=== mux_share_arbiter ===
### M2 wires, mux_share_arbiter

Scale bar: 10 µm. Cells faint in the background.
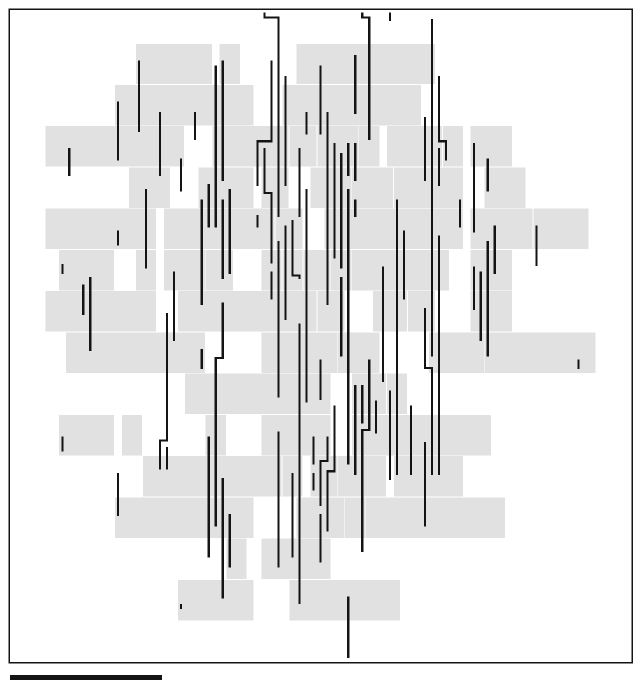

File: config.mk
export PLATFORM = sky130hd
export DESIGN_NAME = mux_share_arbiter
export DESIGN_NICKNAME = d
export VERILOG_FILES = /design/src/rtl/mux_share_arbiter.sv
export SDC_FILE = /design/constraint.sdc
export NUM_CORES = 1
export LEC_CHECK = 0
export ABC_AREA = 0
export CAP_MARGIN = 20
export CORE_AREA = 2 2 39 41
export CTS_BUF_LIST = sky130_fd_sc_hd__clkbuf_8
export DETAILED_ROUTE_END_ITERATION = 6
export DIE_AREA = 0 0 41 43
export PLACE_DENSITY_LB_ADDON = 0.25
export RECOVER_POWER = 25
export SKIP_CTS_REPAIR_TIMING = 1
export SLEW_MARGIN = 0
export SYNTH_ARGS = -nofsm -noshare
export SYNTH_HDL_FRONTEND = slang
export SYNTH_SLANG_ARGS = --single-unit
File: constraint.sdc
create_clock -name clk -period 1.8 [get_ports clk]
set_input_delay 0.36 -clock clk [delete_from_list [all_inputs] [get_ports clk]]
set_output_delay 0.36 -clock clk [all_outputs]
set_load 0.1 [all_outputs]
File: src/rtl/mux_share_arbiter.sv
// mux_share_arbiter
//   Two-requester round-robin arbiter that owns the select line of a shared
//   2x1 multiplexer bank. Grants are exclusive and multi-cycle; a grant held
//   for TIMEOUT cycles is force-released. All outputs come straight from
//   registers, so the mux select never glitches mid-transaction.
//
// Parameters
//   TIMEOUT     maximum cycles a single grant may be held (1 .. 2^CW-1)
//   CW          width of the hold counter
// Ports
//   clk         system clock, rising edge
//   reset       asynchronous active-high reset
//   req[1:0]    req[i] high: requester i wants the shared path
//   done[1:0]   done[i] high: requester i is finished (owner's bit only)
//   gnt[1:0]    registered one-hot-or-zero ownership
//   sel         registered mux select, index of current or most recent owner
//   busy        high while any grant is active
//   timeout_err one-cycle pulse after a grant is force-released

module mux_share_arbiter #(
  parameter int unsigned TIMEOUT = 15,
  parameter int unsigned CW      = 4
) (
  input  logic       clk,
  input  logic       reset,
  input  logic [1:0] req,
  input  logic [1:0] done,
  output logic [1:0] gnt,
  output logic       sel,
  output logic       busy,
  output logic       timeout_err
);

  typedef enum logic [1:0] {StIdle, StOwn0, StOwn1} state_e;

  localparam logic [CW-1:0] CntMax = CW'(TIMEOUT - 1);

  state_e        state_q, state_d;
  logic [1:0]    gnt_q, gnt_d;
  logic          sel_q, sel_d;
  logic          busy_q, busy_d;
  logic          terr_q, terr_d;
  logic [CW-1:0] cnt_q, cnt_d;
  logic          last_q, last_d;

  logic pick_valid;
  logic pick_idx;
  logic own;
  logic hit_max;
  logic rel;
  logic arb;

  // While owning, last_q already equals the owner, so a tie on release goes
  // to the other requester without a separate pointer update.
  assign pick_valid = |req;
  assign pick_idx   = (req == 2'b11) ? ~last_q : req[1];

  assign own     = (state_q == StOwn1);
  assign hit_max = (cnt_q == CntMax);
  assign rel     = done[own] | ~req[own] | hit_max;

  always_comb begin
    state_d = state_q;
    gnt_d   = gnt_q;
    sel_d   = sel_q;
    cnt_d   = cnt_q;
    last_d  = last_q;
    terr_d  = 1'b0;
    arb     = 1'b0;

    unique case (state_q)
      StIdle: arb = 1'b1;
      StOwn0, StOwn1: begin
        if (rel) begin
          arb = 1'b1;
          // Error only when the counter alone forced the release.
          terr_d = hit_max & ~done[own] & req[own];
        end else begin
          cnt_d = cnt_q + CW'(1);
        end
      end
      default: arb = 1'b1;
    endcase

    if (arb) begin
      cnt_d = '0;
      if (pick_valid) begin
        state_d = pick_idx ? StOwn1 : StOwn0;
        gnt_d   = pick_idx ? 2'b10 : 2'b01;
        sel_d   = pick_idx;
        last_d  = pick_idx;
      end else begin
        state_d = StIdle;
        gnt_d   = 2'b00;
      end
    end

    busy_d = |gnt_d;
  end

  always_ff @(posedge clk or posedge reset) begin
    if (reset) begin
      state_q <= StIdle;
      gnt_q   <= 2'b00;
      sel_q   <= 1'b0;
      busy_q  <= 1'b0;
      terr_q  <= 1'b0;
      cnt_q   <= '0;
      last_q  <= 1'b1;
    end else begin
      state_q <= state_d;
      gnt_q   <= gnt_d;
      sel_q   <= sel_d;
      busy_q  <= busy_d;
      terr_q  <= terr_d;
      cnt_q   <= cnt_d;
      last_q  <= last_d;
    end
  end

  assign gnt         = gnt_q;
  assign sel         = sel_q;
  assign busy        = busy_q;
  assign timeout_err = terr_q;

endmodule

=== s27_bist_ctrl ===
===== src/rtl/s27_bist_pkg.sv =====
// s27_bist_pkg: shared types and constants for the s27 BIST sequencer.
//   bist_state_e : sequencer states (IDLE, DUT_RST, RUN, DONE)
//   LFSR_W/MISR_W: stimulus and signature widths
//   MISR_POLY    : x^16+x^12+x^5+1 feedback taps
//   lfsr_next()  : one step of the x^4+x^3+1 Fibonacci LFSR
package s27_bist_pkg;

  localparam int unsigned LFSR_W = 4;
  localparam int unsigned MISR_W = 16;
  localparam logic [MISR_W-1:0] MISR_POLY = 16'h1021;

  typedef enum logic [1:0] {
    IDLE    = 2'd0,
    DUT_RST = 2'd1,
    RUN     = 2'd2,
    DONE    = 2'd3
  } bist_state_e;

  // Period-15 sequence; the all-zero state is a lockup and is kept out by the seed.
  function automatic logic [LFSR_W-1:0] lfsr_next(input logic [LFSR_W-1:0] q);
    return {q[2:0], q[3] ^ q[2]};
  endfunction

endpackage


===== src/rtl/s27_bist_misr.sv =====
// s27_bist_misr: 16-bit serial-input MISR (x^16+x^12+x^5+1).
//   i_clk   : clock, rising edge
//   i_rst   : synchronous active-high reset (clears signature)
//   i_clear : synchronous clear
//   i_en    : shift in i_din this edge
//   i_din   : serial response bit
//   o_sig   : current signature
//   o_next  : signature after the next enabled shift (lets a caller compare
//             the final value on the same edge it is captured)
module s27_bist_misr
  import s27_bist_pkg::*;
(
  input  logic              i_clk,
  input  logic              i_rst,
  input  logic              i_clear,
  input  logic              i_en,
  input  logic              i_din,
  output logic [MISR_W-1:0] o_sig,
  output logic [MISR_W-1:0] o_next
);

  logic [MISR_W-1:0] r_sig;
  logic              w_fb;

  assign w_fb   = r_sig[MISR_W-1] ^ i_din;
  assign o_next = {r_sig[MISR_W-2:0], 1'b0} ^ (w_fb ? MISR_POLY : '0);
  assign o_sig  = r_sig;

  always_ff @(posedge i_clk) begin
    if (i_rst || i_clear) r_sig <= '0;
    else if (i_en)        r_sig <= o_next;
  end

endmodule


===== src/rtl/s27_bist_ctrl.sv =====
// s27_bist_ctrl: BIST sequencer for the s27 core. Holds the core in reset,
// streams LFSR patterns onto G0..G3 and compacts G17 into a MISR.
//   clk_net, reset_net : clock (rising) and synchronous active-high reset
//   start, abort       : begin test (IDLE/DONE only) / cancel running test
//   dut_g17            : s27 response bit
//   dut_reset, dut_g   : s27 reset and {G3,G2,G1,G0} stimulus (registered)
//   busy, done, pass   : status; pass valid while done
//   signature          : MISR contents
//   pattern_idx        : patterns applied in the current test
// Optional: define S27_BIST_COMPARE_EN to build the GOLDEN_SIG comparator;
// otherwise pass is tied 0.
module s27_bist_ctrl
  import s27_bist_pkg::*;
#(
  parameter int unsigned        PATTERN_COUNT = 255,
  parameter int unsigned        RST_CYCLES    = 2,
  parameter logic [LFSR_W-1:0]  LFSR_SEED     = 4'b1001,
  parameter logic [MISR_W-1:0]  GOLDEN_SIG    = 16'h0000
) (
  input  logic              clk_net,
  input  logic              reset_net,
  input  logic              start,
  input  logic              abort,
  input  logic              dut_g17,
  output logic              dut_reset,
  output logic [LFSR_W-1:0] dut_g,
  output logic              busy,
  output logic              done,
  output logic              pass,
  output logic [MISR_W-1:0] signature,
  output logic [15:0]       pattern_idx
);

  localparam logic [LFSR_W-1:0] SEED     = (LFSR_SEED == '0) ? 4'b0001 : LFSR_SEED;
  localparam logic [3:0]        RST_LOAD = 4'(RST_CYCLES - 1);
  localparam logic [15:0]       LAST_IDX = 16'(PATTERN_COUNT - 1);

  bist_state_e       r_state, w_state_nxt;
  logic [3:0]        r_rst_cnt, w_rst_cnt_nxt;
  logic [LFSR_W-1:0] r_lfsr, w_lfsr_nxt;
  logic [LFSR_W-1:0] r_dut_g, w_dut_g_nxt;
  logic [15:0]       r_idx, w_idx_nxt;
  logic              r_pass, w_pass_nxt;
  logic              w_misr_clr, w_misr_en;
`ifdef S27_BIST_COMPARE_EN
  logic [MISR_W-1:0] w_misr_nxt;
`endif

  always_ff @(posedge clk_net) begin
    if (reset_net) begin
      r_state   <= IDLE;
      r_rst_cnt <= '0;
      r_lfsr    <= '0;
      r_dut_g   <= '0;
      r_idx     <= '0;
      r_pass    <= 1'b0;
    end else begin
      r_state   <= w_state_nxt;
      r_rst_cnt <= w_rst_cnt_nxt;
      r_lfsr    <= w_lfsr_nxt;
      r_dut_g   <= w_dut_g_nxt;
      r_idx     <= w_idx_nxt;
      r_pass    <= w_pass_nxt;
    end
  end

  always_comb begin
    w_state_nxt   = r_state;
    w_rst_cnt_nxt = r_rst_cnt;
    w_lfsr_nxt    = r_lfsr;
    w_idx_nxt     = r_idx;
    w_pass_nxt    = r_pass;
    w_misr_clr    = 1'b0;
    w_misr_en     = 1'b0;
    case (r_state)
      IDLE, DONE: begin
        // start beats a simultaneous abort here; abort alone is ignored
        if (start) begin
          w_state_nxt   = DUT_RST;
          w_rst_cnt_nxt = RST_LOAD;
          w_lfsr_nxt    = SEED;
          w_idx_nxt     = '0;
          w_pass_nxt    = 1'b0;
          w_misr_clr    = 1'b1;
        end
      end
      DUT_RST: begin
        if (abort)                w_state_nxt   = IDLE;
        else if (r_rst_cnt == '0) w_state_nxt   = RUN;
        else                      w_rst_cnt_nxt = r_rst_cnt - 4'd1;
      end
      RUN: begin
        if (abort) begin
          w_state_nxt = IDLE;
        end else begin
          // G17 seen this cycle belongs to the pattern retiring at this edge
          w_misr_en  = 1'b1;
          w_lfsr_nxt = lfsr_next(r_lfsr);
          w_idx_nxt  = r_idx + 16'd1;
          if (r_idx == LAST_IDX) begin
            w_state_nxt = DONE;
`ifdef S27_BIST_COMPARE_EN
            w_pass_nxt  = (w_misr_nxt == GOLDEN_SIG);
`endif
          end
        end
      end
      default: w_state_nxt = IDLE;
    endcase
    // Stimulus is registered: preload the pattern the next RUN cycle will use
    w_dut_g_nxt = (w_state_nxt == RUN) ? w_lfsr_nxt : '0;
  end

  s27_bist_misr u_misr (
    .i_clk   (clk_net),
    .i_rst   (reset_net),
    .i_clear (w_misr_clr),
    .i_en    (w_misr_en),
    .i_din   (dut_g17),
    .o_sig   (signature),
`ifdef S27_BIST_COMPARE_EN
    .o_next  (w_misr_nxt)
`else
    .o_next  ()
`endif
  );

  assign dut_reset   = (r_state == DUT_RST);
  assign busy        = (r_state == DUT_RST) || (r_state == RUN);
  assign done        = (r_state == DONE);
  assign dut_g       = r_dut_g;
  assign pattern_idx = r_idx;
  assign pass        = r_pass;

endmodule


===== config.mk =====
export PLATFORM = sky130hd
export DESIGN_NAME = s27_bist_ctrl
export DESIGN_NICKNAME = d
export VERILOG_FILES = /design/src/rtl/s27_bist_pkg.sv /design/src/rtl/s27_bist_misr.sv /design/src/rtl/s27_bist_ctrl.sv
export SDC_FILE = /design/constraint.sdc
export NUM_CORES = 1
export LEC_CHECK = 0
export ABC_AREA = 1
export CAP_MARGIN = 20
export CORE_ASPECT_RATIO = 1.25
export CORE_MARGIN = 4
export CORE_UTILIZATION = 45
export CTS_CLUSTER_DIAMETER = 120
export DETAILED_ROUTE_END_ITERATION = 7
export GPL_TIMING_DRIVEN = 1
export PLACE_DENSITY = 0.82
export SLEW_MARGIN = 20
export SYNTH_ARGS = -nofsm -noshare
export SYNTH_HDL_FRONTEND = slang
export SYNTH_SLANG_ARGS = --single-unit
export TNS_END_PERCENT = 5

===== constraint.sdc =====
create_clock -name clk_net -period 2.6 [get_ports clk_net]
set_input_delay 0.26 -clock clk_net [delete_from_list [all_inputs] [get_ports clk_net]]
set_output_delay 0.26 -clock clk_net [all_outputs]
set_load 0.02 [all_outputs]

=== pb3_roll ===
===== src/rtl/pb3_roll.sv =====
// pb3_roll: multi-cycle rotate/shift engine feeding the L register one bit per clock.
// {L, dout} acts as a 17-bit register for rotates; L captures roll16 whenever isroll is high.
module pb3_roll (
    input  logic        clk1,
    input  logic        nreset,
    input  logic        nstart,
    input  logic [1:0]  op,
    input  logic [3:0]  count,
    input  logic [15:0] din,
    input  logic        fl,
    output logic [15:0] dout,
    output logic        isroll,
    output logic        roll16,
    output logic        busy,
    output logic        ndone
);

    typedef enum logic [1:0] {IDLE, RUN, DONE} state_t;

    state_t      state, state_nx;
    logic [1:0]  op_q;
    logic [4:0]  rem, rem_nx;
    logic [15:0] dout_nx, stepped;
    logic        out_bit, load;

    // One step of the latched operation; left ops emit bit 15, right ops emit bit 0.
    always_comb begin
        stepped = dout;
        case (op_q)
            2'b00:   stepped = {dout[14:0], fl};
            2'b01:   stepped = {fl, dout[15:1]};
            2'b10:   stepped = {dout[14:0], 1'b0};
            default: stepped = {dout[15], dout[15:1]};
        endcase
        out_bit = op_q[0] ? dout[0] : dout[15];
    end

    always_comb begin
        state_nx = state;
        rem_nx   = rem;
        dout_nx  = dout;
        load     = 1'b0;
        case (state)
            IDLE: begin
                if (!nstart) begin
                    state_nx = RUN;
                    rem_nx   = (count == 4'd0) ? 5'd16 : {1'b0, count};
                    dout_nx  = din;
                    load     = 1'b1;
                end
            end
            RUN: begin
                dout_nx = stepped;
                rem_nx  = (rem != 5'd0) ? rem - 5'd1 : 5'd0;
                if (rem <= 5'd1)
                    state_nx = DONE;
            end
            DONE:    state_nx = IDLE;
            default: state_nx = IDLE;
        endcase
    end

    // isroll is registered alongside state so it tracks RUN without decode glitches.
    always_ff @(posedge clk1 or negedge nreset) begin
        if (!nreset) begin
            state  <= IDLE;
            rem    <= 5'd0;
            dout   <= 16'h0000;
            op_q   <= 2'b00;
            isroll <= 1'b0;
        end else begin
            state  <= state_nx;
            rem    <= rem_nx;
            dout   <= dout_nx;
            isroll <= (state_nx == RUN);
            if (load)
                op_q <= op;
        end
    end

    assign roll16 = isroll & out_bit;
    assign busy   = (state != IDLE);
    assign ndone  = (state != DONE);

endmodule


===== config.mk =====
export PLATFORM = sky130hd
export DESIGN_NAME = pb3_roll
export DESIGN_NICKNAME = d
export VERILOG_FILES = /design/src/rtl/pb3_roll.sv
export SDC_FILE = /design/constraint.sdc
export NUM_CORES = 1
export LEC_CHECK = 0
export CAP_MARGIN = 20
export CORE_MARGIN = 2
export CORE_UTILIZATION = 43
export DETAILED_ROUTE_END_ITERATION = 6
export GPL_ROUTABILITY_DRIVEN = 0
export PLACE_DENSITY = 0.87
export SLEW_MARGIN = 10
export SYNTH_ARGS = -nofsm -noshare
export SYNTH_HDL_FRONTEND = slang
export SYNTH_SLANG_ARGS = --single-unit

===== constraint.sdc =====
create_clock -name clk1 -period 1.35 [get_ports clk1]
set_input_delay 0.2025 -clock clk1 [delete_from_list [all_inputs] [get_ports clk1]]
set_output_delay 0.2025 -clock clk1 [all_outputs]
set_load 0.01 [all_outputs]

=== mac_seq_ctrl ===
File: src/rtl/mac_seq_ctrl.sv
// mac_seq_ctrl: sequences a dot product through an external registered mac_unit.
// Reads len operand pairs from the x/w buffers, streams them into the MAC with
// the bias as the seed, waits for the pipeline to drain and holds the result
// until it is accepted.
// Optional feature: define MAC_SEQ_RELU_EN to clamp negative results to zero.
module mac_seq_ctrl #(
  parameter int unsigned N         = 32,
  parameter int unsigned SUM_WIDTH = 2*N+4,
  parameter int unsigned ADDR_W    = 8,
  parameter int unsigned LEN_W     = ADDR_W+1
) (
  input  logic                 clk_i,
  input  logic                 rst_ni,
  input  logic                 start_i,
  input  logic [LEN_W-1:0]     len_i,
  input  logic [ADDR_W-1:0]    x_base_i,
  input  logic [ADDR_W-1:0]    w_base_i,
  input  logic [SUM_WIDTH-1:0] bias_i,
  output logic                 rd_en_o,
  output logic [ADDR_W-1:0]    x_addr_o,
  output logic [ADDR_W-1:0]    w_addr_o,
  input  logic [N-1:0]         x_data_i,
  input  logic [N-1:0]         w_data_i,
  output logic [N-1:0]         mac_xin_c_o,
  output logic [N-1:0]         mac_win_c_o,
  output logic [SUM_WIDTH-1:0] mac_acc_in_c_o,
  input  logic [SUM_WIDTH-1:0] mac_out_i,
  output logic                 busy_o,
  output logic                 res_valid_o,
  output logic [SUM_WIDTH-1:0] res_data_o,
  input  logic                 res_ready_i
);

  typedef enum logic [1:0] {IDLE, ISSUE, DRAIN, DONE} state_e;

  state_e                 state_q, state_d;
  logic [LEN_W-1:0]       cnt_q, cnt_d;
  logic [ADDR_W-1:0]      x_addr_q, x_addr_d;
  logic [ADDR_W-1:0]      w_addr_q, w_addr_d;
  logic                   rd_en_q, rd_en_d;
  logic                   first_rd_q, first_rd_d;
  logic                   dv_q, dv_d;
  logic                   first_dv_q, first_dv_d;
  logic                   drain_q, drain_d;
  logic [SUM_WIDTH-1:0]   bias_q, bias_d;
  logic [SUM_WIDTH-1:0]   res_data_q, res_data_d;
  logic                   busy_q, busy_d;
  logic                   res_valid_q, res_valid_d;
  logic [SUM_WIDTH-1:0]   cap_src, cap_val;

  // Result capture source: bias for the zero-length path, MAC output otherwise.
  always_comb begin
    cap_src = (state_q == IDLE) ? bias_i : mac_out_i;
`ifdef MAC_SEQ_RELU_EN
    cap_val = cap_src[SUM_WIDTH-1] ? '0 : cap_src;
`else
    cap_val = cap_src;
`endif
  end

  // Next-state and register-input logic.
  always_comb begin
    state_d     = state_q;
    cnt_d       = cnt_q;
    x_addr_d    = x_addr_q;
    w_addr_d    = w_addr_q;
    rd_en_d     = rd_en_q;
    first_rd_d  = first_rd_q;
    drain_d     = drain_q;
    bias_d      = bias_q;
    res_data_d  = res_data_q;
    dv_d        = rd_en_q;
    first_dv_d  = rd_en_q & first_rd_q;

    case (state_q)
      IDLE: begin
        if (start_i) begin
          bias_d = bias_i;
          if (len_i != '0) begin
            state_d    = ISSUE;
            cnt_d      = len_i;
            x_addr_d   = x_base_i;
            w_addr_d   = w_base_i;
            rd_en_d    = 1'b1;
            first_rd_d = 1'b1;
          end else begin
            state_d    = DONE;
            res_data_d = cap_val;
          end
        end
      end
      ISSUE: begin
        x_addr_d   = x_addr_q + ADDR_W'(1);
        w_addr_d   = w_addr_q + ADDR_W'(1);
        first_rd_d = 1'b0;
        cnt_d      = cnt_q - LEN_W'(1);
        if (cnt_q == LEN_W'(1)) begin
          rd_en_d = 1'b0;
          drain_d = 1'b0;
          state_d = DRAIN;
        end
      end
      DRAIN: begin
        drain_d = 1'b1;
        if (drain_q) begin
          res_data_d = cap_val;
          state_d    = DONE;
        end
      end
      DONE: begin
        if (res_ready_i) state_d = IDLE;
      end
      default: state_d = IDLE;
    endcase

    busy_d      = (state_d != IDLE);
    res_valid_d = (state_d == DONE);
  end

  // State and datapath registers.
  always_ff @(posedge clk_i or negedge rst_ni) begin
    if (!rst_ni) begin
      state_q     <= IDLE;
      cnt_q       <= '0;
      x_addr_q    <= '0;
      w_addr_q    <= '0;
      rd_en_q     <= 1'b0;
      first_rd_q  <= 1'b0;
      dv_q        <= 1'b0;
      first_dv_q  <= 1'b0;
      drain_q     <= 1'b0;
      bias_q      <= '0;
      res_data_q  <= '0;
      busy_q      <= 1'b0;
      res_valid_q <= 1'b0;
    end else begin
      state_q     <= state_d;
      cnt_q       <= cnt_d;
      x_addr_q    <= x_addr_d;
      w_addr_q    <= w_addr_d;
      rd_en_q     <= rd_en_d;
      first_rd_q  <= first_rd_d;
      dv_q        <= dv_d;
      first_dv_q  <= first_dv_d;
      drain_q     <= drain_d;
      bias_q      <= bias_d;
      res_data_q  <= res_data_d;
      busy_q      <= busy_d;
      res_valid_q <= res_valid_d;
    end
  end

  // MAC operands: feed returning read data, otherwise recirculate to hold.
  always_comb begin
    mac_xin_c_o    = '0;
    mac_win_c_o    = '0;
    mac_acc_in_c_o = mac_out_i;
    if (dv_q) begin
      mac_xin_c_o = x_data_i;
      mac_win_c_o = w_data_i;
      if (first_dv_q) mac_acc_in_c_o = bias_q;
    end
  end

  assign rd_en_o     = rd_en_q;
  assign x_addr_o    = x_addr_q;
  assign w_addr_o    = w_addr_q;
  assign busy_o      = busy_q;
  assign res_valid_o = res_valid_q;
  assign res_data_o  = res_data_q;

endmodule

File: config.mk
export PLATFORM = sky130hd
export DESIGN_NAME = mac_seq_ctrl
export DESIGN_NICKNAME = d
export VERILOG_FILES = /design/src/rtl/mac_seq_ctrl.sv
export SDC_FILE = /design/constraint.sdc
export NUM_CORES = 1
export LEC_CHECK = 0
export CELL_PAD_IN_SITES_DETAIL_PLACEMENT = 0
export CELL_PAD_IN_SITES_GLOBAL_PLACEMENT = 1
export CORE_UTILIZATION = 28
export CTS_BUF_LIST = sky130_fd_sc_hd__clkbuf_4
export DETAILED_ROUTE_END_ITERATION = 6
export PLACE_DENSITY_LB_ADDON = 0.1
export SLEW_MARGIN = 10
export SYNTH_ARGS = -nofsm -noshare
export SYNTH_HDL_FRONTEND = slang
export SYNTH_SLANG_ARGS = --single-unit
File: constraint.sdc
create_clock -name clk_i -period 1.8 [get_ports clk_i]
set_input_delay 0.36 -clock clk_i [delete_from_list [all_inputs] [get_ports clk_i]]
set_output_delay 0.36 -clock clk_i [all_outputs]
set_load 0.02 [all_outputs]
=== systolic_feeder ===
## config.mk

```make
export PLATFORM = sky130hd
export DESIGN_NAME = systolic_feeder
export DESIGN_NICKNAME = d
export VERILOG_FILES = /design/src/rtl/systolic_feeder.sv
export SDC_FILE = /design/constraint.sdc
export NUM_CORES = 1
export LEC_CHECK = 0
export CORE_ASPECT_RATIO = 1.4
export CORE_MARGIN = 10
export CORE_UTILIZATION = 50
export CTS_BUF_LIST = sky130_fd_sc_hd__clkbuf_8
export CTS_CLUSTER_SIZE = 10
export DETAILED_ROUTE_END_ITERATION = 12
export GPL_TIMING_DRIVEN = 0
export PLACE_DENSITY = 0.81
export REMOVE_ABC_BUFFERS = 1
export SYNTH_ARGS = -nofsm -noshare
export SYNTH_HDL_FRONTEND = slang
export SYNTH_SLANG_ARGS = --single-unit
```

## constraint.sdc

```tcl
create_clock -name clk -period 2.92 [get_ports clk]
set_clock_uncertainty 0.15 [all_clocks]
set_input_delay 0.292 -clock clk [delete_from_list [all_inputs] [get_ports clk]]
set_output_delay 0.292 -clock clk [all_outputs]
set_load 0.01 [all_outputs]
```

## src/rtl/systolic_feeder.sv

```systemverilog
// systolic_feeder
//
// Edge driver for an output-stationary systolic MAC array. Each accepted
// handshake carries one unskewed reduction step: one signed 8-bit weight per
// array row and one signed 8-bit feature per array column. The feeder skews
// them diagonally so that row r enters the left edge r cycles late and
// column c enters the top edge c cycles late. The weight and the feature of
// one step therefore meet at PE(r,c). A per-row clear travels with the
// weights and marks the first step of a tile. After the last step the FSM
// drains the array pipeline. It pulses done when the bottom-right
// accumulator holds its final sum.
//
// Ports:
//   clk          clock
//   rst          synchronous active-high reset; aborts any tile in flight
//   start        tile start request, only looked at in IDLE
//   k_len        reduction steps of the tile, latched on an accepted start
//   busy         high whenever the FSM is not IDLE
//   done         one-cycle pulse: every PE sum is final
//   in_valid     reduction-step beat valid
//   in_ready     feeder can take a beat (high throughout FEED)
//   in_weight    ROWS signed weights, lane r = bits [8r+7:8r]
//   in_feature   COLS signed features, lane c = bits [8c+7:8c]
//   out_weight   skewed weights to the array left edge, row r
//   out_feature  skewed features to the array top edge, column c
//   out_clr      skewed accumulator clear to the array left edge, row r
//   dbg_state    current FSM state (0 IDLE, 1 FEED, 2 DRAIN)
//
// Handshake: a beat transfers on a rising edge where in_valid and in_ready
// are both high. in_ready depends only on the FSM state, never on in_valid,
// so the source may hold in_valid high or drop it for bubbles at will. A
// bubble cycle pushes zeros into the skew lanes. The zeros contribute zero
// products, so bubbles keep the array aligned without disturbing the sums.

module systolic_feeder #(
  parameter int ROWS  = 4,
  parameter int COLS  = 4,
  parameter int K_MAX = 256,
  parameter int KW    = $clog2(K_MAX + 1)
) (
  input  logic              clk,
  input  logic              rst,
  input  logic              start,
  input  logic [KW-1:0]     k_len,
  output logic              busy,
  output logic              done,
  input  logic              in_valid,
  output logic              in_ready,
  input  logic [ROWS*8-1:0] in_weight,
  input  logic [COLS*8-1:0] in_feature,
  output logic [ROWS*8-1:0] out_weight,
  output logic [COLS*8-1:0] out_feature,
  output logic [ROWS-1:0]   out_clr,
  output logic [1:0]        dbg_state
);

  // The last step enters PE(0,0) one cycle after it is accepted. It reaches
  // PE(ROWS-1,COLS-1) ROWS+COLS-2 cycles later. Its product is in the
  // accumulator one cycle after that. So DRAIN spans ROWS+COLS-1 cycles.
  localparam int DRAIN_LEN = ROWS + COLS - 1;
  localparam int DW        = (DRAIN_LEN > 1) ? $clog2(DRAIN_LEN) : 1;

  typedef enum logic [1:0] {
    S_IDLE  = 2'd0,
    S_FEED  = 2'd1,
    S_DRAIN = 2'd2
  } state_t;

  state_t          state_q, state_d;
  logic [KW-1:0]   step_cnt;
  logic [KW-1:0]   k_lat;
  logic [DW-1:0]   drain_cnt;
  logic            done_q;
  logic            accept;
  logic            last_beat;
  logic            tile_go;

  // Skew stage inputs: lane data on an accepted beat, zero otherwise.
  logic [ROWS*8-1:0] stage_w;
  logic [COLS*8-1:0] stage_f;
  logic              stage_clr;

  // ---------------------------------------------------------------------
  // FSM next-state logic
  // ---------------------------------------------------------------------
  always_comb begin
    state_d   = state_q;
    accept    = 1'b0;
    last_beat = 1'b0;
    tile_go   = 1'b0;
    case (state_q)
      S_IDLE: begin
        // A start with a zero-length tile has nothing to feed; ignore it.
        if (start && (k_len != '0)) begin
          tile_go = 1'b1;
          state_d = S_FEED;
        end
      end
      S_FEED: begin
        accept = in_valid;
        if (in_valid && ((step_cnt + KW'(1)) == k_lat)) begin
          last_beat = 1'b1;
          state_d   = S_DRAIN;
        end
      end
      S_DRAIN: begin
        if (drain_cnt == '0) begin
          state_d = S_IDLE;
        end
      end
      default: begin
        state_d = S_IDLE;
      end
    endcase
  end

  // ---------------------------------------------------------------------
  // FSM state, step counter, drain counter, done pulse
  // ---------------------------------------------------------------------
  always_ff @(posedge clk) begin
    if (rst) begin
      state_q   <= S_IDLE;
      step_cnt  <= '0;
      k_lat     <= '0;
      drain_cnt <= '0;
      done_q    <= 1'b0;
    end else begin
      state_q <= state_d;
      // done lands on the first IDLE cycle after DRAIN. A start seen in that
      // cycle is honoured, so tiles can run back to back.
      done_q  <= (state_q == S_DRAIN) && (drain_cnt == '0);

      if (tile_go) begin
        k_lat    <= k_len;
        step_cnt <= '0;
      end else if (accept) begin
        step_cnt <= step_cnt + KW'(1);
      end

      if (last_beat) begin
        drain_cnt <= DW'(DRAIN_LEN - 1);
      end else if ((state_q == S_DRAIN) && (drain_cnt != '0)) begin
        drain_cnt <= drain_cnt - DW'(1);
      end
    end
  end

  assign busy      = (state_q != S_IDLE);
  assign in_ready  = (state_q == S_FEED);
  assign done      = done_q;
  assign dbg_state = state_q;

  // ---------------------------------------------------------------------
  // Skew stage inputs
  // ---------------------------------------------------------------------
  always_comb begin
    stage_w   = '0;
    stage_f   = '0;
    stage_clr = 1'b0;
    if (accept) begin
      stage_w   = in_weight;
      stage_f   = in_feature;
      // Only the first step of a tile restarts the accumulators.
      stage_clr = (step_cnt == '0);
    end
  end

  // ---------------------------------------------------------------------
  // Row lanes: row r weight and clear pass through r+1 registers.
  // ---------------------------------------------------------------------
  for (genvar r = 0; r < ROWS; r++) begin : g_row
    logic [7:0] w_sr [0:r];
    logic       c_sr [0:r];

    always_ff @(posedge clk) begin
      if (rst) begin
        for (int i = 0; i <= r; i++) begin
          w_sr[i] <= '0;
          c_sr[i] <= 1'b0;
        end
      end else begin
        w_sr[0] <= stage_w[8*r +: 8];
        c_sr[0] <= stage_clr;
        for (int i = 1; i <= r; i++) begin
          w_sr[i] <= w_sr[i-1];
          c_sr[i] <= c_sr[i-1];
        end
      end
    end

    assign out_weight[8*r +: 8] = w_sr[r];
    assign out_clr[r]           = c_sr[r];
  end

  // ---------------------------------------------------------------------
  // Column lanes: column c feature passes through c+1 registers.
  // ---------------------------------------------------------------------
  for (genvar c = 0; c < COLS; c++) begin : g_col
    logic [7:0] f_sr [0:c];

    always_ff @(posedge clk) begin
      if (rst) begin
        for (int i = 0; i <= c; i++) begin
          f_sr[i] <= '0;
        end
      end else begin
        f_sr[0] <= stage_f[8*c +: 8];
        for (int i = 1; i <= c; i++) begin
          f_sr[i] <= f_sr[i-1];
        end
      end
    end

    assign out_feature[8*c +: 8] = f_sr[c];
  end

endmodule

```

### M1 wires, systolic_feeder

Scale bar: 20 µm. Supply wires on this layer in gray. Cells faint in the background.
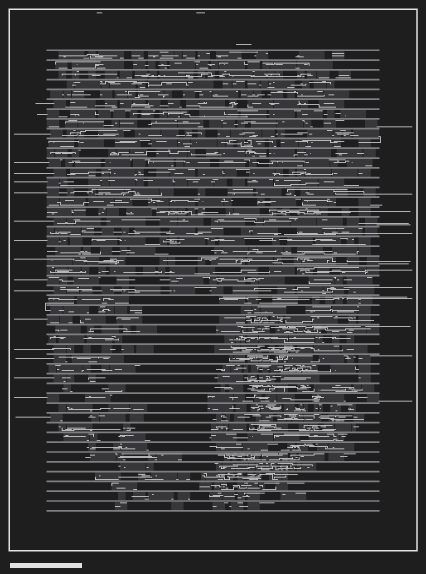
The wires run mostly horizontal. The layer carries 4,120 µm of wire. The longest straight run is 51.1 µm. The layer holds 36% of the routed length.

==> flow_summary.json, systolic_feeder <==
{
  "area_leaders": "dfxtp_1 62%, nor2b_1 10%, and2_1 6.7%",
  "grt_max_degree": 76,
  "internal_power_uw": 3615,
  "setup_violations": 0,
  "pg_clk_uw": 1780,
  "cts_buffers": 17,
  "clock_tree_area_fraction_pct": 5.626,
  "p_seq_uw": 2620,
  "power.leakage_uw": 0.002989,
  "sw_frac_of_total_pct": 22.55,
  "crit_required_ns": 2.48,
  "p_sw_uw": 1053,
  "overflow": 0,
  "route.layer.met1.wl_um": 4124,
  "rsz0062_at_grt": "no",
  "nWellTaps": 147,
  "cts-resized-gates": 0,
  "xor_area_share_pct": 2.907,
  "synthArstFlopShare_pct": 0,
  "slowest_stage": "nor2_1",
  "netlist_area_um2": 6026,
  "antenna_found_initial": 0,
  "status": "finished, final reports clean",
  "ant_nets": 0,
  "grt.busiest_layer": "met2",
  "drtPass1Iterations": 6,
  "tightest_slew_ns": 0.5954
}
==> systolic_feeder: through the flow <==
stage          cells  hold slack [ns]  setup slack (ns)
5_1_grt          812           0.1223            0.3804
3_3_place_gp     778           0.2659            -4.678
3_5_place_dp     780           0.2704            0.5457
2_1_floorplan    482           0.2111           0.02332
4_1_cts          812           0.1084            0.5479
6_report         812           0.1204            0.5706
==> systolic_feeder: flip-flops by register name (all words and copies together), names as in the netlist <==
signal      cells
g_col.f_sr     80
g_row.w_sr     80
k_lat           9
step_cnt        9
g_row.c_sr      4
drain_cnt       3
dbg_state       2
done            1
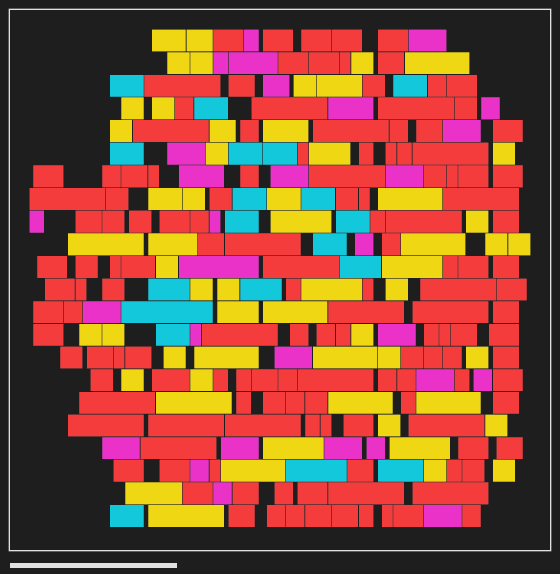
*Drive-strength map, pb3_roll*
Scale bar: 20 µm.
Key: x2 = magenta [cells 29]; x6 and larger = cyan [cells 19]; x1 and smaller = red [cells 142]; x3 and x4 = yellow [cells 57]

==> flow_summary.json, pb3_roll <==
{
  "hold_viol_final": 0,
  "route.met3.wl_um": 268,
  "nNetsFinal": 277,
  "antennaDiodeCount": 0,
  "layout-drive-gt1-share_pct": 42.51,
  "regArea_um2": 651.9,
  "crit_start": "op_q[0]$_DFFE_PN0P_",
  "slowest_delay_ns": 0.41,
  "largest_register": "dout",
  "violations": "negative setup slack",
  "grt_max_degree": 35,
  "status": "complete, but fails checks",
  "highest_layer": "met4",
  "route.layer.met1.wl_um": 2319,
  "finalClockSkew_ns": 0.01068,
  "area_growth_pct": 78.16,
  "min-delay-path-class": "in -> async",
  "synthArstFlopShare_pct": 100.0,
  "setup_violations": 15,
  "crit_chain": "mux2i_1 > nor2b_1 > buf_2",
  "p_per_area_nw_per_um2": 3037,
  "slowest_stage": "dfrtp_1",
  "gr-usage-met2_pct": 46.39,
  "tightest_slew_ns": 0.4193,
  "setup_ws_ns": -0.07489,
  "yosys.area_share.aoi_pct": 29.38,
  "grt_use_met1_pct": 29.07,
  "slew-limit-headroom_pct": 71.75,
  "path_clk_slew_ns": 0.10
}
## pb3_roll: final cells by class
class	instances	share of cell area, %
Timing Repair Buffer	89	28.70
Clock buffer	3	1.455
Inverter	4	0.5291
Sequential cell	26	22.97
Clock inverter	1	1.058
Multi-Input combinational cell	124	43.17
Tap cell	48	2.116
## pb3_roll: power groups by stage
| stage | clock (µW) | sequential (µW) | combinational [µW] |
|---|---|---|---|
| finish | 668 | 1570 | 6380 |
| global route | 701 | 1620 | 6710 |
| CTS | 668 | 1490 | 4410 |
| detailed placement | 0 | 1580 | 3920 |
| global placement | 0 | 1560 | 3820 |
| floorplan | 0 | 1650 | 2240 |
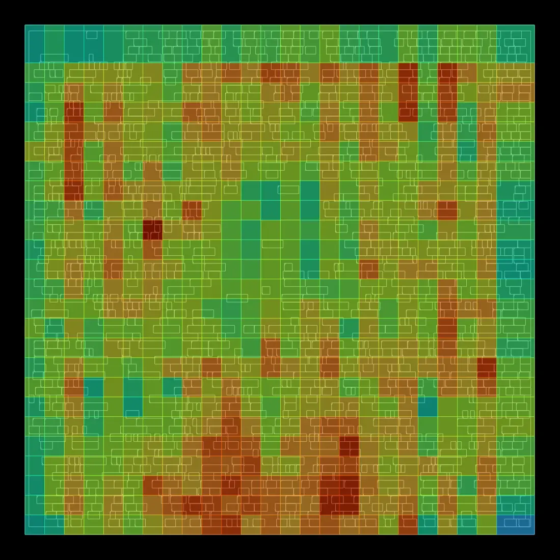
*Routing congestion map, mac_seq_ctrl*
Final Util: 53.13%
met2 usage: 35.17%
global-route usage over all layers: 19.96%

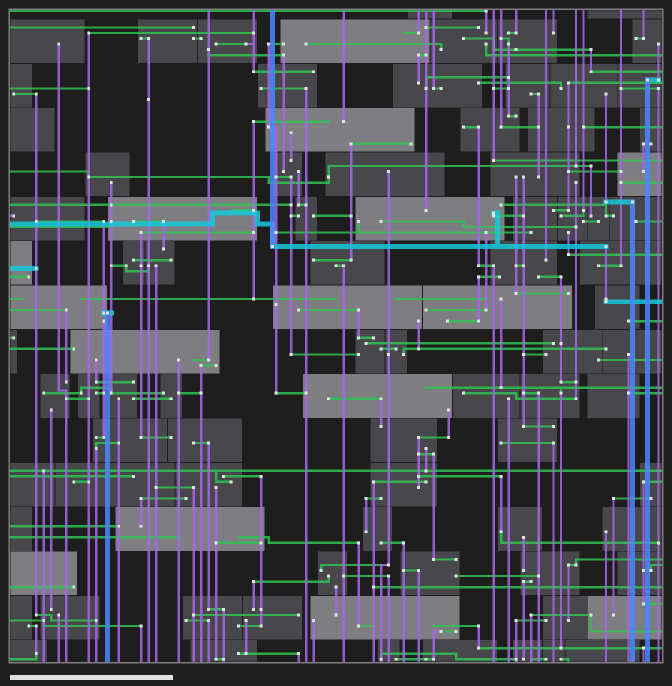
*Layout detail, mac_seq_ctrl*
Scale bar: 10 µm. Window x 69 to 109, y 34 to 74 µm. Cells in gray, sequential cells in the stronger gray; small squares are vias.
Key: M3 = cyan; M2 = purple; M4 = blue; M1 = green
Most frequent: dfrtp_1 (11), clkdlybuf4s50_1 (9), dlymetal6s2s_1 (9). Sequential cells in the window: 11. Netlist names of flops here include `res_data_o` (7), `bias_q` (4). 76 logic cells have their middle in the window.

==> flow_summary.json, mac_seq_ctrl <==
{
  "finalNonFillerCells": 1743,
  "placed_cell_area_um2": 14430,
  "nWellTaps": 396,
  "path_common_cell": "buf_6",
  "yosysChipArea_um2": 8761,
  "status": "complete, but fails checks",
  "area_leaders": "dfrtp_1 49%, mux2_2 17%, mux2i_1 8.2%",
  "io_pins": 448,
  "setup_violations": 132,
  "violations": "negative setup slack",
  "final_layout_top_logic_cell": "clkdlybuf4s50_1",
  "crit_type": "reg -> out",
  "area_growth_pct": 85.98,
  "layout_top_cells": "227 x clkdlybuf4s50_1, 168 x dfrtp_1, 142 x buf_6",
  "synthTopCellsByCount": "170 x dfrtp_1, 136 x mux2_2, 79 x nand2_1",
  "netlist_instances": 782,
  "crit_family": "buffers and inverters",
  "top_area_share_pct": 48.56,
  "setup_ws_ns": -0.5448,
  "ff2ff_setup_slack_ns": 0.07,
  "cts_buffer_depth": 2
}
==> mac_seq_ctrl: flip-flops by register name (all words and copies together) (netlist names), 2 cells and up <==
register,count
bias_q,68
cnt_q,9
res_data_o,68
state_q,2
w_addr_o,8
x_addr_o,8
==> mac_seq_ctrl: logic make-up after synthesis <==
family,count (synthesis)
multiplexers,208
AND/OR/NAND/NOR,206
flip-flops,170
AND-OR/OR-AND,136
buffers and inverters,58
adder cells (fa/ha/maj),4
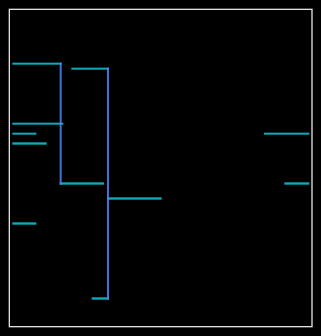
*Signal wires by layer, mux_share_arbiter*
Two of the layers only.
Key: M4 = blue [wire length 47.6 µm]; M3 = cyan [wire length 52.2 µm]

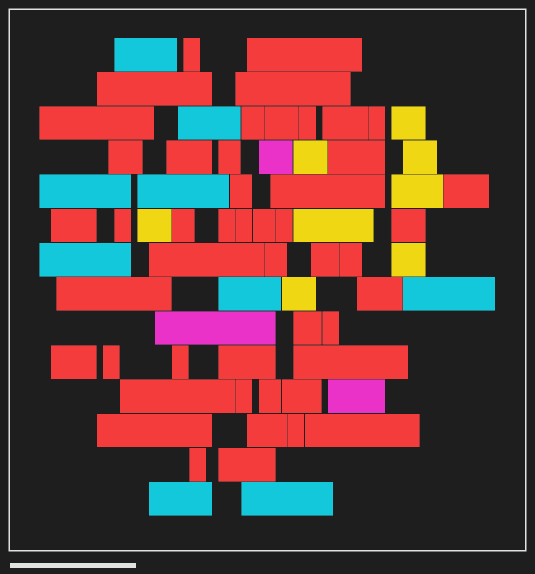
*Drive-strength map, mux_share_arbiter*
Scale bar: 10 µm.
Key: x1 and smaller = red [cells 48]; x2 = magenta [cells 3]; x6 and larger = cyan [cells 9]; x3 and x4 = yellow [cells 8]

About 'M2 wires' of mux_share_arbiter:
The layer carries 498 µm of wire. The wires run mostly vertical. The layer holds 48% of the routed length.

==> flow_summary.json, mux_share_arbiter <==
{
  "period_used_pct": 97.33,
  "final_layout_top_logic_cell": "dfrtp_1",
  "finalWirelength_um": 1031,
  "status": "finished, final reports clean",
  "placed_cell_area_um2": 738.2,
  "clockBufferCount": 4,
  "synth-edff-count": 0,
  "pg_clk_uw": 295,
  "start_kind": "input pin",
  "grt_pass1_vias": 413,
  "top_area_cell": "dfrtp_1",
  "ff2ff_setup_slack_ns": 0.05,
  "sw_frac_of_total_pct": 37.47,
  "ff_count": 12,
  "viasPerCell": 4.929
}
[mux_share_arbiter: metrics by stage]
stage	power, µW	hold slack, ns	util [%]	instances	TNS (ns)
6_report	1120	0.4843	58.50	84	0
2_1_floorplan	646.7	0.2240	-	49	0
3_5_place_dp	810.4	0.4760	53.35	79	-1.490
3_3_place_gp	809.8	0.4646	53.35	79	-1.325
4_1_cts	1114	0.4301	57.32	83	0
5_1_grt	1167	0.5259	58.50	84	0
[mux_share_arbiter: routing by layer]
metal	wire, µm	global-route usage, %	vias up
li1	-	-	202
met1	433	17.53	197
met5	0	0	-
met4	47	16.00	0
met3	52	5.236	5
met2	498	20.00	10
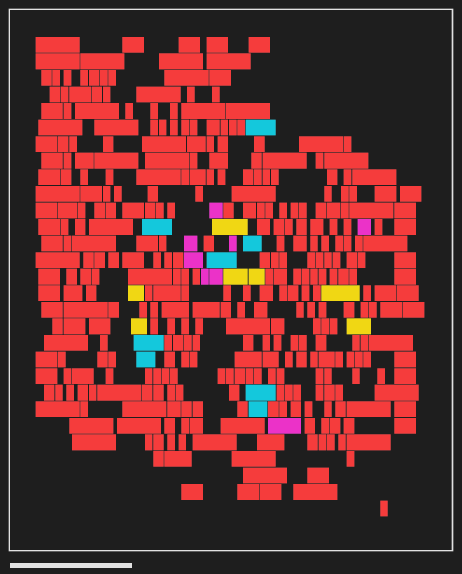
*Drive-strength map, s27_bist_ctrl*
Scale bar: 20 µm.
Key: x1 and smaller = red [cells 345]; x6 and larger = cyan [cells 8]; x3 and x4 = yellow [cells 7]; x2 = magenta [cells 8]

==> flow_summary.json, s27_bist_ctrl <==
{
  "power.leakage_uw": 0.001089,
  "placed_cell_area_um2": 2723,
  "met2_length_um": 2458,
  "die_y_um": 88.66,
  "slowest_delay_ns": 0.58,
  "ys_seq_share_pct": 39.32,
  "max_freq_mhz": 468.1,
  "synth.cellmix.simpleShare_pct": 29.54,
  "stdcell_area_um2": 2818,
  "route.layer.met1.wl_um": 2096,
  "fp_util_pct": 46.44,
  "worstReg2RegStart": "r_state[0]$_SDFF_PP0_",
  "synth-edff-count": 0,
  "fin_hold_ws_ns": 0.4793,
  "ff2ff_setup_slack_ns": 0.46,
  "status": "finished, final reports clean",
  "ys_types": 33,
  "top_area_cell": "dfxtp_1",
  "grt_pass1_vias": 2088,
  "coreArea_um2": 5044,
  "cp.arrival_ns": 2.34,
  "syn_area_per_cell_um2": 6.992,
  "crit_required_ns": 2.80,
  "yosys_cells": 335,
  "cts-resized-gates": 0,
  "p_per_area_nw_per_um2": 498.7,
  "finalWirelength_um": 5088
}
## s27_bist_ctrl: layout make-up
class                      count  area (µm²)
clock buffer                   5       68.82
sequential                    46       920.9
multi-input combinational    220        1091
fill                         501        2226
timing repair buffer          46       452.9
inverter                      48       180.2
clock inverter                 3       26.28
tap                           62       77.57
## s27_bist_ctrl: report_power, final
| group | total, µW | switching [µW] | internal, µW |
|---|---|---|---|
| Sequential | 734 | 12.8 | 721 |
| Combinational | 199 | 130 | 69.4 |
| Clock | 472 | 272 | 200 |

=== reg_file_dump_flat ===
**src/rtl/reg_file_dump_if.sv**
```systemverilog
`default_nettype none
// ----------------------------------------------------------------------------
// reg_file_dump_if : control, register-file read port and output stream bundle
// Rev 1.0
// ----------------------------------------------------------------------------
interface reg_file_dump_if #(
  parameter int DATA_W = 16,
  parameter int ADDR_W = 1
);
  logic              start;
  logic [ADDR_W-1:0] start_addr;
  logic [ADDR_W:0]   count;
  logic              abort;
  logic [ADDR_W-1:0] raddr_out;
  logic [DATA_W-1:0] rdata_in;
  logic [DATA_W-1:0] dout;
  logic              dout_valid;
  logic              dout_ready;
  logic              dout_last;
  logic              busy;
  logic              done;

  // master: the dump sequencer itself
  modport master (
    input  start, start_addr, count, abort, rdata_in, dout_ready,
    output raddr_out, dout, dout_valid, dout_last, busy, done
  );

  // slave: the register file plus the consumer around the sequencer
  modport slave (
    output start, start_addr, count, abort, rdata_in, dout_ready,
    input  raddr_out, dout, dout_valid, dout_last, busy, done
  );
endinterface
`default_nettype wire

```
**src/rtl/reg_file_dump.sv**
```systemverilog
`default_nettype none
// ----------------------------------------------------------------------------
// reg_file_dump : walks COUNT register-file entries from START_ADDR (wrapping)
//                 and streams them on a valid/ready interface
// Rev 1.0
// ----------------------------------------------------------------------------
module reg_file_dump #(
  parameter int DATA_W = 16,
  parameter int DEPTH  = 2,
  parameter int ADDR_W = 1
) (
  input  logic                 clock,
  input  logic                 reset,
  reg_file_dump_if.master      bus
);

  typedef enum logic [1:0] {
    IDLE  = 2'd0,
    RUN   = 2'd1,
    DRAIN = 2'd2,
    DONE  = 2'd3
  } state_t;

  localparam logic [ADDR_W:0]   DEPTH_CNT = (ADDR_W+1)'(DEPTH);
  localparam logic [ADDR_W-1:0] LAST_ADDR = ADDR_W'(DEPTH - 1);
  localparam logic [ADDR_W:0]   ONE_CNT   = (ADDR_W+1)'(1);

  state_t            state_q, state_d;
  logic [ADDR_W-1:0] raddr_q, raddr_d;
  logic [ADDR_W:0]   remaining_q, remaining_d;
  logic [DATA_W-1:0] dout_q, dout_d;
  logic              valid_q, valid_d;
  logic              last_q, last_d;
  logic [ADDR_W:0]   eff_count;
  logic [ADDR_W-1:0] next_addr;

  always_ff @(posedge clock or posedge reset) begin
    if (reset) begin
      state_q     <= IDLE;
      raddr_q     <= '0;
      remaining_q <= '0;
      dout_q      <= '0;
      valid_q     <= 1'b0;
      last_q      <= 1'b0;
    end else begin
      state_q     <= state_d;
      raddr_q     <= raddr_d;
      remaining_q <= remaining_d;
      dout_q      <= dout_d;
      valid_q     <= valid_d;
      last_q      <= last_d;
    end
  end

  always_comb begin
    state_d     = state_q;
    raddr_d     = raddr_q;
    remaining_d = remaining_q;
    dout_d      = dout_q;
    valid_d     = valid_q;
    last_d      = last_q;

    // zero and oversize requests both mean "whole file"
    eff_count = ((bus.count == '0) || (bus.count > DEPTH_CNT)) ? DEPTH_CNT : bus.count;
    next_addr = (raddr_q == LAST_ADDR) ? '0 : raddr_q + ADDR_W'(1);

    case (state_q)
      IDLE: begin
        if (bus.start) begin
          state_d     = RUN;
          raddr_d     = bus.start_addr;
          remaining_d = eff_count;
        end
      end
      RUN: begin
        if (bus.abort) begin
          state_d     = IDLE;
          valid_d     = 1'b0;
          last_d      = 1'b0;
          remaining_d = '0;
        end else if (!valid_q || bus.dout_ready) begin
          dout_d      = bus.rdata_in;
          valid_d     = 1'b1;
          last_d      = (remaining_q == ONE_CNT);
          remaining_d = remaining_q - ONE_CNT;
          raddr_d     = next_addr;
          if (remaining_q == ONE_CNT) begin
            state_d = DRAIN;
          end
        end
      end
      DRAIN: begin
        if (bus.abort) begin
          state_d = IDLE;
          valid_d = 1'b0;
          last_d  = 1'b0;
        end else if (valid_q && bus.dout_ready) begin
          state_d = DONE;
          valid_d = 1'b0;
          last_d  = 1'b0;
        end
      end
      DONE: begin
        state_d = IDLE;
      end
      default: begin
        state_d = IDLE;
      end
    endcase
  end

  assign bus.raddr_out  = raddr_q;
  assign bus.dout       = dout_q;
  assign bus.dout_valid = valid_q;
  assign bus.dout_last  = last_q;
  assign bus.busy       = (state_q != IDLE);
  assign bus.done       = (state_q == DONE);

endmodule
`default_nettype wire

```
**src/flat_wrapper.sv**
```systemverilog
// flat-port wrapper written by rule: the top's interface ports become plain ports
module reg_file_dump_flat 
#(
  parameter int DATA_W = 16,
  parameter int DEPTH  = 2,
  parameter int ADDR_W = 1
)
  (clock, reset, bus_start, bus_start_addr, bus_count, bus_abort, bus_rdata_in, bus_dout_ready, bus_raddr_out, bus_dout, bus_dout_valid, bus_dout_last, bus_busy, bus_done);
  reg_file_dump_if #(.DATA_W(DATA_W), .ADDR_W(ADDR_W)) bus_i ();
  input  logic clock;
  input  logic reset;
  input wire logic [$bits(bus_i.start)-1:0] bus_start;
  input wire logic [$bits(bus_i.start_addr)-1:0] bus_start_addr;
  input wire logic [$bits(bus_i.count)-1:0] bus_count;
  input wire logic [$bits(bus_i.abort)-1:0] bus_abort;
  input wire logic [$bits(bus_i.rdata_in)-1:0] bus_rdata_in;
  input wire logic [$bits(bus_i.dout_ready)-1:0] bus_dout_ready;
  output wire logic [$bits(bus_i.raddr_out)-1:0] bus_raddr_out;
  output wire logic [$bits(bus_i.dout)-1:0] bus_dout;
  output wire logic [$bits(bus_i.dout_valid)-1:0] bus_dout_valid;
  output wire logic [$bits(bus_i.dout_last)-1:0] bus_dout_last;
  output wire logic [$bits(bus_i.busy)-1:0] bus_busy;
  output wire logic [$bits(bus_i.done)-1:0] bus_done;
  assign bus_i.start = bus_start;
  assign bus_i.start_addr = bus_start_addr;
  assign bus_i.count = bus_count;
  assign bus_i.abort = bus_abort;
  assign bus_i.rdata_in = bus_rdata_in;
  assign bus_i.dout_ready = bus_dout_ready;
  assign bus_raddr_out = bus_i.raddr_out;
  assign bus_dout = bus_i.dout;
  assign bus_dout_valid = bus_i.dout_valid;
  assign bus_dout_last = bus_i.dout_last;
  assign bus_busy = bus_i.busy;
  assign bus_done = bus_i.done;
  reg_file_dump #(.DATA_W(DATA_W), .DEPTH(DEPTH), .ADDR_W(ADDR_W)) u_core (.clock(clock), .reset(reset), .bus(bus_i));
endmodule
```
**config.mk**
```make
export PLATFORM = sky130hd
export DESIGN_NAME = reg_file_dump_flat
export DESIGN_NICKNAME = d
export VERILOG_FILES = /design/src/rtl/reg_file_dump_if.sv /design/src/rtl/reg_file_dump.sv /design/src/flat_wrapper.sv
export SDC_FILE = /design/constraint.sdc
export NUM_CORES = 1
export LEC_CHECK = 0
export ABC_CLOCK_PERIOD_IN_PS = 1900
export CORE_MARGIN = 5
export CORE_UTILIZATION = 43
export CTS_CLUSTER_SIZE = 40
export DETAILED_ROUTE_END_ITERATION = 7
export PLACE_DENSITY = 0.86
export SYNTH_ARGS = -nofsm -noshare
export SYNTH_HDL_FRONTEND = slang
export SYNTH_SLANG_ARGS = --single-unit
```
**constraint.sdc**
```tcl
create_clock -name clock -period 1.9 [get_ports clock]
set_input_delay 0.19 -clock clock [delete_from_list [all_inputs] [get_ports clock]]
set_output_delay 0.19 -clock clock [all_outputs]
set_load 0.02 [all_outputs]
```
=== spi_aes_regbank ===
$ cat config.mk
export PLATFORM = sky130hd
export DESIGN_NAME = spi_aes_regbank
export DESIGN_NICKNAME = d
export VERILOG_FILES = /design/src/rtl/spi_aes_pkg.sv /design/src/rtl/spi_aes_regbank_byte_reg128.sv /design/src/rtl/spi_aes_regbank.sv
export SDC_FILE = /design/constraint.sdc
export NUM_CORES = 1
export LEC_CHECK = 0
export CAP_MARGIN = 30
export CORE_ASPECT_RATIO = 0.8
export CORE_MARGIN = 2
export CORE_UTILIZATION = 40
export CTS_BUF_LIST = sky130_fd_sc_hd__clkbuf_8
export CTS_CLUSTER_DIAMETER = 120
export DETAILED_ROUTE_END_ITERATION = 10
export PLACE_DENSITY_LB_ADDON = 0.08
export RECOVER_POWER = 50
export SLEW_MARGIN = 10
export SYNTH_ARGS = -nofsm -noshare
export SYNTH_HDL_FRONTEND = slang
export SYNTH_HIERARCHICAL = 1
export SYNTH_SLANG_ARGS = --single-unit
export TNS_END_PERCENT = 10
$ cat constraint.sdc
create_clock -name clk -period 2.7 [get_ports clk]
set_input_delay 0.54 -clock clk [delete_from_list [all_inputs] [get_ports clk]]
set_output_delay 0.54 -clock clk [all_outputs]
set_load 0.05 [all_outputs]
$ cat src/rtl/spi_aes_pkg.sv
// Shared constants for the SPI-facing AES register bank.
// Latency: n/a (declarations only).
// Backpressure: n/a (declarations only).
//
// Contents: register address map, STATUS and CTRL bit positions, control FSM
// state encoding.
package spi_aes_pkg;

  // Register map. KEY/DATA/RESULT are 16-byte windows selected by addr[5:4];
  // the low nibble is the byte index, byte 0 being the MSB of the block.
  localparam logic [5:0] KEY_BASE  = 6'h00;
  localparam logic [5:0] DATA_BASE = 6'h10;
  localparam logic [5:0] RES_BASE  = 6'h20;
  localparam logic [5:0] CTRL_ADDR = 6'h30;
  localparam logic [5:0] STAT_ADDR = 6'h31;

  // STATUS byte bit positions; bits 7:5 read as zero.
  localparam int ST_BUSY  = 0;
  localparam int ST_DONE  = 1;
  localparam int ST_ERR   = 2;
  localparam int ST_KFULL = 3;
  localparam int ST_DFULL = 4;

  // CTRL byte bit positions.
  localparam int CTRL_START = 0;
  localparam int CTRL_CLR   = 1;

  typedef enum logic [1:0] {
    IDLE = 2'd0,
    BUSY = 2'd1,
    DONE = 2'd2
  } fsm_t;

endpackage

$ cat src/rtl/spi_aes_regbank_byte_reg128.sv
// 16-byte register with byte write, per-byte written mask, clear and read mux.
// Latency: write lands on the next edge; read mux is combinational.
// Backpressure: none; every write strobe is accepted in the cycle it appears.
//
// Ports: clk/rstb clock and async active-low reset; wr_en/wr_idx/wr_dat byte
// write; clr zeroes contents and mask; mask_clr zeroes only the mask;
// rd_idx/rd_dat byte read; q whole block; mask/full load tracking.
module byte_reg128
  import spi_aes_pkg::*;
#(
  parameter int REG_W = 8,
  parameter int BLK_W = 128
) (
  input  logic                      clk,
  input  logic                      rstb,
  input  logic                      wr_en,
  input  logic [3:0]                wr_idx,
  input  logic [REG_W-1:0]          wr_dat,
  input  logic                      clr,
  input  logic                      mask_clr,
  input  logic [3:0]                rd_idx,
  output logic [REG_W-1:0]          rd_dat,
  output logic [BLK_W-1:0]          q,
  output logic [BLK_W/REG_W-1:0]    mask,
  output logic                      full
);

  localparam int NBYTES = BLK_W / REG_W;

  always_ff @(posedge clk or negedge rstb) begin
    if (!rstb) begin
      q    <= '0;
      mask <= '0;
    end else if (clr) begin
      q    <= '0;
      mask <= '0;
    end else begin
      if (mask_clr) begin
        mask <= '0;
      end
      // Byte 0 sits at the top of the block.
      if (wr_en) begin
        q[(NBYTES-1-int'(wr_idx))*REG_W +: REG_W] <= wr_dat;
        mask[wr_idx]                              <= 1'b1;
      end
    end
  end

  assign rd_dat = q[(NBYTES-1-int'(rd_idx))*REG_W +: REG_W];
  assign full   = &mask;

endmodule

$ cat src/rtl/spi_aes_regbank.sv
// Byte-wide register bank between the SPI front end and an AES-128 core.
// Latency: writes take effect next edge; reads are combinational; STATUS lags
//   the internal state by one register stage.
// Backpressure: none; the front end never stalls, illegal accesses set ERR.
//
// Ports: clk, rstb (async active-low), ena (global hold);
//   reg_addr/reg_rw/reg_data_o/reg_data_o_dv/reg_addr_v from the SPI front end,
//   reg_data_i read data back to it, status registered status byte;
//   aes_key/aes_data/aes_start to the core, aes_done/aes_result from it.
module spi_aes_regbank
  import spi_aes_pkg::*;
#(
  parameter int ADDR_W = 6,
  parameter int REG_W  = 8,
  parameter int BLK_W  = 128
) (
  input  logic              clk,
  input  logic              rstb,
  input  logic              ena,
  input  logic [ADDR_W-1:0] reg_addr,
  input  logic              reg_rw,
  input  logic [REG_W-1:0]  reg_data_o,
  input  logic              reg_data_o_dv,
  input  logic              reg_addr_v,
  output logic [REG_W-1:0]  reg_data_i,
  output logic [REG_W-1:0]  status,
  output logic [BLK_W-1:0]  aes_key,
  output logic [BLK_W-1:0]  aes_data,
  output logic              aes_start,
  input  logic              aes_done,
  input  logic [BLK_W-1:0]  aes_result
);

  localparam int NBYTES = BLK_W / REG_W;
  localparam int NB_W   = BLK_W / REG_W;

  localparam logic [ADDR_W-1:0] A_KEY  = ADDR_W'(KEY_BASE);
  localparam logic [ADDR_W-1:0] A_DATA = ADDR_W'(DATA_BASE);
  localparam logic [ADDR_W-1:0] A_RES  = ADDR_W'(RES_BASE);
  localparam logic [ADDR_W-1:0] A_CTRL = ADDR_W'(CTRL_ADDR);
  localparam logic [ADDR_W-1:0] A_STAT = ADDR_W'(STAT_ADDR);

  fsm_t state_q, state_d;
  logic is_busy, is_done;

  logic [3:0]       byte_idx;
  logic             key_sel, data_sel, res_sel, ctrl_sel, stat_sel;
  logic             wr, ctrl_wr, start_ok, clr_ok, done_ok, stat_clr, err_set;
  logic             err_q;
  logic [BLK_W-1:0] result_q;
  logic [REG_W-1:0] key_rd, data_rd, status_d;
  logic [NB_W-1:0]  key_mask, data_mask;
  logic             key_full, data_full;

  // ---------------------------------------------------------------- decode
  assign byte_idx = reg_addr[3:0];
  assign key_sel  = reg_addr[ADDR_W-1:4] == A_KEY[ADDR_W-1:4];
  assign data_sel = reg_addr[ADDR_W-1:4] == A_DATA[ADDR_W-1:4];
  assign res_sel  = reg_addr[ADDR_W-1:4] == A_RES[ADDR_W-1:4];
  assign ctrl_sel = reg_addr == A_CTRL;
  assign stat_sel = reg_addr == A_STAT;

  // Every event below is qualified by ena so that a low ena freezes all state.
  assign wr       = ena && reg_data_o_dv && reg_rw;
  assign ctrl_wr  = wr && ctrl_sel;
  assign stat_clr = ena && reg_addr_v && !reg_rw && stat_sel;
  assign done_ok  = ena && aes_done && is_busy;

  // CLR takes priority over START when both are written outside BUSY.
  assign clr_ok   = ctrl_wr && reg_data_o[CTRL_CLR] && !is_busy;
  assign start_ok = ctrl_wr && reg_data_o[CTRL_START] && !reg_data_o[CTRL_CLR]
                    && !is_busy && key_full && data_full;

  // A START that neither launches nor is overridden by CLR is an error, as is
  // any CLR or KEY/DATA write attempted while the core is running.
  assign err_set  = (ctrl_wr && reg_data_o[CTRL_START] && !clr_ok && !start_ok)
                 || (ctrl_wr && reg_data_o[CTRL_CLR] && is_busy)
                 || (wr && (key_sel || data_sel) && is_busy);

  // ------------------------------------------------------- KEY / DATA regs
  byte_reg128 #(.REG_W(REG_W), .BLK_W(BLK_W)) u_key (
    .clk      (clk),
    .rstb     (rstb),
    .wr_en    (wr && key_sel && !is_busy),
    .wr_idx   (byte_idx),
    .wr_dat   (reg_data_o),
    .clr      (clr_ok),
    .mask_clr (1'b0),
    .rd_idx   (byte_idx),
    .rd_dat   (key_rd),
    .q        (aes_key),
    .mask     (key_mask),
    .full     (key_full)
  );

  // The data mask is dropped on completion so a new block must be loaded
  // before the next START; the key stays armed.
  byte_reg128 #(.REG_W(REG_W), .BLK_W(BLK_W)) u_data (
    .clk      (clk),
    .rstb     (rstb),
    .wr_en    (wr && data_sel && !is_busy),
    .wr_idx   (byte_idx),
    .wr_dat   (reg_data_o),
    .clr      (clr_ok),
    .mask_clr (done_ok),
    .rd_idx   (byte_idx),
    .rd_dat   (data_rd),
    .q        (aes_data),
    .mask     (data_mask),
    .full     (data_full)
  );

  // ---------------------------------------------------------- control FSM
  always_ff @(posedge clk or negedge rstb) begin
    if (!rstb) begin
      state_q <= IDLE;
    end else begin
      state_q <= state_d;
    end
  end

  always_comb begin
    state_d = state_q;
    unique case (state_q)
      IDLE:    if (start_ok) state_d = BUSY;
      BUSY:    if (done_ok)  state_d = DONE;
      DONE: begin
        if (clr_ok)        state_d = IDLE;
        else if (start_ok) state_d = BUSY;
      end
      default: state_d = IDLE;
    endcase
  end

  always_comb begin
    is_busy = 1'b0;
    is_done = 1'b0;
    unique case (state_q)
      BUSY:    is_busy = 1'b1;
      DONE:    is_done = 1'b1;
      default: ;
    endcase
  end

  // ------------------------------------------- ERR, RESULT, STATUS, START
  always_comb begin
    status_d           = '0;
    status_d[ST_BUSY]  = is_busy;
    status_d[ST_DONE]  = is_done;
    status_d[ST_ERR]   = err_q;
    status_d[ST_KFULL] = key_full;
    status_d[ST_DFULL] = data_full;
  end

  always_ff @(posedge clk or negedge rstb) begin
    if (!rstb) begin
      err_q     <= 1'b0;
      result_q  <= '0;
      status    <= '0;
      aes_start <= 1'b0;
    end else begin
      // start_ok already carries ena, so the pulse is always one cycle wide.
      aes_start <= start_ok;
      if (ena) begin
        // A new error beats a simultaneous clear from CLR or a STATUS read.
        if (err_set) begin
          err_q <= 1'b1;
        end else if (clr_ok || stat_clr) begin
          err_q <= 1'b0;
        end
        if (clr_ok) begin
          result_q <= '0;
        end else if (done_ok) begin
          result_q <= aes_result;
        end
        status <= status_d;
      end
    end
  end

  // ------------------------------------------------------------ read mux
  always_comb begin
    reg_data_i = '0;
    if (key_sel) begin
      reg_data_i = key_rd;
    end else if (data_sel) begin
      reg_data_i = data_rd;
    end else if (res_sel) begin
      reg_data_i = result_q[(NBYTES-1-int'(byte_idx))*REG_W +: REG_W];
    end else if (stat_sel) begin
      reg_data_i = status;
    end
  end

  // Only the mask reductions are consumed; the vectors stay visible for debug.
  logic unused_masks;
  assign unused_masks = ^{key_mask, data_mask};

endmodule

=== control_unit_flat ===
$ cat src/rtl/control_unit_if.sv
// +-------------------------------------------------------------------+
// | k_and_s_pkg / control_unit_if                                     |
// | Opcode type and the control/status bundle between control_unit    |
// | and data_path.                                                    |
// | Revision: 1.0                                                     |
// +-------------------------------------------------------------------+
`default_nettype none

package k_and_s_pkg;
  // Encodings 14 and 15 are unassigned and decode as NOP.
  typedef enum logic [3:0] {
    I_NOP    = 4'd0,
    I_LOAD   = 4'd1,
    I_STORE  = 4'd2,
    I_MOVE   = 4'd3,
    I_ADD    = 4'd4,
    I_SUB    = 4'd5,
    I_AND    = 4'd6,
    I_OR     = 4'd7,
    I_BRANCH = 4'd8,
    I_BZERO  = 4'd9,
    I_BNZERO = 4'd10,
    I_BNEG   = 4'd11,
    I_BNNEG  = 4'd12,
    I_HALT   = 4'd13
  } decoded_instruction_type;
endpackage

interface control_unit_if;
  import k_and_s_pkg::*;

  decoded_instruction_type decoded_instruction;
  logic       zero_op;
  logic       neg_op;
  logic       unsigned_overflow;
  logic       signed_overflow;

  logic       branch;
  logic       pc_enable;
  logic       ir_enable;
  logic       addr_sel;
  logic       c_sel;
  logic [1:0] operation;
  logic       write_reg_enable;
  logic       flags_reg_enable;
  logic       ram_write_enable;
  logic       halted;
  logic [3:0] cond_flags;

  modport master (
    input  decoded_instruction, zero_op, neg_op, unsigned_overflow, signed_overflow,
    output branch, pc_enable, ir_enable, addr_sel, c_sel, operation,
           write_reg_enable, flags_reg_enable, ram_write_enable, halted, cond_flags
  );

  modport slave (
    output decoded_instruction, zero_op, neg_op, unsigned_overflow, signed_overflow,
    input  branch, pc_enable, ir_enable, addr_sel, c_sel, operation,
           write_reg_enable, flags_reg_enable, ram_write_enable, halted, cond_flags
  );
endinterface

`default_nettype wire

$ cat src/rtl/control_unit.sv
// +-------------------------------------------------------------------+
// | control_unit                                                      |
// | Fetch/decode/execute sequencer driving the data_path controls.    |
// | Revision: 1.0                                                     |
// +-------------------------------------------------------------------+
`default_nettype none

module control_unit
  import k_and_s_pkg::*;
(
  input  wire logic     clk,
  input  wire logic     rst_n,
  control_unit_if.master bus
);

  typedef enum logic [2:0] {
    S_FETCH      = 3'd0,
    S_DECODE     = 3'd1,
    S_EXEC_LOAD  = 3'd2,
    S_EXEC_STORE = 3'd3,
    S_EXEC_ALU   = 3'd4,
    S_EXEC_BR    = 3'd5,
    S_HALT       = 3'd6
  } state_t;

  state_t     r_state;
  logic [3:0] r_cond_flags;
  logic       r_flag_pending;
  logic       w_take;

  always_comb begin
    w_take = 1'b0;
    case (bus.decoded_instruction)
      I_BRANCH: w_take = 1'b1;
      I_BZERO:  w_take = r_cond_flags[0];
      I_BNZERO: w_take = ~r_cond_flags[0];
      I_BNEG:   w_take = r_cond_flags[1];
      I_BNNEG:  w_take = ~r_cond_flags[1];
      default:  w_take = 1'b0;
    endcase
  end

  // Outputs are forced low while reset is held so an aborted EXEC cycle writes nothing.
  always_comb begin
    bus.branch           = 1'b0;
    bus.pc_enable        = 1'b0;
    bus.ir_enable        = 1'b0;
    bus.addr_sel         = 1'b0;
    bus.c_sel            = 1'b0;
    bus.operation        = 2'b00;
    bus.write_reg_enable = 1'b0;
    bus.flags_reg_enable = 1'b0;
    bus.ram_write_enable = 1'b0;
    bus.halted           = 1'b0;
    bus.cond_flags       = rst_n ? r_cond_flags : 4'b0000;
    if (rst_n) begin
      case (r_state)
        S_FETCH: begin
          bus.addr_sel  = 1'b1;
          bus.ir_enable = 1'b1;
          bus.pc_enable = 1'b1;
        end
        S_EXEC_LOAD: begin
          bus.c_sel            = 1'b1;
          bus.write_reg_enable = 1'b1;
        end
        S_EXEC_STORE: bus.ram_write_enable = 1'b1;
        S_EXEC_ALU: begin
          bus.write_reg_enable = 1'b1;
          case (bus.decoded_instruction)
            I_ADD: begin bus.operation = 2'b01; bus.flags_reg_enable = 1'b1; end
            I_SUB: begin bus.operation = 2'b10; bus.flags_reg_enable = 1'b1; end
            I_AND: begin bus.operation = 2'b11; bus.flags_reg_enable = 1'b1; end
            I_OR:  begin bus.operation = 2'b00; bus.flags_reg_enable = 1'b1; end
            default: bus.operation = 2'b00;
          endcase
        end
        S_EXEC_BR: begin
          bus.branch    = w_take;
          bus.pc_enable = w_take;
        end
        S_HALT:  bus.halted = 1'b1;
        default: ;
      endcase
    end
  end

  always_ff @(posedge clk) begin
    if (!rst_n) begin
      r_state        <= S_FETCH;
      r_cond_flags   <= 4'b0000;
      r_flag_pending <= 1'b0;
    end else begin
      case (r_state)
        S_FETCH: begin
          // The data_path flag register was loaded at the end of EXEC_ALU.
          if (r_flag_pending) begin
            r_cond_flags   <= {bus.signed_overflow, bus.unsigned_overflow,
                               bus.neg_op, bus.zero_op};
            r_flag_pending <= 1'b0;
          end
          r_state <= S_DECODE;
        end
        S_DECODE: begin
          case (bus.decoded_instruction)
            I_LOAD:  r_state <= S_EXEC_LOAD;
            I_STORE: r_state <= S_EXEC_STORE;
            I_MOVE, I_ADD, I_SUB, I_AND, I_OR:
                     r_state <= S_EXEC_ALU;
            I_BRANCH, I_BZERO, I_BNZERO, I_BNEG, I_BNNEG:
                     r_state <= S_EXEC_BR;
            I_HALT:  r_state <= S_HALT;
            default: r_state <= S_FETCH;
          endcase
        end
        S_EXEC_ALU: begin
          if (bus.decoded_instruction != I_MOVE)
            r_flag_pending <= 1'b1;
          r_state <= S_FETCH;
        end
        S_HALT:  r_state <= S_HALT;
        default: r_state <= S_FETCH;
      endcase
    end
  end

endmodule

`default_nettype wire

$ cat src/flat_wrapper.sv
// flat-port wrapper written by rule: the top's interface ports become plain ports
module control_unit_flat import k_and_s_pkg::*;
  (clk, rst_n, bus_decoded_instruction, bus_zero_op, bus_neg_op, bus_unsigned_overflow, bus_signed_overflow, bus_branch, bus_pc_enable, bus_ir_enable, bus_addr_sel, bus_c_sel, bus_operation, bus_write_reg_enable, bus_flags_reg_enable, bus_ram_write_enable, bus_halted, bus_cond_flags);
  control_unit_if bus_i ();
  input  wire logic clk;
  input  wire logic rst_n;
  input wire logic [$bits(bus_i.decoded_instruction)-1:0] bus_decoded_instruction;
  input wire logic [$bits(bus_i.zero_op)-1:0] bus_zero_op;
  input wire logic [$bits(bus_i.neg_op)-1:0] bus_neg_op;
  input wire logic [$bits(bus_i.unsigned_overflow)-1:0] bus_unsigned_overflow;
  input wire logic [$bits(bus_i.signed_overflow)-1:0] bus_signed_overflow;
  output wire logic [$bits(bus_i.branch)-1:0] bus_branch;
  output wire logic [$bits(bus_i.pc_enable)-1:0] bus_pc_enable;
  output wire logic [$bits(bus_i.ir_enable)-1:0] bus_ir_enable;
  output wire logic [$bits(bus_i.addr_sel)-1:0] bus_addr_sel;
  output wire logic [$bits(bus_i.c_sel)-1:0] bus_c_sel;
  output wire logic [$bits(bus_i.operation)-1:0] bus_operation;
  output wire logic [$bits(bus_i.write_reg_enable)-1:0] bus_write_reg_enable;
  output wire logic [$bits(bus_i.flags_reg_enable)-1:0] bus_flags_reg_enable;
  output wire logic [$bits(bus_i.ram_write_enable)-1:0] bus_ram_write_enable;
  output wire logic [$bits(bus_i.halted)-1:0] bus_halted;
  output wire logic [$bits(bus_i.cond_flags)-1:0] bus_cond_flags;
  assign bus_i.decoded_instruction = bus_decoded_instruction;
  assign bus_i.zero_op = bus_zero_op;
  assign bus_i.neg_op = bus_neg_op;
  assign bus_i.unsigned_overflow = bus_unsigned_overflow;
  assign bus_i.signed_overflow = bus_signed_overflow;
  assign bus_branch = bus_i.branch;
  assign bus_pc_enable = bus_i.pc_enable;
  assign bus_ir_enable = bus_i.ir_enable;
  assign bus_addr_sel = bus_i.addr_sel;
  assign bus_c_sel = bus_i.c_sel;
  assign bus_operation = bus_i.operation;
  assign bus_write_reg_enable = bus_i.write_reg_enable;
  assign bus_flags_reg_enable = bus_i.flags_reg_enable;
  assign bus_ram_write_enable = bus_i.ram_write_enable;
  assign bus_halted = bus_i.halted;
  assign bus_cond_flags = bus_i.cond_flags;
  control_unit u_core (.clk(clk), .rst_n(rst_n), .bus(bus_i));
endmodule
$ cat config.mk
export PLATFORM = sky130hd
export DESIGN_NAME = control_unit_flat
export DESIGN_NICKNAME = d
export VERILOG_FILES = /design/src/rtl/control_unit_if.sv /design/src/rtl/control_unit.sv /design/src/flat_wrapper.sv
export SDC_FILE = /design/constraint.sdc
export NUM_CORES = 1
export LEC_CHECK = 0
export ABC_CLOCK_PERIOD_IN_PS = 1800
export CAP_MARGIN = 25
export CORE_AREA = 3 3 40 42
export CTS_CLUSTER_SIZE = 10
export DETAILED_ROUTE_END_ITERATION = 16
export DIE_AREA = 0 0 43 45
export DONT_BUFFER_PORTS = 1
export GPL_ROUTABILITY_DRIVEN = 0
export MAX_ROUTING_LAYER = met4
export PLACE_DENSITY_LB_ADDON = 0.15
export SYNTH_ARGS = -nofsm -noshare
export SYNTH_HDL_FRONTEND = slang
export SYNTH_SLANG_ARGS = --single-unit
$ cat constraint.sdc
create_clock -name clk -period 1.8 [get_ports clk]
set_clock_uncertainty 0.2 [all_clocks]
set_input_delay 0.18 -clock clk [delete_from_list [all_inputs] [get_ports clk]]
set_output_delay 0.18 -clock clk [all_outputs]
set_load 0.05 [all_outputs]
### Layout detail, spi_aes_regbank

Scale bar: 10 µm. Window x 107 to 147, y 41 to 81 µm. Cells in gray, sequential cells in the stronger gray; small squares are vias.
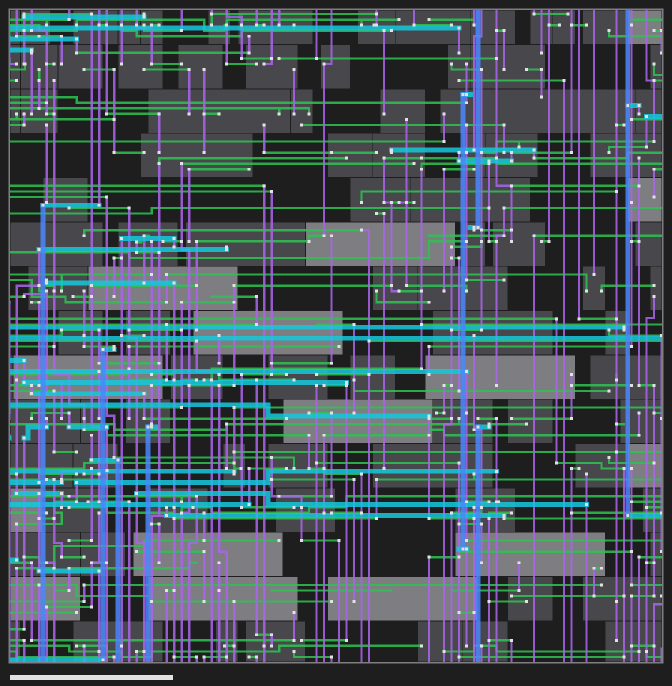
Key: M2 = purple; M1 = green; M3 = cyan; M4 = blue
Netlist names of flops here include `u_key/q` (10). Most frequent: buf_4 (21), dfrtp_1 (10), nand2_1 (8). Sequential cells in the window: 10. 86 logic cells have their middle in the window.

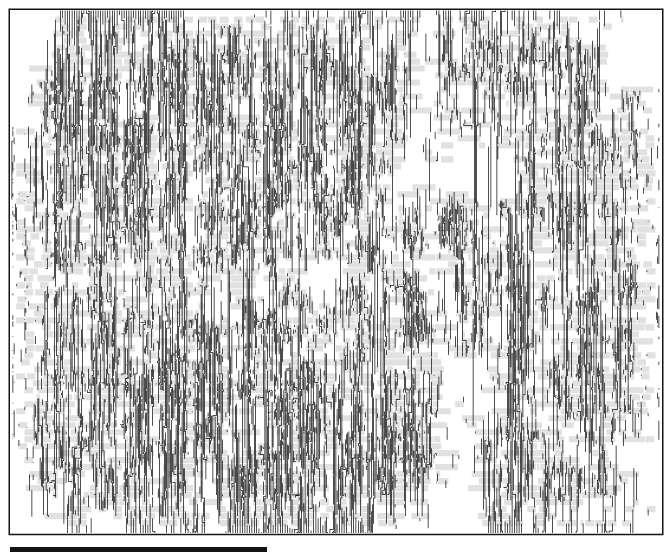
*M2 wires, spi_aes_regbank*
Scale bar: 100 µm. Cells faint in the background.
The layer carries 36.3 mm of wire. The layer holds 44% of the routed length.

==> flow_summary.json, spi_aes_regbank <==
{
  "status": "complete, but fails checks",
  "violations": "negative setup slack",
  "drc": 0,
  "clockPowerShare_pct": 41.6,
  "rows": 73,
  "setup_ws_ns": -0.6581,
  "p_seq_uw": 6660,
  "setup_violations": 79,
  "yosys_cells": 1504,
  "netlist_area_um2": 19930,
  "viasPerCell": 5.902,
  "drtIter0Drc": 1680,
  "netlist_instances": 1504,
  "fill_cells": 4048,
  "drtPass1Iterations": 5,
  "largestRegisters": "result_q: 128 flops, u_data/q: 128 flops, u_key/q: 128 flops",
  "slew-limit-headroom_pct": 1.142,
  "grt_use_met1_pct": 44.27,
  "sw_frac_of_total_pct": 27.28,
  "grt_pass1_vias": 18400,
  "crit_chain": "clkdlybuf4s50_1 > buf_12 > and2_2 > buf_4 > a22oi_2 > nand2_1 > mux2i_4 > buf_4 > o211ai_1 > buf_4 > buf_12",
  "ir_drop_mv": 0.3289,
  "route.met3.wl_um": 8156
}
-- spi_aes_regbank: through the flow --
| step | std cells | cell area, µm² | setup WS, ns | hold WS (ns) | setup TNS, ns |
|---|---|---|---|---|---|
| floorplan | 1507 | 20050 | -0.0007150 | 0.2444 | -0.0007150 |
| finish | 3003 | 29510 | -0.6581 | 0.4941 | -21.56 |
| global route | 3003 | 29510 | -0.7229 | 0.4713 | -52.43 |
| CTS | 3002 | 29620 | -0.6417 | 0.4048 | -4.870 |
| detailed placement | 2865 | 27800 | -0.8867 | 0.4772 | -130.01 |
| global placement | 2865 | 27800 | -0.8917 | 0.4787 | -118.20 |
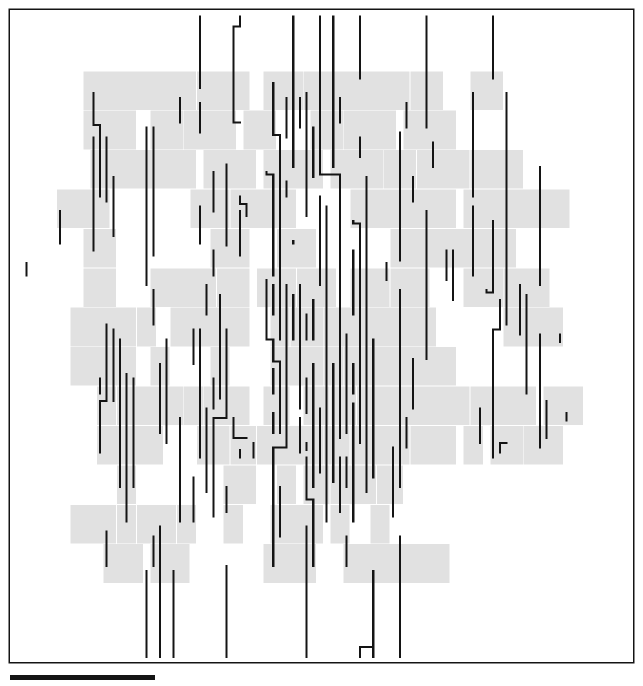
*M2 wires, control_unit_flat*
Scale bar: 10 µm. Cells faint in the background.
The layer holds 50% of the routed length. 84 nets have wire on it.

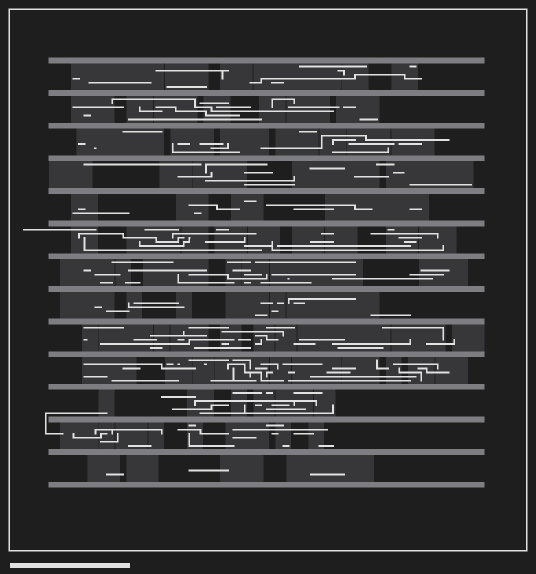
*M1 wires, control_unit_flat*
Scale bar: 10 µm. Supply wires on this layer in gray. Cells faint in the background.
90 nets have wire on it. The layer holds 45% of the routed length. The longest straight run is 14.7 µm. The layer carries 634 µm of wire.

==> flow_summary.json, control_unit_flat <==
{
  "status": "complete, but fails checks",
  "violations": "negative hold slack, negative setup slack",
  "hold_start": "bus_decoded_instruction[1]",
  "drtIter0Drc": 7,
  "clockPowerShare_pct": 24.1,
  "fin_hold_ws_ns": -0.01156,
  "largest_register": "u_core.r_cond_flags",
  "synth-main-ff-cell": "dfxtp_1",
  "ir_drop_mv": 0.3853,
  "worstReg2RegStart": "u_core.r_state[1]$_SDFF_PN0_",
  "hold_viol_final": 1,
  "route.layer.met1.wl_um": 633,
  "p_seq_share_pct": 38.9,
  "min_path_cells": 3,
  "finalWirelength_um": 1399,
  "ys_types": 30,
  "setup_violations": 1,
  "fin_crit_ns": 1.818,
  "ff2ff_path_depth": 3,
  "crit_family": "flip-flops",
  "io_buffers": 0,
  "fp_util_pct": 46.64,
  "route.met3.wl_um": 71,
  "highest_layer": "met3",
  "yosys_cells": 73,
  "cp-endpoint": "bus_pc_enable",
  "ys_seq_share_pct": 26.72,
  "setup_ws_ns": -0.01801,
  "grt_first_pass_wirelength_um": 2283,
  "grt.total_usage_pct": 15.99
}
[control_unit_flat: synthesized netlist by cell type, drive strengths merged, types with 2 or more instances]
library cell  instances  area (µm²)
o21ai                 3       15.01
nor2b                 5       31.28
nand4                 2       12.51
ha                    4       50.05
o31ai                 2       15.01
nor2                 10       37.54
nand2b                2       12.51
inv                   4       15.01
buf                   2       18.77
a211oi                2       15.01
a21oi                 2       10.01
nand3                 3       15.01
and2                  4       25.02
clkbuf                4       16.26
mux2i                 4       40.04
dfxtp                 8       160.2
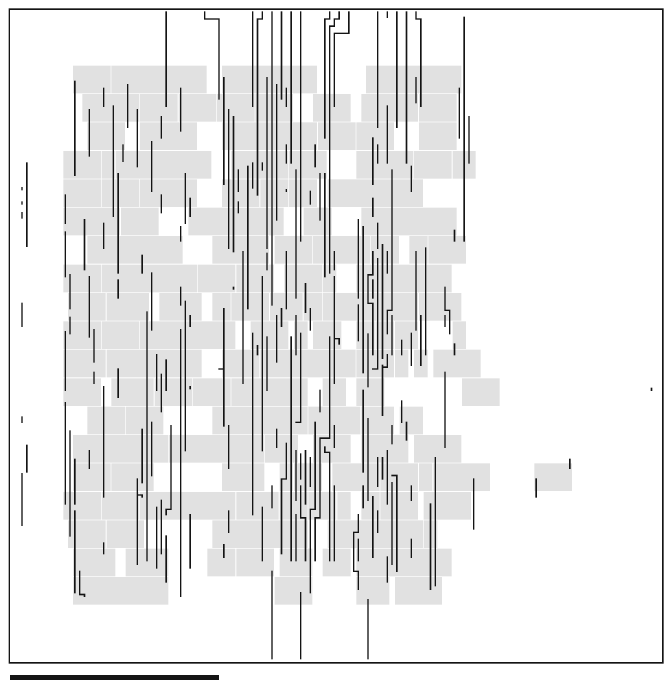
*M2 wires, reg_file_dump_flat*
Scale bar: 20 µm. Cells faint in the background.
The layer carries 1,190 µm of wire. The longest straight run is 28.0 µm.

==> flow_summary.json, reg_file_dump_flat <==
{
  "status": "finished, final reports clean",
  "num-nonclk-buffers": 47,
  "route.layer.met1.wl_um": 1049,
  "worstReg2RegStart": "u_core.state_q[1]$_DFFE_PP0P_",
  "crit_required_ns": 2.12,
  "antennaDiodeCount": 0,
  "logic_area_um2": 559.3,
  "yosys.area_share.aoi_pct": 8.051,
  "ys_types": 29,
  "logic_gate_count": 56,
  "syn_nets": 118,
  "ctsHtreeMaxLevel": 1,
  "p_total_uw": 2740,
  "tightest_slew_ns": 0.3532,
  "grt_pass1_vias": 953,
  "dp_hpwl_um": 2000,
  "die_y_um": 62.41,
  "fill_cells": 205,
  "area_growth_pct": 42.69,
  "largest_reg_flops": 16,
  "met2_length_um": 1189,
  "die_w_um": 62.41,
  "p_per_area_nw_per_um2": 1626,
  "ant_nets": 0,
  "dieArea_um2": 3895,
  "power.leakage_uw": 0.0007535,
  "top_area_cell": "dfrtp_1"
}
-- reg_file_dump_flat: worst max-delay path, cell delays in order, from the launching register on --
cell	delay, ns
dfrtp_1	0.43
inv_1	0.13
ha_2	0.29
a21oi_2	0.08
a211o_1	0.29
nand2_1	0.10
mux2_2	0.33
-- reg_file_dump_flat: report_power, final --
group / leakage [µW] / switching, µW / internal [µW] / total [µW]
Clock: 0.0000177 / 159 / 79.0 / 238
Sequential: 0.000275 / 150 / 732 / 882
Combinational: 0.000461 / 750 / 870 / 1620

==> screenshots <==
Routing congestion map.
image #1
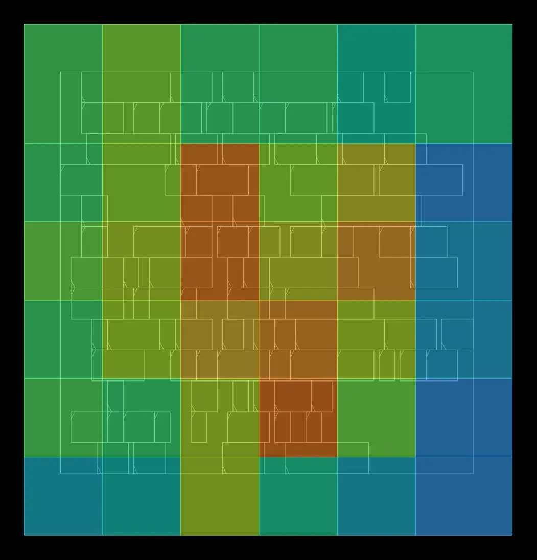
image #2
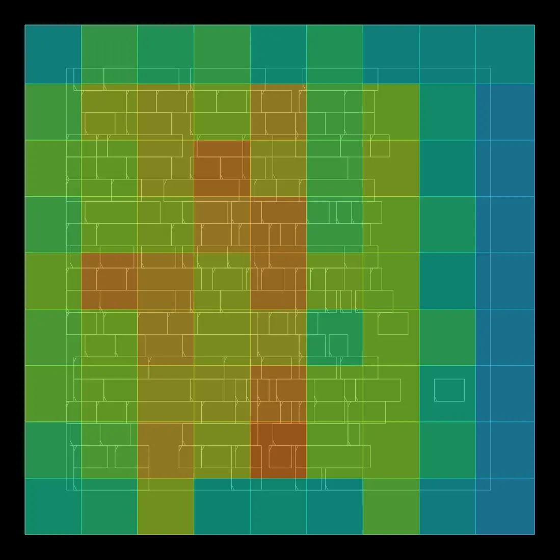
image #3
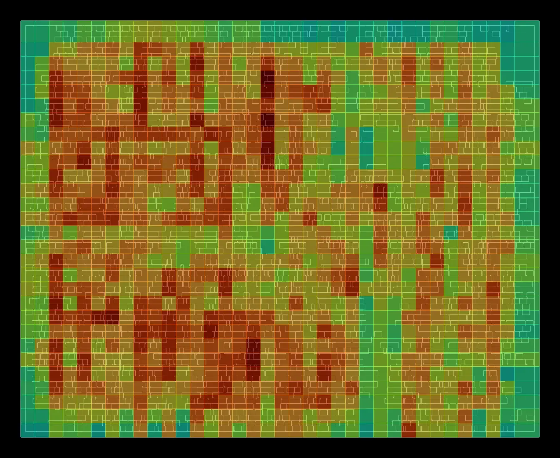
- lowest track usage: image #2
- most wire per cell: image #3
control_unit_flat -> image #1
spi_aes_regbank -> image #3
reg_file_dump_flat -> image #2


=== prog_chain_loader ===
### M2 wires, prog_chain_loader

Scale bar: 20 µm. Cells faint in the background.
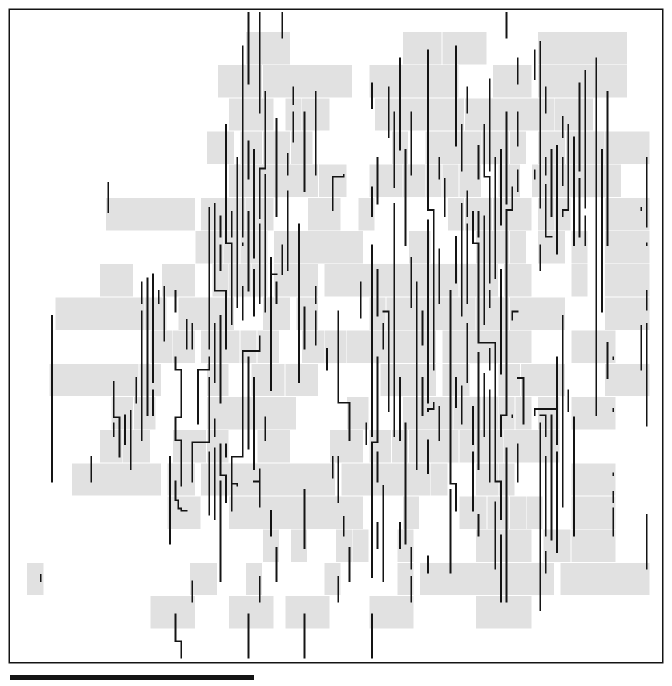

<file path="config.mk">
export PLATFORM = sky130hd
export DESIGN_NAME = prog_chain_loader
export DESIGN_NICKNAME = d
export VERILOG_FILES = /design/src/rtl/prog_chain_loader.sv
export SDC_FILE = /design/constraint.sdc
export NUM_CORES = 1
export LEC_CHECK = 0
export CORE_UTILIZATION = 45
export DETAILED_ROUTE_END_ITERATION = 10
export GPL_ROUTABILITY_DRIVEN = 0
export PLACE_DENSITY = 0.73
export SKIP_LAST_GASP = 1
export SLEW_MARGIN = 20
export SYNTH_ARGS = -nofsm -noshare
export SYNTH_HDL_FRONTEND = slang
export SYNTH_SLANG_ARGS = --single-unit
</file>
<file path="constraint.sdc">
create_clock -name clk -period 3.8 [get_ports clk]
set_clock_uncertainty 0.1 [all_clocks]
set_input_delay 0.95 -clock clk [delete_from_list [all_inputs] [get_ports clk]]
set_output_delay 0.95 -clock clk [all_outputs]
set_load 0.005 [all_outputs]
</file>
<file path="src/rtl/prog_chain_loader.sv">
// Word-wide loader for the configuration scan chain: serialises DATA_W-bit words LSB-first onto a
// shift-qualified chain. Optional CRC readback verify is enabled by defining PROG_CRC_EN.
module prog_chain_loader #(
    parameter int CHAIN_LEN = 64,
    parameter int DATA_W    = 4,
    parameter int CNT_W     = 7
) (
    input  logic              clk,
    input  logic              rst,
    input  logic              start,
    input  logic              din_valid,
    output logic              din_ready,
    input  logic [DATA_W-1:0] din,
    output logic              chain_en,
    output logic              chain_shift,
    output logic              chain_in,
    input  logic              chain_out,
    output logic              busy,
    output logic              done,
    output logic              error,
    output logic [CNT_W-1:0]  bit_count
);

    localparam int HC_W  = $clog2(DATA_W + 1);
    localparam int ACC_W = CNT_W + 1;

    typedef enum logic [2:0] {
        S_IDLE,
        S_LOAD,
`ifdef PROG_CRC_EN
        S_VERIFY,
        S_ERR,
`endif
        S_DONE
    } state_t;

    state_t state, state_nxt;

    logic [DATA_W-1:0] hold_reg;
    logic [HC_W-1:0]   hold_cnt;
    logic [ACC_W-1:0]  acc_cnt;
    logic [ACC_W-1:0]  acc_sum;
    logic              all_acc;

    logic in_load;
    logic in_idle_end;
    logic start_take;
    logic load_shift;
    logic last_load_shift;
    logic accept;

    assign in_load     = (state == S_LOAD);
`ifdef PROG_CRC_EN
    assign in_idle_end = (state == S_IDLE) || (state == S_DONE) || (state == S_ERR);
`else
    assign in_idle_end = (state == S_IDLE) || (state == S_DONE);
`endif
    assign start_take  = start && in_idle_end;

    // The loader is never in LOAD with bit_count==CHAIN_LEN: it leaves on the final shift edge.
    assign load_shift      = in_load && (hold_cnt != '0);
    assign last_load_shift = load_shift && (bit_count == CNT_W'(CHAIN_LEN - 1));

    assign din_ready = in_load && !all_acc && ((hold_cnt == '0) || (hold_cnt == HC_W'(1)));
    assign accept    = din_valid && din_ready;
    assign acc_sum   = acc_cnt + ACC_W'(DATA_W);

`ifdef PROG_CRC_EN
    logic [7:0] crc_load;
    logic [7:0] crc_ver;
    logic       in_verify;
    logic       ver_last;
    logic       crc_match;

    function automatic logic [7:0] crc8_step(input logic [7:0] crc, input logic b);
        logic fb;
        fb = crc[7] ^ b;
        return {crc[6:0], 1'b0} ^ (fb ? 8'h07 : 8'h00);
    endfunction

    assign in_verify = (state == S_VERIFY);
    assign ver_last  = in_verify && (bit_count == CNT_W'(CHAIN_LEN - 1));
    assign crc_match = (crc8_step(crc_ver, chain_out) == crc_load);

    assign chain_shift = load_shift || in_verify;
    assign chain_in    = load_shift ? hold_reg[0] : (in_verify ? chain_out : 1'b0);
    assign busy        = in_load || in_verify;
    assign error       = (state == S_ERR);
`else
    logic unused_chain_out;
    assign unused_chain_out = chain_out;

    assign chain_shift = load_shift;
    assign chain_in    = load_shift ? hold_reg[0] : 1'b0;
    assign busy        = in_load;
    assign error       = 1'b0;
`endif

    assign chain_en = busy;
    assign done     = (state == S_DONE);

    always_comb begin
        state_nxt = state;
        case (state)
            S_IDLE: if (start) state_nxt = S_LOAD;
            S_LOAD: begin
                if (last_load_shift) begin
`ifdef PROG_CRC_EN
                    state_nxt = S_VERIFY;
`else
                    state_nxt = S_DONE;
`endif
                end
            end
`ifdef PROG_CRC_EN
            S_VERIFY: if (ver_last) state_nxt = crc_match ? S_DONE : S_ERR;
            S_ERR:    if (start) state_nxt = S_LOAD;
`endif
            S_DONE: if (start) state_nxt = S_LOAD;
            default: state_nxt = S_IDLE;
        endcase
    end

    always_ff @(posedge clk) begin
        if (rst) begin
            state <= S_IDLE;
        end else begin
            state <= state_nxt;
        end
    end

    always_ff @(posedge clk) begin
        if (rst) begin
            hold_cnt  <= '0;
            acc_cnt   <= '0;
            all_acc   <= 1'b0;
            bit_count <= '0;
        end else if (start_take) begin
            hold_cnt  <= '0;
            acc_cnt   <= '0;
            all_acc   <= 1'b0;
            bit_count <= '0;
        end else if (in_load) begin
            if (last_load_shift) begin
                // Leftover bits of the final word are dropped here.
                hold_cnt <= '0;
`ifdef PROG_CRC_EN
                bit_count <= '0;
`else
                bit_count <= bit_count + CNT_W'(1);
`endif
            end else begin
                if (accept) begin
                    hold_cnt <= HC_W'(DATA_W);
                    acc_cnt  <= acc_sum;
                    all_acc  <= (acc_sum >= ACC_W'(CHAIN_LEN));
                end else if (load_shift) begin
                    hold_cnt <= hold_cnt - HC_W'(1);
                end
                if (load_shift) bit_count <= bit_count + CNT_W'(1);
            end
        end
`ifdef PROG_CRC_EN
        else if (in_verify) begin
            bit_count <= bit_count + CNT_W'(1);
        end
`endif
    end

    always_ff @(posedge clk) begin
        if (accept) begin
            hold_reg <= din;
        end else if (load_shift) begin
            hold_reg <= hold_reg >> 1;
        end
    end

`ifdef PROG_CRC_EN
    // Load CRC covers the bits written; verify CRC covers the same bits read back by rotation.
    always_ff @(posedge clk) begin
        if (start_take) begin
            crc_load <= 8'h00;
        end else if (load_shift) begin
            crc_load <= crc8_step(crc_load, hold_reg[0]);
        end
        if (last_load_shift) begin
            crc_ver <= 8'h00;
        end else if (in_verify) begin
            crc_ver <= crc8_step(crc_ver, chain_out);
        end
    end
`endif

endmodule

</file>
=== aileron_servo_ctrl_flat ===
===== config.mk =====
export PLATFORM = sky130hd
export DESIGN_NAME = aileron_servo_ctrl_flat
export DESIGN_NICKNAME = d
export VERILOG_FILES = /design/src/rtl/aileron_servo_ctrl_if.sv /design/src/rtl/aileron_servo_ctrl.sv /design/src/flat_wrapper.sv
export SDC_FILE = /design/constraint.sdc
export NUM_CORES = 1
export LEC_CHECK = 0
export CORE_MARGIN = 3
export CORE_UTILIZATION = 40
export CTS_CLUSTER_SIZE = 10
export DETAILED_ROUTE_END_ITERATION = 10
export PLACE_DENSITY = 0.66
export SLEW_MARGIN = 20
export SYNTH_ARGS = -nofsm -noshare
export SYNTH_HDL_FRONTEND = slang
export SYNTH_SLANG_ARGS = --single-unit

===== constraint.sdc =====
create_clock -name clk -period 4.7 [get_ports clk]
set_input_delay 0.94 -clock clk [delete_from_list [all_inputs] [get_ports clk]]
set_output_delay 0.94 -clock clk [all_outputs]
set_load 0.03 [all_outputs]

===== src/rtl/aileron_servo_ctrl_if.sv =====
// Command channel between the flight-command sequencer and the aileron
// servo controller.
//   cmd_angle : signed deflection request (W bits, two's complement)
//   cmd_valid : sequencer has a command on cmd_angle
//   cmd_ready : controller can take a command this cycle
// The master modport is the sequencer side, the slave modport the controller.
interface aileron_servo_ctrl_if #(
  parameter int W = 4
);
  logic signed [W-1:0] cmd_angle;
  logic                cmd_valid;
  logic                cmd_ready;

  modport master (output cmd_angle, output cmd_valid, input  cmd_ready);
  modport slave  (input  cmd_angle, input  cmd_valid, output cmd_ready);
endinterface


===== src/rtl/aileron_servo_ctrl.sv =====
// Aileron actuator controller. Takes a clamped signed deflection command,
// slews the position register toward it by at most STEP every TICK_DIV
// clocks, decodes the position into the four valve drives, waits HOLD_CYC
// cycles once the target is reached and then pulses done.
//   clk    : system clock, rising edge
//   rst_n  : asynchronous active-low reset
//   cmd    : command channel (cmd_angle / cmd_valid / cmd_ready), slave side
//   centre : level-sensitive emergency re-centre, overrides any command
//   pos    : current deflection, signed, registered
//   busy   : a move or settle interval is in progress
//   done   : one-cycle pulse when a move has settled
//   v1e/v1d: stage-1 valves (left when negative, right otherwise)
//   v2e/v2d: stage-2 valves (open at magnitudes of HI_THR and above)
module aileron_servo_ctrl #(
  parameter int W        = 4,
  parameter int LIMIT    = 7,
  parameter int HI_THR   = 4,
  parameter int STEP     = 1,
  parameter int TICK_DIV = 4,
  parameter int HOLD_CYC = 3
) (
  input  logic                clk,
  input  logic                rst_n,
  aileron_servo_ctrl_if.slave cmd,
  input  logic                centre,
  output logic signed [W-1:0] pos,
  output logic                busy,
  output logic                done,
  output logic                v1e,
  output logic                v1d,
  output logic                v2e,
  output logic                v2d
);

  localparam int TW = (TICK_DIV > 1) ? $clog2(TICK_DIV) : 1;
  localparam int HW = (HOLD_CYC > 1) ? $clog2(HOLD_CYC) : 1;

  localparam logic [TW-1:0]        TICK_LAST = TW'(TICK_DIV - 1);
  localparam logic [HW-1:0]        HOLD_LAST = HW'(HOLD_CYC - 1);
  localparam logic signed [W-1:0]  LIM_P     = W'(LIMIT);
  localparam logic signed [W-1:0]  LIM_N     = W'(-LIMIT);
  localparam logic signed [W-1:0]  HI_P      = W'(HI_THR);
  localparam logic signed [W-1:0]  HI_N      = W'(-HI_THR);
  localparam logic signed [W-1:0]  ZERO      = '0;
  localparam logic signed [W-1:0]  STEP_W    = W'(STEP);
  localparam logic signed [W:0]    STEP_X    = (W+1)'(STEP);

  typedef enum logic [1:0] {IDLE, MOVE, HOLD} state_t;

  state_t              state;
  logic signed [W-1:0] target;
  logic [TW-1:0]       tick_cnt;
  logic [HW-1:0]       hold_cnt;

  logic signed [W-1:0] clamped;
  logic signed [W-1:0] step_pos;
  logic signed [W-1:0] move_pos;
  logic signed [W-1:0] move_tgt;
  logic signed [W:0]   diff;
  logic signed [W:0]   diff_mag;
  logic                ready;
  logic                accept;
  logic                tick_hit;

  // Saturate the incoming command into the legal deflection range.
  always_comb begin
    clamped = cmd.cmd_angle;
    if (cmd.cmd_angle > LIM_P)
      clamped = LIM_P;
    else if (cmd.cmd_angle < LIM_N)
      clamped = LIM_N;
  end

  // One slew step toward the current target. The difference is taken one bit
  // wider than the angle so that e.g. +7 - (-7) cannot wrap.
  always_comb begin
    diff     = {target[W-1], target} - {pos[W-1], pos};
    diff_mag = diff[W] ? -diff : diff;
    if (diff_mag <= STEP_X)
      step_pos = target;
    else if (diff[W])
      step_pos = pos - STEP_W;
    else
      step_pos = pos + STEP_W;
  end

  // Values pos and target take at the end of a MOVE cycle. The step uses the
  // target held before the edge; a retarget on the same edge counts from the
  // next tick onward.
  always_comb begin
    move_pos = tick_hit ? step_pos : pos;
    move_tgt = target;
    if (centre)
      move_tgt = ZERO;
    else if (accept)
      move_tgt = clamped;
  end

  assign tick_hit      = (tick_cnt == TICK_LAST);
  assign ready         = (state != HOLD) && !centre;
  assign accept        = cmd.cmd_valid && ready;
  assign cmd.cmd_ready = ready;
  assign busy          = (state != IDLE);

  // Valve decode straight off the position register, no extra latency.
  assign v1e = pos[W-1];
  assign v1d = ~pos[W-1];
  assign v2e = (pos <= HI_N);
  assign v2d = (pos >= HI_P);

  // Controller FSM. centre outranks any command in every state; a held centre
  // with the position already at zero lets the settle interval run out.
  always_ff @(posedge clk or negedge rst_n) begin
    if (!rst_n) begin
      state    <= IDLE;
      pos      <= ZERO;
      target   <= ZERO;
      tick_cnt <= '0;
      hold_cnt <= '0;
      done     <= 1'b0;
    end else begin
      done <= 1'b0;
      case (state)
        IDLE: begin
          if (centre) begin
            target <= ZERO;
            if (pos != ZERO) begin
              state    <= MOVE;
              tick_cnt <= '0;
            end
          end else if (accept) begin
            target   <= clamped;
            tick_cnt <= '0;
            if (clamped == pos) begin
              state    <= HOLD;
              hold_cnt <= '0;
            end else begin
              state <= MOVE;
            end
          end
        end
        MOVE: begin
          target   <= move_tgt;
          pos      <= move_pos;
          tick_cnt <= tick_hit ? '0 : tick_cnt + 1'b1;
          if (move_pos == move_tgt) begin
            state    <= HOLD;
            hold_cnt <= '0;
          end
        end
        HOLD: begin
          if (centre && (pos != ZERO)) begin
            target   <= ZERO;
            state    <= MOVE;
            tick_cnt <= '0;
          end else begin
            if (centre)
              target <= ZERO;
            if (hold_cnt == HOLD_LAST) begin
              state    <= IDLE;
              done     <= 1'b1;
              hold_cnt <= '0;
            end else begin
              hold_cnt <= hold_cnt + 1'b1;
            end
          end
        end
        default: state <= IDLE;
      endcase
    end
  end

endmodule


===== src/flat_wrapper.sv =====
// flat-port wrapper written by rule: the top's interface ports become plain ports
module aileron_servo_ctrl_flat 
#(
  parameter int W        = 4,
  parameter int LIMIT    = 7,
  parameter int HI_THR   = 4,
  parameter int STEP     = 1,
  parameter int TICK_DIV = 4,
  parameter int HOLD_CYC = 3
)
  (clk, rst_n, centre, pos, busy, done, v1e, v1d, v2e, v2d, cmd_cmd_angle, cmd_cmd_valid, cmd_cmd_ready);
  aileron_servo_ctrl_if #(.W(W)) cmd_i ();
  input  logic clk;
  input  logic rst_n;
  input  logic centre;
  output logic signed [W-1:0] pos;
  output logic busy;
  output logic done;
  output logic v1e;
  output logic v1d;
  output logic v2e;
  output logic v2d;
  input wire logic [$bits(cmd_i.cmd_angle)-1:0] cmd_cmd_angle;
  input wire logic [$bits(cmd_i.cmd_valid)-1:0] cmd_cmd_valid;
  output wire logic [$bits(cmd_i.cmd_ready)-1:0] cmd_cmd_ready;
  assign cmd_i.cmd_angle = cmd_cmd_angle;
  assign cmd_i.cmd_valid = cmd_cmd_valid;
  assign cmd_cmd_ready = cmd_i.cmd_ready;
  aileron_servo_ctrl #(.W(W), .LIMIT(LIMIT), .HI_THR(HI_THR), .STEP(STEP), .TICK_DIV(TICK_DIV), .HOLD_CYC(HOLD_CYC)) u_core (.clk(clk), .rst_n(rst_n), .cmd(cmd_i), .centre(centre), .pos(pos), .busy(busy), .done(done), .v1e(v1e), .v1d(v1d), .v2e(v2e), .v2d(v2d));
endmodule

=== ftdi_fifo_host_emu ===
**src/rtl/ftdi_fifo_host_emu.sv**
```systemverilog
// FT232H 245-FIFO host-side emulator: a source engine offers framed packets to the
// FPGA read path and a sink engine counts FPGA writes. Optional byte checker: FTDI_EMU_CHECK_EN.
module ftdi_fifo_host_emu #(
   parameter int unsigned NUM_PKTS     = 2,
   parameter int unsigned PKT_LEN      = 8,
   parameter int unsigned STOP_LEN     = 2,
   parameter logic [7:0]  START_SEQ    = 8'hA5,
   parameter logic [7:0]  STOP_SEQ     = 8'h5A,
   parameter int unsigned GAP_CYCLES   = 2,
   parameter int unsigned TXE_HOLD     = 1,
   parameter int unsigned EXPECT_BYTES = 16
) (
   input  logic        clock,
   input  logic        resetN,
   input  logic        start,
   input  logic        rd_n,
   input  logic        wr_n,
   input  logic [7:0]  adbus_in,
   output logic        rxf_n,
   output logic        txe_n,
   output logic [7:0]  adbus_out,
   output logic        adbus_oe,
   output logic [15:0] rx_count,
   output logic [7:0]  err_count,
   output logic        proto_err,
   output logic        done,
   output logic        pass
);

   localparam logic [7:0]  LP_LAST_PKT      = 8'(NUM_PKTS - 1);
   localparam logic [7:0]  LP_PKT_LAST_IDX  = 8'(PKT_LEN - 1);
   localparam logic [7:0]  LP_STOP_LAST_IDX = 8'(STOP_LEN - 1);
   localparam logic [3:0]  LP_GAP_LOAD      = 4'(GAP_CYCLES - 1);
   localparam logic [3:0]  LP_HOLD_LOAD     = 4'(TXE_HOLD - 1);
   localparam logic [15:0] LP_EXPECT        = 16'(EXPECT_BYTES);

   typedef enum logic [2:0] {
      SRC_IDLE  = 3'd0,
      SRC_OFFER = 3'd1,
      SRC_DRIVE = 3'd2,
      SRC_GAP   = 3'd3,
      SRC_DONE  = 3'd4
   } src_state_t;

   typedef enum logic [1:0] {
      SNK_IDLE  = 2'd0,
      SNK_READY = 2'd1,
      SNK_HOLD  = 2'd2,
      SNK_DONE  = 2'd3
   } snk_state_t;

   // Byte at position idx of packet pkt: header byte, then the payload index itself.
   function automatic logic [7:0] f_stream_byte(input logic [7:0] pkt, input logic [7:0] idx);
      logic [7:0] v;
      if (idx != 8'd0) begin
         v = idx;
      end else if (pkt == LP_LAST_PKT) begin
         v = STOP_SEQ;
      end else begin
         v = START_SEQ;
      end
      return v;
   endfunction

   function automatic logic [7:0] f_last_idx(input logic [7:0] pkt);
      return (pkt == LP_LAST_PKT) ? LP_STOP_LAST_IDX : LP_PKT_LAST_IDX;
   endfunction

   src_state_t  r_src_state;
   snk_state_t  r_snk_state;
   logic [7:0]  r_src_pkt;
   logic [7:0]  r_src_idx;
   logic        r_src_last;
   logic [3:0]  r_gap_cnt;
   logic        r_rxf_n;
   logic        r_oe;
   logic [7:0]  r_dout;
   logic        r_txe_n;
   logic [3:0]  r_hold_cnt;
   logic [15:0] r_rx_count;
   logic        r_wr_prev;
   logic        r_proto_err;
   logic        r_done;
   logic [7:0]  w_err_count;
   logic        w_launch;
   logic        w_both_done;
   logic        w_capture;

   assign w_launch    = start && (r_src_state == SRC_IDLE) && (r_snk_state == SNK_IDLE);
   assign w_both_done = (r_src_state == SRC_DONE) && (r_snk_state == SNK_DONE);
   // A capture needs a fresh falling strobe: wr_n held low across cycles is one write.
   assign w_capture   = (r_snk_state == SNK_READY) && !wr_n && r_wr_prev;

   // Source engine: offers bytes on rxf_n and drives ADBUS while the FPGA reads.
   always_ff @(posedge clock or negedge resetN) begin
      if (!resetN) begin
         r_src_state <= SRC_IDLE;
         r_src_pkt   <= 8'd0;
         r_src_idx   <= 8'd0;
         r_src_last  <= 1'b0;
         r_gap_cnt   <= 4'd0;
         r_rxf_n     <= 1'b1;
         r_oe        <= 1'b0;
         r_dout      <= 8'd0;
      end else begin
         case (r_src_state)
            SRC_IDLE: begin
               if (w_launch) begin
                  r_src_pkt   <= 8'd0;
                  r_src_idx   <= 8'd0;
                  r_src_last  <= 1'b0;
                  r_rxf_n     <= 1'b0;
                  r_src_state <= SRC_OFFER;
               end
            end
            SRC_OFFER: begin
               if (!rd_n) begin
                  r_oe        <= 1'b1;
                  r_dout      <= f_stream_byte(r_src_pkt, r_src_idx);
                  r_src_state <= SRC_DRIVE;
               end
            end
            SRC_DRIVE: begin
               if (rd_n) begin
                  r_oe        <= 1'b0;
                  r_rxf_n     <= 1'b1;
                  r_gap_cnt   <= LP_GAP_LOAD;
                  r_src_state <= SRC_GAP;
                  if (r_src_idx == f_last_idx(r_src_pkt)) begin
                     r_src_idx <= 8'd0;
                     if (r_src_pkt == LP_LAST_PKT) begin
                        r_src_last <= 1'b1;
                     end else begin
                        r_src_pkt <= r_src_pkt + 8'd1;
                     end
                  end else begin
                     r_src_idx <= r_src_idx + 8'd1;
                  end
               end
            end
            SRC_GAP: begin
               if (r_gap_cnt == 4'd0) begin
                  if (r_src_last) begin
                     r_src_state <= SRC_DONE;
                  end else begin
                     r_rxf_n     <= 1'b0;
                     r_src_state <= SRC_OFFER;
                  end
               end else begin
                  r_gap_cnt <= r_gap_cnt - 4'd1;
               end
            end
            SRC_DONE: begin
               if (w_both_done) begin
                  r_src_state <= SRC_IDLE;
               end
            end
            default: begin
               r_src_state <= SRC_IDLE;
               r_rxf_n     <= 1'b1;
               r_oe        <= 1'b0;
            end
         endcase
      end
   end

   // Sink engine: accepts writes while txe_n is low and flags writes outside that window.
   always_ff @(posedge clock or negedge resetN) begin
      if (!resetN) begin
         r_snk_state <= SNK_IDLE;
         r_txe_n     <= 1'b1;
         r_hold_cnt  <= 4'd0;
         r_rx_count  <= 16'd0;
         r_wr_prev   <= 1'b1;
         r_proto_err <= 1'b0;
      end else begin
         r_wr_prev <= wr_n;
         if (w_launch) begin
            r_proto_err <= 1'b0;
         end else if (!wr_n && r_txe_n && (r_snk_state != SNK_IDLE)) begin
            r_proto_err <= 1'b1;
         end
         case (r_snk_state)
            SNK_IDLE: begin
               if (w_launch) begin
                  r_rx_count  <= 16'd0;
                  r_txe_n     <= 1'b0;
                  r_snk_state <= SNK_READY;
               end
            end
            SNK_READY: begin
               if (w_capture) begin
                  r_rx_count  <= (r_rx_count == 16'hFFFF) ? r_rx_count : r_rx_count + 16'd1;
                  r_txe_n     <= 1'b1;
                  r_hold_cnt  <= LP_HOLD_LOAD;
                  r_snk_state <= SNK_HOLD;
               end
            end
            SNK_HOLD: begin
               if (r_hold_cnt == 4'd0) begin
                  if (r_rx_count >= LP_EXPECT) begin
                     r_snk_state <= SNK_DONE;
                  end else begin
                     r_txe_n     <= 1'b0;
                     r_snk_state <= SNK_READY;
                  end
               end else begin
                  r_hold_cnt <= r_hold_cnt - 4'd1;
               end
            end
            SNK_DONE: begin
               if (w_both_done) begin
                  r_snk_state <= SNK_IDLE;
               end
            end
            default: begin
               r_snk_state <= SNK_IDLE;
               r_txe_n     <= 1'b1;
            end
         endcase
      end
   end

   // Run-complete flag, held until the next honoured start.
   always_ff @(posedge clock or negedge resetN) begin
      if (!resetN) begin
         r_done <= 1'b0;
      end else if (w_launch) begin
         r_done <= 1'b0;
      end else if (w_both_done) begin
         r_done <= 1'b1;
      end
   end

`ifdef FTDI_EMU_CHECK_EN
   logic [7:0] r_exp_pkt;
   logic [7:0] r_exp_idx;
   logic [7:0] r_err_count;

   // Expected-stream generator and comparator; wraps to packet 0 after the stop packet.
   always_ff @(posedge clock or negedge resetN) begin
      if (!resetN) begin
         r_exp_pkt   <= 8'd0;
         r_exp_idx   <= 8'd0;
         r_err_count <= 8'd0;
      end else if (w_launch) begin
         r_exp_pkt   <= 8'd0;
         r_exp_idx   <= 8'd0;
         r_err_count <= 8'd0;
      end else if (w_capture) begin
         if ((adbus_in != f_stream_byte(r_exp_pkt, r_exp_idx)) && (r_err_count != 8'hFF)) begin
            r_err_count <= r_err_count + 8'd1;
         end
         if (r_exp_idx == f_last_idx(r_exp_pkt)) begin
            r_exp_idx <= 8'd0;
            r_exp_pkt <= (r_exp_pkt == LP_LAST_PKT) ? 8'd0 : r_exp_pkt + 8'd1;
         end else begin
            r_exp_idx <= r_exp_idx + 8'd1;
         end
      end
   end

   assign w_err_count = r_err_count;
`else
   assign w_err_count = 8'd0;
`endif

   assign rxf_n     = r_rxf_n;
   assign txe_n     = r_txe_n;
   assign adbus_out = r_dout;
   assign adbus_oe  = r_oe;
   assign rx_count  = r_rx_count;
   assign err_count = w_err_count;
   assign proto_err = r_proto_err;
   assign done      = r_done;
   assign pass      = r_done && (w_err_count == 8'd0) && !r_proto_err;

endmodule

```
**config.mk**
```make
export PLATFORM = sky130hd
export DESIGN_NAME = ftdi_fifo_host_emu
export DESIGN_NICKNAME = d
export VERILOG_FILES = /design/src/rtl/ftdi_fifo_host_emu.sv
export SDC_FILE = /design/constraint.sdc
export NUM_CORES = 1
export LEC_CHECK = 0
export CELL_PAD_IN_SITES_DETAIL_PLACEMENT = 0
export CELL_PAD_IN_SITES_GLOBAL_PLACEMENT = 1
export CORE_ASPECT_RATIO = 1.25
export CORE_MARGIN = 8
export CORE_UTILIZATION = 44
export CTS_CLUSTER_DIAMETER = 100
export DETAILED_ROUTE_END_ITERATION = 10
export PLACE_DENSITY_LB_ADDON = 0.1
export REMOVE_ABC_BUFFERS = 1
export SYNTH_ARGS = -nofsm -noshare
export SYNTH_HDL_FRONTEND = slang
export SYNTH_SLANG_ARGS = --single-unit
```
**constraint.sdc**
```tcl
create_clock -name clock -period 5.6 [get_ports clock]
set_input_delay 1.12 -clock clock [delete_from_list [all_inputs] [get_ports clock]]
set_output_delay 1.12 -clock clock [all_outputs]
set_load 0.03 [all_outputs]
```
=== segment_feeder ===
**src/rtl/segment_feeder_pkg.sv**
```systemverilog
// segment_feeder_pkg -- shared types and constants for the segment feeder.
//   coord_t          : 8-bit unsigned coordinate
//   vertex_t         : packed {x, y, z} toolpath vertex
//   state_e          : feeder FSM state encoding
//   DEFAULT_MAX_SEGS : default collision-detector segment capacity
//   vtx_eq()         : all-axis vertex equality (degenerate-segment test)
package segment_feeder_pkg;

  localparam int unsigned DEFAULT_MAX_SEGS = 51;

  typedef logic [7:0] coord_t;

  typedef struct packed {
    coord_t x;
    coord_t y;
    coord_t z;
  } vertex_t;

  typedef enum logic [2:0] {
    IDLE,
    WAIT_PT,
    ISSUE,
    CHECK,
    GAP,
    DONE,
    FULL
  } state_e;

  function automatic logic vtx_eq(input vertex_t a, input vertex_t b);
    return (a.x == b.x) && (a.y == b.y) && (a.z == b.z);
  endfunction

endpackage

```
**src/rtl/segment_feeder.sv**
```systemverilog
// segment_feeder -- turns a stream of toolpath vertices into line segments
// for a collision detector and reports the detector's verdict.
//
// Parameters
//   MAX_SEGS   : detector segment capacity; FULL is entered once reached (<=255)
//   GAP_CYCLES : idle cycles inserted after each CHECK (0-15)
// Ports
//   clk, reset                 : clock (rising edge), async active-low reset
//   pt_valid/pt_ready          : vertex handshake
//   pt_x/pt_y/pt_z, pt_last    : vertex coordinates, last-vertex-of-path flag
//   seg_val, x1..z2            : one-cycle segment strobe + endpoints
//   det_val, det_id            : detector verdict, sampled in the cycle after seg_val
//   hit, hit_id                : one-cycle hit pulse, id of the colliding segment
//   seg_count, hit_count       : segments issued, hits seen (if enabled)
//   busy, full, done           : status; done is a one-cycle end-of-path pulse
// Configuration
//   SEGMENT_FEEDER_HIT_COUNT_EN : when defined, hit_count is a saturating
//                                 hit counter; otherwise it is tied to 0.
module segment_feeder #(
  parameter int unsigned MAX_SEGS   = segment_feeder_pkg::DEFAULT_MAX_SEGS,
  parameter int unsigned GAP_CYCLES = 1
) (
  input  logic       clk,
  input  logic       reset,
  input  logic       pt_valid,
  output logic       pt_ready,
  input  logic [7:0] pt_x,
  input  logic [7:0] pt_y,
  input  logic [7:0] pt_z,
  input  logic       pt_last,
  output logic       seg_val,
  output logic [7:0] x1,
  output logic [7:0] y1,
  output logic [7:0] z1,
  output logic [7:0] x2,
  output logic [7:0] y2,
  output logic [7:0] z2,
  input  logic       det_val,
  input  logic [7:0] det_id,
  output logic       hit,
  output logic [7:0] hit_id,
  output logic [7:0] seg_count,
  output logic       busy,
  output logic       full,
  output logic       done,
  output logic [7:0] hit_count
);
  import segment_feeder_pkg::*;

  localparam logic [7:0] MAX_SEGS_C = 8'(MAX_SEGS);
  localparam logic [3:0] GAP_LOAD   = (GAP_CYCLES == 0) ? 4'd0 : 4'(GAP_CYCLES - 1);
  localparam logic       HAS_GAP    = (GAP_CYCLES != 0);

  state_e     state_q, state_d, after_seg;
  vertex_t    cur_vtx, prev_q, seg_a_q, seg_b_q;
  logic       prev_vld_q, last_q, rdy_en_q, hit_q;
  logic [7:0] seg_cnt_q, hit_id_q;
  logic [3:0] gap_q;
  logic       accept, store_only, degenerate;

  assign cur_vtx = {pt_x, pt_y, pt_z};

  always_comb begin
    // rdy_en_q keeps pt_ready low during reset and until the first clock after it.
    pt_ready   = rdy_en_q && ((state_q == IDLE) || (state_q == WAIT_PT));
    accept     = pt_valid && pt_ready;
    store_only = (state_q == IDLE) || !prev_vld_q;
    degenerate = !store_only && vtx_eq(cur_vtx, prev_q);

    if (seg_cnt_q == MAX_SEGS_C) begin
      after_seg = FULL;
    end else if (last_q) begin
      after_seg = DONE;
    end else begin
      after_seg = WAIT_PT;
    end

    state_d = state_q;
    unique case (state_q)
      IDLE, WAIT_PT: begin
        if (accept) begin
          if (store_only || degenerate) begin
            state_d = pt_last ? DONE : WAIT_PT;
          end else begin
            state_d = ISSUE;
          end
        end
      end
      ISSUE:   state_d = CHECK;
      CHECK:   state_d = HAS_GAP ? GAP : after_seg;
      GAP:     if (gap_q == '0) state_d = after_seg;
      DONE:    state_d = IDLE;
      FULL:    state_d = FULL;
      default: state_d = IDLE;
    endcase
  end

  always_ff @(posedge clk or negedge reset) begin
    if (!reset) begin
      state_q <= IDLE;
    end else begin
      state_q <= state_d;
    end
  end

  always_ff @(posedge clk or negedge reset) begin
    if (!reset) begin
      prev_q     <= '0;
      prev_vld_q <= 1'b0;
      seg_a_q    <= '0;
      seg_b_q    <= '0;
      last_q     <= 1'b0;
      rdy_en_q   <= 1'b0;
      seg_cnt_q  <= '0;
      hit_q      <= 1'b0;
      hit_id_q   <= '0;
      gap_q      <= '0;
    end else begin
      rdy_en_q <= 1'b1;
      hit_q    <= 1'b0;

      // Endpoints are latched at accept time so they are already stable in
      // ISSUE; the end vertex becomes prev at that same moment.
      if (accept) begin
        if (store_only) begin
          prev_q     <= cur_vtx;
          prev_vld_q <= 1'b1;
        end else if (!degenerate) begin
          seg_a_q <= prev_q;
          seg_b_q <= cur_vtx;
          prev_q  <= cur_vtx;
          last_q  <= pt_last;
        end
      end

      if ((state_q == ISSUE) && (seg_cnt_q != '1)) begin
        seg_cnt_q <= seg_cnt_q + 8'd1;
      end

      if ((state_q == CHECK) && det_val) begin
        hit_q    <= 1'b1;
        hit_id_q <= det_id;
      end

      if (state_q == CHECK) begin
        gap_q <= GAP_LOAD;
      end else if ((state_q == GAP) && (gap_q != '0)) begin
        gap_q <= gap_q - 4'd1;
      end

      if (state_q == DONE) begin
        prev_vld_q <= 1'b0;
      end
    end
  end

`ifdef SEGMENT_FEEDER_HIT_COUNT_EN
  logic [7:0] hit_cnt_q;

  always_ff @(posedge clk or negedge reset) begin
    if (!reset) begin
      hit_cnt_q <= '0;
    end else if ((state_q == CHECK) && det_val && (hit_cnt_q != '1)) begin
      hit_cnt_q <= hit_cnt_q + 8'd1;
    end
  end

  assign hit_count = hit_cnt_q;
`else
  assign hit_count = '0;
`endif

  assign seg_val   = (state_q == ISSUE);
  assign x1        = seg_a_q.x;
  assign y1        = seg_a_q.y;
  assign z1        = seg_a_q.z;
  assign x2        = seg_b_q.x;
  assign y2        = seg_b_q.y;
  assign z2        = seg_b_q.z;
  assign hit       = hit_q;
  assign hit_id    = hit_id_q;
  assign seg_count = seg_cnt_q;
  assign busy      = (state_q != IDLE) && (state_q != FULL);
  assign full      = (state_q == FULL);
  assign done      = (state_q == DONE);

endmodule

```
**config.mk**
```make
export PLATFORM = sky130hd
export DESIGN_NAME = segment_feeder
export DESIGN_NICKNAME = d
export VERILOG_FILES = /design/src/rtl/segment_feeder_pkg.sv /design/src/rtl/segment_feeder.sv
export SDC_FILE = /design/constraint.sdc
export NUM_CORES = 1
export LEC_CHECK = 0
export CORE_ASPECT_RATIO = 1.5
export CORE_UTILIZATION = 52
export DETAILED_ROUTE_END_ITERATION = 10
export PLACE_DENSITY = 0.92
export SLEW_MARGIN = 20
export SYNTH_ARGS = -nofsm -noshare
export SYNTH_HDL_FRONTEND = slang
export SYNTH_SLANG_ARGS = --single-unit
```
**constraint.sdc**
```tcl
create_clock -name clk -period 3.1 [get_ports clk]
set_input_delay 0.31 -clock clk [delete_from_list [all_inputs] [get_ports clk]]
set_output_delay 0.31 -clock clk [all_outputs]
set_load 0.01 [all_outputs]
```

==> gallery <==
Layout detail.
(a)
Scale bar: 10 µm. Window x 18 to 58, y 14 to 54 µm. Cells in gray, sequential cells in the stronger gray; small squares are vias.
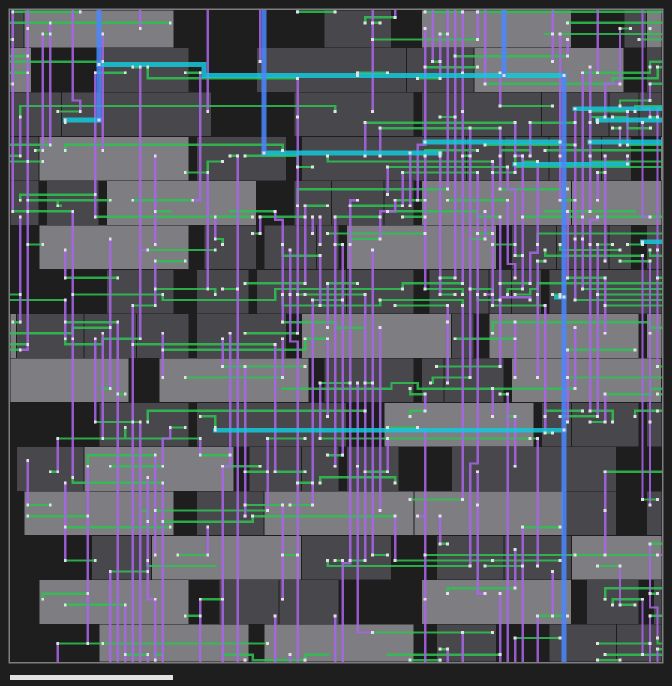
(b)
Scale bar: 10 µm. Window x 15 to 55, y 1 to 41 µm. Cells in gray, sequential cells in the stronger gray; small squares are vias.
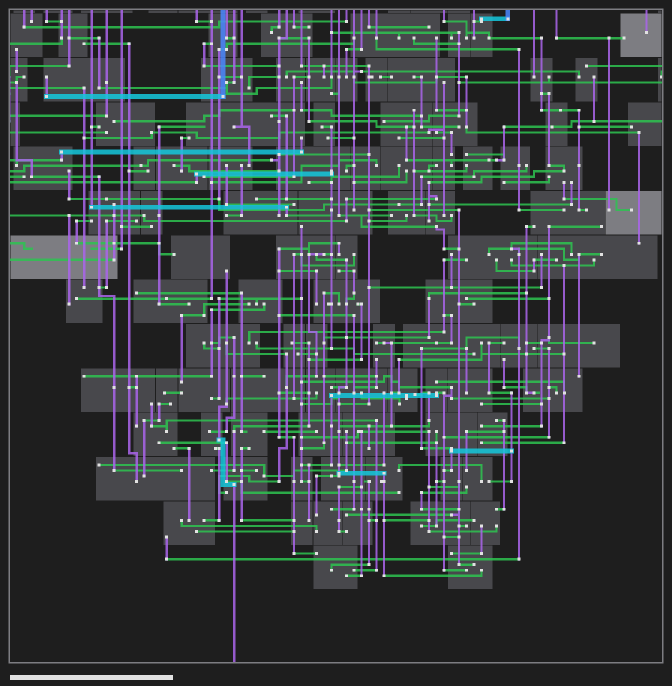
(c)
Scale bar: 10 µm. Window x 27 to 67, y 14 to 54 µm. Cells in gray, sequential cells in the stronger gray; small squares are vias.
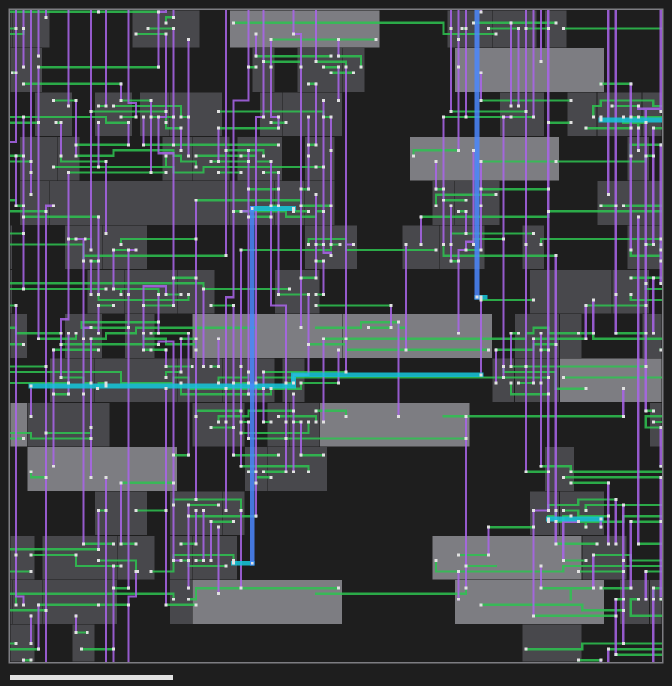
(b) is aileron_servo_ctrl_flat.
(c) is ftdi_fifo_host_emu.
(a) is segment_feeder.
The one with the largest die is (c).

### M2 wires, ftdi_fifo_host_emu

Scale bar: 20 µm. Cells faint in the background.
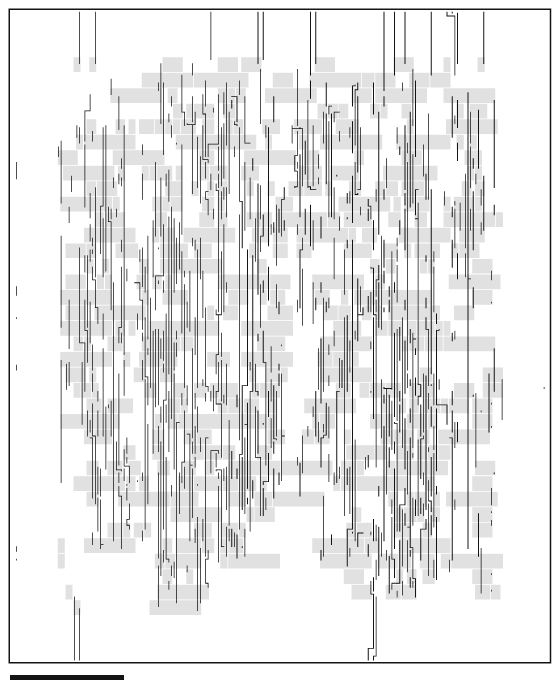
The longest straight run is 79.9 µm. 364 nets have wire on it. The layer holds 52% of the routed length.

==> flow_summary.json, ftdi_fifo_host_emu <==
{
  "drv_slew": 0,
  "ff_count": 60,
  "fp_util_pct": 44.40,
  "synth.cellmix.simpleShare_pct": 25.80,
  "status": "finished, final reports clean",
  "finalNonFillerCells": 521,
  "netlist_area_um2": 3400,
  "crit_chain": "clkdlybuf4s50_1 > or4b_4 > o21a_1 > or3_1 > or4_1 > nand2_1",
  "worstReg2RegStart": "r_src_pkt[4]$_DFFE_PN0P_",
  "netlist_instances": 381,
  "xor_area_share_pct": 1.288,
  "route.layer.met1.wl_um": 3592,
  "regArea_um2": 1505,
  "slowest_stage": "or4b_4",
  "drv_cap": 0,
  "num_vias": 2963,
  "drtPass1Iterations": 4,
  "rsz0062_at_grt": "no",
  "synth-main-ff-cell": "dfrtp_1",
  "route.met3.wl_um": 367,
  "yosysChipArea_um2": 3400,
  "ff2ff_setup_slack_ns": 3.03,
  "grt_max_degree": 61,
  "cts_buffer_depth": 2,
  "post-cts-setup-buffers": 0,
  "syn_area_per_cell_um2": 8.923,
  "yosys_cells": 381
}
## ftdi_fifo_host_emu: registers in the layout, summed over array words and instances (netlist names), 2 cells and up
register     count
adbus_out        8
r_gap_cnt        4
r_hold_cnt       4
r_snk_state      2
r_src_idx        8
r_src_pkt        8
r_src_state      3
rx_count        16
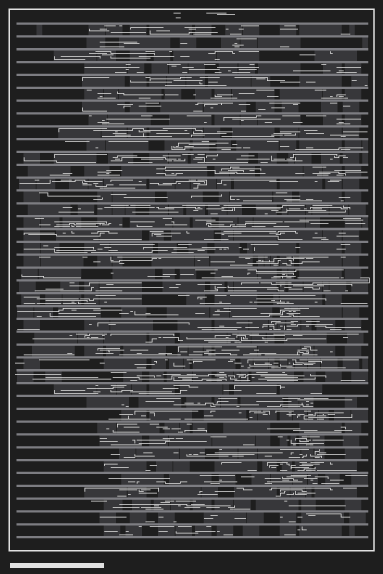
*M1 wires, segment_feeder*
Scale bar: 20 µm. Supply wires on this layer in gray. Cells faint in the background.
The wires run mostly horizontal. The layer holds 41% of the routed length. The longest straight run is 19.3 µm. 375 nets have wire on it. The layer carries 3,580 µm of wire.

==> flow_summary.json, segment_feeder <==
{
  "netlist_instances": 303,
  "ff2ff_path_depth": 6,
  "status": "finished, final reports clean",
  "yosysMostFrequentCell": "dfrtp_1",
  "adder_share_pct": 0.5714,
  "drtPass1Iterations": 4,
  "path_clk_slew_ns": 0.06,
  "crit_buf_inv": 2,
  "viasPerCell": 5.357,
  "coreArea_um2": 8108,
  "num-nonclk-inverters": 6,
  "start_kind": "input pin",
  "dp_slack_ns": 0.3785,
  "max_freq_mhz": 423.3,
  "grt.total_usage_pct": 21.64,
  "grt_max_degree": 81,
  "syn_area_per_cell_um2": 14.45,
  "cp.arrival_ns": 2.59,
  "die_y_um": 114.4,
  "dp_hpwl_um": 6133,
  "buf_share_pct": 19.62,
  "crit_type": "in -> reg",
  "post-cts-setup-buffers": 0
}
==> segment_feeder: registers in the layout, indices dropped and copies added (netlist names), 8 cells and up <==
name	cells
prev_q	24
z2	8
x2	8
z1	8
y2	8
hit_id	8
y1	8
seg_count	8
x1	8
==> segment_feeder: per-layer routing <==
layer / part of all wire (%) / global-route usage (%) / routed length, µm / vias up
li1: - / - / - / 1276
met1: 41 / 26.98 / 3583 / 1412
met2: 51 / 35.00 / 4537 / 108
met3: 4.6 / 3.108 / 402 / 22
met4: 3.5 / 14.62 / 310 / 0
met5: 0 / 0 / 0 / -
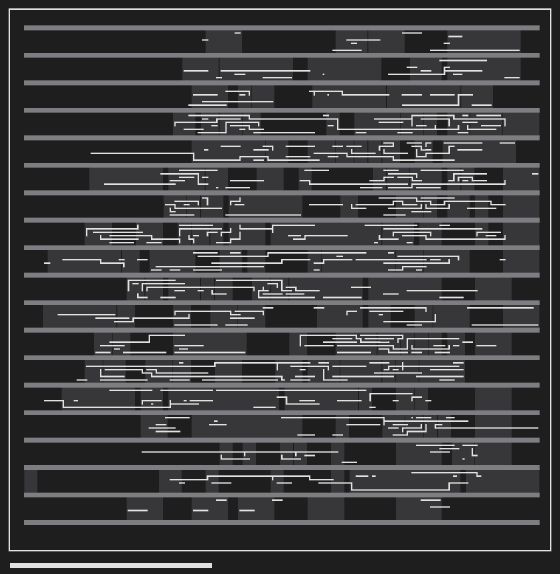
*M1 wires, prog_chain_loader*
Scale bar: 20 µm. Supply wires on this layer in gray. Cells faint in the background.
The longest straight run is 19.3 µm. 148 nets have wire on it.

About 'M2 wires' of prog_chain_loader:
The layer holds 49% of the routed length. 141 nets have wire on it.

==> flow_summary.json, prog_chain_loader <==
{
  "crit_required_ns": 2.75,
  "status": "finished, final reports clean",
  "layout-drive-gt1-share_pct": 5.769,
  "crit_type": "reg -> out",
  "min_path_cells": 2,
  "grt_first_pass_wirelength_um": 4077,
  "clock_tree_area_fraction_pct": 1.943,
  "worstReg2RegStart": "hold_cnt[0]$_SDFFE_PP0P_",
  "grt_max_degree": 14,
  "slowest_stage": "clkdlybuf4s50_1",
  "fp_util_pct": 47.65,
  "synth_warnings": 0,
  "ant_nets": 0,
  "grt.total_usage_pct": 19.90,
  "ff_count": 23,
  "grt_util_met3_pct": 3.736,
  "yosysChipArea_um2": 1191,
  "setup_tns_ns": 0,
  "nNetsFinal": 171,
  "die_y_um": 53.45
}
==> prog_chain_loader: cells in the mapped netlist (all sizes together) (2+ instances only) <==
cell type  count  share of area [%]
nand2         22                6.9
a21oi         12                5.0
nor4           4                2.6
nor2b          3                1.6
edfxtp         4                 10
xnor2          2                1.5
mux2i          2                1.7
buf            4                2.8
ha             5                5.3
xor2           3                2.2
nand2b         3                1.6
o31ai          5                3.2
nor2           9                2.8
and3           3                1.6
nand3          9                3.8
nand4          2                1.1
or4            4                2.8
o21ai          4                1.7
inv            3               0.95
or3            4                2.1
dfxtp         19                 32
clkbuf         3                1.1
and2           3                1.6
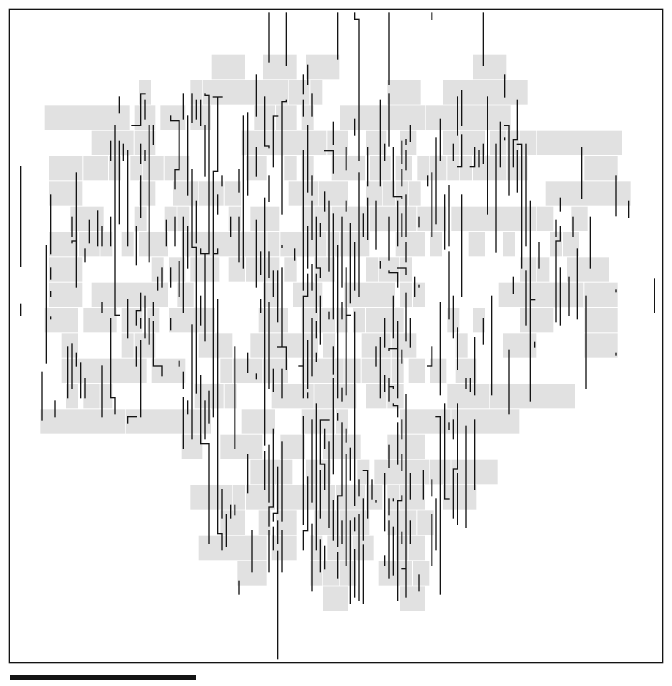
*M2 wires, aileron_servo_ctrl_flat*
Scale bar: 20 µm. Cells faint in the background.
The layer carries 1,700 µm of wire. The longest straight run is 26.5 µm. 191 nets have wire on it. The wires run mostly vertical. The layer holds 44% of the routed length.

==> flow_summary.json, aileron_servo_ctrl_flat <==
{
  "synth_warnings": 0,
  "num_vias": 1527,
  "clockBufferCount": 4,
  "setup_tns_ns": 0,
  "viasPerCell": 5.762,
  "slowest_delay_ns": 0.55,
  "ant_nets": 0,
  "status": "finished, final reports clean",
  "dieArea_um2": 4905,
  "cts_buffers": 3,
  "area_growth_pct": 14.80,
  "route.layer.met1.wl_um": 1989,
  "hold_viol_final": 0,
  "drv_slew": 0,
  "grt_use_met1_pct": 25.11,
  "final_util_pct": 49.57,
  "crit_required_ns": 4.84,
  "ys_types": 59,
  "placed_cell_area_um2": 1838,
  "hold_start": "u_core.tick_cnt[1]$_DFFE_PN0P_"
}
==> aileron_servo_ctrl_flat: logic make-up (layout without fill, tap and decap cells) <==
| logic type | after synthesis | after routing | share of synthesized area [%] |
|---|---|---|---|
| adders and majority gates | 11 | 11 | 9.306 |
| buffers and inverters | 20 | 34 | 5.339 |
| AOI/OAI and AO/OA | 61 | 61 | 27.08 |
| xor gates and xnor gates | 9 | 9 | 4.806 |
| DFF | 15 | 15 | 22.88 |
| and+or+nand+nor | 81 | 81 | 26.16 |
| muxes | 6 | 6 | 4.424 |

=== control_unit_frame_flat ===
### Layout detail, control_unit_frame_flat

Scale bar: 10 µm. Window x 36 to 76, y 14 to 54 µm. Cells in gray, sequential cells in the stronger gray; small squares are vias.
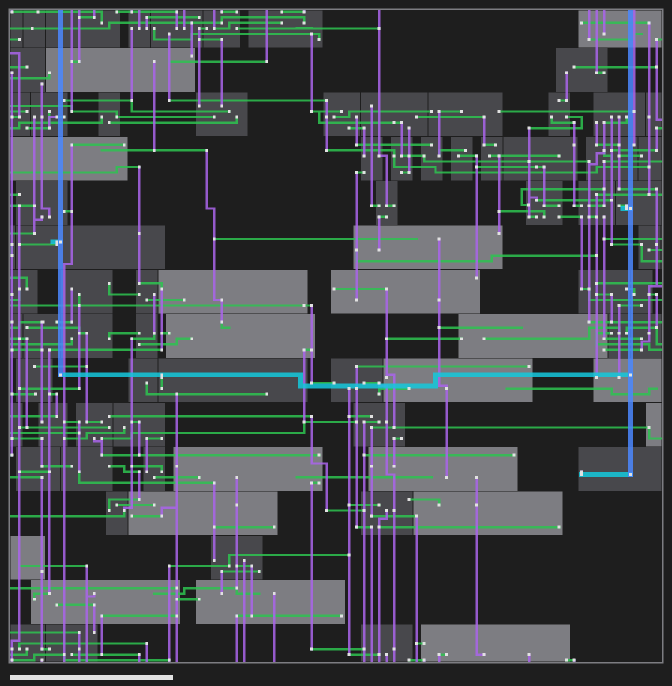

[config.mk]
export PLATFORM = sky130hd
export DESIGN_NAME = control_unit_frame_flat
export DESIGN_NICKNAME = d
export VERILOG_FILES = /design/src/rtl/control_unit_frame_if.sv /design/src/rtl/control_unit_frame.sv /design/src/flat_wrapper.sv
export SDC_FILE = /design/constraint.sdc
export NUM_CORES = 1
export LEC_CHECK = 0
export ABC_CLOCK_PERIOD_IN_PS = 5500
export CORE_UTILIZATION = 30
export CTS_CLUSTER_SIZE = 16
export DETAILED_ROUTE_END_ITERATION = 12
export PLACE_DENSITY = 0.52
export SYNTH_ARGS = -nofsm -noshare
export SYNTH_HDL_FRONTEND = slang
export SYNTH_SLANG_ARGS = --single-unit
[constraint.sdc]
create_clock -name clk -period 5.5 [get_ports clk]
set_clock_uncertainty 0.05 [all_clocks]
set_input_delay 0.55 -clock clk [delete_from_list [all_inputs] [get_ports clk]]
set_output_delay 0.55 -clock clk [all_outputs]
set_load 0.005 [all_outputs]
[src/rtl/control_unit_frame_if.sv]
// Stream interface between the word source and the frame control unit.
// master drives words in; slave (the control unit) returns buffer/filter controls.
interface control_unit_frame_if #(
   parameter int DATA_BIT   = 15,
   parameter int DATA_IDBIT = 2,
   parameter int CNT_BIT    = 10
);
   logic [DATA_IDBIT-1:0] data_id;
   logic                  data_in_valid;
   logic [DATA_BIT-1:0]   data_in;
   logic                  in_ready;
   logic                  ctrl2buf_valid;
   logic                  update_cf;
   logic [CNT_BIT-1:0]    cf_addr;
   logic                  en_funct;
   logic [DATA_BIT-1:0]   data_out;
   logic                  frame_done;
   logic                  cf_loaded;
   logic                  cf_err;

   modport master (
      output data_id, data_in_valid, data_in,
      input  in_ready, ctrl2buf_valid, update_cf, cf_addr, en_funct,
             data_out, frame_done, cf_loaded, cf_err
   );

   modport slave (
      input  data_id, data_in_valid, data_in,
      output in_ready, ctrl2buf_valid, update_cf, cf_addr, en_funct,
             data_out, frame_done, cf_loaded, cf_err
   );
endinterface

[src/rtl/control_unit_frame.sv]
// Frame control unit: loads the coefficient file, walks pixels through a frame,
// flags interior pixels for the filter and drains the filter pipe at frame end.
module control_unit_frame #(
   parameter int DATA_BIT   = 15,
   parameter int DATA_IDBIT = 2,
   parameter int ROW_WIDTH  = 512,
   parameter int COL_WIDTH  = 512,
   parameter int MASK_WIDTH = 7,
   parameter int CNT_BIT    = 10,
   parameter int PIPE_DEPTH = 4
) (
   input logic                 clk,
   input logic                 reset,
   control_unit_frame_if.slave bus
);
   localparam int HALF = (MASK_WIDTH - 1) / 2;
   localparam logic [CNT_BIT-1:0] X_LAST  = CNT_BIT'(ROW_WIDTH - 1);
   localparam logic [CNT_BIT-1:0] Y_LAST  = CNT_BIT'(COL_WIDTH - 1);
   localparam logic [CNT_BIT-1:0] EDGE    = CNT_BIT'(2 * HALF);
   localparam logic [CNT_BIT-1:0] CF_LAST = CNT_BIT'(MASK_WIDTH * MASK_WIDTH - 1);
   localparam logic [CNT_BIT-1:0] DRN_END = CNT_BIT'(PIPE_DEPTH);
   localparam logic [CNT_BIT-1:0] ONE     = CNT_BIT'(1);
   localparam logic [DATA_IDBIT-1:0] ID_PIX   = DATA_IDBIT'(0);
   localparam logic [DATA_IDBIT-1:0] ID_CF    = DATA_IDBIT'(1);
   localparam logic [DATA_IDBIT-1:0] ID_ABORT = DATA_IDBIT'(2);

   typedef enum logic [1:0] {IDLE, UPDT_CF, PROCESS, DRAIN} state_t;

   state_t              state, state_n;
   logic [CNT_BIT-1:0]  x_cnt, x_n, y_cnt, y_n, cf_cnt, cf_n, drn_cnt, drn_n;
   logic [CNT_BIT-1:0]  addr_q, addr_n;
   logic [DATA_BIT-1:0] dout_q, dout_n;
   logic                rdy_q, rdy_n, c2b_q, c2b_n, upd_q, upd_n, en_q, en_n;
   logic                fd_q, fd_n, ld_q, ld_n, err_q, err_n;
   logic                accept, pix;

   assign accept = bus.data_in_valid && rdy_q;

   always_comb begin
      state_n = state;
      x_n     = x_cnt;
      y_n     = y_cnt;
      cf_n    = cf_cnt;
      drn_n   = drn_cnt;
      addr_n  = addr_q;
      dout_n  = dout_q;
      ld_n    = ld_q;
      err_n   = err_q;
      c2b_n   = 1'b0;
      upd_n   = 1'b0;
      en_n    = 1'b0;
      fd_n    = 1'b0;
      pix     = 1'b0;

      if (accept) dout_n = bus.data_in;

      case (state)
         IDLE: if (accept) begin
            if (bus.data_id == ID_CF) begin
               upd_n   = 1'b1;
               addr_n  = '0;
               cf_n    = ONE;
               state_n = UPDT_CF;
            end else if (bus.data_id == ID_PIX) begin
               pix     = 1'b1;
               state_n = PROCESS;
            end
         end
         UPDT_CF: if (accept) begin
            case (bus.data_id)
               ID_CF: begin
                  upd_n  = 1'b1;
                  addr_n = cf_cnt;
                  if (cf_cnt == CF_LAST) begin
                     ld_n    = 1'b1;
                     cf_n    = '0;
                     state_n = IDLE;
                  end else begin
                     cf_n = cf_cnt + ONE;
                  end
               end
               ID_PIX: begin
                  err_n   = 1'b1;
                  cf_n    = '0;
                  state_n = IDLE;
               end
               ID_ABORT: begin
                  cf_n    = '0;
                  state_n = IDLE;
               end
               default: ;
            endcase
         end
         PROCESS: if (accept) begin
            case (bus.data_id)
               ID_PIX: pix = 1'b1;
               ID_CF:  err_n = 1'b1;
               ID_ABORT: begin
                  x_n     = '0;
                  y_n     = '0;
                  state_n = IDLE;
               end
               default: ;
            endcase
         end
         DRAIN: begin
            // one extra count beyond PIPE_DEPTH: frame_done lands 1+PIPE_DEPTH edges after the last pixel
            if (drn_cnt == DRN_END) begin
               fd_n    = 1'b1;
               drn_n   = '0;
               state_n = IDLE;
            end else begin
               drn_n = drn_cnt + ONE;
            end
         end
         default: state_n = IDLE;
      endcase

      if (pix) begin
         c2b_n = 1'b1;
         en_n  = (x_cnt >= EDGE) && (y_cnt >= EDGE);
         if (x_cnt == X_LAST) begin
            x_n = '0;
            if (y_cnt == Y_LAST) begin
               y_n     = '0;
               drn_n   = '0;
               state_n = DRAIN;
            end else begin
               y_n = y_cnt + ONE;
            end
         end else begin
            x_n = x_cnt + ONE;
         end
      end

      rdy_n = (state_n != DRAIN);
   end

   always_ff @(posedge clk or negedge reset) begin
      if (!reset) begin
         state   <= IDLE;
         x_cnt   <= '0;
         y_cnt   <= '0;
         cf_cnt  <= '0;
         drn_cnt <= '0;
         addr_q  <= '0;
         dout_q  <= '0;
         rdy_q   <= 1'b1;
         c2b_q   <= 1'b0;
         upd_q   <= 1'b0;
         en_q    <= 1'b0;
         fd_q    <= 1'b0;
         ld_q    <= 1'b0;
         err_q   <= 1'b0;
      end else begin
         state   <= state_n;
         x_cnt   <= x_n;
         y_cnt   <= y_n;
         cf_cnt  <= cf_n;
         drn_cnt <= drn_n;
         addr_q  <= addr_n;
         dout_q  <= dout_n;
         rdy_q   <= rdy_n;
         c2b_q   <= c2b_n;
         upd_q   <= upd_n;
         en_q    <= en_n;
         fd_q    <= fd_n;
         ld_q    <= ld_n;
         err_q   <= err_n;
      end
   end

   assign bus.in_ready       = rdy_q;
   assign bus.ctrl2buf_valid = c2b_q;
   assign bus.update_cf      = upd_q;
   assign bus.cf_addr        = addr_q;
   assign bus.en_funct       = en_q;
   assign bus.data_out       = dout_q;
   assign bus.frame_done     = fd_q;
   assign bus.cf_loaded      = ld_q;
   assign bus.cf_err         = err_q;
endmodule

[src/flat_wrapper.sv]
// flat-port wrapper written by rule: the top's interface ports become plain ports
module control_unit_frame_flat 
#(
   parameter int DATA_BIT   = 15,
   parameter int DATA_IDBIT = 2,
   parameter int ROW_WIDTH  = 512,
   parameter int COL_WIDTH  = 512,
   parameter int MASK_WIDTH = 7,
   parameter int CNT_BIT    = 10,
   parameter int PIPE_DEPTH = 4
)
  (clk, reset, bus_data_id, bus_data_in_valid, bus_data_in, bus_in_ready, bus_ctrl2buf_valid, bus_update_cf, bus_cf_addr, bus_en_funct, bus_data_out, bus_frame_done, bus_cf_loaded, bus_cf_err);
  control_unit_frame_if #(.DATA_BIT(DATA_BIT), .DATA_IDBIT(DATA_IDBIT), .CNT_BIT(CNT_BIT)) bus_i ();
  input logic clk;
  input logic reset;
  input wire logic [$bits(bus_i.data_id)-1:0] bus_data_id;
  input wire logic [$bits(bus_i.data_in_valid)-1:0] bus_data_in_valid;
  input wire logic [$bits(bus_i.data_in)-1:0] bus_data_in;
  output wire logic [$bits(bus_i.in_ready)-1:0] bus_in_ready;
  output wire logic [$bits(bus_i.ctrl2buf_valid)-1:0] bus_ctrl2buf_valid;
  output wire logic [$bits(bus_i.update_cf)-1:0] bus_update_cf;
  output wire logic [$bits(bus_i.cf_addr)-1:0] bus_cf_addr;
  output wire logic [$bits(bus_i.en_funct)-1:0] bus_en_funct;
  output wire logic [$bits(bus_i.data_out)-1:0] bus_data_out;
  output wire logic [$bits(bus_i.frame_done)-1:0] bus_frame_done;
  output wire logic [$bits(bus_i.cf_loaded)-1:0] bus_cf_loaded;
  output wire logic [$bits(bus_i.cf_err)-1:0] bus_cf_err;
  assign bus_i.data_id = bus_data_id;
  assign bus_i.data_in_valid = bus_data_in_valid;
  assign bus_i.data_in = bus_data_in;
  assign bus_in_ready = bus_i.in_ready;
  assign bus_ctrl2buf_valid = bus_i.ctrl2buf_valid;
  assign bus_update_cf = bus_i.update_cf;
  assign bus_cf_addr = bus_i.cf_addr;
  assign bus_en_funct = bus_i.en_funct;
  assign bus_data_out = bus_i.data_out;
  assign bus_frame_done = bus_i.frame_done;
  assign bus_cf_loaded = bus_i.cf_loaded;
  assign bus_cf_err = bus_i.cf_err;
  control_unit_frame #(.DATA_BIT(DATA_BIT), .DATA_IDBIT(DATA_IDBIT), .ROW_WIDTH(ROW_WIDTH), .COL_WIDTH(COL_WIDTH), .MASK_WIDTH(MASK_WIDTH), .CNT_BIT(CNT_BIT), .PIPE_DEPTH(PIPE_DEPTH)) u_core (.clk(clk), .reset(reset), .bus(bus_i));
endmodule
=== enemy_shot_pool_flat ===
## config.mk

```make
export PLATFORM = sky130hd
export DESIGN_NAME = enemy_shot_pool_flat
export DESIGN_NICKNAME = d
export VERILOG_FILES = /design/src/rtl/enemy_shot_pool_if.sv /design/src/rtl/enemy_shot_pool.sv /design/src/flat_wrapper.sv
export SDC_FILE = /design/constraint.sdc
export NUM_CORES = 1
export LEC_CHECK = 0
export CAP_MARGIN = 5
export CORE_MARGIN = 1
export CORE_UTILIZATION = 40
export CTS_CLUSTER_DIAMETER = 60
export DETAILED_ROUTE_END_ITERATION = 12
export SLEW_MARGIN = 40
export SYNTH_ARGS = -nofsm -noshare
export SYNTH_HDL_FRONTEND = slang
export SYNTH_SLANG_ARGS = --single-unit
```

## constraint.sdc

```tcl
create_clock -name clk -period 5.44 [get_ports clk]
set_input_delay 0.544 -clock clk [delete_from_list [all_inputs] [get_ports clk]]
set_output_delay 0.544 -clock clk [all_outputs]
set_load 0.02 [all_outputs]
```

## src/rtl/enemy_shot_pool_if.sv

```systemverilog
// ---------------------------------------------------------------------------
// enemy_shot_pool_if
//
// Bundle between the enemy-shot pool and its neighbours. The master side is
// the game environment: frame timing, the collision matrix, the launching pig's
// position, the random generator and the fire/pre-game controls. The slave side
// is the pool, which returns per-slot coordinates and status to the shot
// drawers.
//
// Signals (direction as seen by the slave / pool):
//   startOfFrame  in   one-cycle pulse per frame
//   collision     in   per-slot hit; a set bit kills that slot
//   pigTLX/pigTLY in   launching pig top-left, px
//   randomValue   in   signed launch spread
//   fire          in   launch request, level-sampled
//   preGame       in   inhibits launches while high
//   topLeftX/Y    out  flattened per-slot top-left, px; slot i at [11i+10:11i]
//   active        out  slot live mask
//   shooting      out  registered OR of active
//   launched      out  one-cycle pulse when a slot is loaded
// ---------------------------------------------------------------------------
interface enemy_shot_pool_if #(
    parameter int NUM_SHOTS = 4
);
    logic                          startOfFrame;
    logic [NUM_SHOTS-1:0]          collision;
    logic [10:0]                   pigTLX;
    logic [10:0]                   pigTLY;
    logic signed [4:0]             randomValue;
    logic                          fire;
    logic                          preGame;

    logic signed [NUM_SHOTS*11-1:0] topLeftX;
    logic signed [NUM_SHOTS*11-1:0] topLeftY;
    logic [NUM_SHOTS-1:0]          active;
    logic                          shooting;
    logic                          launched;

    modport master (
        output startOfFrame, collision, pigTLX, pigTLY, randomValue, fire, preGame,
        input  topLeftX, topLeftY, active, shooting, launched
    );

    modport slave (
        input  startOfFrame, collision, pigTLX, pigTLY, randomValue, fire, preGame,
        output topLeftX, topLeftY, active, shooting, launched
    );
endinterface

```

## src/rtl/enemy_shot_pool.sv

```systemverilog
// ---------------------------------------------------------------------------
// enemy_shot_pool
//
// Pool of NUM_SHOTS independent enemy projectiles. Each slot carries a
// fixed-point position and velocity, falls under gravity (with a terminal
// downward speed), is removed by a collision, the floor or the left wall, and
// either bounces off or dies at the right wall.
//
// Once per frame a sequential sweep visits every slot (integrate, then check),
// followed by a single launch opportunity that loads the lowest free slot at
// the pig's spawn point, subject to a frame-count cooldown.
//
// Ports:
//   clk     system clock
//   resetN  asynchronous active-low reset
//   bus     enemy_shot_pool_if.slave (frame pulse, collisions, pig position,
//           random spread, fire/preGame in; coordinates and status out)
// ---------------------------------------------------------------------------
module enemy_shot_pool #(
    parameter int NUM_SHOTS       = 4,
    parameter int FRAC_BITS       = 6,
    parameter int SPAWN_DX        = 64,
    parameter int SPAWN_DY        = -32,
    parameter int X_SPREAD        = 3,
    parameter int X_BASE          = -48,
    parameter int LAUNCH_VY       = 640,
    parameter int GRAVITY         = 16,
    parameter int MAX_VY          = 1024,
    parameter int BOUNCE_RIGHT    = 1,
    parameter int COOLDOWN_FRAMES = 15,
    parameter int OBJ_W           = 32,
    parameter int OBJ_H           = 32,
    parameter int MARGIN          = 2
) (
    input  logic              clk,
    input  logic              resetN,
    enemy_shot_pool_if.slave  bus
);

    localparam int POS_W = 12 + FRAC_BITS;
    localparam int VEL_W = 16;
    localparam int IDX_W = (NUM_SHOTS > 1) ? $clog2(NUM_SHOTS) : 1;
    localparam int CD_W  = (COOLDOWN_FRAMES > 0) ? $clog2(COOLDOWN_FRAMES + 1) : 1;

    typedef logic signed [POS_W-1:0] pos_t;
    typedef logic signed [VEL_W-1:0] vel_t;

    // Playfield limits for the object's top-left corner, in fixed point.
    localparam pos_t LIM_L = pos_t'(MARGIN << FRAC_BITS);
    localparam pos_t LIM_R = pos_t'((639 - MARGIN - OBJ_W) << FRAC_BITS);
    localparam pos_t LIM_T = pos_t'(MARGIN << FRAC_BITS);
    localparam pos_t LIM_B = pos_t'((479 - MARGIN - OBJ_H) << FRAC_BITS);

    localparam logic [IDX_W-1:0] LAST_IDX = IDX_W'(NUM_SHOTS - 1);

    typedef enum logic [1:0] {
        WAIT_ST,
        INTEG_ST,
        CHECK_ST,
        LAUNCH_ST
    } state_t;

    // -----------------------------------------------------------------------
    // State
    // -----------------------------------------------------------------------
    state_t               state;
    state_t               state_n;
    logic [IDX_W-1:0]     idx;

    pos_t                 xpos [NUM_SHOTS];
    pos_t                 ypos [NUM_SHOTS];
    vel_t                 xvel [NUM_SHOTS];
    vel_t                 yvel [NUM_SHOTS];
    logic [NUM_SHOTS-1:0] act_r;
    logic [NUM_SHOTS-1:0] hit_latch;
    logic [CD_W-1:0]      cooldown;
    logic                 shooting_r;
    logic                 launched_r;

    // -----------------------------------------------------------------------
    // Per-sweep datapath: values for the slot currently addressed by idx,
    // plus the spawn values for a launch.
    // -----------------------------------------------------------------------
    pos_t                 cur_x;
    pos_t                 cur_y;
    vel_t                 cur_xv;
    vel_t                 cur_yv;
    logic                 cur_act;
    pos_t                 int_x;
    pos_t                 int_y;
    logic signed [VEL_W:0] yv_sum;
    vel_t                 yv_grav;

    pos_t                 spawn_x;
    pos_t                 spawn_y;
    vel_t                 spawn_xv;
    logic                 free_found;
    logic [IDX_W-1:0]     free_slot;

    // NOTE: every variable written in an always_comb gets a default first, so
    // no path through the block can leave it holding a value (which would
    // infer a latch).
    always_comb begin
        cur_x   = xpos[idx];
        cur_y   = ypos[idx];
        cur_xv  = xvel[idx];
        cur_yv  = yvel[idx];
        cur_act = act_r[idx];

        // Position moves with the old velocities; gravity is applied after.
        int_x   = cur_x + pos_t'(cur_xv);
        int_y   = cur_y + pos_t'(cur_yv);

        // One extra bit so the gravity add cannot wrap before the clamp.
        yv_sum  = (VEL_W + 1)'(cur_yv) + (VEL_W + 1)'(GRAVITY);
        yv_grav = (yv_sum > (VEL_W + 1)'(MAX_VY)) ? vel_t'(MAX_VY) : vel_t'(yv_sum);

        spawn_x  = (pos_t'(bus.pigTLX) + pos_t'(SPAWN_DX)) <<< FRAC_BITS;
        spawn_y  = (pos_t'(bus.pigTLY) + pos_t'(SPAWN_DY)) <<< FRAC_BITS;
        spawn_xv = vel_t'(bus.randomValue) * vel_t'(X_SPREAD) + vel_t'(X_BASE);

        // Scan from the top so the lowest free index wins.
        free_found = 1'b0;
        free_slot  = '0;
        for (int i = NUM_SHOTS - 1; i >= 0; i--) begin
            if (!act_r[i]) begin
                free_found = 1'b1;
                free_slot  = IDX_W'(i);
            end
        end
    end

    // -----------------------------------------------------------------------
    // FSM: next state and per-cycle actions
    // -----------------------------------------------------------------------
    logic do_integ;
    logic do_kill;
    logic do_bounce;
    logic do_clamp_top;
    logic do_launch;
    logic cool_dec;
    logic idx_clear;
    logic idx_inc;

    always_comb begin
        state_n      = state;
        do_integ     = 1'b0;
        do_kill      = 1'b0;
        do_bounce    = 1'b0;
        do_clamp_top = 1'b0;
        do_launch    = 1'b0;
        cool_dec     = 1'b0;
        idx_clear    = 1'b0;
        idx_inc      = 1'b0;

        unique case (state)
            WAIT_ST: begin
                if (bus.startOfFrame) begin
                    idx_clear = 1'b1;
                    state_n   = INTEG_ST;
                end
            end

            INTEG_ST: begin
                do_integ = cur_act;
                state_n  = CHECK_ST;
            end

            CHECK_ST: begin
                if (cur_act) begin
                    // A live collision counts here too, so a hit landing on
                    // this very cycle is not lost.
                    if (hit_latch[idx] || bus.collision[idx]) begin
                        do_kill = 1'b1;
                    end else if (cur_y >= LIM_B || cur_x <= LIM_L) begin
                        do_kill = 1'b1;
                    end else if (cur_x >= LIM_R) begin
                        if (BOUNCE_RIGHT != 0) do_bounce = 1'b1;
                        else                   do_kill   = 1'b1;
                    end else if (cur_y < LIM_T) begin
                        do_clamp_top = 1'b1;
                    end
                end
                if (idx == LAST_IDX) begin
                    state_n = LAUNCH_ST;
                end else begin
                    idx_inc = 1'b1;
                    state_n = INTEG_ST;
                end
            end

            LAUNCH_ST: begin
                // Cooldown is consumed once per sweep, so it counts frames.
                if (cooldown != '0) begin
                    cool_dec = 1'b1;
                end else if (bus.fire && !bus.preGame && free_found) begin
                    do_launch = 1'b1;
                end
                state_n = WAIT_ST;
            end

            default: state_n = WAIT_ST;
        endcase
    end

    always_ff @(posedge clk or negedge resetN) begin
        if (!resetN) state <= WAIT_ST;
        else         state <= state_n;
    end

    // -----------------------------------------------------------------------
    // Slot storage, flags, cooldown and sweep index
    // -----------------------------------------------------------------------
    // NOTE: non-blocking assignments throughout, so every update in this block
    // is computed from the values present before the clock edge. Later
    // assignments to the same bit deliberately override earlier ones (a kill
    // or launch clearing a freshly latched hit).
    always_ff @(posedge clk or negedge resetN) begin
        if (!resetN) begin
            // NOTE: the slot arrays are reset element by element because a
            // reset must return every slot, mid-sweep or not, to a known
            // zero state; these are flops, not a RAM.
            for (int i = 0; i < NUM_SHOTS; i++) begin
                xpos[i] <= '0;
                ypos[i] <= '0;
                xvel[i] <= '0;
                yvel[i] <= '0;
            end
            act_r      <= '0;
            hit_latch  <= '0;
            cooldown   <= '0;
            idx        <= '0;
            shooting_r <= 1'b0;
            launched_r <= 1'b0;
        end else begin
            launched_r <= 1'b0;
            shooting_r <= |act_r;

            // Hits on free slots are ignored.
            hit_latch <= hit_latch | (bus.collision & act_r);

            if (idx_clear) idx <= '0;
            if (idx_inc)   idx <= idx + 1'b1;

            if (do_integ) begin
                xpos[idx] <= int_x;
                ypos[idx] <= int_y;
                yvel[idx] <= yv_grav;
            end

            // A killed slot keeps its last position; drawers gate on active.
            if (do_kill) begin
                act_r[idx]     <= 1'b0;
                hit_latch[idx] <= 1'b0;
            end

            if (do_bounce) begin
                xpos[idx] <= LIM_R;
                xvel[idx] <= -cur_xv;
            end

            if (do_clamp_top) begin
                ypos[idx] <= LIM_T;
                yvel[idx] <= '0;
            end

            if (cool_dec) cooldown <= cooldown - 1'b1;

            if (do_launch) begin
                xpos[free_slot]      <= spawn_x;
                ypos[free_slot]      <= spawn_y;
                xvel[free_slot]      <= spawn_xv;
                yvel[free_slot]      <= vel_t'(-LAUNCH_VY);
                act_r[free_slot]     <= 1'b1;
                hit_latch[free_slot] <= 1'b0;
                cooldown             <= CD_W'(COOLDOWN_FRAMES);
                launched_r           <= 1'b1;
            end
        end
    end

    // -----------------------------------------------------------------------
    // Outputs: pixel coordinates are the floor of the fixed-point position
    // (arithmetic shift), truncated to 11 bits.
    // -----------------------------------------------------------------------
    logic [NUM_SHOTS*11-1:0] tlx_c;
    logic [NUM_SHOTS*11-1:0] tly_c;

    always_comb begin
        tlx_c = '0;
        tly_c = '0;
        for (int i = 0; i < NUM_SHOTS; i++) begin
            tlx_c[11*i +: 11] = 11'(xpos[i] >>> FRAC_BITS);
            tly_c[11*i +: 11] = 11'(ypos[i] >>> FRAC_BITS);
        end
    end

    assign bus.topLeftX = tlx_c;
    assign bus.topLeftY = tly_c;
    assign bus.active   = act_r;
    assign bus.shooting = shooting_r;
    assign bus.launched = launched_r;

endmodule

```

## src/flat_wrapper.sv

```systemverilog
// flat-port wrapper written by rule: the top's interface ports become plain ports
module enemy_shot_pool_flat 
#(
    parameter int NUM_SHOTS       = 4,
    parameter int FRAC_BITS       = 6,
    parameter int SPAWN_DX        = 64,
    parameter int SPAWN_DY        = -32,
    parameter int X_SPREAD        = 3,
    parameter int X_BASE          = -48,
    parameter int LAUNCH_VY       = 640,
    parameter int GRAVITY         = 16,
    parameter int MAX_VY          = 1024,
    parameter int BOUNCE_RIGHT    = 1,
    parameter int COOLDOWN_FRAMES = 15,
    parameter int OBJ_W           = 32,
    parameter int OBJ_H           = 32,
    parameter int MARGIN          = 2
)
  (clk, resetN, bus_startOfFrame, bus_collision, bus_pigTLX, bus_pigTLY, bus_randomValue, bus_fire, bus_preGame, bus_topLeftX, bus_topLeftY, bus_active, bus_shooting, bus_launched);
  enemy_shot_pool_if #(.NUM_SHOTS(NUM_SHOTS)) bus_i ();
  input  logic clk;
  input  logic resetN;
  input wire logic [$bits(bus_i.startOfFrame)-1:0] bus_startOfFrame;
  input wire logic [$bits(bus_i.collision)-1:0] bus_collision;
  input wire logic [$bits(bus_i.pigTLX)-1:0] bus_pigTLX;
  input wire logic [$bits(bus_i.pigTLY)-1:0] bus_pigTLY;
  input wire logic [$bits(bus_i.randomValue)-1:0] bus_randomValue;
  input wire logic [$bits(bus_i.fire)-1:0] bus_fire;
  input wire logic [$bits(bus_i.preGame)-1:0] bus_preGame;
  output wire logic [$bits(bus_i.topLeftX)-1:0] bus_topLeftX;
  output wire logic [$bits(bus_i.topLeftY)-1:0] bus_topLeftY;
  output wire logic [$bits(bus_i.active)-1:0] bus_active;
  output wire logic [$bits(bus_i.shooting)-1:0] bus_shooting;
  output wire logic [$bits(bus_i.launched)-1:0] bus_launched;
  assign bus_i.startOfFrame = bus_startOfFrame;
  assign bus_i.collision = bus_collision;
  assign bus_i.pigTLX = bus_pigTLX;
  assign bus_i.pigTLY = bus_pigTLY;
  assign bus_i.randomValue = bus_randomValue;
  assign bus_i.fire = bus_fire;
  assign bus_i.preGame = bus_preGame;
  assign bus_topLeftX = bus_i.topLeftX;
  assign bus_topLeftY = bus_i.topLeftY;
  assign bus_active = bus_i.active;
  assign bus_shooting = bus_i.shooting;
  assign bus_launched = bus_i.launched;
  enemy_shot_pool #(.NUM_SHOTS(NUM_SHOTS), .FRAC_BITS(FRAC_BITS), .SPAWN_DX(SPAWN_DX), .SPAWN_DY(SPAWN_DY), .X_SPREAD(X_SPREAD), .X_BASE(X_BASE), .LAUNCH_VY(LAUNCH_VY), .GRAVITY(GRAVITY), .MAX_VY(MAX_VY), .BOUNCE_RIGHT(BOUNCE_RIGHT), .COOLDOWN_FRAMES(COOLDOWN_FRAMES), .OBJ_W(OBJ_W), .OBJ_H(OBJ_H), .MARGIN(MARGIN)) u_core (.clk(clk), .resetN(resetN), .bus(bus_i));
endmodule
```

### Drive-strength map, control_unit_frame_flat

Scale bar: 20 µm.
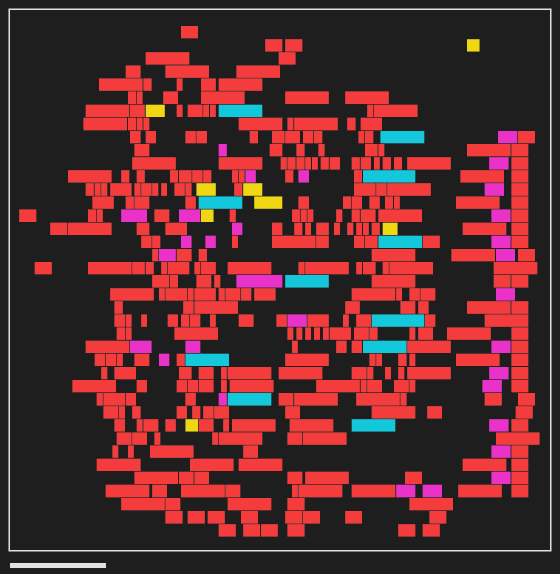
Key: x1 and smaller = red [cells 355]; x2 = magenta [cells 30]; x3 and x4 = yellow [cells 8]; x6 and larger = cyan [cells 11]

About 'Layout detail' of control_unit_frame_flat:
Key: M1 = green; M2 = purple; M3 = cyan; M4 = blue
Most frequent: dfrtp_1 (16), nor2_1 (10), a22o_1 (8). Sequential cells in the window: 16. Netlist names of flops here include `u_core.bus.cf_addr` (5), `u_core.cf_cnt` (4), `u_core.drn_cnt` (4). 75 logic cells have their middle in the window.

==> flow_summary.json, control_unit_frame_flat <==
{
  "status": "complete, but fails checks",
  "violations": "design-rule violations",
  "top_area_share_pct": 50.28,
  "xor_area_share_pct": 5.544,
  "grt.total_usage_pct": 12.91,
  "synth_flops": 74,
  "num-nonclk-buffers": 51,
  "critical_path_depth": 6,
  "crit_type": "in -> reg",
  "syn_nets": 380,
  "met2_length_um": 3575,
  "antenna_found_initial": 0,
  "power_frac_comb_pct": 20.8,
  "adder_share_pct": 4.132,
  "ff2ff_path_depth": 7,
  "cts_buffer_depth": 2,
  "synth-main-ff-cell": "dfrtp_1",
  "rows": 39,
  "drc": 5,
  "ir_drop_mv": 0.1325,
  "hold_viol_final": 0,
  "ctsHtreeMaxLevel": 3,
  "power.leakage_uw": 0.001981,
  "placed_cell_area_um2": 4272,
  "regArea_um2": 1853,
  "setup_violations": 0,
  "crit_required_ns": 5.66,
  "tool_warnings": 33,
  "p_total_uw": 1710,
  "crit_chain": "clkdlybuf4s50_1 > and4bb_1 > nand4_2 > nor2_2 > a21o_1 > nor2_1"
}
control_unit_frame_flat: logic make-up after synthesis:
family | after synthesis
AOI/OAI and AO/OA | 56
xor gates and xnor gates | 23
adders and majority gates | 12
buffers and inverters | 23
DFF | 74
muxes | 17
and+or+nand+nor | 143
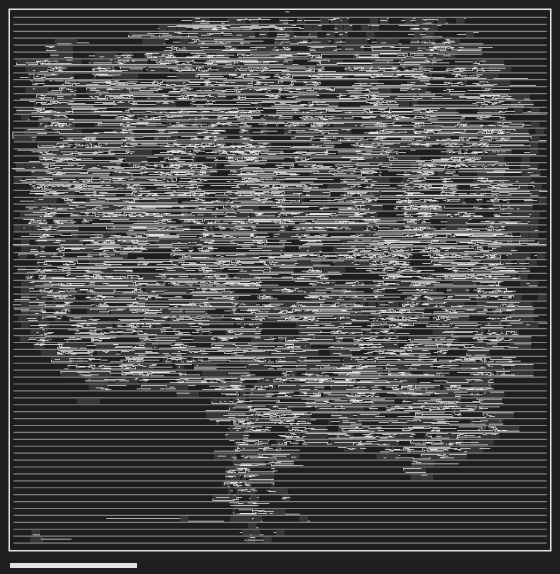
*M1 wires, enemy_shot_pool_flat*
Scale bar: 50 µm. Supply wires on this layer in gray. Cells faint in the background.
The layer holds 41% of the routed length. The layer carries 23.6 mm of wire. The wires run mostly horizontal. 1,741 nets have wire on it.

==> flow_summary.json, enemy_shot_pool_flat <==
{
  "cts_buffers": 37,
  "dieArea_um2": 45100,
  "xor_area_share_pct": 3.265,
  "start_kind": "flip-flop",
  "netlist_instances": 1754,
  "layout_top_cells": "288 x dfrtp_1, 197 x nor2_1, 197 x nand2_1",
  "path_clk_slew_ns": 0.06,
  "fill_cells": 4123,
  "tightest_slew_ns": 0.8700,
  "coreArea_um2": 43360,
  "clock_sinks": 290,
  "yosys_cells": 1754,
  "hold_end": "u_core.ypos[35]$_DFF_PN0_",
  "ff_count": 290,
  "grt_use_met1_pct": 34.34,
  "hold_viol_final": 0,
  "rows": 76,
  "status": "finished, final reports clean",
  "fin_hold_ws_ns": 0.4638,
  "hold_start": "u_core.ypos[35]$_DFF_PN0_",
  "adder_share_pct": 4.085,
  "grt_max_degree": 123,
  "num-nonclk-buffers": 174,
  "min_path_cells": 2,
  "final_layout_top_logic_cell": "dfrtp_1",
  "buf_share_pct": 8.558
}
[enemy_shot_pool_flat: power by group]
group	internal, µW	total, µW	switching, µW
sequential	2350	2570	221
clock	1600	2600	1000
combinational	1280	3190	1910
[enemy_shot_pool_flat: registers in the layout (all words and copies together), names as in the netlist]
signal and cells:
u_core.xvel 64, u_core.yvel 64, u_core.bus.topLeftX 44, u_core.bus.topLeftY 44
u_core.xpos 28, u_core.ypos 28, u_core.bus.active 4, u_core.cooldown 4
u_core.hit_latch 4, u_core.idx 2, u_core.state 2, u_core.bus.launched 1
u_core.bus.shooting 1

=== framebuffer_write_arbiter ===
[src/rtl/framebuffer_write_arbiter.sv]
// Round-robin arbiter sharing one single-beat Avalon-MM write master between the
// clear engine (port 0) and the rasterizer (port 1); double-buffered base, deferred swap.
//   state | meaning
//   IDLE  | apply a pending swap, or grant one requester and capture its write
//   WRITE | hold the captured write until waitrequest drops
module framebuffer_write_arbiter (
    input  logic        clock,
    input  logic        reset,
    input  logic        r0_valid,
    output logic        r0_ready,
    input  logic [17:0] r0_offset,
    input  logic [63:0] r0_data,
    input  logic [7:0]  r0_byteenable,
    input  logic        r1_valid,
    output logic        r1_ready,
    input  logic [17:0] r1_offset,
    input  logic [63:0] r1_data,
    input  logic [7:0]  r1_byteenable,
    input  logic        swap,
    output logic        target_buffer,
    output logic        range_error,
    output logic [28:0] address,
    output logic [7:0]  burstcount,
    output logic [63:0] writedata,
    output logic [7:0]  byteenable,
    output logic        write,
    input  logic        waitrequest
);
    localparam logic [28:0] FRAMEBUFFER1_START = 29'h0700_0000;
    localparam logic [28:0] FRAMEBUFFER2_START = 29'h0702_5800;
    localparam logic [17:0] FRAMEBUFFER_WORDS  = 18'h25800;

    typedef enum logic {IDLE, WRITE} state_t;

    state_t      state_q, state_d;
    logic [28:0] address_q, address_d;
    logic [63:0] writedata_q, writedata_d;
    logic [7:0]  byteenable_q, byteenable_d;
    logic        write_q, write_d;
    logic        target_buffer_q, target_buffer_d;
    logic        range_error_q, range_error_d;
    logic        swap_pending_q, swap_pending_d;
    logic        last_grant_q, last_grant_d;

    logic        grant0, grant1;
    logic [17:0] sel_offset;
    logic [63:0] sel_data;
    logic [7:0]  sel_be;
    logic [28:0] base;

    // A pending swap blocks grants so the toggle lands on an idle bus.
    always_comb begin
        grant0 = 1'b0;
        grant1 = 1'b0;
        if (state_q == IDLE && !swap_pending_q) begin
            if (r0_valid && r1_valid) begin
                grant0 = last_grant_q;
                grant1 = ~last_grant_q;
            end else begin
                grant0 = r0_valid;
                grant1 = r1_valid;
            end
        end
    end

    assign sel_offset = grant1 ? r1_offset     : r0_offset;
    assign sel_data   = grant1 ? r1_data       : r0_data;
    assign sel_be     = grant1 ? r1_byteenable : r0_byteenable;
    assign base       = target_buffer_q ? FRAMEBUFFER2_START : FRAMEBUFFER1_START;

    always_comb begin
        state_d         = state_q;
        address_d       = address_q;
        writedata_d     = writedata_q;
        byteenable_d    = byteenable_q;
        write_d         = write_q;
        target_buffer_d = target_buffer_q;
        range_error_d   = range_error_q;
        swap_pending_d  = swap_pending_q | swap;
        last_grant_d    = last_grant_q;

        if (state_q == IDLE) begin
            if (swap_pending_q) begin
                // A pulse coinciding with the toggle is absorbed: one toggle per pending swap.
                target_buffer_d = ~target_buffer_q;
                swap_pending_d  = 1'b0;
            end else if (grant0 || grant1) begin
                last_grant_d = grant1;
                if (sel_offset >= FRAMEBUFFER_WORDS) begin
                    range_error_d = 1'b1;
                end else begin
                    address_d    = base + {11'b0, sel_offset};
                    writedata_d  = sel_data;
                    byteenable_d = sel_be;
                    write_d      = 1'b1;
                    state_d      = WRITE;
                end
            end
        end else begin
            if (!waitrequest) begin
                write_d = 1'b0;
                state_d = IDLE;
            end
        end
    end

    always_ff @(posedge clock or posedge reset) begin
        if (reset) begin
            state_q         <= IDLE;
            address_q       <= '0;
            writedata_q     <= '0;
            byteenable_q    <= '0;
            write_q         <= 1'b0;
            target_buffer_q <= 1'b0;
            range_error_q   <= 1'b0;
            swap_pending_q  <= 1'b0;
            last_grant_q    <= 1'b1;
        end else begin
            state_q         <= state_d;
            address_q       <= address_d;
            writedata_q     <= writedata_d;
            byteenable_q    <= byteenable_d;
            write_q         <= write_d;
            target_buffer_q <= target_buffer_d;
            range_error_q   <= range_error_d;
            swap_pending_q  <= swap_pending_d;
            last_grant_q    <= last_grant_d;
        end
    end

    assign r0_ready      = grant0;
    assign r1_ready      = grant1;
    assign target_buffer = target_buffer_q;
    assign range_error   = range_error_q;
    assign address       = address_q;
    assign burstcount    = 8'h01;
    assign writedata     = writedata_q;
    assign byteenable    = byteenable_q;
    assign write         = write_q;
endmodule

[config.mk]
export PLATFORM = sky130hd
export DESIGN_NAME = framebuffer_write_arbiter
export DESIGN_NICKNAME = d
export VERILOG_FILES = /design/src/rtl/framebuffer_write_arbiter.sv
export SDC_FILE = /design/constraint.sdc
export NUM_CORES = 1
export LEC_CHECK = 0
export CORE_AREA = 2 2 118 120
export DETAILED_ROUTE_END_ITERATION = 7
export DIE_AREA = 0 0 120 122
export GPL_ROUTABILITY_DRIVEN = 0
export PLACE_DENSITY_LB_ADDON = 0.05
export SLEW_MARGIN = 20
export SYNTH_ARGS = -nofsm -noshare
export SYNTH_HDL_FRONTEND = slang
export SYNTH_SLANG_ARGS = --single-unit
[constraint.sdc]
create_clock -name clock -period 4.8 [get_ports clock]
set_input_delay 1.44 -clock clock [delete_from_list [all_inputs] [get_ports clock]]
set_output_delay 1.44 -clock clock [all_outputs]
set_load 0.01 [all_outputs]
=== fetch_unit ===
File: config.mk
export PLATFORM = sky130hd
export DESIGN_NAME = fetch_unit
export DESIGN_NICKNAME = d
export VERILOG_FILES = /design/src/rtl/fetch_unit.sv
export SDC_FILE = /design/constraint.sdc
export NUM_CORES = 1
export LEC_CHECK = 0
export ABC_AREA = 1
export CAP_MARGIN = 5
export CORE_ASPECT_RATIO = 1.75
export CORE_MARGIN = 1
export CORE_UTILIZATION = 28
export CTS_BUF_LIST = sky130_fd_sc_hd__clkbuf_16
export DETAILED_ROUTE_END_ITERATION = 6
export MAX_ROUTING_LAYER = met4
export PLACE_DENSITY = 0.56
export SETUP_SLACK_MARGIN = 0.05
export SYNTH_ARGS = -nofsm -noshare
export SYNTH_HDL_FRONTEND = slang
export SYNTH_SLANG_ARGS = --single-unit
File: constraint.sdc
create_clock -name clk -period 3.2 [get_ports clk]
set_clock_uncertainty 0.15 [all_clocks]
set_input_delay 0.64 -clock clk [delete_from_list [all_inputs] [get_ports clk]]
set_output_delay 0.64 -clock clk [all_outputs]
set_load 0.02 [all_outputs]
File: src/rtl/fetch_unit.sv
// fetch_unit: instruction fetch stage between the program counter and the
// instruction decoder. Issues reads to a 1-cycle-latency synchronous
// instruction memory, buffers returned words in a 2-entry FIFO and presents
// them over a valid/ready handshake. Fetch stops after a halt word is
// buffered. A redirect flushes the stage and restarts fetch at a new PC.
//
// Ports:
//   clk, rst                 clock, asynchronous active-high reset
//   imem_req, imem_addr      read request / address (address equals pc)
//   imem_rdata               read data, valid the cycle after the request
//   inst_valid, inst_ready   decoder handshake for the FIFO head
//   inst_data, inst_pc       head instruction word and its address (0 when invalid)
//   redirect_valid/_pc       flush and restart fetch at redirect_pc
//   halted                   fetch stopped by a halt word
module fetch_unit #(
   parameter int ADDR_WIDTH = 5,
   parameter int WIDTH = 32,
   parameter logic [6:0] HALT_OPCODE = 7'b0000001
) (
   input  logic                  clk,
   input  logic                  rst,
   output logic                  imem_req,
   output logic [ADDR_WIDTH-1:0] imem_addr,
   input  logic [WIDTH-1:0]      imem_rdata,
   output logic                  inst_valid,
   input  logic                  inst_ready,
   output logic [WIDTH-1:0]      inst_data,
   output logic [ADDR_WIDTH-1:0] inst_pc,
   input  logic                  redirect_valid,
   input  logic [ADDR_WIDTH-1:0] redirect_pc,
   output logic                  halted
);

   localparam int DEPTH = 2;

   logic [ADDR_WIDTH-1:0] pc_q, pc_d;
   logic [ADDR_WIDTH-1:0] req_addr_q, req_addr_d;
   logic [1:0]            count_q, count_d;
   logic                  inflight_q, inflight_d;
   logic                  kill_q, kill_d;
   logic                  halted_q, halted_d;
   logic                  wr_ptr_q, wr_ptr_d;
   logic                  rd_ptr_q, rd_ptr_d;

   logic [WIDTH-1:0]      data_q [DEPTH];
   logic [ADDR_WIDTH-1:0] addr_q [DEPTH];
   logic [DEPTH-1:0]      wr_en;

   logic                  deq;
   logic                  enq;
   logic                  enq_halt;
   logic [2:0]            credit;

   // Handshake, request and datapath outputs
   always_comb begin
      // A redirect cycle never transfers: the head is about to be flushed.
      inst_valid = (count_q != 2'd0) && !redirect_valid;
      deq        = inst_valid && inst_ready;
      // Slots that will be occupied once the outstanding response lands,
      // net of the word leaving this cycle; keeps the FIFO from overflowing.
      credit     = {1'b0, count_q} + {2'b00, inflight_q} - {2'b00, deq};
      // Gated by rst so the request drops as soon as reset asserts.
      imem_req   = !rst && !halted_q && !redirect_valid && (credit < 3'd2);
      imem_addr  = pc_q;
      inst_data  = inst_valid ? data_q[rd_ptr_q] : '0;
      inst_pc    = inst_valid ? addr_q[rd_ptr_q] : '0;
      halted     = halted_q;
      enq        = inflight_q && !kill_q && !redirect_valid;
      enq_halt   = enq && (imem_rdata[6:0] == HALT_OPCODE);
   end

   // Next-state logic; redirect overrides everything else
   always_comb begin
      pc_d       = imem_req ? pc_q + 1'b1 : pc_q;   // wraps modulo 2^ADDR_WIDTH
      req_addr_d = imem_req ? pc_q : req_addr_q;
      inflight_d = imem_req;
      count_d    = count_q + {1'b0, enq} - {1'b0, deq};
      wr_ptr_d   = wr_ptr_q ^ enq;
      rd_ptr_d   = rd_ptr_q ^ deq;
      halted_d   = halted_q | enq_halt;
      // The request issued alongside a halt word is fetched past the halt.
      kill_d     = enq_halt && imem_req;
      if (redirect_valid) begin
         pc_d     = redirect_pc;
         count_d  = 2'd0;
         wr_ptr_d = 1'b0;
         rd_ptr_d = 1'b0;
         halted_d = 1'b0;
         kill_d   = inflight_q;
      end
   end

   generate
      for (genvar gi = 0; gi < DEPTH; gi++) begin : g_wr_en
         assign wr_en[gi] = enq && (wr_ptr_q == 1'(gi));
      end
   endgenerate

   always_ff @(posedge clk or posedge rst) begin
      if (rst) begin
         pc_q       <= '0;
         req_addr_q <= '0;
         count_q    <= 2'd0;
         inflight_q <= 1'b0;
         kill_q     <= 1'b0;
         halted_q   <= 1'b0;
         wr_ptr_q   <= 1'b0;
         rd_ptr_q   <= 1'b0;
         for (int i = 0; i < DEPTH; i++) begin
            data_q[i] <= '0;
            addr_q[i] <= '0;
         end
      end else begin
         pc_q       <= pc_d;
         req_addr_q <= req_addr_d;
         count_q    <= count_d;
         inflight_q <= inflight_d;
         kill_q     <= kill_d;
         halted_q   <= halted_d;
         wr_ptr_q   <= wr_ptr_d;
         rd_ptr_q   <= rd_ptr_d;
         for (int i = 0; i < DEPTH; i++) begin
            if (wr_en[i]) begin
               data_q[i] <= imem_rdata;
               addr_q[i] <= req_addr_q;
            end
         end
      end
   end

endmodule

=== co_result_collector ===
**src/rtl/co_result_collector.sv**
```systemverilog
// Result return path: sequences one operation, captures the selected unit's result
// and presents it (or an error) until the consumer accepts it.
module co_result_collector #(
    parameter int unsigned W       = 4,
    parameter int unsigned TIMEOUT = 16
) (
    input  logic           clk,
    input  logic           rst,
    input  logic           start,
    input  logic           from_mul,
    input  logic           from_div,
    input  logic           from_sqr,
    input  logic [2*W-1:0] alu_res,
    input  logic           alu_valid,
    input  logic [2*W-1:0] mul_res,
    input  logic           mul_done,
    input  logic [W-1:0]   div_q,
    input  logic [W-1:0]   div_r,
    input  logic           div_done,
    input  logic           div_by_zero,
    input  logic [W-1:0]   sqr_res,
    input  logic           sqr_done,
    output logic [2*W-1:0] res,
    output logic           res_valid,
    input  logic           res_ready,
    output logic           busy,
    output logic           err,
    output logic [1:0]     err_code
);

    typedef enum logic [1:0] {StIdle, StWait, StHold, StErr} state_e;

    localparam logic [2:0] ModeAlu = 3'b000;
    localparam logic [2:0] ModeMul = 3'b100;
    localparam logic [2:0] ModeDiv = 3'b010;
    localparam logic [2:0] ModeSqr = 3'b001;

    localparam logic [1:0] CodeNone    = 2'b00;
    localparam logic [1:0] CodeTimeout = 2'b01;
    localparam logic [1:0] CodeDivZero = 2'b10;
    localparam logic [1:0] CodeIllegal = 2'b11;

    localparam logic [7:0] TimeoutCnt = 8'(TIMEOUT);

    state_e         state_q, state_d;
    logic [7:0]     cnt_q, cnt_d;
    logic [2:0]     mode_q, mode_d;
    logic [2*W-1:0] res_q, res_d;
    logic           valid_q, valid_d;
    logic           err_q, err_d;
    logic [1:0]     code_q, code_d;

    logic [2:0]     mode_in;
    logic           mode_in_legal;
    logic [W-1:0]   div_q_rev, div_r_rev;
    logic           sel_done;
    logic [2*W-1:0] sel_res;
    logic [7:0]     cnt_inc;

    assign mode_in       = {from_mul, from_div, from_sqr};
    // Legal modes are all-zero or exactly one bit set.
    assign mode_in_legal = ($countones(mode_in) <= 1);
    assign cnt_inc       = cnt_q + 8'd1;

    // The divider returns its fields bit-reversed; restore natural order.
    always_comb begin
        div_q_rev = '0;
        div_r_rev = '0;
        for (int unsigned i = 0; i < W; i++) begin
            div_q_rev[i] = div_q[W-1-i];
            div_r_rev[i] = div_r[W-1-i];
        end
    end

    always_comb begin
        sel_done = 1'b0;
        sel_res  = '0;
        case (mode_q)
            ModeAlu: begin
                sel_done = alu_valid;
                sel_res  = alu_res;
            end
            ModeMul: begin
                sel_done = mul_done;
                sel_res  = mul_res;
            end
            ModeDiv: begin
                sel_done = div_done;
                sel_res  = {div_q_rev, div_r_rev};
            end
            ModeSqr: begin
                sel_done = sqr_done;
                sel_res  = {{W{1'b0}}, sqr_res};
            end
            default: ;
        endcase
    end

    always_comb begin
        state_d = state_q;
        cnt_d   = cnt_q;
        mode_d  = mode_q;
        res_d   = res_q;
        valid_d = valid_q;
        err_d   = err_q;
        code_d  = code_q;
        case (state_q)
            StIdle: begin
                if (start) begin
                    mode_d = mode_in;
                    cnt_d  = 8'd0;
                    if (mode_in_legal) begin
                        state_d = StWait;
                    end else begin
                        state_d = StErr;
                        res_d   = '0;
                        valid_d = 1'b1;
                        err_d   = 1'b1;
                        code_d  = CodeIllegal;
                    end
                end
            end
            StWait: begin
                cnt_d = cnt_inc;
                // A done landing on the timeout cycle takes priority.
                if (sel_done) begin
                    valid_d = 1'b1;
                    if (mode_q == ModeDiv && div_by_zero) begin
                        state_d = StErr;
                        res_d   = '0;
                        err_d   = 1'b1;
                        code_d  = CodeDivZero;
                    end else begin
                        state_d = StHold;
                        res_d   = sel_res;
                    end
                end else if (cnt_inc == TimeoutCnt) begin
                    state_d = StErr;
                    res_d   = '0;
                    valid_d = 1'b1;
                    err_d   = 1'b1;
                    code_d  = CodeTimeout;
                end
            end
            StHold: begin
                if (res_ready) begin
                    state_d = StIdle;
                    valid_d = 1'b0;
                end
            end
            StErr: begin
                if (res_ready) begin
                    state_d = StIdle;
                    valid_d = 1'b0;
                    err_d   = 1'b0;
                    code_d  = CodeNone;
                end
            end
            default: state_d = StIdle;
        endcase
    end

    always_ff @(posedge clk) begin
        if (rst) begin
            state_q <= StIdle;
            cnt_q   <= 8'd0;
            mode_q  <= 3'b000;
            res_q   <= '0;
            valid_q <= 1'b0;
            err_q   <= 1'b0;
            code_q  <= CodeNone;
        end else begin
            state_q <= state_d;
            cnt_q   <= cnt_d;
            mode_q  <= mode_d;
            res_q   <= res_d;
            valid_q <= valid_d;
            err_q   <= err_d;
            code_q  <= code_d;
        end
    end

    assign res       = res_q;
    assign res_valid = valid_q;
    assign err       = err_q;
    assign err_code  = code_q;
    assign busy      = (state_q != StIdle);

endmodule

```
**config.mk**
```make
export PLATFORM = sky130hd
export DESIGN_NAME = co_result_collector
export DESIGN_NICKNAME = d
export VERILOG_FILES = /design/src/rtl/co_result_collector.sv
export SDC_FILE = /design/constraint.sdc
export NUM_CORES = 1
export LEC_CHECK = 0
export ABC_AREA = 1
export CAP_MARGIN = 40
export CORE_MARGIN = 3
export CORE_UTILIZATION = 47
export CTS_CLUSTER_DIAMETER = 80
export DETAILED_ROUTE_END_ITERATION = 8
export GPL_TIMING_DRIVEN = 0
export PLACE_DENSITY = 0.8
export SYNTH_ARGS = -nofsm -noshare
export SYNTH_HDL_FRONTEND = slang
export SYNTH_SLANG_ARGS = --single-unit
```
**constraint.sdc**
```tcl
create_clock -name clk -period 2.2 [get_ports clk]
set_clock_uncertainty 0.15 [all_clocks]
set_input_delay 0.44 -clock clk [delete_from_list [all_inputs] [get_ports clk]]
set_output_delay 0.44 -clock clk [all_outputs]
set_load 0.02 [all_outputs]
```
### M1 wires, framebuffer_write_arbiter

Scale bar: 20 µm. Supply wires on this layer in gray. Cells faint in the background.
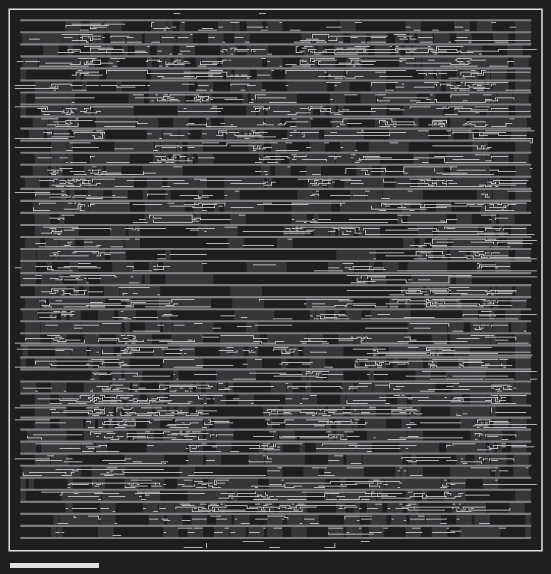
The layer carries 6,460 µm of wire. The wires run mostly horizontal. 903 nets have wire on it. The longest straight run is 38.2 µm. The layer holds 39% of the routed length.

==> flow_summary.json, framebuffer_write_arbiter <==
{
  "placed_cell_area_um2": 7769,
  "clockPowerShare_pct": 16.0,
  "grt_first_pass_wirelength_um": 25710,
  "dp_hpwl_um": 12110,
  "internal_power_uw": 2919,
  "num-nonclk-buffers": 296,
  "status": "finished, final reports clean",
  "min_path_cells": 1,
  "fp_util_pct": 35.67,
  "area_leaders": "dfrtp_1 50%, nand2_1 14%, a31oi_1 11%",
  "finalNonFillerCells": 1028,
  "fill_cells": 1226,
  "worstReg2RegEnd": "address[16]$_DFFE_PP0P_",
  "dominant_cells": "non-clock buffers",
  "power.group.top": "combinational logic",
  "worstReg2RegStart": "state_q$_DFF_PP0_",
  "p_per_area_nw_per_um2": 568.4,
  "start_kind": "input pin",
  "stdcell_area_um2": 8070,
  "io_buffers": 284,
  "layout-drive-gt1-share_pct": 4.481
}
[framebuffer_write_arbiter: how the worst max path moves through the flow]
stage                              endpoint  cells past startpoint
floorplan           address[17]$_DFFE_PP0P_                     13
global placement    address[16]$_DFFE_PP0P_                     13
detailed placement  address[16]$_DFFE_PP0P_                     13
CTS                                r1_ready                      5
global route                       r1_ready                      5
finish                             r1_ready                      5
[framebuffer_write_arbiter: routing by layer]
layer,vias to the layer above,track usage [%],routed length [µm]
met5,-,0,0
met2,219,38.88,8307
met4,0,8.456,318
met3,21,6.367,1347
li1,2433,-,-
met1,2353,26.66,6458
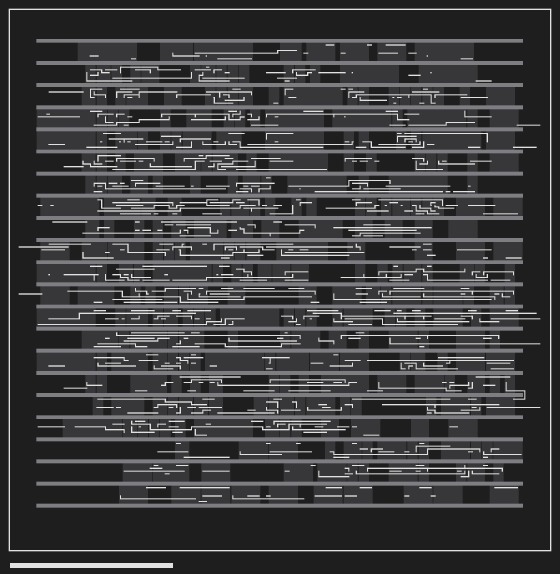
*M1 wires, co_result_collector*
Scale bar: 20 µm. Supply wires on this layer in gray. Cells faint in the background.
The longest straight run is 22.5 µm. The layer carries 1,930 µm of wire. The wires run mostly horizontal. 329 nets have wire on it. The layer holds 46% of the routed length.

==> flow_summary.json, co_result_collector <==
{
  "status": "finished, final reports clean",
  "p_total_uw": 2476,
  "area_leaders": "dfxtp_1 29%, nand2_1 21%, nor2_1 7.5%",
  "highest_layer": "met4",
  "adder_share_pct": 5.117,
  "slowest_delay_ns": 0.38,
  "yosys_cells": 265,
  "crit_buf_inv": 3,
  "internal_power_uw": 1302,
  "path_common_cell": "inv_1",
  "pg_clk_uw": 203,
  "dp_slack_ns": -0.06604,
  "synth_warnings": 0,
  "setup_ws_ns": 0.1098,
  "top_area_cell": "dfxtp_1",
  "netlist_instances": 265,
  "die_y_um": 66.35,
  "fp_util_pct": 50.11
}
## co_result_collector: final timing paths
kind,cells after the start,slack [ns],start,end
max,4,0.11,state_q[0]$_SDFFE_PP0P_,busy
min,2,0.33,res_valid$_SDFFE_PP0P_,res_valid$_SDFFE_PP0P_
max reg2reg,11,0.20,cnt_q[0]$_SDFFE_PP0P_,res[4]$_SDFFE_PP0P_
min reg2reg,2,0.33,res_valid$_SDFFE_PP0P_,res_valid$_SDFFE_PP0P_
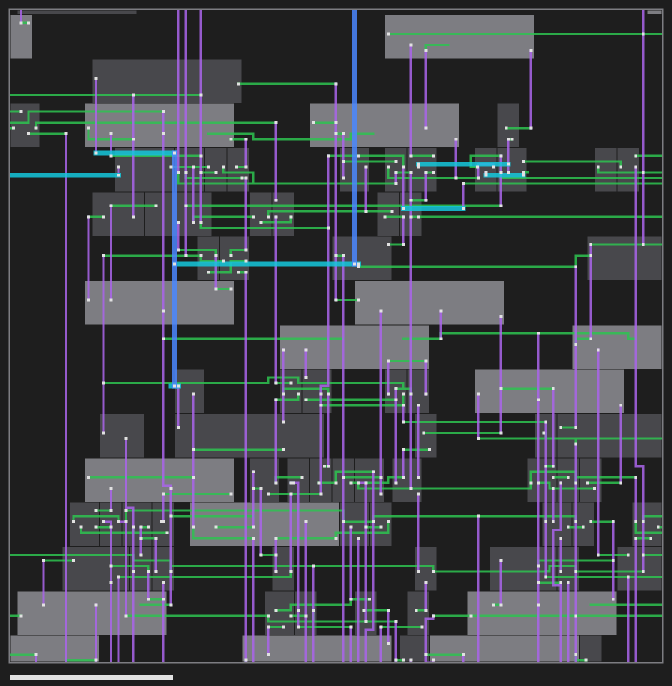
*Layout detail, fetch_unit*
Scale bar: 10 µm. Window x 29 to 69, y 31 to 71 µm. Cells in gray, sequential cells in the stronger gray; small squares are vias.
Key: M3 = cyan; M1 = green; M2 = purple; M4 = blue
Sequential cells in the window: 15. Most frequent: nand2_1 (18), dfrtp_1 (15), o21ai_0 (14). 80 logic cells have their middle in the window. Netlist names of flops here include `data_q` (15).

==> flow_summary.json, fetch_unit <==
{
  "grt_use_met1_pct": 14.81,
  "area_growth_pct": 30.96,
  "adder_share_pct": 2.097,
  "route.layer.met1.wl_um": 4096,
  "dp_slack_ns": -0.6418,
  "gr-usage-met2_pct": 25.29,
  "cp.arrival_ns": 2.25,
  "synth.cellmix.simpleShare_pct": 17.74,
  "synth-main-ff-cell": "dfrtp_1",
  "drtIter0Drc": 117,
  "netlist_instances": 533,
  "ff2ff_path_depth": 12,
  "drc": 5,
  "fin_hold_ws_ns": 0.3542,
  "clock_sinks": 91,
  "crit_fanout": 2,
  "status": "complete, but fails checks",
  "syn_area_per_cell_um2": 8.507,
  "layout-drive-gt1-share_pct": 14.29,
  "synth_flops": 91,
  "highest_layer": "met4",
  "crit_start": "redirect_valid",
  "coreArea_um2": 15880,
  "syn_nets": 581,
  "synth-edff-count": 0,
  "cts-resized-gates": 12,
  "violations": "design-rule violations",
  "grt_first_pass_wirelength_um": 17680,
  "cts.hold.buffers_added": 0,
  "topCombFamilyByArea": "simple AND/OR/NAND/NOR gates"
}
==> fetch_unit: state kept, by name, summed over array words and instances (netlist names) <==
register    count
req_addr_q      5
imem_addr       5
count_q         2
data_q         64
halted          1
rd_ptr_q        1
addr_q         10
inflight_q      1
wr_ptr_q        1
kill_q          1
==> fetch_unit: cell type report <==
type	count	area, µm²	area share (%)
Timing Repair Buffer	103	1052	17.72
Multi-Input combinational cell	318	1723	29.01
Sequential cell	91	2281	38.41
Clock buffer	9	225.2	3.793
Tap cell	189	236.5	3.982
Inverter	95	360.3	6.068
Clock inverter	7	60.06	1.011

=== op_entry_ctrl_flat ===
### Drive-strength map, op_entry_ctrl_flat

Scale bar: 20 µm.
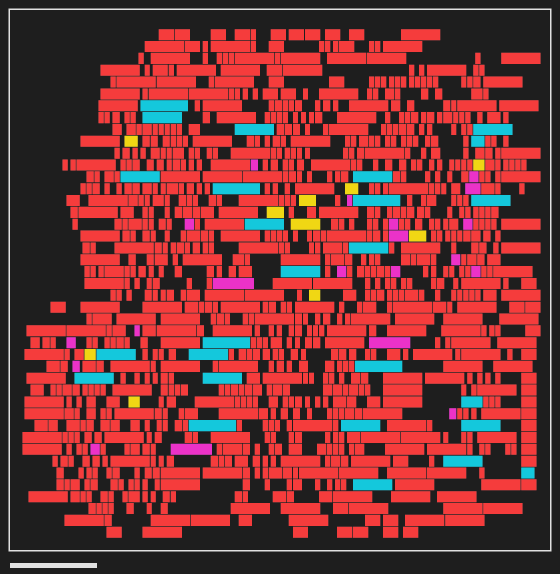

--- src/rtl/types_pkg.sv ---
// Shared types for the operator-entry front end.
//   word_t        : switch-bank / operand word
//   opr_mode_t    : operation selector; declaration order is the UP/DOWN step order
//   commit_t      : committed {mode, operand} pair handed to the datapath
//   entry_state_t : operator-entry FSM states
//   mode_next/prev: wrap-around stepping through opr_mode_t
package types_pkg;

  localparam int unsigned WORD_W = 16;
  localparam int unsigned MODE_W = 3;

  typedef logic [WORD_W-1:0] word_t;

  typedef enum logic [MODE_W-1:0] {
    ADD,
    SUB,
    MUL,
    SHL,
    SHR,
    CMP
  } opr_mode_t;

  localparam opr_mode_t MODE_FIRST = ADD;
  localparam opr_mode_t MODE_LAST  = CMP;

  typedef struct packed {
    opr_mode_t mode;
    word_t     operand;
  } commit_t;

  typedef enum logic [1:0] {
    IDLE,
    EDIT,
    COMMIT
  } entry_state_t;

  // Step forward in declaration order, wrapping from the last member to ADD.
  function automatic opr_mode_t mode_next(input opr_mode_t m);
    opr_mode_t r;
    if (m == MODE_LAST) r = MODE_FIRST;
    else                r = opr_mode_t'(MODE_W'(m) + MODE_W'(1));
    return r;
  endfunction

  // Step backward in declaration order, wrapping from ADD to the last member.
  function automatic opr_mode_t mode_prev(input opr_mode_t m);
    opr_mode_t r;
    if (m == MODE_FIRST) r = MODE_LAST;
    else                 r = opr_mode_t'(MODE_W'(m) - MODE_W'(1));
    return r;
  endfunction

endpackage

--- src/rtl/op_entry_ctrl_if.sv ---
// Operator-entry bus: raw panel inputs in, committed selection out.
//   BTN_ENTER/BTN_UP/BTN_DOWN : raw push buttons
//   SW_RAW                    : raw switch bank
//   SELECTOR/SW               : committed mode and operand
//   PEND_MODE                 : mode currently being edited
//   UPDATE                    : one-cycle strobe when SELECTOR/SW change
// master = panel side (drives buttons/switches), slave = controller side.
interface op_entry_ctrl_if;
  import types_pkg::*;

  logic      BTN_ENTER;
  logic      BTN_UP;
  logic      BTN_DOWN;
  word_t     SW_RAW;
  opr_mode_t SELECTOR;
  word_t     SW;
  opr_mode_t PEND_MODE;
  logic      UPDATE;

  modport master (
    output BTN_ENTER, BTN_UP, BTN_DOWN, SW_RAW,
    input  SELECTOR, SW, PEND_MODE, UPDATE
  );

  modport slave (
    input  BTN_ENTER, BTN_UP, BTN_DOWN, SW_RAW,
    output SELECTOR, SW, PEND_MODE, UPDATE
  );

endinterface

--- src/rtl/btn_debounce.sv ---
// Push-button conditioner: 2-FF synchronizer, then a level debouncer that
// accepts a new level only after DEBOUNCE_CYCLES consecutive cycles of it.
// Each accepted 0->1 transition emits one registered PULSE, 2+DEBOUNCE_CYCLES
// cycles after the raw edge.
//   clk, rst : clock, asynchronous active-high reset
//   BTN_RAW  : raw (bouncy, asynchronous) button level
//   PULSE    : one-cycle pulse per accepted press
module btn_debounce #(
  parameter int unsigned DEBOUNCE_CYCLES = 1_000_000
) (
  input  logic clk,
  input  logic rst,
  input  logic BTN_RAW,
  output logic PULSE
);

  localparam int unsigned CNT_W = (DEBOUNCE_CYCLES > 1) ? $clog2(DEBOUNCE_CYCLES) : 1;
  localparam logic [CNT_W-1:0] CNT_LAST = CNT_W'(DEBOUNCE_CYCLES - 1);

  logic [1:0]       sync_q;
  logic [1:0]       warm_q;
  logic             level_q, level_d;
  logic [CNT_W-1:0] cnt_q, cnt_d;
  logic             pulse_q, pulse_d;

  // Debounce: count consecutive disagreeing samples; any agreement restarts.
  // The counter stops at CNT_LAST (acceptance), so it can never wrap.
  always_comb begin
    level_d = level_q;
    cnt_d   = cnt_q;
    pulse_d = 1'b0;
    if (warm_q[1]) begin
      if (sync_q[1] == level_q) begin
        cnt_d = '0;
      end else if (cnt_q == CNT_LAST) begin
        level_d = sync_q[1];
        cnt_d   = '0;
        pulse_d = sync_q[1];
      end else begin
        cnt_d = cnt_q + CNT_W'(1);
      end
    end
  end

  // Accepted level resets to "pressed" so a button held through reset must
  // be released and pressed again before it can pulse. warm_q holds off
  // comparisons until the synchronizer carries real samples.
  always_ff @(posedge clk or posedge rst) begin
    if (rst) begin
      sync_q  <= 2'b00;
      warm_q  <= 2'b00;
      level_q <= 1'b1;
      cnt_q   <= '0;
      pulse_q <= 1'b0;
    end else begin
      sync_q  <= {sync_q[0], BTN_RAW};
      warm_q  <= {warm_q[0], 1'b1};
      level_q <= level_d;
      cnt_q   <= cnt_d;
      pulse_q <= pulse_d;
    end
  end

  assign PULSE = pulse_q;

endmodule

--- src/rtl/op_entry_ctrl.sv ---
// Operator-entry controller: three debounced buttons edit a pending mode
// (UP/DOWN) and commit it together with the synchronized switch bank (ENTER).
// An edit left untouched for TIMEOUT_CYCLES is discarded.
//   clk, rst : clock, asynchronous active-high reset
//   bus      : op_entry_ctrl_if.slave
//              in : BTN_ENTER, BTN_UP, BTN_DOWN, SW_RAW
//              out: SELECTOR, SW (committed), PEND_MODE (editing), UPDATE (strobe)
module op_entry_ctrl
  import types_pkg::*;
#(
  parameter int unsigned DEBOUNCE_CYCLES = 1_000_000,
  parameter int unsigned TIMEOUT_CYCLES  = 500_000_000
) (
  input  logic            clk,
  input  logic            rst,
  op_entry_ctrl_if.slave  bus
);

  localparam int unsigned TMO_W = (TIMEOUT_CYCLES > 1) ? $clog2(TIMEOUT_CYCLES) : 1;
  localparam logic [TMO_W-1:0] TMO_LAST = TMO_W'(TIMEOUT_CYCLES - 1);

  logic enter_p;
  logic up_p;
  logic down_p;

  word_t            sw_s1_q, sw_s2_q;
  entry_state_t     state_q, state_d;
  opr_mode_t        pend_q, pend_d;
  commit_t          commit_q, commit_d;
  logic             upd_q, upd_d;
  logic [TMO_W-1:0] tmo_q, tmo_d;

  logic      step_req;
  opr_mode_t step_mode;

  btn_debounce #(.DEBOUNCE_CYCLES(DEBOUNCE_CYCLES)) u_dbn_enter (
    .clk     (clk),
    .rst     (rst),
    .BTN_RAW (bus.BTN_ENTER),
    .PULSE   (enter_p)
  );

  btn_debounce #(.DEBOUNCE_CYCLES(DEBOUNCE_CYCLES)) u_dbn_up (
    .clk     (clk),
    .rst     (rst),
    .BTN_RAW (bus.BTN_UP),
    .PULSE   (up_p)
  );

  btn_debounce #(.DEBOUNCE_CYCLES(DEBOUNCE_CYCLES)) u_dbn_down (
    .clk     (clk),
    .rst     (rst),
    .BTN_RAW (bus.BTN_DOWN),
    .PULSE   (down_p)
  );

  // Simultaneous UP and DOWN cancel out: only a lone direction steps.
  assign step_req  = up_p ^ down_p;
  assign step_mode = up_p ? mode_next(pend_q) : mode_prev(pend_q);

  // Next-state / output logic. Commit values are loaded on the transition
  // into COMMIT so UPDATE and the new SELECTOR/SW appear in the same cycle,
  // one cycle after the ENTER pulse. ENTER has priority over any step.
  always_comb begin
    state_d  = state_q;
    pend_d   = pend_q;
    commit_d = commit_q;
    upd_d    = 1'b0;
    tmo_d    = tmo_q;

    case (state_q)
      IDLE: begin
        if (enter_p) begin
          state_d          = COMMIT;
          commit_d.mode    = pend_q;
          commit_d.operand = sw_s2_q;
          upd_d            = 1'b1;
          tmo_d            = '0;
        end else if (step_req) begin
          state_d = EDIT;
          pend_d  = step_mode;
          tmo_d   = '0;
        end
      end

      EDIT: begin
        if (enter_p) begin
          state_d          = COMMIT;
          commit_d.mode    = pend_q;
          commit_d.operand = sw_s2_q;
          upd_d            = 1'b1;
          tmo_d            = '0;
        end else if (step_req) begin
          pend_d = step_mode;
          tmo_d  = '0;
        end else if (tmo_q == TMO_LAST) begin
          // Edit abandoned: fall back to what is actually committed.
          state_d = IDLE;
          pend_d  = commit_q.mode;
          tmo_d   = '0;
        end else begin
          tmo_d = tmo_q + TMO_W'(1);
        end
      end

      // Single-cycle strobe state; pulses arriving here are dropped.
      COMMIT: begin
        state_d = IDLE;
      end

      default: begin
        state_d = IDLE;
      end
    endcase
  end

  // State, switch synchronizer and output registers.
  always_ff @(posedge clk or posedge rst) begin
    if (rst) begin
      sw_s1_q  <= '0;
      sw_s2_q  <= '0;
      state_q  <= IDLE;
      pend_q   <= ADD;
      commit_q <= '{mode: ADD, operand: '0};
      upd_q    <= 1'b0;
      tmo_q    <= '0;
    end else begin
      sw_s1_q  <= bus.SW_RAW;
      sw_s2_q  <= sw_s1_q;
      state_q  <= state_d;
      pend_q   <= pend_d;
      commit_q <= commit_d;
      upd_q    <= upd_d;
      tmo_q    <= tmo_d;
    end
  end

  assign bus.SELECTOR  = commit_q.mode;
  assign bus.SW        = commit_q.operand;
  assign bus.PEND_MODE = pend_q;
  assign bus.UPDATE    = upd_q;

endmodule

--- src/flat_wrapper.sv ---
// flat-port wrapper written by rule: the top's interface ports become plain ports
module op_entry_ctrl_flat import types_pkg::*;
#(
  parameter int unsigned DEBOUNCE_CYCLES = 1_000_000,
  parameter int unsigned TIMEOUT_CYCLES  = 500_000_000
)
  (clk, rst, bus_BTN_ENTER, bus_BTN_UP, bus_BTN_DOWN, bus_SW_RAW, bus_SELECTOR, bus_SW, bus_PEND_MODE, bus_UPDATE);
  op_entry_ctrl_if bus_i ();
  input  logic clk;
  input  logic rst;
  input wire logic [$bits(bus_i.BTN_ENTER)-1:0] bus_BTN_ENTER;
  input wire logic [$bits(bus_i.BTN_UP)-1:0] bus_BTN_UP;
  input wire logic [$bits(bus_i.BTN_DOWN)-1:0] bus_BTN_DOWN;
  input wire logic [$bits(bus_i.SW_RAW)-1:0] bus_SW_RAW;
  output wire logic [$bits(bus_i.SELECTOR)-1:0] bus_SELECTOR;
  output wire logic [$bits(bus_i.SW)-1:0] bus_SW;
  output wire logic [$bits(bus_i.PEND_MODE)-1:0] bus_PEND_MODE;
  output wire logic [$bits(bus_i.UPDATE)-1:0] bus_UPDATE;
  assign bus_i.BTN_ENTER = bus_BTN_ENTER;
  assign bus_i.BTN_UP = bus_BTN_UP;
  assign bus_i.BTN_DOWN = bus_BTN_DOWN;
  assign bus_i.SW_RAW = bus_SW_RAW;
  assign bus_SELECTOR = bus_i.SELECTOR;
  assign bus_SW = bus_i.SW;
  assign bus_PEND_MODE = bus_i.PEND_MODE;
  assign bus_UPDATE = bus_i.UPDATE;
  op_entry_ctrl #(.DEBOUNCE_CYCLES(DEBOUNCE_CYCLES), .TIMEOUT_CYCLES(TIMEOUT_CYCLES)) u_core (.clk(clk), .rst(rst), .bus(bus_i));
endmodule
--- config.mk ---
export PLATFORM = sky130hd
export DESIGN_NAME = op_entry_ctrl_flat
export DESIGN_NICKNAME = d
export VERILOG_FILES = /design/src/rtl/types_pkg.sv /design/src/rtl/op_entry_ctrl_if.sv /design/src/rtl/btn_debounce.sv /design/src/rtl/op_entry_ctrl.sv /design/src/flat_wrapper.sv
export SDC_FILE = /design/constraint.sdc
export NUM_CORES = 1
export LEC_CHECK = 0
export ABC_AREA = 1
export CAP_MARGIN = 20
export CORE_MARGIN = 2
export CORE_UTILIZATION = 55
export CTS_CLUSTER_SIZE = 25
export DETAILED_ROUTE_END_ITERATION = 10
export PLACE_DENSITY = 0.78
export RECOVER_POWER = 25
export SLEW_MARGIN = 20
export SYNTH_ARGS = -nofsm -noshare
export SYNTH_HDL_FRONTEND = slang
export SYNTH_SLANG_ARGS = --single-unit
--- constraint.sdc ---
create_clock -name clk -period 7.3 [get_ports clk]
set_input_delay 1.46 -clock clk [delete_from_list [all_inputs] [get_ports clk]]
set_output_delay 1.46 -clock clk [all_outputs]
set_load 0.01 [all_outputs]
=== pipe_stage_buf ===
[config.mk]
export PLATFORM = sky130hd
export DESIGN_NAME = pipe_stage_buf
export DESIGN_NICKNAME = d
export VERILOG_FILES = /design/src/rtl/pipe_pkg.sv /design/src/rtl/pipe_stage_buf_sat_counter.sv /design/src/rtl/pipe_stage_buf.sv
export SDC_FILE = /design/constraint.sdc
export NUM_CORES = 1
export LEC_CHECK = 0
export CAP_MARGIN = 40
export CORE_AREA = 2 2 134 201
export CTS_BUF_LIST = sky130_fd_sc_hd__clkbuf_8
export DETAILED_ROUTE_END_ITERATION = 8
export DIE_AREA = 0 0 136 203
export GPL_ROUTABILITY_DRIVEN = 0
export HOLD_SLACK_MARGIN = 0.1
export PLACE_DENSITY = 0.84
export SETUP_SLACK_MARGIN = 0.3
export SLEW_MARGIN = 20
export SYNTH_ARGS = -nofsm -noshare
export SYNTH_HDL_FRONTEND = slang
export SYNTH_SLANG_ARGS = --single-unit
export TNS_END_PERCENT = 10
[constraint.sdc]
create_clock -name CLK -period 3.4 [get_ports CLK]
set_clock_uncertainty 0.15 [all_clocks]
set_input_delay 0.51 -clock CLK [delete_from_list [all_inputs] [get_ports CLK]]
set_output_delay 0.51 -clock CLK [all_outputs]
set_load 0.03 [all_outputs]
[src/rtl/pipe_pkg.sv]
// Shared definitions for the pipeline stage registers: occupancy states,
// control-bus bit positions and default bus widths.
package pipe_pkg;

  // Occupancy of a stage: nothing held, head only, or head plus skid entry.
  typedef enum logic [1:0] {
    EMPTY = 2'd0,
    ONE   = 2'd1,
    TWO   = 2'd2
  } pipe_state_t;

  // Default widths used when a stage is instantiated without overrides.
  localparam int PIPE_DATA_W = 128;
  localparam int PIPE_CTRL_W = 16;
  localparam int PIPE_CNT_W  = 16;

  // Bit positions inside the control bus. Because the whole bus is zeroed
  // for a bubble, none of these can assert without a valid instruction.
  localparam int CTRL_REGWRITE = 0;
  localparam int CTRL_MEMWRITE = 1;
  localparam int CTRL_MEMREAD  = 2;
  localparam int CTRL_BRANCH   = 3;
  localparam int CTRL_JUMP     = 4;
  localparam int CTRL_JAL      = 5;
  localparam int CTRL_TWOSCOMP = 6;
  localparam int CTRL_MUX1     = 7;
  localparam int CTRL_MUX2     = 8;
  localparam int CTRL_MUX3     = 9;
  localparam int CTRL_ALU_LSB  = 10;
  localparam int CTRL_ALU_W    = 3;
  localparam int CTRL_ALU_MSB  = CTRL_ALU_LSB + CTRL_ALU_W - 1;

endpackage

[src/rtl/pipe_stage_buf_sat_counter.sv]
// Saturating up-counter: counts INC pulses and sticks at all-ones.
module sat_counter
  import pipe_pkg::*;
#(
  parameter int CNT_W = PIPE_CNT_W
) (
  input  logic             CLK,
  input  logic             RESET,
  input  logic             INC,
  output logic [CNT_W-1:0] COUNT
);

  localparam logic [CNT_W-1:0] CNT_STEP = {{(CNT_W-1){1'b0}}, 1'b1};

  logic [CNT_W-1:0] count_reg;

  // Count up on INC until the maximum value is reached, then hold.
  always_ff @(posedge CLK or negedge RESET) begin
    if (!RESET) begin
      count_reg <= '0;
    end else if (INC && (count_reg != '1)) begin
      count_reg <= count_reg + CNT_STEP;
    end
  end

  assign COUNT = count_reg;

endmodule

[src/rtl/pipe_stage_buf.sv]
// Pipeline stage register with valid/ready handshake, global stall, flush to
// bubble and an optional second (skid) entry. The control bus is masked to
// zero whenever the stage holds nothing, so bubbles never cause side effects.
module pipe_stage_buf
  import pipe_pkg::*;
#(
  parameter int DATA_W = PIPE_DATA_W,
  parameter int CTRL_W = PIPE_CTRL_W,
  parameter int SKID   = 1,
  parameter int CNT_W  = PIPE_CNT_W
) (
  input  logic              CLK,
  input  logic              RESET,
  input  logic              BUSYWAIT,
  input  logic              FLUSH,
  input  logic              IN_VALID,
  output logic              IN_READY,
  input  logic [DATA_W-1:0] IN_DATA,
  input  logic [CTRL_W-1:0] IN_CTRL,
  output logic              OUT_VALID,
  input  logic              OUT_READY,
  output logic [DATA_W-1:0] OUT_DATA,
  output logic [CTRL_W-1:0] OUT_CTRL,
  output logic [CNT_W-1:0]  STALL_CNT
);

  pipe_state_t       state_reg;
  logic              out_valid_reg;
  logic [DATA_W-1:0] head_data_reg;
  logic [CTRL_W-1:0] head_ctrl_reg;
  logic              in_ready_int;

  logic in_fire;
  logic out_fire;
  logic stall_inc;

  // A stall freezes both sides and a flush overrides any transfer.
  assign in_fire   = IN_VALID & in_ready_int & ~BUSYWAIT & ~FLUSH;
  assign out_fire  = out_valid_reg & OUT_READY & ~BUSYWAIT & ~FLUSH;

  // A valid head that could not leave this cycle counts as a stalled cycle.
  assign stall_inc = out_valid_reg & (~OUT_READY | BUSYWAIT) & ~FLUSH;

  assign IN_READY  = in_ready_int;
  assign OUT_VALID = out_valid_reg;
  assign OUT_DATA  = head_data_reg;
  assign OUT_CTRL  = out_valid_reg ? head_ctrl_reg : '0;

  generate
    if (SKID != 0) begin : g_skid
      logic [DATA_W-1:0] skid_data_reg;
      logic [CTRL_W-1:0] skid_ctrl_reg;
      logic              in_ready_reg;

      // Ready comes straight from a flop so upstream never sees OUT_READY.
      assign in_ready_int = in_ready_reg;

      // Two-entry FIFO: the skid slot catches the entry that arrives while
      // the head is blocked, and is promoted once the head leaves.
      always_ff @(posedge CLK or negedge RESET) begin
        if (!RESET) begin
          state_reg     <= EMPTY;
          out_valid_reg <= 1'b0;
          in_ready_reg  <= 1'b1;
          head_data_reg <= '0;
          head_ctrl_reg <= '0;
          skid_data_reg <= '0;
          skid_ctrl_reg <= '0;
        end else if (FLUSH) begin
          state_reg     <= EMPTY;
          out_valid_reg <= 1'b0;
          in_ready_reg  <= 1'b1;
        end else begin
          case (state_reg)
            EMPTY: begin
              if (in_fire) begin
                head_data_reg <= IN_DATA;
                head_ctrl_reg <= IN_CTRL;
                state_reg     <= ONE;
                out_valid_reg <= 1'b1;
                in_ready_reg  <= 1'b1;
              end
            end
            ONE: begin
              if (in_fire && out_fire) begin
                head_data_reg <= IN_DATA;
                head_ctrl_reg <= IN_CTRL;
              end else if (in_fire) begin
                skid_data_reg <= IN_DATA;
                skid_ctrl_reg <= IN_CTRL;
                state_reg     <= TWO;
                in_ready_reg  <= 1'b0;
              end else if (out_fire) begin
                state_reg     <= EMPTY;
                out_valid_reg <= 1'b0;
              end
            end
            TWO: begin
              // Upstream sees ready low here, so only the head can move.
              if (out_fire) begin
                head_data_reg <= skid_data_reg;
                head_ctrl_reg <= skid_ctrl_reg;
                state_reg     <= ONE;
                in_ready_reg  <= 1'b1;
              end
            end
            default: begin
              state_reg     <= EMPTY;
              out_valid_reg <= 1'b0;
              in_ready_reg  <= 1'b1;
            end
          endcase
        end
      end
    end else begin : g_single
      // Single entry: accept whenever the head is free or leaving this cycle.
      assign in_ready_int = ~out_valid_reg | (OUT_READY & ~BUSYWAIT);

      // One-entry register; a simultaneous accept and release reloads it.
      always_ff @(posedge CLK or negedge RESET) begin
        if (!RESET) begin
          state_reg     <= EMPTY;
          out_valid_reg <= 1'b0;
          head_data_reg <= '0;
          head_ctrl_reg <= '0;
        end else if (FLUSH) begin
          state_reg     <= EMPTY;
          out_valid_reg <= 1'b0;
        end else begin
          case (state_reg)
            EMPTY: begin
              if (in_fire) begin
                head_data_reg <= IN_DATA;
                head_ctrl_reg <= IN_CTRL;
                state_reg     <= ONE;
                out_valid_reg <= 1'b1;
              end
            end
            default: begin
              if (in_fire) begin
                head_data_reg <= IN_DATA;
                head_ctrl_reg <= IN_CTRL;
                state_reg     <= ONE;
                out_valid_reg <= 1'b1;
              end else if (out_fire) begin
                state_reg     <= EMPTY;
                out_valid_reg <= 1'b0;
              end
            end
          endcase
        end
      end
    end
  endgenerate

  sat_counter #(
    .CNT_W(CNT_W)
  ) u_stall_cnt (
    .CLK  (CLK),
    .RESET(RESET),
    .INC  (stall_inc),
    .COUNT(STALL_CNT)
  );

endmodule

### M2 wires, op_entry_ctrl_flat

Scale bar: 20 µm. Cells faint in the background.
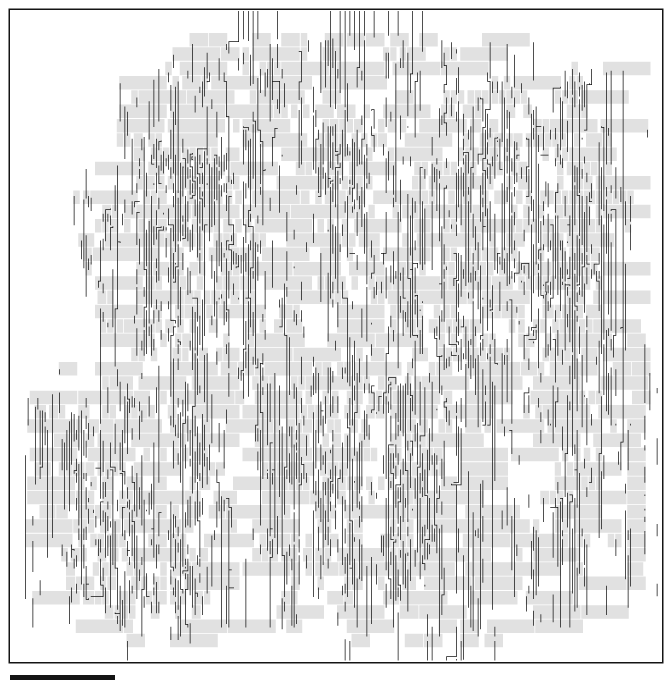
The layer carries 8,210 µm of wire. The wires run mostly vertical.

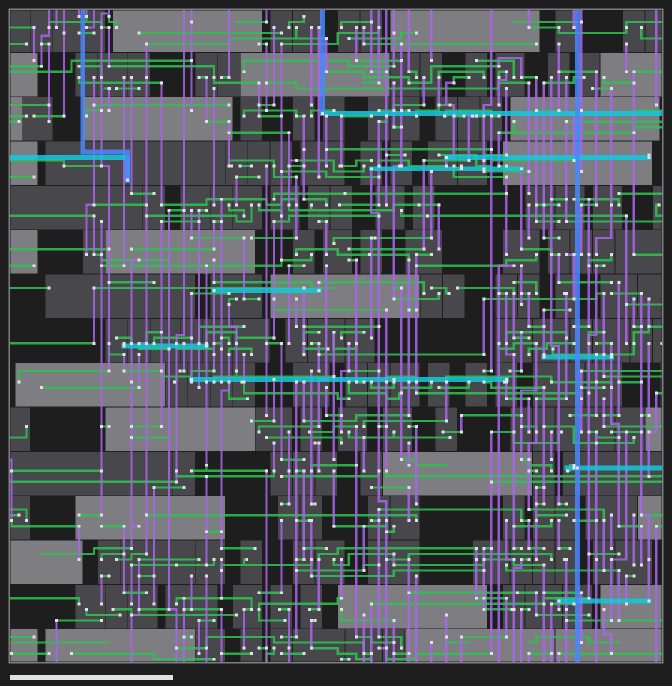
*Layout detail, op_entry_ctrl_flat*
Scale bar: 10 µm. Window x 42 to 82, y 17 to 57 µm. Cells in gray, sequential cells in the stronger gray; small squares are vias.
Key: M1 = green; M4 = blue; M3 = cyan; M2 = purple
Most frequent: nand2_1 (47), inv_1 (23), nor2_1 (19). Sequential cells in the window: 16. 168 logic cells have their middle in the window. Netlist names of flops here include `u_core.u_dbn_up.cnt_q` (13).

Notes on 'Drive-strength map' of op_entry_ctrl_flat above:
Key: x6 and larger = cyan [cells 26]; x2 = magenta [cells 20]; x3 and x4 = yellow [cells 10]; x1 and smaller = red [cells 1,010]

==> flow_summary.json, op_entry_ctrl_flat <==
{
  "crit_family": "simple AND/OR/NAND/NOR gates",
  "final_layout_top_logic_cell": "nand2_1",
  "drv_cap": 1,
  "status": "complete, but fails checks",
  "crit_buf_inv": 2,
  "ff2ff_path_depth": 8,
  "crit_required_ns": 7.60,
  "root_buffer": "clkbuf_16",
  "buf_share_pct": 4.874,
  "route.met3.wl_um": 643,
  "topCombFamilyByArea": "simple AND/OR/NAND/NOR gates",
  "crit_chain": "inv_1 > nand2_1 > nand2_1 > nor2_1 > nor2_1 > nand2_1 > inv_2 > nor2_1",
  "violations": "max-capacitance violations, max-slew violations",
  "fill_cells": 1163,
  "ff2ff_setup_slack_ns": 3.86,
  "drv_slew": 23,
  "synth.cellmix.simpleShare_pct": 31.77,
  "ff_count": 160,
  "rows": 43,
  "cp-endpoint": "u_core.tmo_q[11]$_DFFE_PP0P_"
}
-- op_entry_ctrl_flat: per-stage QoR --
step                      worst slack (ns)  hold WS (ns)  power (µW)  instances
final                                3.856        0.3467        1980       1246
after global routing                 3.577        0.3562        2043       1246
after global placement               3.863        0.3314       984.6       1214
after floorplan                      1.525        0.3312       961.5       1006
after detailed placement             3.852        0.3347       987.0       1214
after CTS                            4.308        0.3480        1999       1246
-- op_entry_ctrl_flat: report_power, final --
group          internal [µW]  switching [µW]
clock network            650             363
logic                   15.5            36.8
registers                904            10.7
total                   1570             411
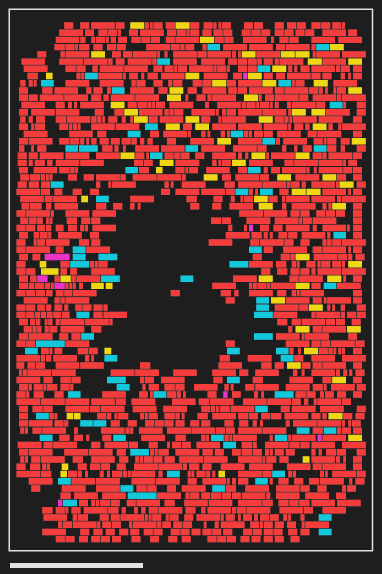
*Drive-strength map, pipe_stage_buf*
Scale bar: 50 µm.
Key: x2 = magenta [cells 8]; x3 and x4 = yellow [cells 75]; x6 and larger = cyan [cells 74]; x1 and smaller = red [cells 1,234]

==> flow_summary.json, pipe_stage_buf <==
{
  "fin_hold_ws_ns": 0.3276,
  "ir_drop_mv": 0.4864,
  "crit_chain": "buf_4 > and2_1 > clkdlybuf4s50_1",
  "netlist_instances": 1042,
  "area_growth_pct": 34.01,
  "finalNonFillerCells": 1729,
  "coreArea_um2": 25760,
  "drtPass1Iterations": 4,
  "fp_util_pct": 51.34,
  "power_frac_comb_pct": 30.4,
  "power.group.top": "sequential cells",
  "area_leaders": "dfrtp_1 58%, mux2i_1 11%, mux2_1 7.2%",
  "synth-main-ff-cell": "dfrtp_1",
  "die_w_um": 136,
  "end_kind": "primary output",
  "drtIter0Drc": 423,
  "grt.total_usage_pct": 23.57,
  "status": "finished, final reports clean"
}
-- pipe_stage_buf: cell type report --
type	instances	area (µm²)
clock buffer	61	839.6
sequential	308	7709
timing repair buffer	332	3403
inverter	1	3.754
antenna	5	12.51
tap	333	416.7
fill	1853	8039
multi-input combinational	667	5192
clock inverter	22	148.9
-- pipe_stage_buf: what timing repair did --
action | in CTS | in global routing
buffers inserted | 0 | 0
hold endpoints to repair | 76 | 0
hold buffers | 1 | 0

==> layout pictures side by side <==
M1 wires.
panel A
Scale bar: 50 µm. Supply wires on this layer in gray. Cells faint in the background.
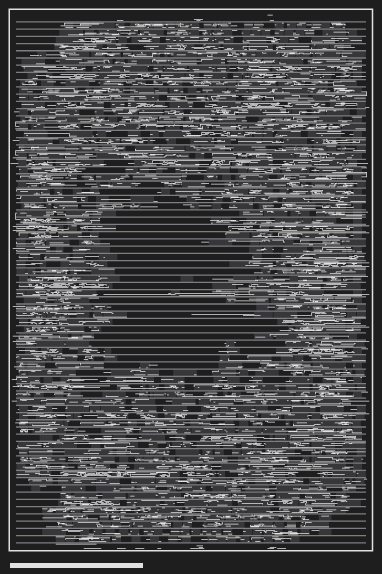
panel B
Scale bar: 20 µm. Supply wires on this layer in gray. Cells faint in the background.
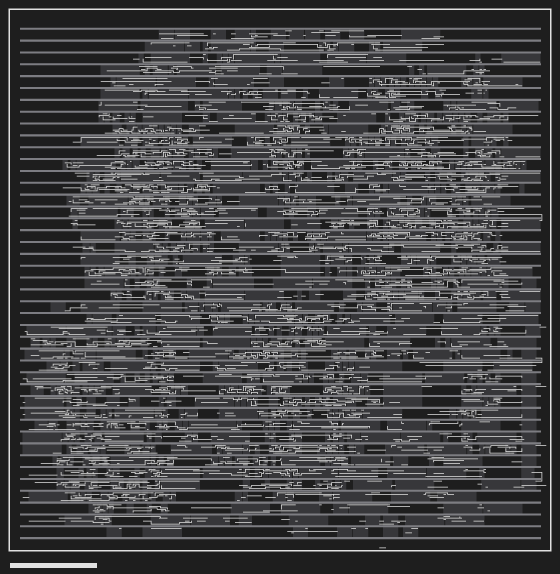
Panel B is op_entry_ctrl_flat.
Panel A is pipe_stage_buf.
- largest die: panel A


=== riscv_inst_assembler ===
### Layout detail, riscv_inst_assembler

Scale bar: 10 µm. Window x 32 to 72, y 17 to 57 µm. Cells in gray, sequential cells in the stronger gray; small squares are vias.
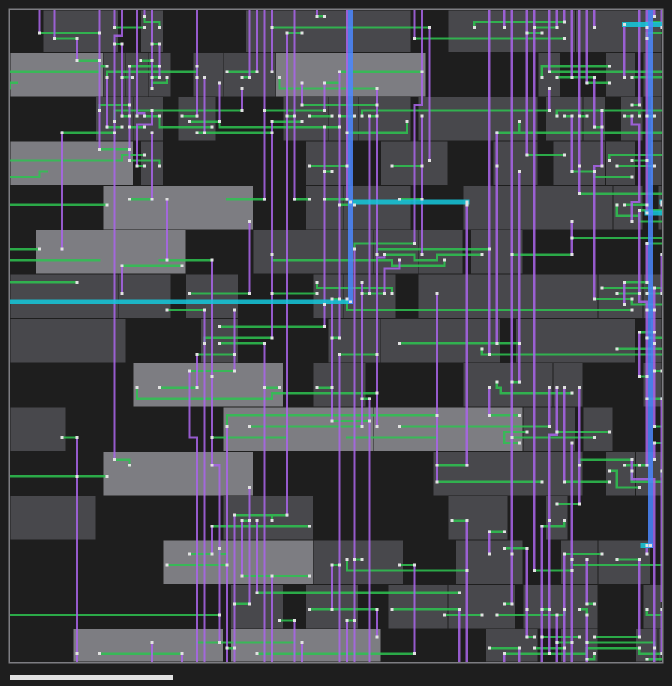

**src/rtl/riscv_inst_assembler.sv**
```systemverilog
// RV32I instruction assembler: encodes symbolic requests into 32-bit words and
// streams them into IMEM at consecutive word addresses over an acked write port.
module riscv_inst_assembler #(
  parameter int unsigned WORD_LENGTH = 32,
  parameter int unsigned ADDR_WIDTH  = 10
) (
  input  logic                   clk,
  input  logic                   rst_n,
  input  logic                   start_i,
  input  logic [ADDR_WIDTH-1:0]  base_addr_i,
  input  logic                   req_valid_i,
  output logic                   req_ready_o,
  input  logic [4:0]             req_op_i,
  input  logic [4:0]             req_rd_i,
  input  logic [4:0]             req_rs1_i,
  input  logic [4:0]             req_rs2_i,
  input  logic [WORD_LENGTH-1:0] req_imm_i,
  input  logic                   req_last_i,
  output logic                   imem_we_o,
  output logic [ADDR_WIDTH-1:0]  imem_addr_o,
  output logic [WORD_LENGTH-1:0] imem_wdata_o,
  input  logic                   imem_ack_i,
  output logic                   err_o,
  output logic [1:0]             err_code_o,
  output logic                   busy_o,
  output logic                   done_o,
  output logic [ADDR_WIDTH:0]    count_o
);

  localparam int unsigned MSB = WORD_LENGTH - 1;
  localparam int unsigned CW  = ADDR_WIDTH + 1;

  localparam logic [6:0] OPC_OP     = 7'h33;
  localparam logic [6:0] OPC_OPIMM  = 7'h13;
  localparam logic [6:0] OPC_LOAD   = 7'h03;
  localparam logic [6:0] OPC_STORE  = 7'h23;
  localparam logic [6:0] OPC_BRANCH = 7'h63;
  localparam logic [6:0] OPC_JAL    = 7'h6F;
  localparam logic [6:0] OPC_LUI    = 7'h37;
  localparam logic [6:0] OPC_AUIPC  = 7'h17;

  localparam logic [1:0] ERR_NONE  = 2'd0;
  localparam logic [1:0] ERR_OP    = 2'd1;
  localparam logic [1:0] ERR_RANGE = 2'd2;
  localparam logic [1:0] ERR_ALIGN = 2'd3;

  typedef enum logic [1:0] {
    IDLE  = 2'd0,
    RUN   = 2'd1,
    WRITE = 2'd2
  } state_e;

  state_e                 state_q, state_d;
  logic                   last_q, last_d;
  logic                   ready_d, we_d, err_d, busy_d, done_d;
  logic [1:0]             err_code_d;
  logic [ADDR_WIDTH-1:0]  addr_d;
  logic [WORD_LENGTH-1:0] wdata_d;
  logic [CW-1:0]          count_d;

  logic [WORD_LENGTH-1:0] enc_word;
  logic [1:0]             enc_err;
  logic [2:0]             f3;
  logic [6:0]             f7;
  logic                   imm12_ok, imm13_ok, imm21_ok, shamt_ok, upper_ok;

  // Signed-range checks: the bits above the field's sign bit must all equal it.
  assign imm12_ok = (&req_imm_i[MSB:11]) | ~(|req_imm_i[MSB:11]);
  assign imm13_ok = (&req_imm_i[MSB:12]) | ~(|req_imm_i[MSB:12]);
  assign imm21_ok = (&req_imm_i[MSB:20]) | ~(|req_imm_i[MSB:20]);
  assign shamt_ok = ~(|req_imm_i[MSB:5]);
  assign upper_ok = ~(|req_imm_i[11:0]);

  // funct3/funct7 lookup shared by every format that carries them.
  always_comb begin
    f3 = 3'd0;
    case (req_op_i)
      5'd0, 5'd1, 5'd10, 5'd22:               f3 = 3'd0;
      5'd2, 5'd16, 5'd23:                     f3 = 3'd1;
      5'd3, 5'd11, 5'd19, 5'd20:              f3 = 3'd2;
      5'd4, 5'd12:                            f3 = 3'd3;
      5'd5, 5'd13, 5'd24:                     f3 = 3'd4;
      5'd6, 5'd7, 5'd17, 5'd18, 5'd25:        f3 = 3'd5;
      5'd8, 5'd14, 5'd26:                     f3 = 3'd6;
      5'd9, 5'd15, 5'd27:                     f3 = 3'd7;
      default:                                f3 = 3'd0;
    endcase
    f7 = (req_op_i == 5'd1 || req_op_i == 5'd7 || req_op_i == 5'd18) ? 7'h20 : 7'h00;
  end

  // Encoder and validator; priority is illegal op, then alignment, then range.
  always_comb begin
    enc_word = '0;
    enc_err  = ERR_NONE;
    if (req_op_i >= 5'd30) begin
      enc_err = ERR_OP;
    end else if (req_op_i <= 5'd9) begin
      enc_word = {f7, req_rs2_i, req_rs1_i, f3, req_rd_i, OPC_OP};
    end else if (req_op_i <= 5'd15 || req_op_i == 5'd19) begin
      if (!imm12_ok) enc_err = ERR_RANGE;
      enc_word = {req_imm_i[11:0], req_rs1_i, f3, req_rd_i,
                  (req_op_i == 5'd19) ? OPC_LOAD : OPC_OPIMM};
    end else if (req_op_i <= 5'd18) begin
      if (!shamt_ok) enc_err = ERR_RANGE;
      enc_word = {f7, req_imm_i[4:0], req_rs1_i, f3, req_rd_i, OPC_OPIMM};
    end else if (req_op_i == 5'd20) begin
      if (!imm12_ok) enc_err = ERR_RANGE;
      enc_word = {req_imm_i[11:5], req_rs2_i, req_rs1_i, f3, req_imm_i[4:0], OPC_STORE};
    end else if (req_op_i == 5'd21) begin
      if (req_imm_i[0])   enc_err = ERR_ALIGN;
      else if (!imm21_ok) enc_err = ERR_RANGE;
      enc_word = {req_imm_i[20], req_imm_i[10:1], req_imm_i[11], req_imm_i[19:12],
                  req_rd_i, OPC_JAL};
    end else if (req_op_i <= 5'd27) begin
      if (req_imm_i[0])   enc_err = ERR_ALIGN;
      else if (!imm13_ok) enc_err = ERR_RANGE;
      enc_word = {req_imm_i[12], req_imm_i[10:5], req_rs2_i, req_rs1_i, f3,
                  req_imm_i[4:1], req_imm_i[11], OPC_BRANCH};
    end else begin
      if (!upper_ok) enc_err = ERR_RANGE;
      enc_word = {req_imm_i[31:12], req_rd_i,
                  (req_op_i == 5'd28) ? OPC_LUI : OPC_AUIPC};
    end
  end

  // Next-state and next-output logic.
  always_comb begin
    state_d    = state_q;
    last_d     = last_q;
    addr_d     = imem_addr_o;
    wdata_d    = imem_wdata_o;
    count_d    = count_o;
    err_code_d = err_code_o;
    err_d      = 1'b0;
    done_d     = 1'b0;
    case (state_q)
      IDLE: begin
        if (start_i) begin
          addr_d  = base_addr_i;
          count_d = '0;
          state_d = RUN;
        end
      end
      RUN: begin
        if (req_valid_i) begin
          if (enc_err == ERR_NONE) begin
            wdata_d = enc_word;
            last_d  = req_last_i;
            state_d = WRITE;
          end else begin
            err_d      = 1'b1;
            err_code_d = enc_err;
            if (req_last_i) begin
              done_d  = 1'b1;
              state_d = IDLE;
            end
          end
        end
      end
      WRITE: begin
        if (imem_ack_i) begin
          addr_d = imem_addr_o + ADDR_WIDTH'(1);
          if (!count_o[ADDR_WIDTH]) count_d = count_o + CW'(1);
          if (last_q) begin
            done_d  = 1'b1;
            state_d = IDLE;
          end else begin
            state_d = RUN;
          end
        end
      end
      default: state_d = IDLE;
    endcase
    ready_d = (state_d == RUN);
    we_d    = (state_d == WRITE);
    busy_d  = (state_d != IDLE);
  end

  // State and registered outputs.
  always_ff @(posedge clk or negedge rst_n) begin
    if (!rst_n) begin
      state_q      <= IDLE;
      last_q       <= 1'b0;
      req_ready_o  <= 1'b0;
      imem_we_o    <= 1'b0;
      imem_addr_o  <= '0;
      imem_wdata_o <= '0;
      err_o        <= 1'b0;
      err_code_o   <= '0;
      busy_o       <= 1'b0;
      done_o       <= 1'b0;
      count_o      <= '0;
    end else begin
      state_q      <= state_d;
      last_q       <= last_d;
      req_ready_o  <= ready_d;
      imem_we_o    <= we_d;
      imem_addr_o  <= addr_d;
      imem_wdata_o <= wdata_d;
      err_o        <= err_d;
      err_code_o   <= err_code_d;
      busy_o       <= busy_d;
      done_o       <= done_d;
      count_o      <= count_d;
    end
  end

endmodule

```
**config.mk**
```make
export PLATFORM = sky130hd
export DESIGN_NAME = riscv_inst_assembler
export DESIGN_NICKNAME = d
export VERILOG_FILES = /design/src/rtl/riscv_inst_assembler.sv
export SDC_FILE = /design/constraint.sdc
export NUM_CORES = 1
export LEC_CHECK = 0
export CORE_ASPECT_RATIO = 1.2
export CORE_UTILIZATION = 34
export DETAILED_ROUTE_END_ITERATION = 6
export GPL_TIMING_DRIVEN = 0
export SLEW_MARGIN = 5
export SYNTH_ARGS = -nofsm -noshare
export SYNTH_HDL_FRONTEND = slang
export SYNTH_SLANG_ARGS = --single-unit
export TNS_END_PERCENT = 1
```
**constraint.sdc**
```tcl
create_clock -name clk -period 2.2 [get_ports clk]
set_input_delay 0.44 -clock clk [delete_from_list [all_inputs] [get_ports clk]]
set_output_delay 0.44 -clock clk [all_outputs]
set_load 0.1 [all_outputs]
```
=== morse_decoder_flat ===
==> config.mk <==
export PLATFORM = sky130hd
export DESIGN_NAME = morse_decoder_flat
export DESIGN_NICKNAME = d
export VERILOG_FILES = /design/src/rtl/morse_decoder_if.sv /design/src/rtl/morse_decoder.sv /design/src/flat_wrapper.sv
export SDC_FILE = /design/constraint.sdc
export NUM_CORES = 1
export LEC_CHECK = 0
export CAP_MARGIN = 30
export CORE_MARGIN = 2
export CORE_UTILIZATION = 65
export CTS_CLUSTER_DIAMETER = 40
export DETAILED_ROUTE_END_ITERATION = 10
export PLACE_DENSITY = 0.86
export SLEW_MARGIN = 5
export SYNTH_ARGS = -nofsm -noshare
export SYNTH_HDL_FRONTEND = slang
export SYNTH_SLANG_ARGS = --single-unit
==> constraint.sdc <==
create_clock -name clk -period 6.1 [get_ports clk]
set_input_delay 1.22 -clock clk [delete_from_list [all_inputs] [get_ports clk]]
set_output_delay 1.22 -clock clk [all_outputs]
set_load 0.01 [all_outputs]
==> src/rtl/morse_decoder_if.sv <==
// Morse decoder bundle: raw key in, decoded character stream and status out.
interface morse_decoder_if;
    logic       key_n;
    logic [7:0] ascii_char;
    logic       char_valid;
    logic       key_down;
    logic [2:0] elem_count;

    // Key source / character consumer side
    modport master (
        output key_n,
        input  ascii_char,
        input  char_valid,
        input  key_down,
        input  elem_count
    );

    // Decoder side
    modport slave (
        input  key_n,
        output ascii_char,
        output char_valid,
        output key_down,
        output elem_count
    );
endinterface

==> src/rtl/morse_decoder.sv <==
// Morse key decoder: synchronize and debounce the key, time presses and gaps
// in units of UNIT_CYCLES, and emit one ASCII character per letter plus one
// space per word gap.
module morse_decoder #(
    parameter int unsigned UNIT_CYCLES     = 5_000_000,
    parameter int unsigned DEBOUNCE_CYCLES = 500_000
) (
    input  logic            clk,
    input  logic            reset,
    morse_decoder_if.slave  bus
);

    localparam int unsigned CNT_W   = $clog2(7 * UNIT_CYCLES + 1);
    localparam int unsigned DB_W    = $clog2(DEBOUNCE_CYCLES + 1);
    localparam int unsigned MAX_ELEM = 5;

    localparam logic [CNT_W-1:0] DASH_MIN   = CNT_W'(2 * UNIT_CYCLES);
    localparam logic [CNT_W-1:0] LETTER_END = CNT_W'(3 * UNIT_CYCLES - 1);
    localparam logic [CNT_W-1:0] WORD_END   = CNT_W'(7 * UNIT_CYCLES - 1);
    localparam logic [CNT_W-1:0] GAP_MAX    = CNT_W'(7 * UNIT_CYCLES);
    localparam logic [DB_W-1:0]  DB_LAST    = DB_W'(DEBOUNCE_CYCLES - 1);

    typedef enum logic [1:0] {
        S_IDLE      = 2'd0,
        S_PRESS     = 2'd1,
        S_GAP       = 2'd2,
        S_WORD_WAIT = 2'd3
    } state_t;

    state_t           r_state;
    state_t           w_next_state;

    logic             r_sync1;
    logic             r_sync2;
    logic             w_key_sync;
    logic [DB_W-1:0]  r_db_cnt;
    logic             r_key_down;

    logic [CNT_W-1:0] r_press_cnt;
    logic [CNT_W-1:0] r_gap_cnt;
    // Element code with a leading marker bit: dot=0, dash=1, first element highest
    logic [5:0]       r_code;
    logic [2:0]       r_elem_cnt;
    logic             r_ovf;

    logic [7:0]       r_ascii;
    logic             r_char_valid;

    logic             w_press_clr;
    logic             w_press_inc;
    logic             w_gap_clr;
    logic             w_gap_inc;
    logic             w_append;
    logic             w_letter_clr;
    logic             w_emit_char;
    logic             w_emit_space;
    logic             w_is_dash;
    logic [7:0]       w_lookup;

    // Map a marker-prefixed element code to its uppercase ASCII character
    function automatic logic [7:0] f_lookup(input logic [5:0] code);
        logic [7:0] ch;
        case (code)
            6'd2:  ch = "E";
            6'd3:  ch = "T";
            6'd4:  ch = "I";
            6'd5:  ch = "A";
            6'd6:  ch = "N";
            6'd7:  ch = "M";
            6'd8:  ch = "S";
            6'd9:  ch = "U";
            6'd10: ch = "R";
            6'd11: ch = "W";
            6'd12: ch = "D";
            6'd13: ch = "K";
            6'd14: ch = "G";
            6'd15: ch = "O";
            6'd16: ch = "H";
            6'd17: ch = "V";
            6'd18: ch = "F";
            6'd20: ch = "L";
            6'd22: ch = "P";
            6'd23: ch = "J";
            6'd24: ch = "B";
            6'd25: ch = "X";
            6'd26: ch = "C";
            6'd27: ch = "Y";
            6'd28: ch = "Z";
            6'd29: ch = "Q";
            6'd32: ch = "5";
            6'd33: ch = "4";
            6'd35: ch = "3";
            6'd39: ch = "2";
            6'd47: ch = "1";
            6'd48: ch = "6";
            6'd56: ch = "7";
            6'd60: ch = "8";
            6'd62: ch = "9";
            6'd63: ch = "0";
            default: ch = "?";
        endcase
        return ch;
    endfunction

    // Two-flop synchronizer for the asynchronous key, idles released
    always_ff @(posedge clk) begin
        if (reset) begin
            r_sync1 <= 1'b1;
            r_sync2 <= 1'b1;
        end else begin
            r_sync1 <= bus.key_n;
            r_sync2 <= r_sync1;
        end
    end

    assign w_key_sync = ~r_sync2;

    // Debounce: accept a new key level only after it persists for the full window
    always_ff @(posedge clk) begin
        if (reset) begin
            r_db_cnt   <= '0;
            r_key_down <= 1'b0;
        end else if (w_key_sync != r_key_down) begin
            if (r_db_cnt == DB_LAST) begin
                r_key_down <= w_key_sync;
                r_db_cnt   <= '0;
            end else begin
                r_db_cnt <= r_db_cnt + DB_W'(1);
            end
        end else begin
            r_db_cnt <= '0;
        end
    end

    // FSM state register
    always_ff @(posedge clk) begin
        if (reset) begin
            r_state <= S_IDLE;
        end else begin
            r_state <= w_next_state;
        end
    end

    // FSM next-state logic
    always_comb begin
        w_next_state = r_state;
        case (r_state)
            S_IDLE: begin
                if (r_key_down) w_next_state = S_PRESS;
            end
            S_PRESS: begin
                if (!r_key_down) w_next_state = S_GAP;
            end
            S_GAP: begin
                if (r_key_down)                    w_next_state = S_PRESS;
                else if (r_gap_cnt >= LETTER_END)  w_next_state = S_WORD_WAIT;
            end
            S_WORD_WAIT: begin
                if (r_key_down)                    w_next_state = S_PRESS;
                else if (r_gap_cnt >= WORD_END)    w_next_state = S_IDLE;
            end
            default: w_next_state = S_IDLE;
        endcase
    end

    // FSM output logic: counter controls, element append and emission strobes
    always_comb begin
        w_press_clr  = 1'b0;
        w_press_inc  = 1'b0;
        w_gap_clr    = 1'b0;
        w_gap_inc    = 1'b0;
        w_append     = 1'b0;
        w_letter_clr = 1'b0;
        w_emit_char  = 1'b0;
        w_emit_space = 1'b0;
        case (r_state)
            S_IDLE: begin
                if (r_key_down) w_press_clr = 1'b1;
            end
            S_PRESS: begin
                if (r_key_down) begin
                    w_press_inc = 1'b1;
                end else begin
                    w_append  = 1'b1;
                    w_gap_clr = 1'b1;
                end
            end
            S_GAP: begin
                if (r_key_down) begin
                    w_press_clr = 1'b1;
                end else begin
                    w_gap_inc = 1'b1;
                    if (r_gap_cnt >= LETTER_END) begin
                        w_emit_char  = 1'b1;
                        w_letter_clr = 1'b1;
                    end
                end
            end
            S_WORD_WAIT: begin
                if (r_key_down) begin
                    w_press_clr = 1'b1;
                end else if (r_gap_cnt >= WORD_END) begin
                    w_emit_space = 1'b1;
                end else begin
                    w_gap_inc = 1'b1;
                end
            end
            default: ;
        endcase
    end

    assign w_is_dash = (r_press_cnt >= DASH_MIN);
    assign w_lookup  = r_ovf ? 8'h3F : f_lookup(r_code);

    // Press and gap duration counters, both saturating
    always_ff @(posedge clk) begin
        if (reset) begin
            r_press_cnt <= '0;
            r_gap_cnt   <= '0;
        end else begin
            if (w_press_clr) begin
                r_press_cnt <= '0;
            end else if (w_press_inc && (r_press_cnt != DASH_MIN)) begin
                r_press_cnt <= r_press_cnt + CNT_W'(1);
            end
            if (w_gap_clr) begin
                r_gap_cnt <= '0;
            end else if (w_gap_inc && (r_gap_cnt != GAP_MAX)) begin
                r_gap_cnt <= r_gap_cnt + CNT_W'(1);
            end
        end
    end

    // Element store: shift in dots/dashes, flag letters longer than five elements
    always_ff @(posedge clk) begin
        if (reset) begin
            r_code     <= 6'd1;
            r_elem_cnt <= '0;
            r_ovf      <= 1'b0;
        end else if (w_letter_clr) begin
            r_code     <= 6'd1;
            r_elem_cnt <= '0;
            r_ovf      <= 1'b0;
        end else if (w_append) begin
            if (r_elem_cnt == 3'(MAX_ELEM)) begin
                r_ovf <= 1'b1;
            end else begin
                r_code     <= {r_code[4:0], w_is_dash};
                r_elem_cnt <= r_elem_cnt + 3'd1;
            end
        end
    end

    // Character output register: one-cycle valid, character held between pulses
    always_ff @(posedge clk) begin
        if (reset) begin
            r_ascii      <= 8'h00;
            r_char_valid <= 1'b0;
        end else begin
            r_char_valid <= w_emit_char | w_emit_space;
            if (w_emit_char) begin
                r_ascii <= w_lookup;
            end else if (w_emit_space) begin
                r_ascii <= 8'h20;
            end
        end
    end

    assign bus.ascii_char = r_ascii;
    assign bus.char_valid = r_char_valid;
    assign bus.key_down   = r_key_down;
    assign bus.elem_count = r_elem_cnt;

endmodule

==> src/flat_wrapper.sv <==
// flat-port wrapper written by rule: the top's interface ports become plain ports
module morse_decoder_flat 
#(
    parameter int unsigned UNIT_CYCLES     = 5_000_000,
    parameter int unsigned DEBOUNCE_CYCLES = 500_000
)
  (clk, reset, bus_key_n, bus_ascii_char, bus_char_valid, bus_key_down, bus_elem_count);
  morse_decoder_if bus_i ();
  input  logic clk;
  input  logic reset;
  input wire logic [$bits(bus_i.key_n)-1:0] bus_key_n;
  output wire logic [$bits(bus_i.ascii_char)-1:0] bus_ascii_char;
  output wire logic [$bits(bus_i.char_valid)-1:0] bus_char_valid;
  output wire logic [$bits(bus_i.key_down)-1:0] bus_key_down;
  output wire logic [$bits(bus_i.elem_count)-1:0] bus_elem_count;
  assign bus_i.key_n = bus_key_n;
  assign bus_ascii_char = bus_i.ascii_char;
  assign bus_char_valid = bus_i.char_valid;
  assign bus_key_down = bus_i.key_down;
  assign bus_elem_count = bus_i.elem_count;
  morse_decoder #(.UNIT_CYCLES(UNIT_CYCLES), .DEBOUNCE_CYCLES(DEBOUNCE_CYCLES)) u_core (.clk(clk), .reset(reset), .bus(bus_i));
endmodule
### Layout detail, morse_decoder_flat

Scale bar: 10 µm. Window x 28 to 68, y 9 to 49 µm. Cells in gray, sequential cells in the stronger gray; small squares are vias.
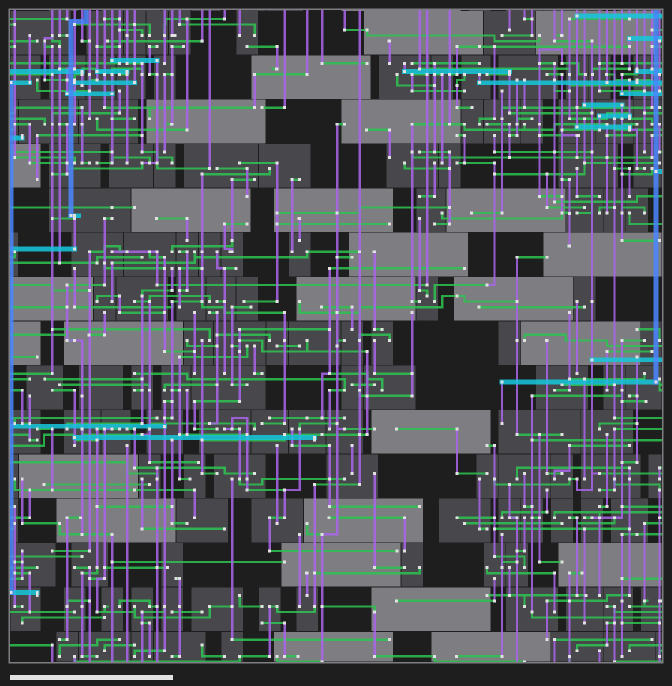
Key: M2 = purple; M3 = cyan; M4 = blue; M1 = green
Netlist names of flops here include `u_core.r_press_cnt` (11), `u_core.r_db_cnt` (6), `u_core.r_gap_cnt` (5). Sequential cells in the window: 24. Most frequent: nor2_1 (29), dfxtp_1 (24), nand2_1 (17). 147 logic cells have their middle in the window.

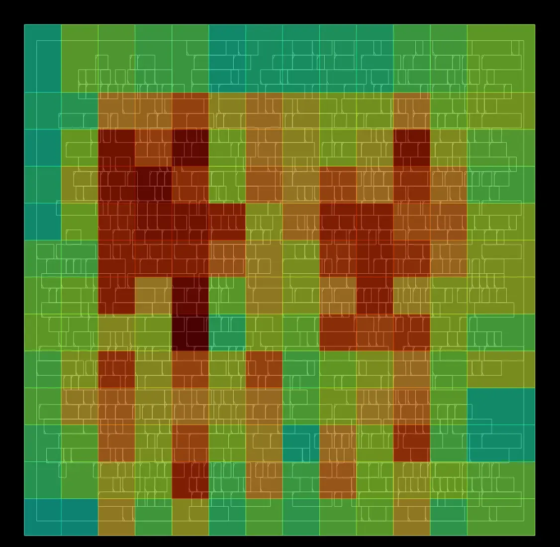
*Routing congestion map, morse_decoder_flat*
Wirelength per Cell: 15.95 µm
Final Util: 70.89%
global-route usage over all layers: 28.62%
met2 usage: 48.30%

==> flow_summary.json, morse_decoder_flat <==
{
  "status": "finished, final reports clean",
  "rows": 33,
  "area_leaders": "dfxtp_1 37%, nor2_1 7.6%, nand2_1 5.2%",
  "insertion_delay_ns": 0.37,
  "gp_congestion": 0.9344,
  "ys_types": 73,
  "cts-resized-gates": 0,
  "grt_use_met1_pct": 35.86,
  "ff_count": 101,
  "io_pins": 16,
  "ant_nets": 0,
  "yosys_cells": 678,
  "clockBufferCount": 11,
  "nNetsFinal": 695,
  "path_clk_slew_ns": 0.09,
  "io_buffers": 14,
  "viasPerCell": 6.396,
  "p_per_area_nw_per_um2": 183.2,
  "cts_tree": "yes",
  "crit_buf_inv": 2,
  "p_total_uw": 1062,
  "yosysMostFrequentCell": "nor2_1",
  "crit_type": "reg -> reg",
  "tightest_slew_ns": 1.029
}
==> morse_decoder_flat: path summary, 6_finish.rpt <==
| path | start | endpoint | slack [ns] | cells past startpoint |
|---|---|---|---|---|
| worst max register to register | u_core.r_state[0]$_SDFFE_PP0P_ | flip-flop | 2.23 | 11 |
| worst max-delay path | u_core.r_state[0]$_SDFFE_PP0P_ | flip-flop | 2.23 | 11 |
| worst min-delay path | u_core.r_sync1$_SDFF_PP1_ | u_core.r_sync2$_SDFF_PP1_ | 0.42 | 1 |
| worst min register to register | u_core.r_sync1$_SDFF_PP1_ | u_core.r_sync2$_SDFF_PP1_ | 0.42 | 1 |
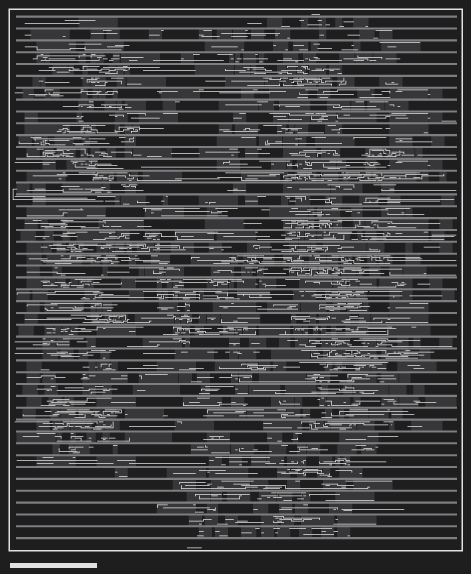
*M1 wires, riscv_inst_assembler*
Scale bar: 20 µm. Supply wires on this layer in gray. Cells faint in the background.
The layer holds 41% of the routed length. The longest straight run is 27.6 µm.

## Picture notes: 'Layout detail' of riscv_inst_assembler
Key: M4 = blue; M2 = purple; M3 = cyan; M1 = green
85 logic cells have their middle in the window. Most frequent: dfrtp_1 (12), dlygate4sd2_1 (8). Sequential cells in the window: 12. Netlist names of flops here include `imem_wdata_o` (7), `state_q` (2).

==> flow_summary.json, riscv_inst_assembler <==
{
  "status": "complete, but fails checks",
  "violations": "negative setup slack",
  "tool_warnings": 39,
  "setup_violations": 39,
  "finalClockSkew_ns": 0.006524,
  "yosysChipArea_um2": 4212,
  "critical_path_depth": 12,
  "overflow": 0,
  "ys_types": 65,
  "setup_tns_ns": -9.047,
  "top_area_share_pct": 36.84,
  "crit_family": "simple AND/OR/NAND/NOR gates",
  "setup_ws_ns": -0.2808,
  "crit_buf_inv": 4,
  "synth_warnings": 0,
  "grt_pass1_vias": 4078,
  "crit_type": "in -> reg",
  "p_total_uw": 9596
}
==> riscv_inst_assembler: layout make-up <==
type / instances / area share [%]
plain buffers: 23 / 2.763
clock buffers: 11 / 3.903
clock inverters: 5 / 1.990
inverters: 18 / 1.043
multi-input cells: 336 / 41.80
flip-flops and latches: 62 / 23.96
well taps: 161 / 3.111
repair buffers: 154 / 21.43
==> riscv_inst_assembler: layer usage <==
layer | wire length (µm) | GRT usage [%] | up-vias
li1 | - | - | 1977
met1 | 5352 | 23.65 | 1959
met2 | 6844 | 37.63 | 123
met3 | 589 | 4.239 | 21
met4 | 229 | 7.790 | 0
met5 | 0 | 0 | -

==> layout pictures side by side <==
M2 wires.
Scale bar: 20 µm. Cells faint in the background.
shot_01.png
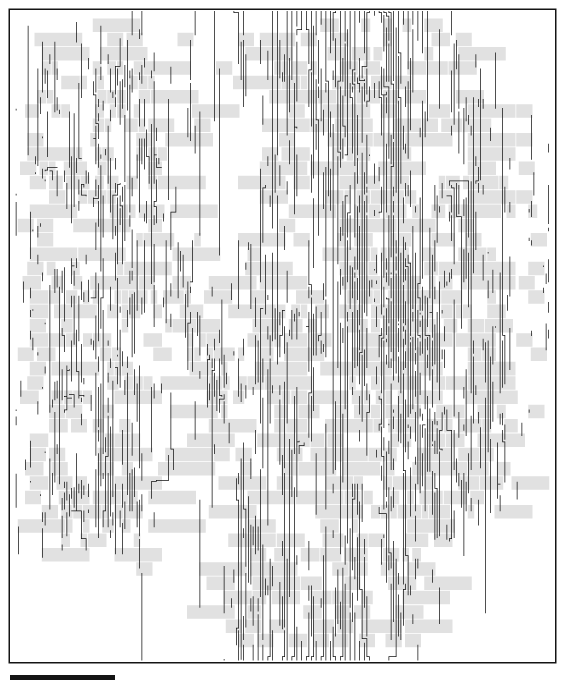
shot_02.png
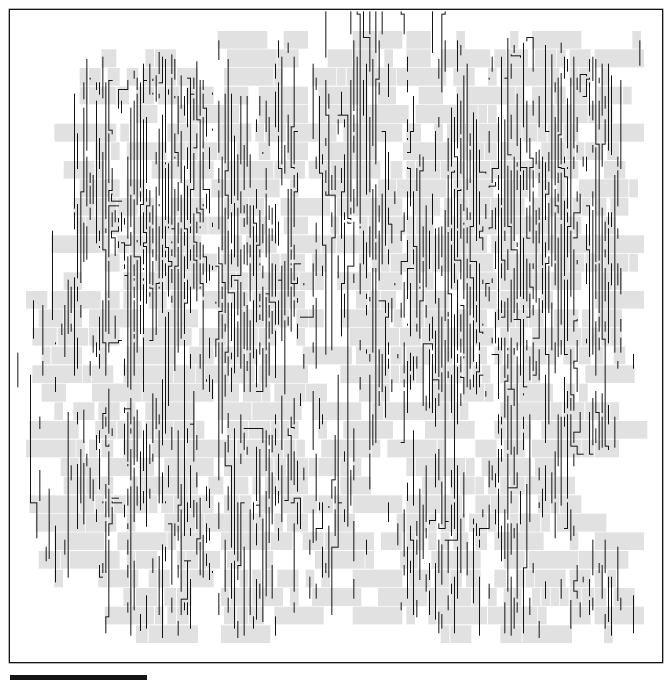
riscv_inst_assembler -> shot_01.png
morse_decoder_flat -> shot_02.png
Of these, largest die: shot_01.png



==> gallery <==
Layout detail.
picture 1
Scale bar: 10 µm. Window x 11 to 51, y 0 to 40 µm. Cells in gray, sequential cells in the stronger gray; small squares are vias.
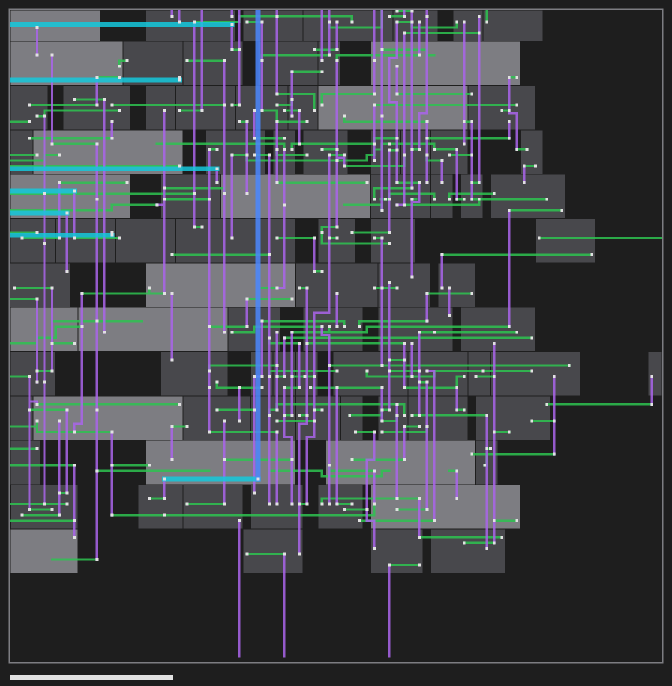
picture 2
Scale bar: 10 µm. Window x 86 to 126, y 44 to 84 µm. Cells in gray, sequential cells in the stronger gray; small squares are vias.
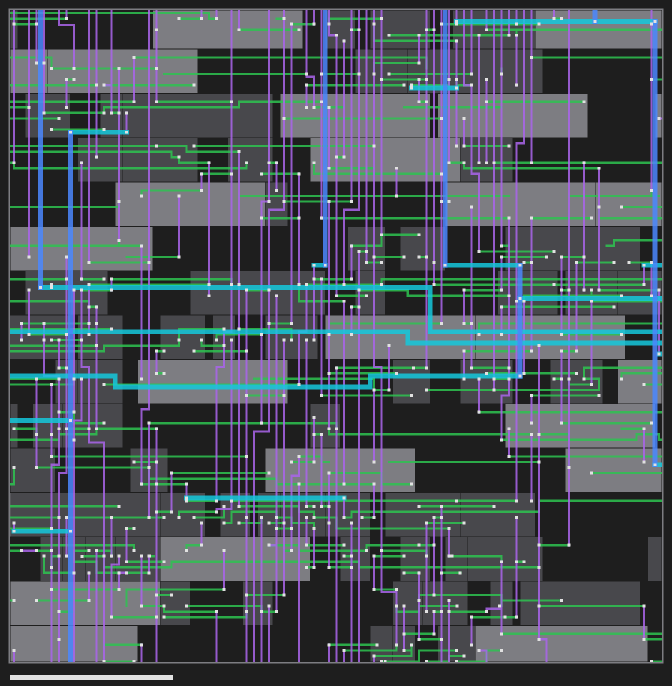
picture 3
Scale bar: 10 µm. Window x 16 to 56, y 7 to 47 µm. Cells in gray, sequential cells in the stronger gray; small squares are vias.
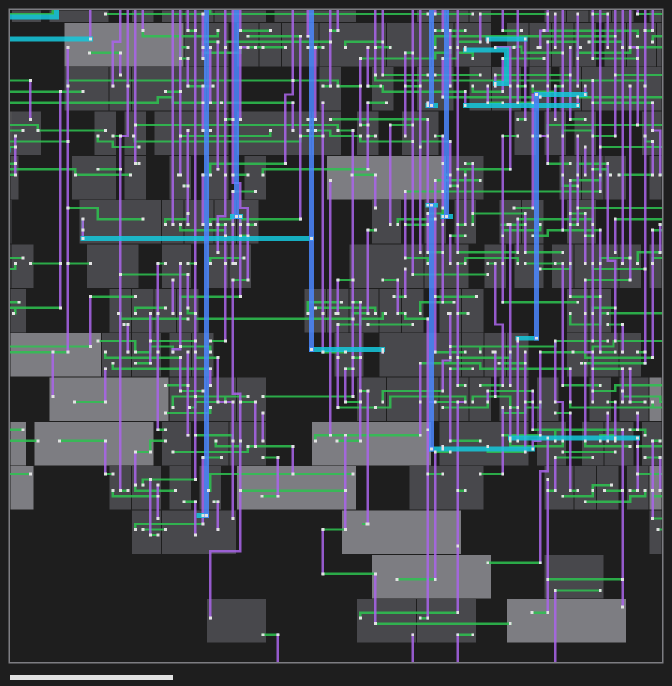
picture 4
Scale bar: 10 µm. Window x 36 to 76, y 25 to 65 µm. Cells in gray, sequential cells in the stronger gray; small squares are vias.
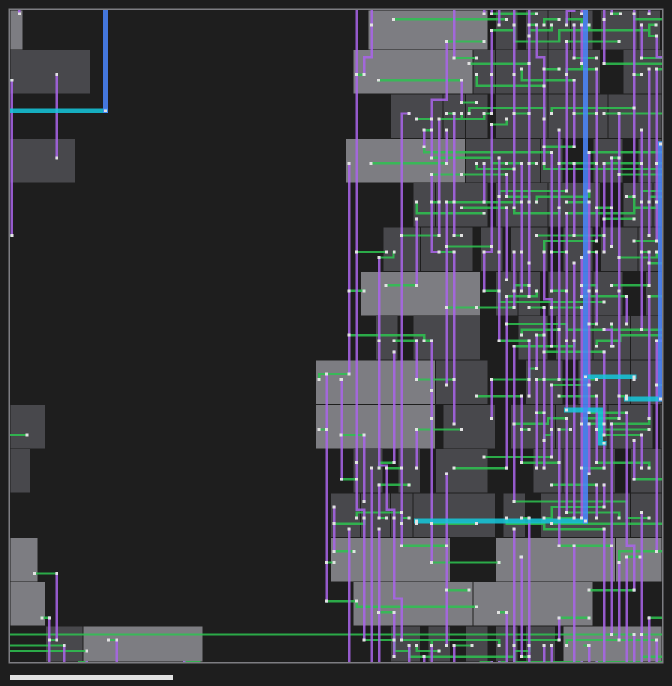
picture 5
Scale bar: 10 µm. Window x 40 to 80, y 17 to 57 µm. Cells in gray, sequential cells in the stronger gray; small squares are vias.
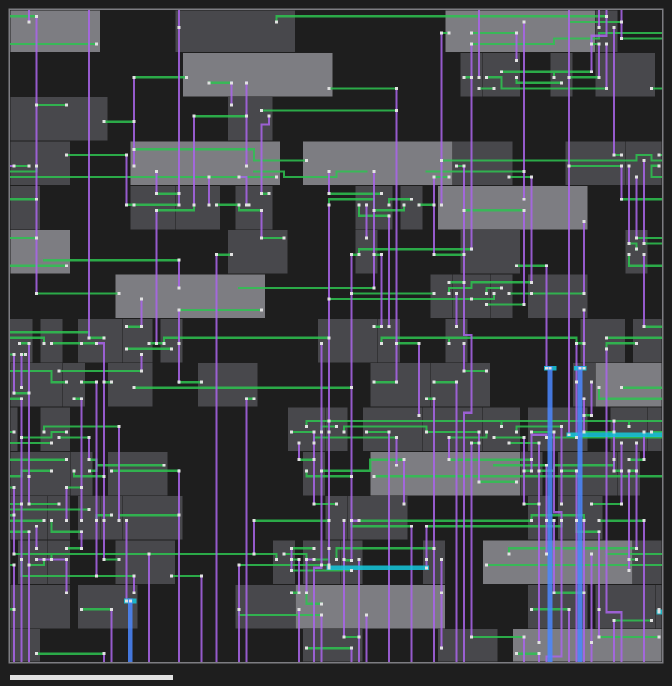
picture 6
Scale bar: 10 µm. Window x 12 to 52, y 0 to 40 µm. Cells in gray, sequential cells in the stronger gray; small squares are vias.
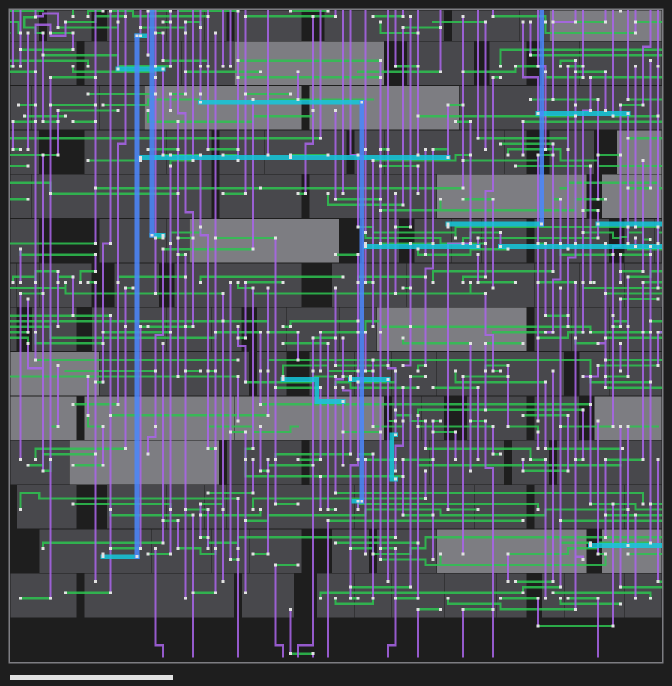
framebuffer_write_arbiter is picture 5.
enemy_shot_pool_flat is picture 2.
reg_file_dump_flat is picture 1.
systolic_feeder is picture 4.
s27_bist_ctrl is picture 3.
pb3_roll is picture 6.


==> screenshots <==
M2 wires.
Scale bar: 20 µm. Cells faint in the background.
Plate I
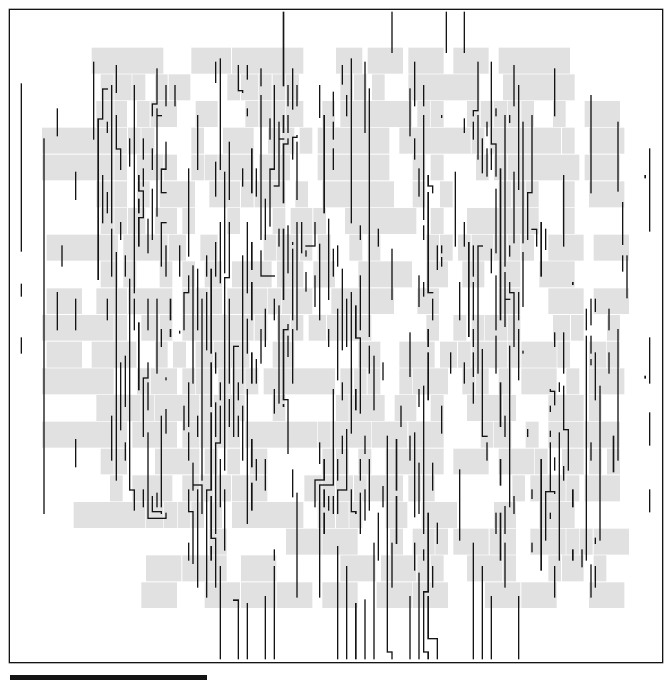
Plate II
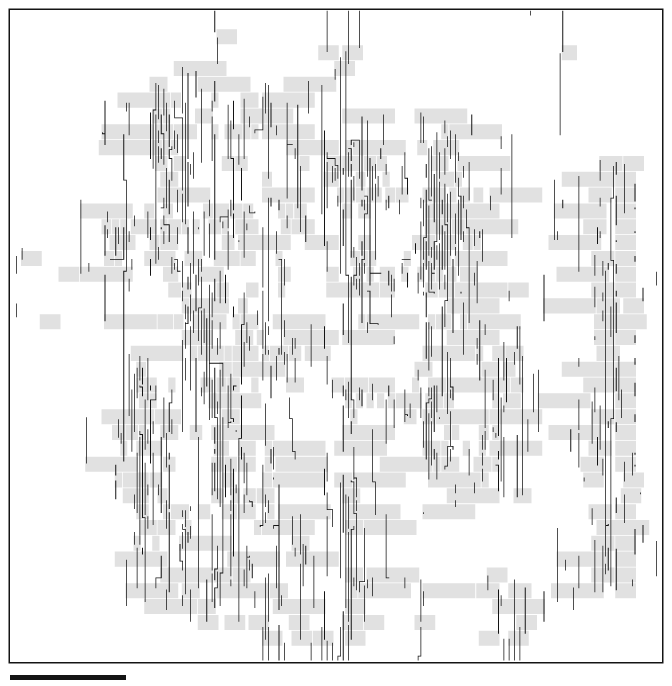
Plate III
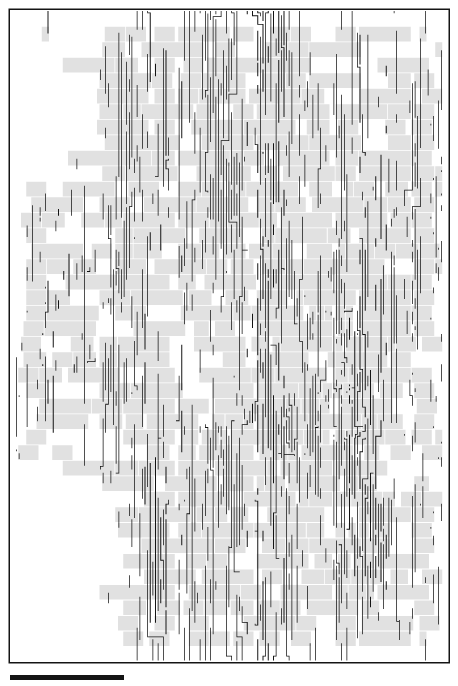
Plate IV
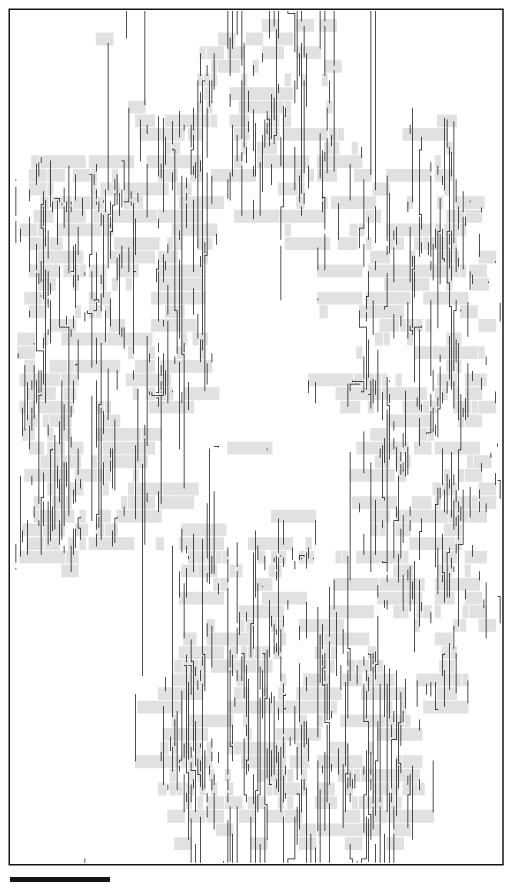
Plate V
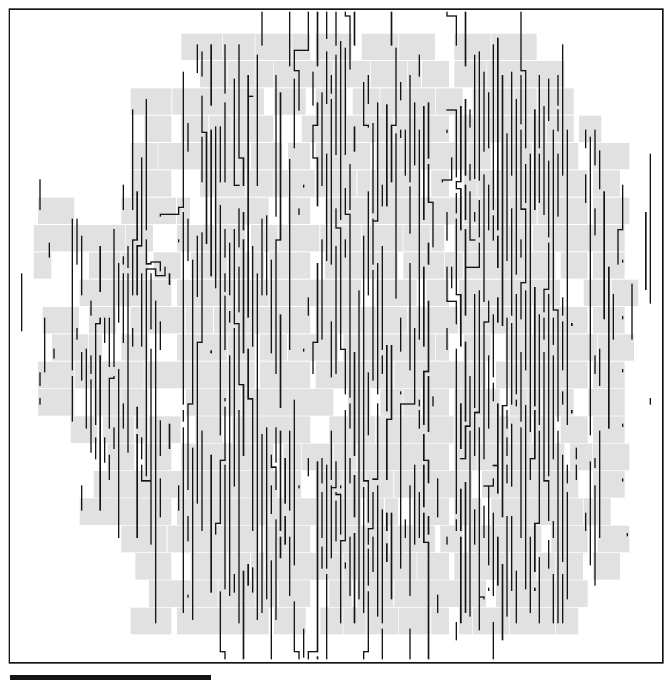
Plate VI
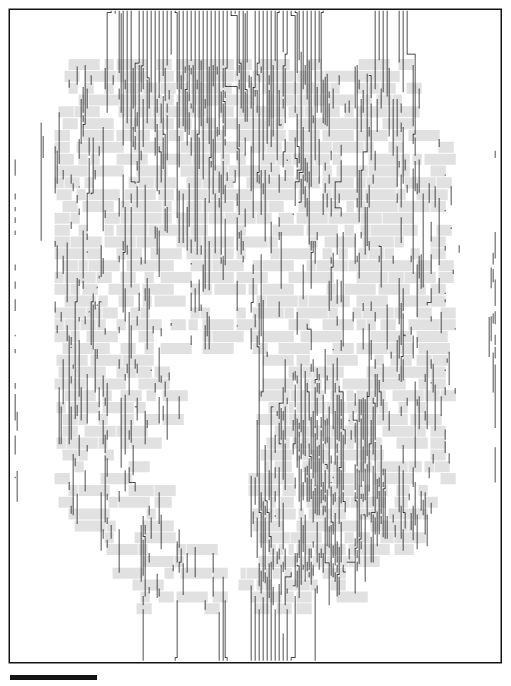
fetch_unit: Plate IV
systolic_feeder: Plate VI
segment_feeder: Plate III
co_result_collector: Plate I
control_unit_frame_flat: Plate II
pb3_roll: Plate V

Key to Plate V:
The layer holds 54% of the routed length. The layer carries 3,130 µm of wire. The longest straight run is 34.3 µm.

Power and IR drop assume default switching activity.
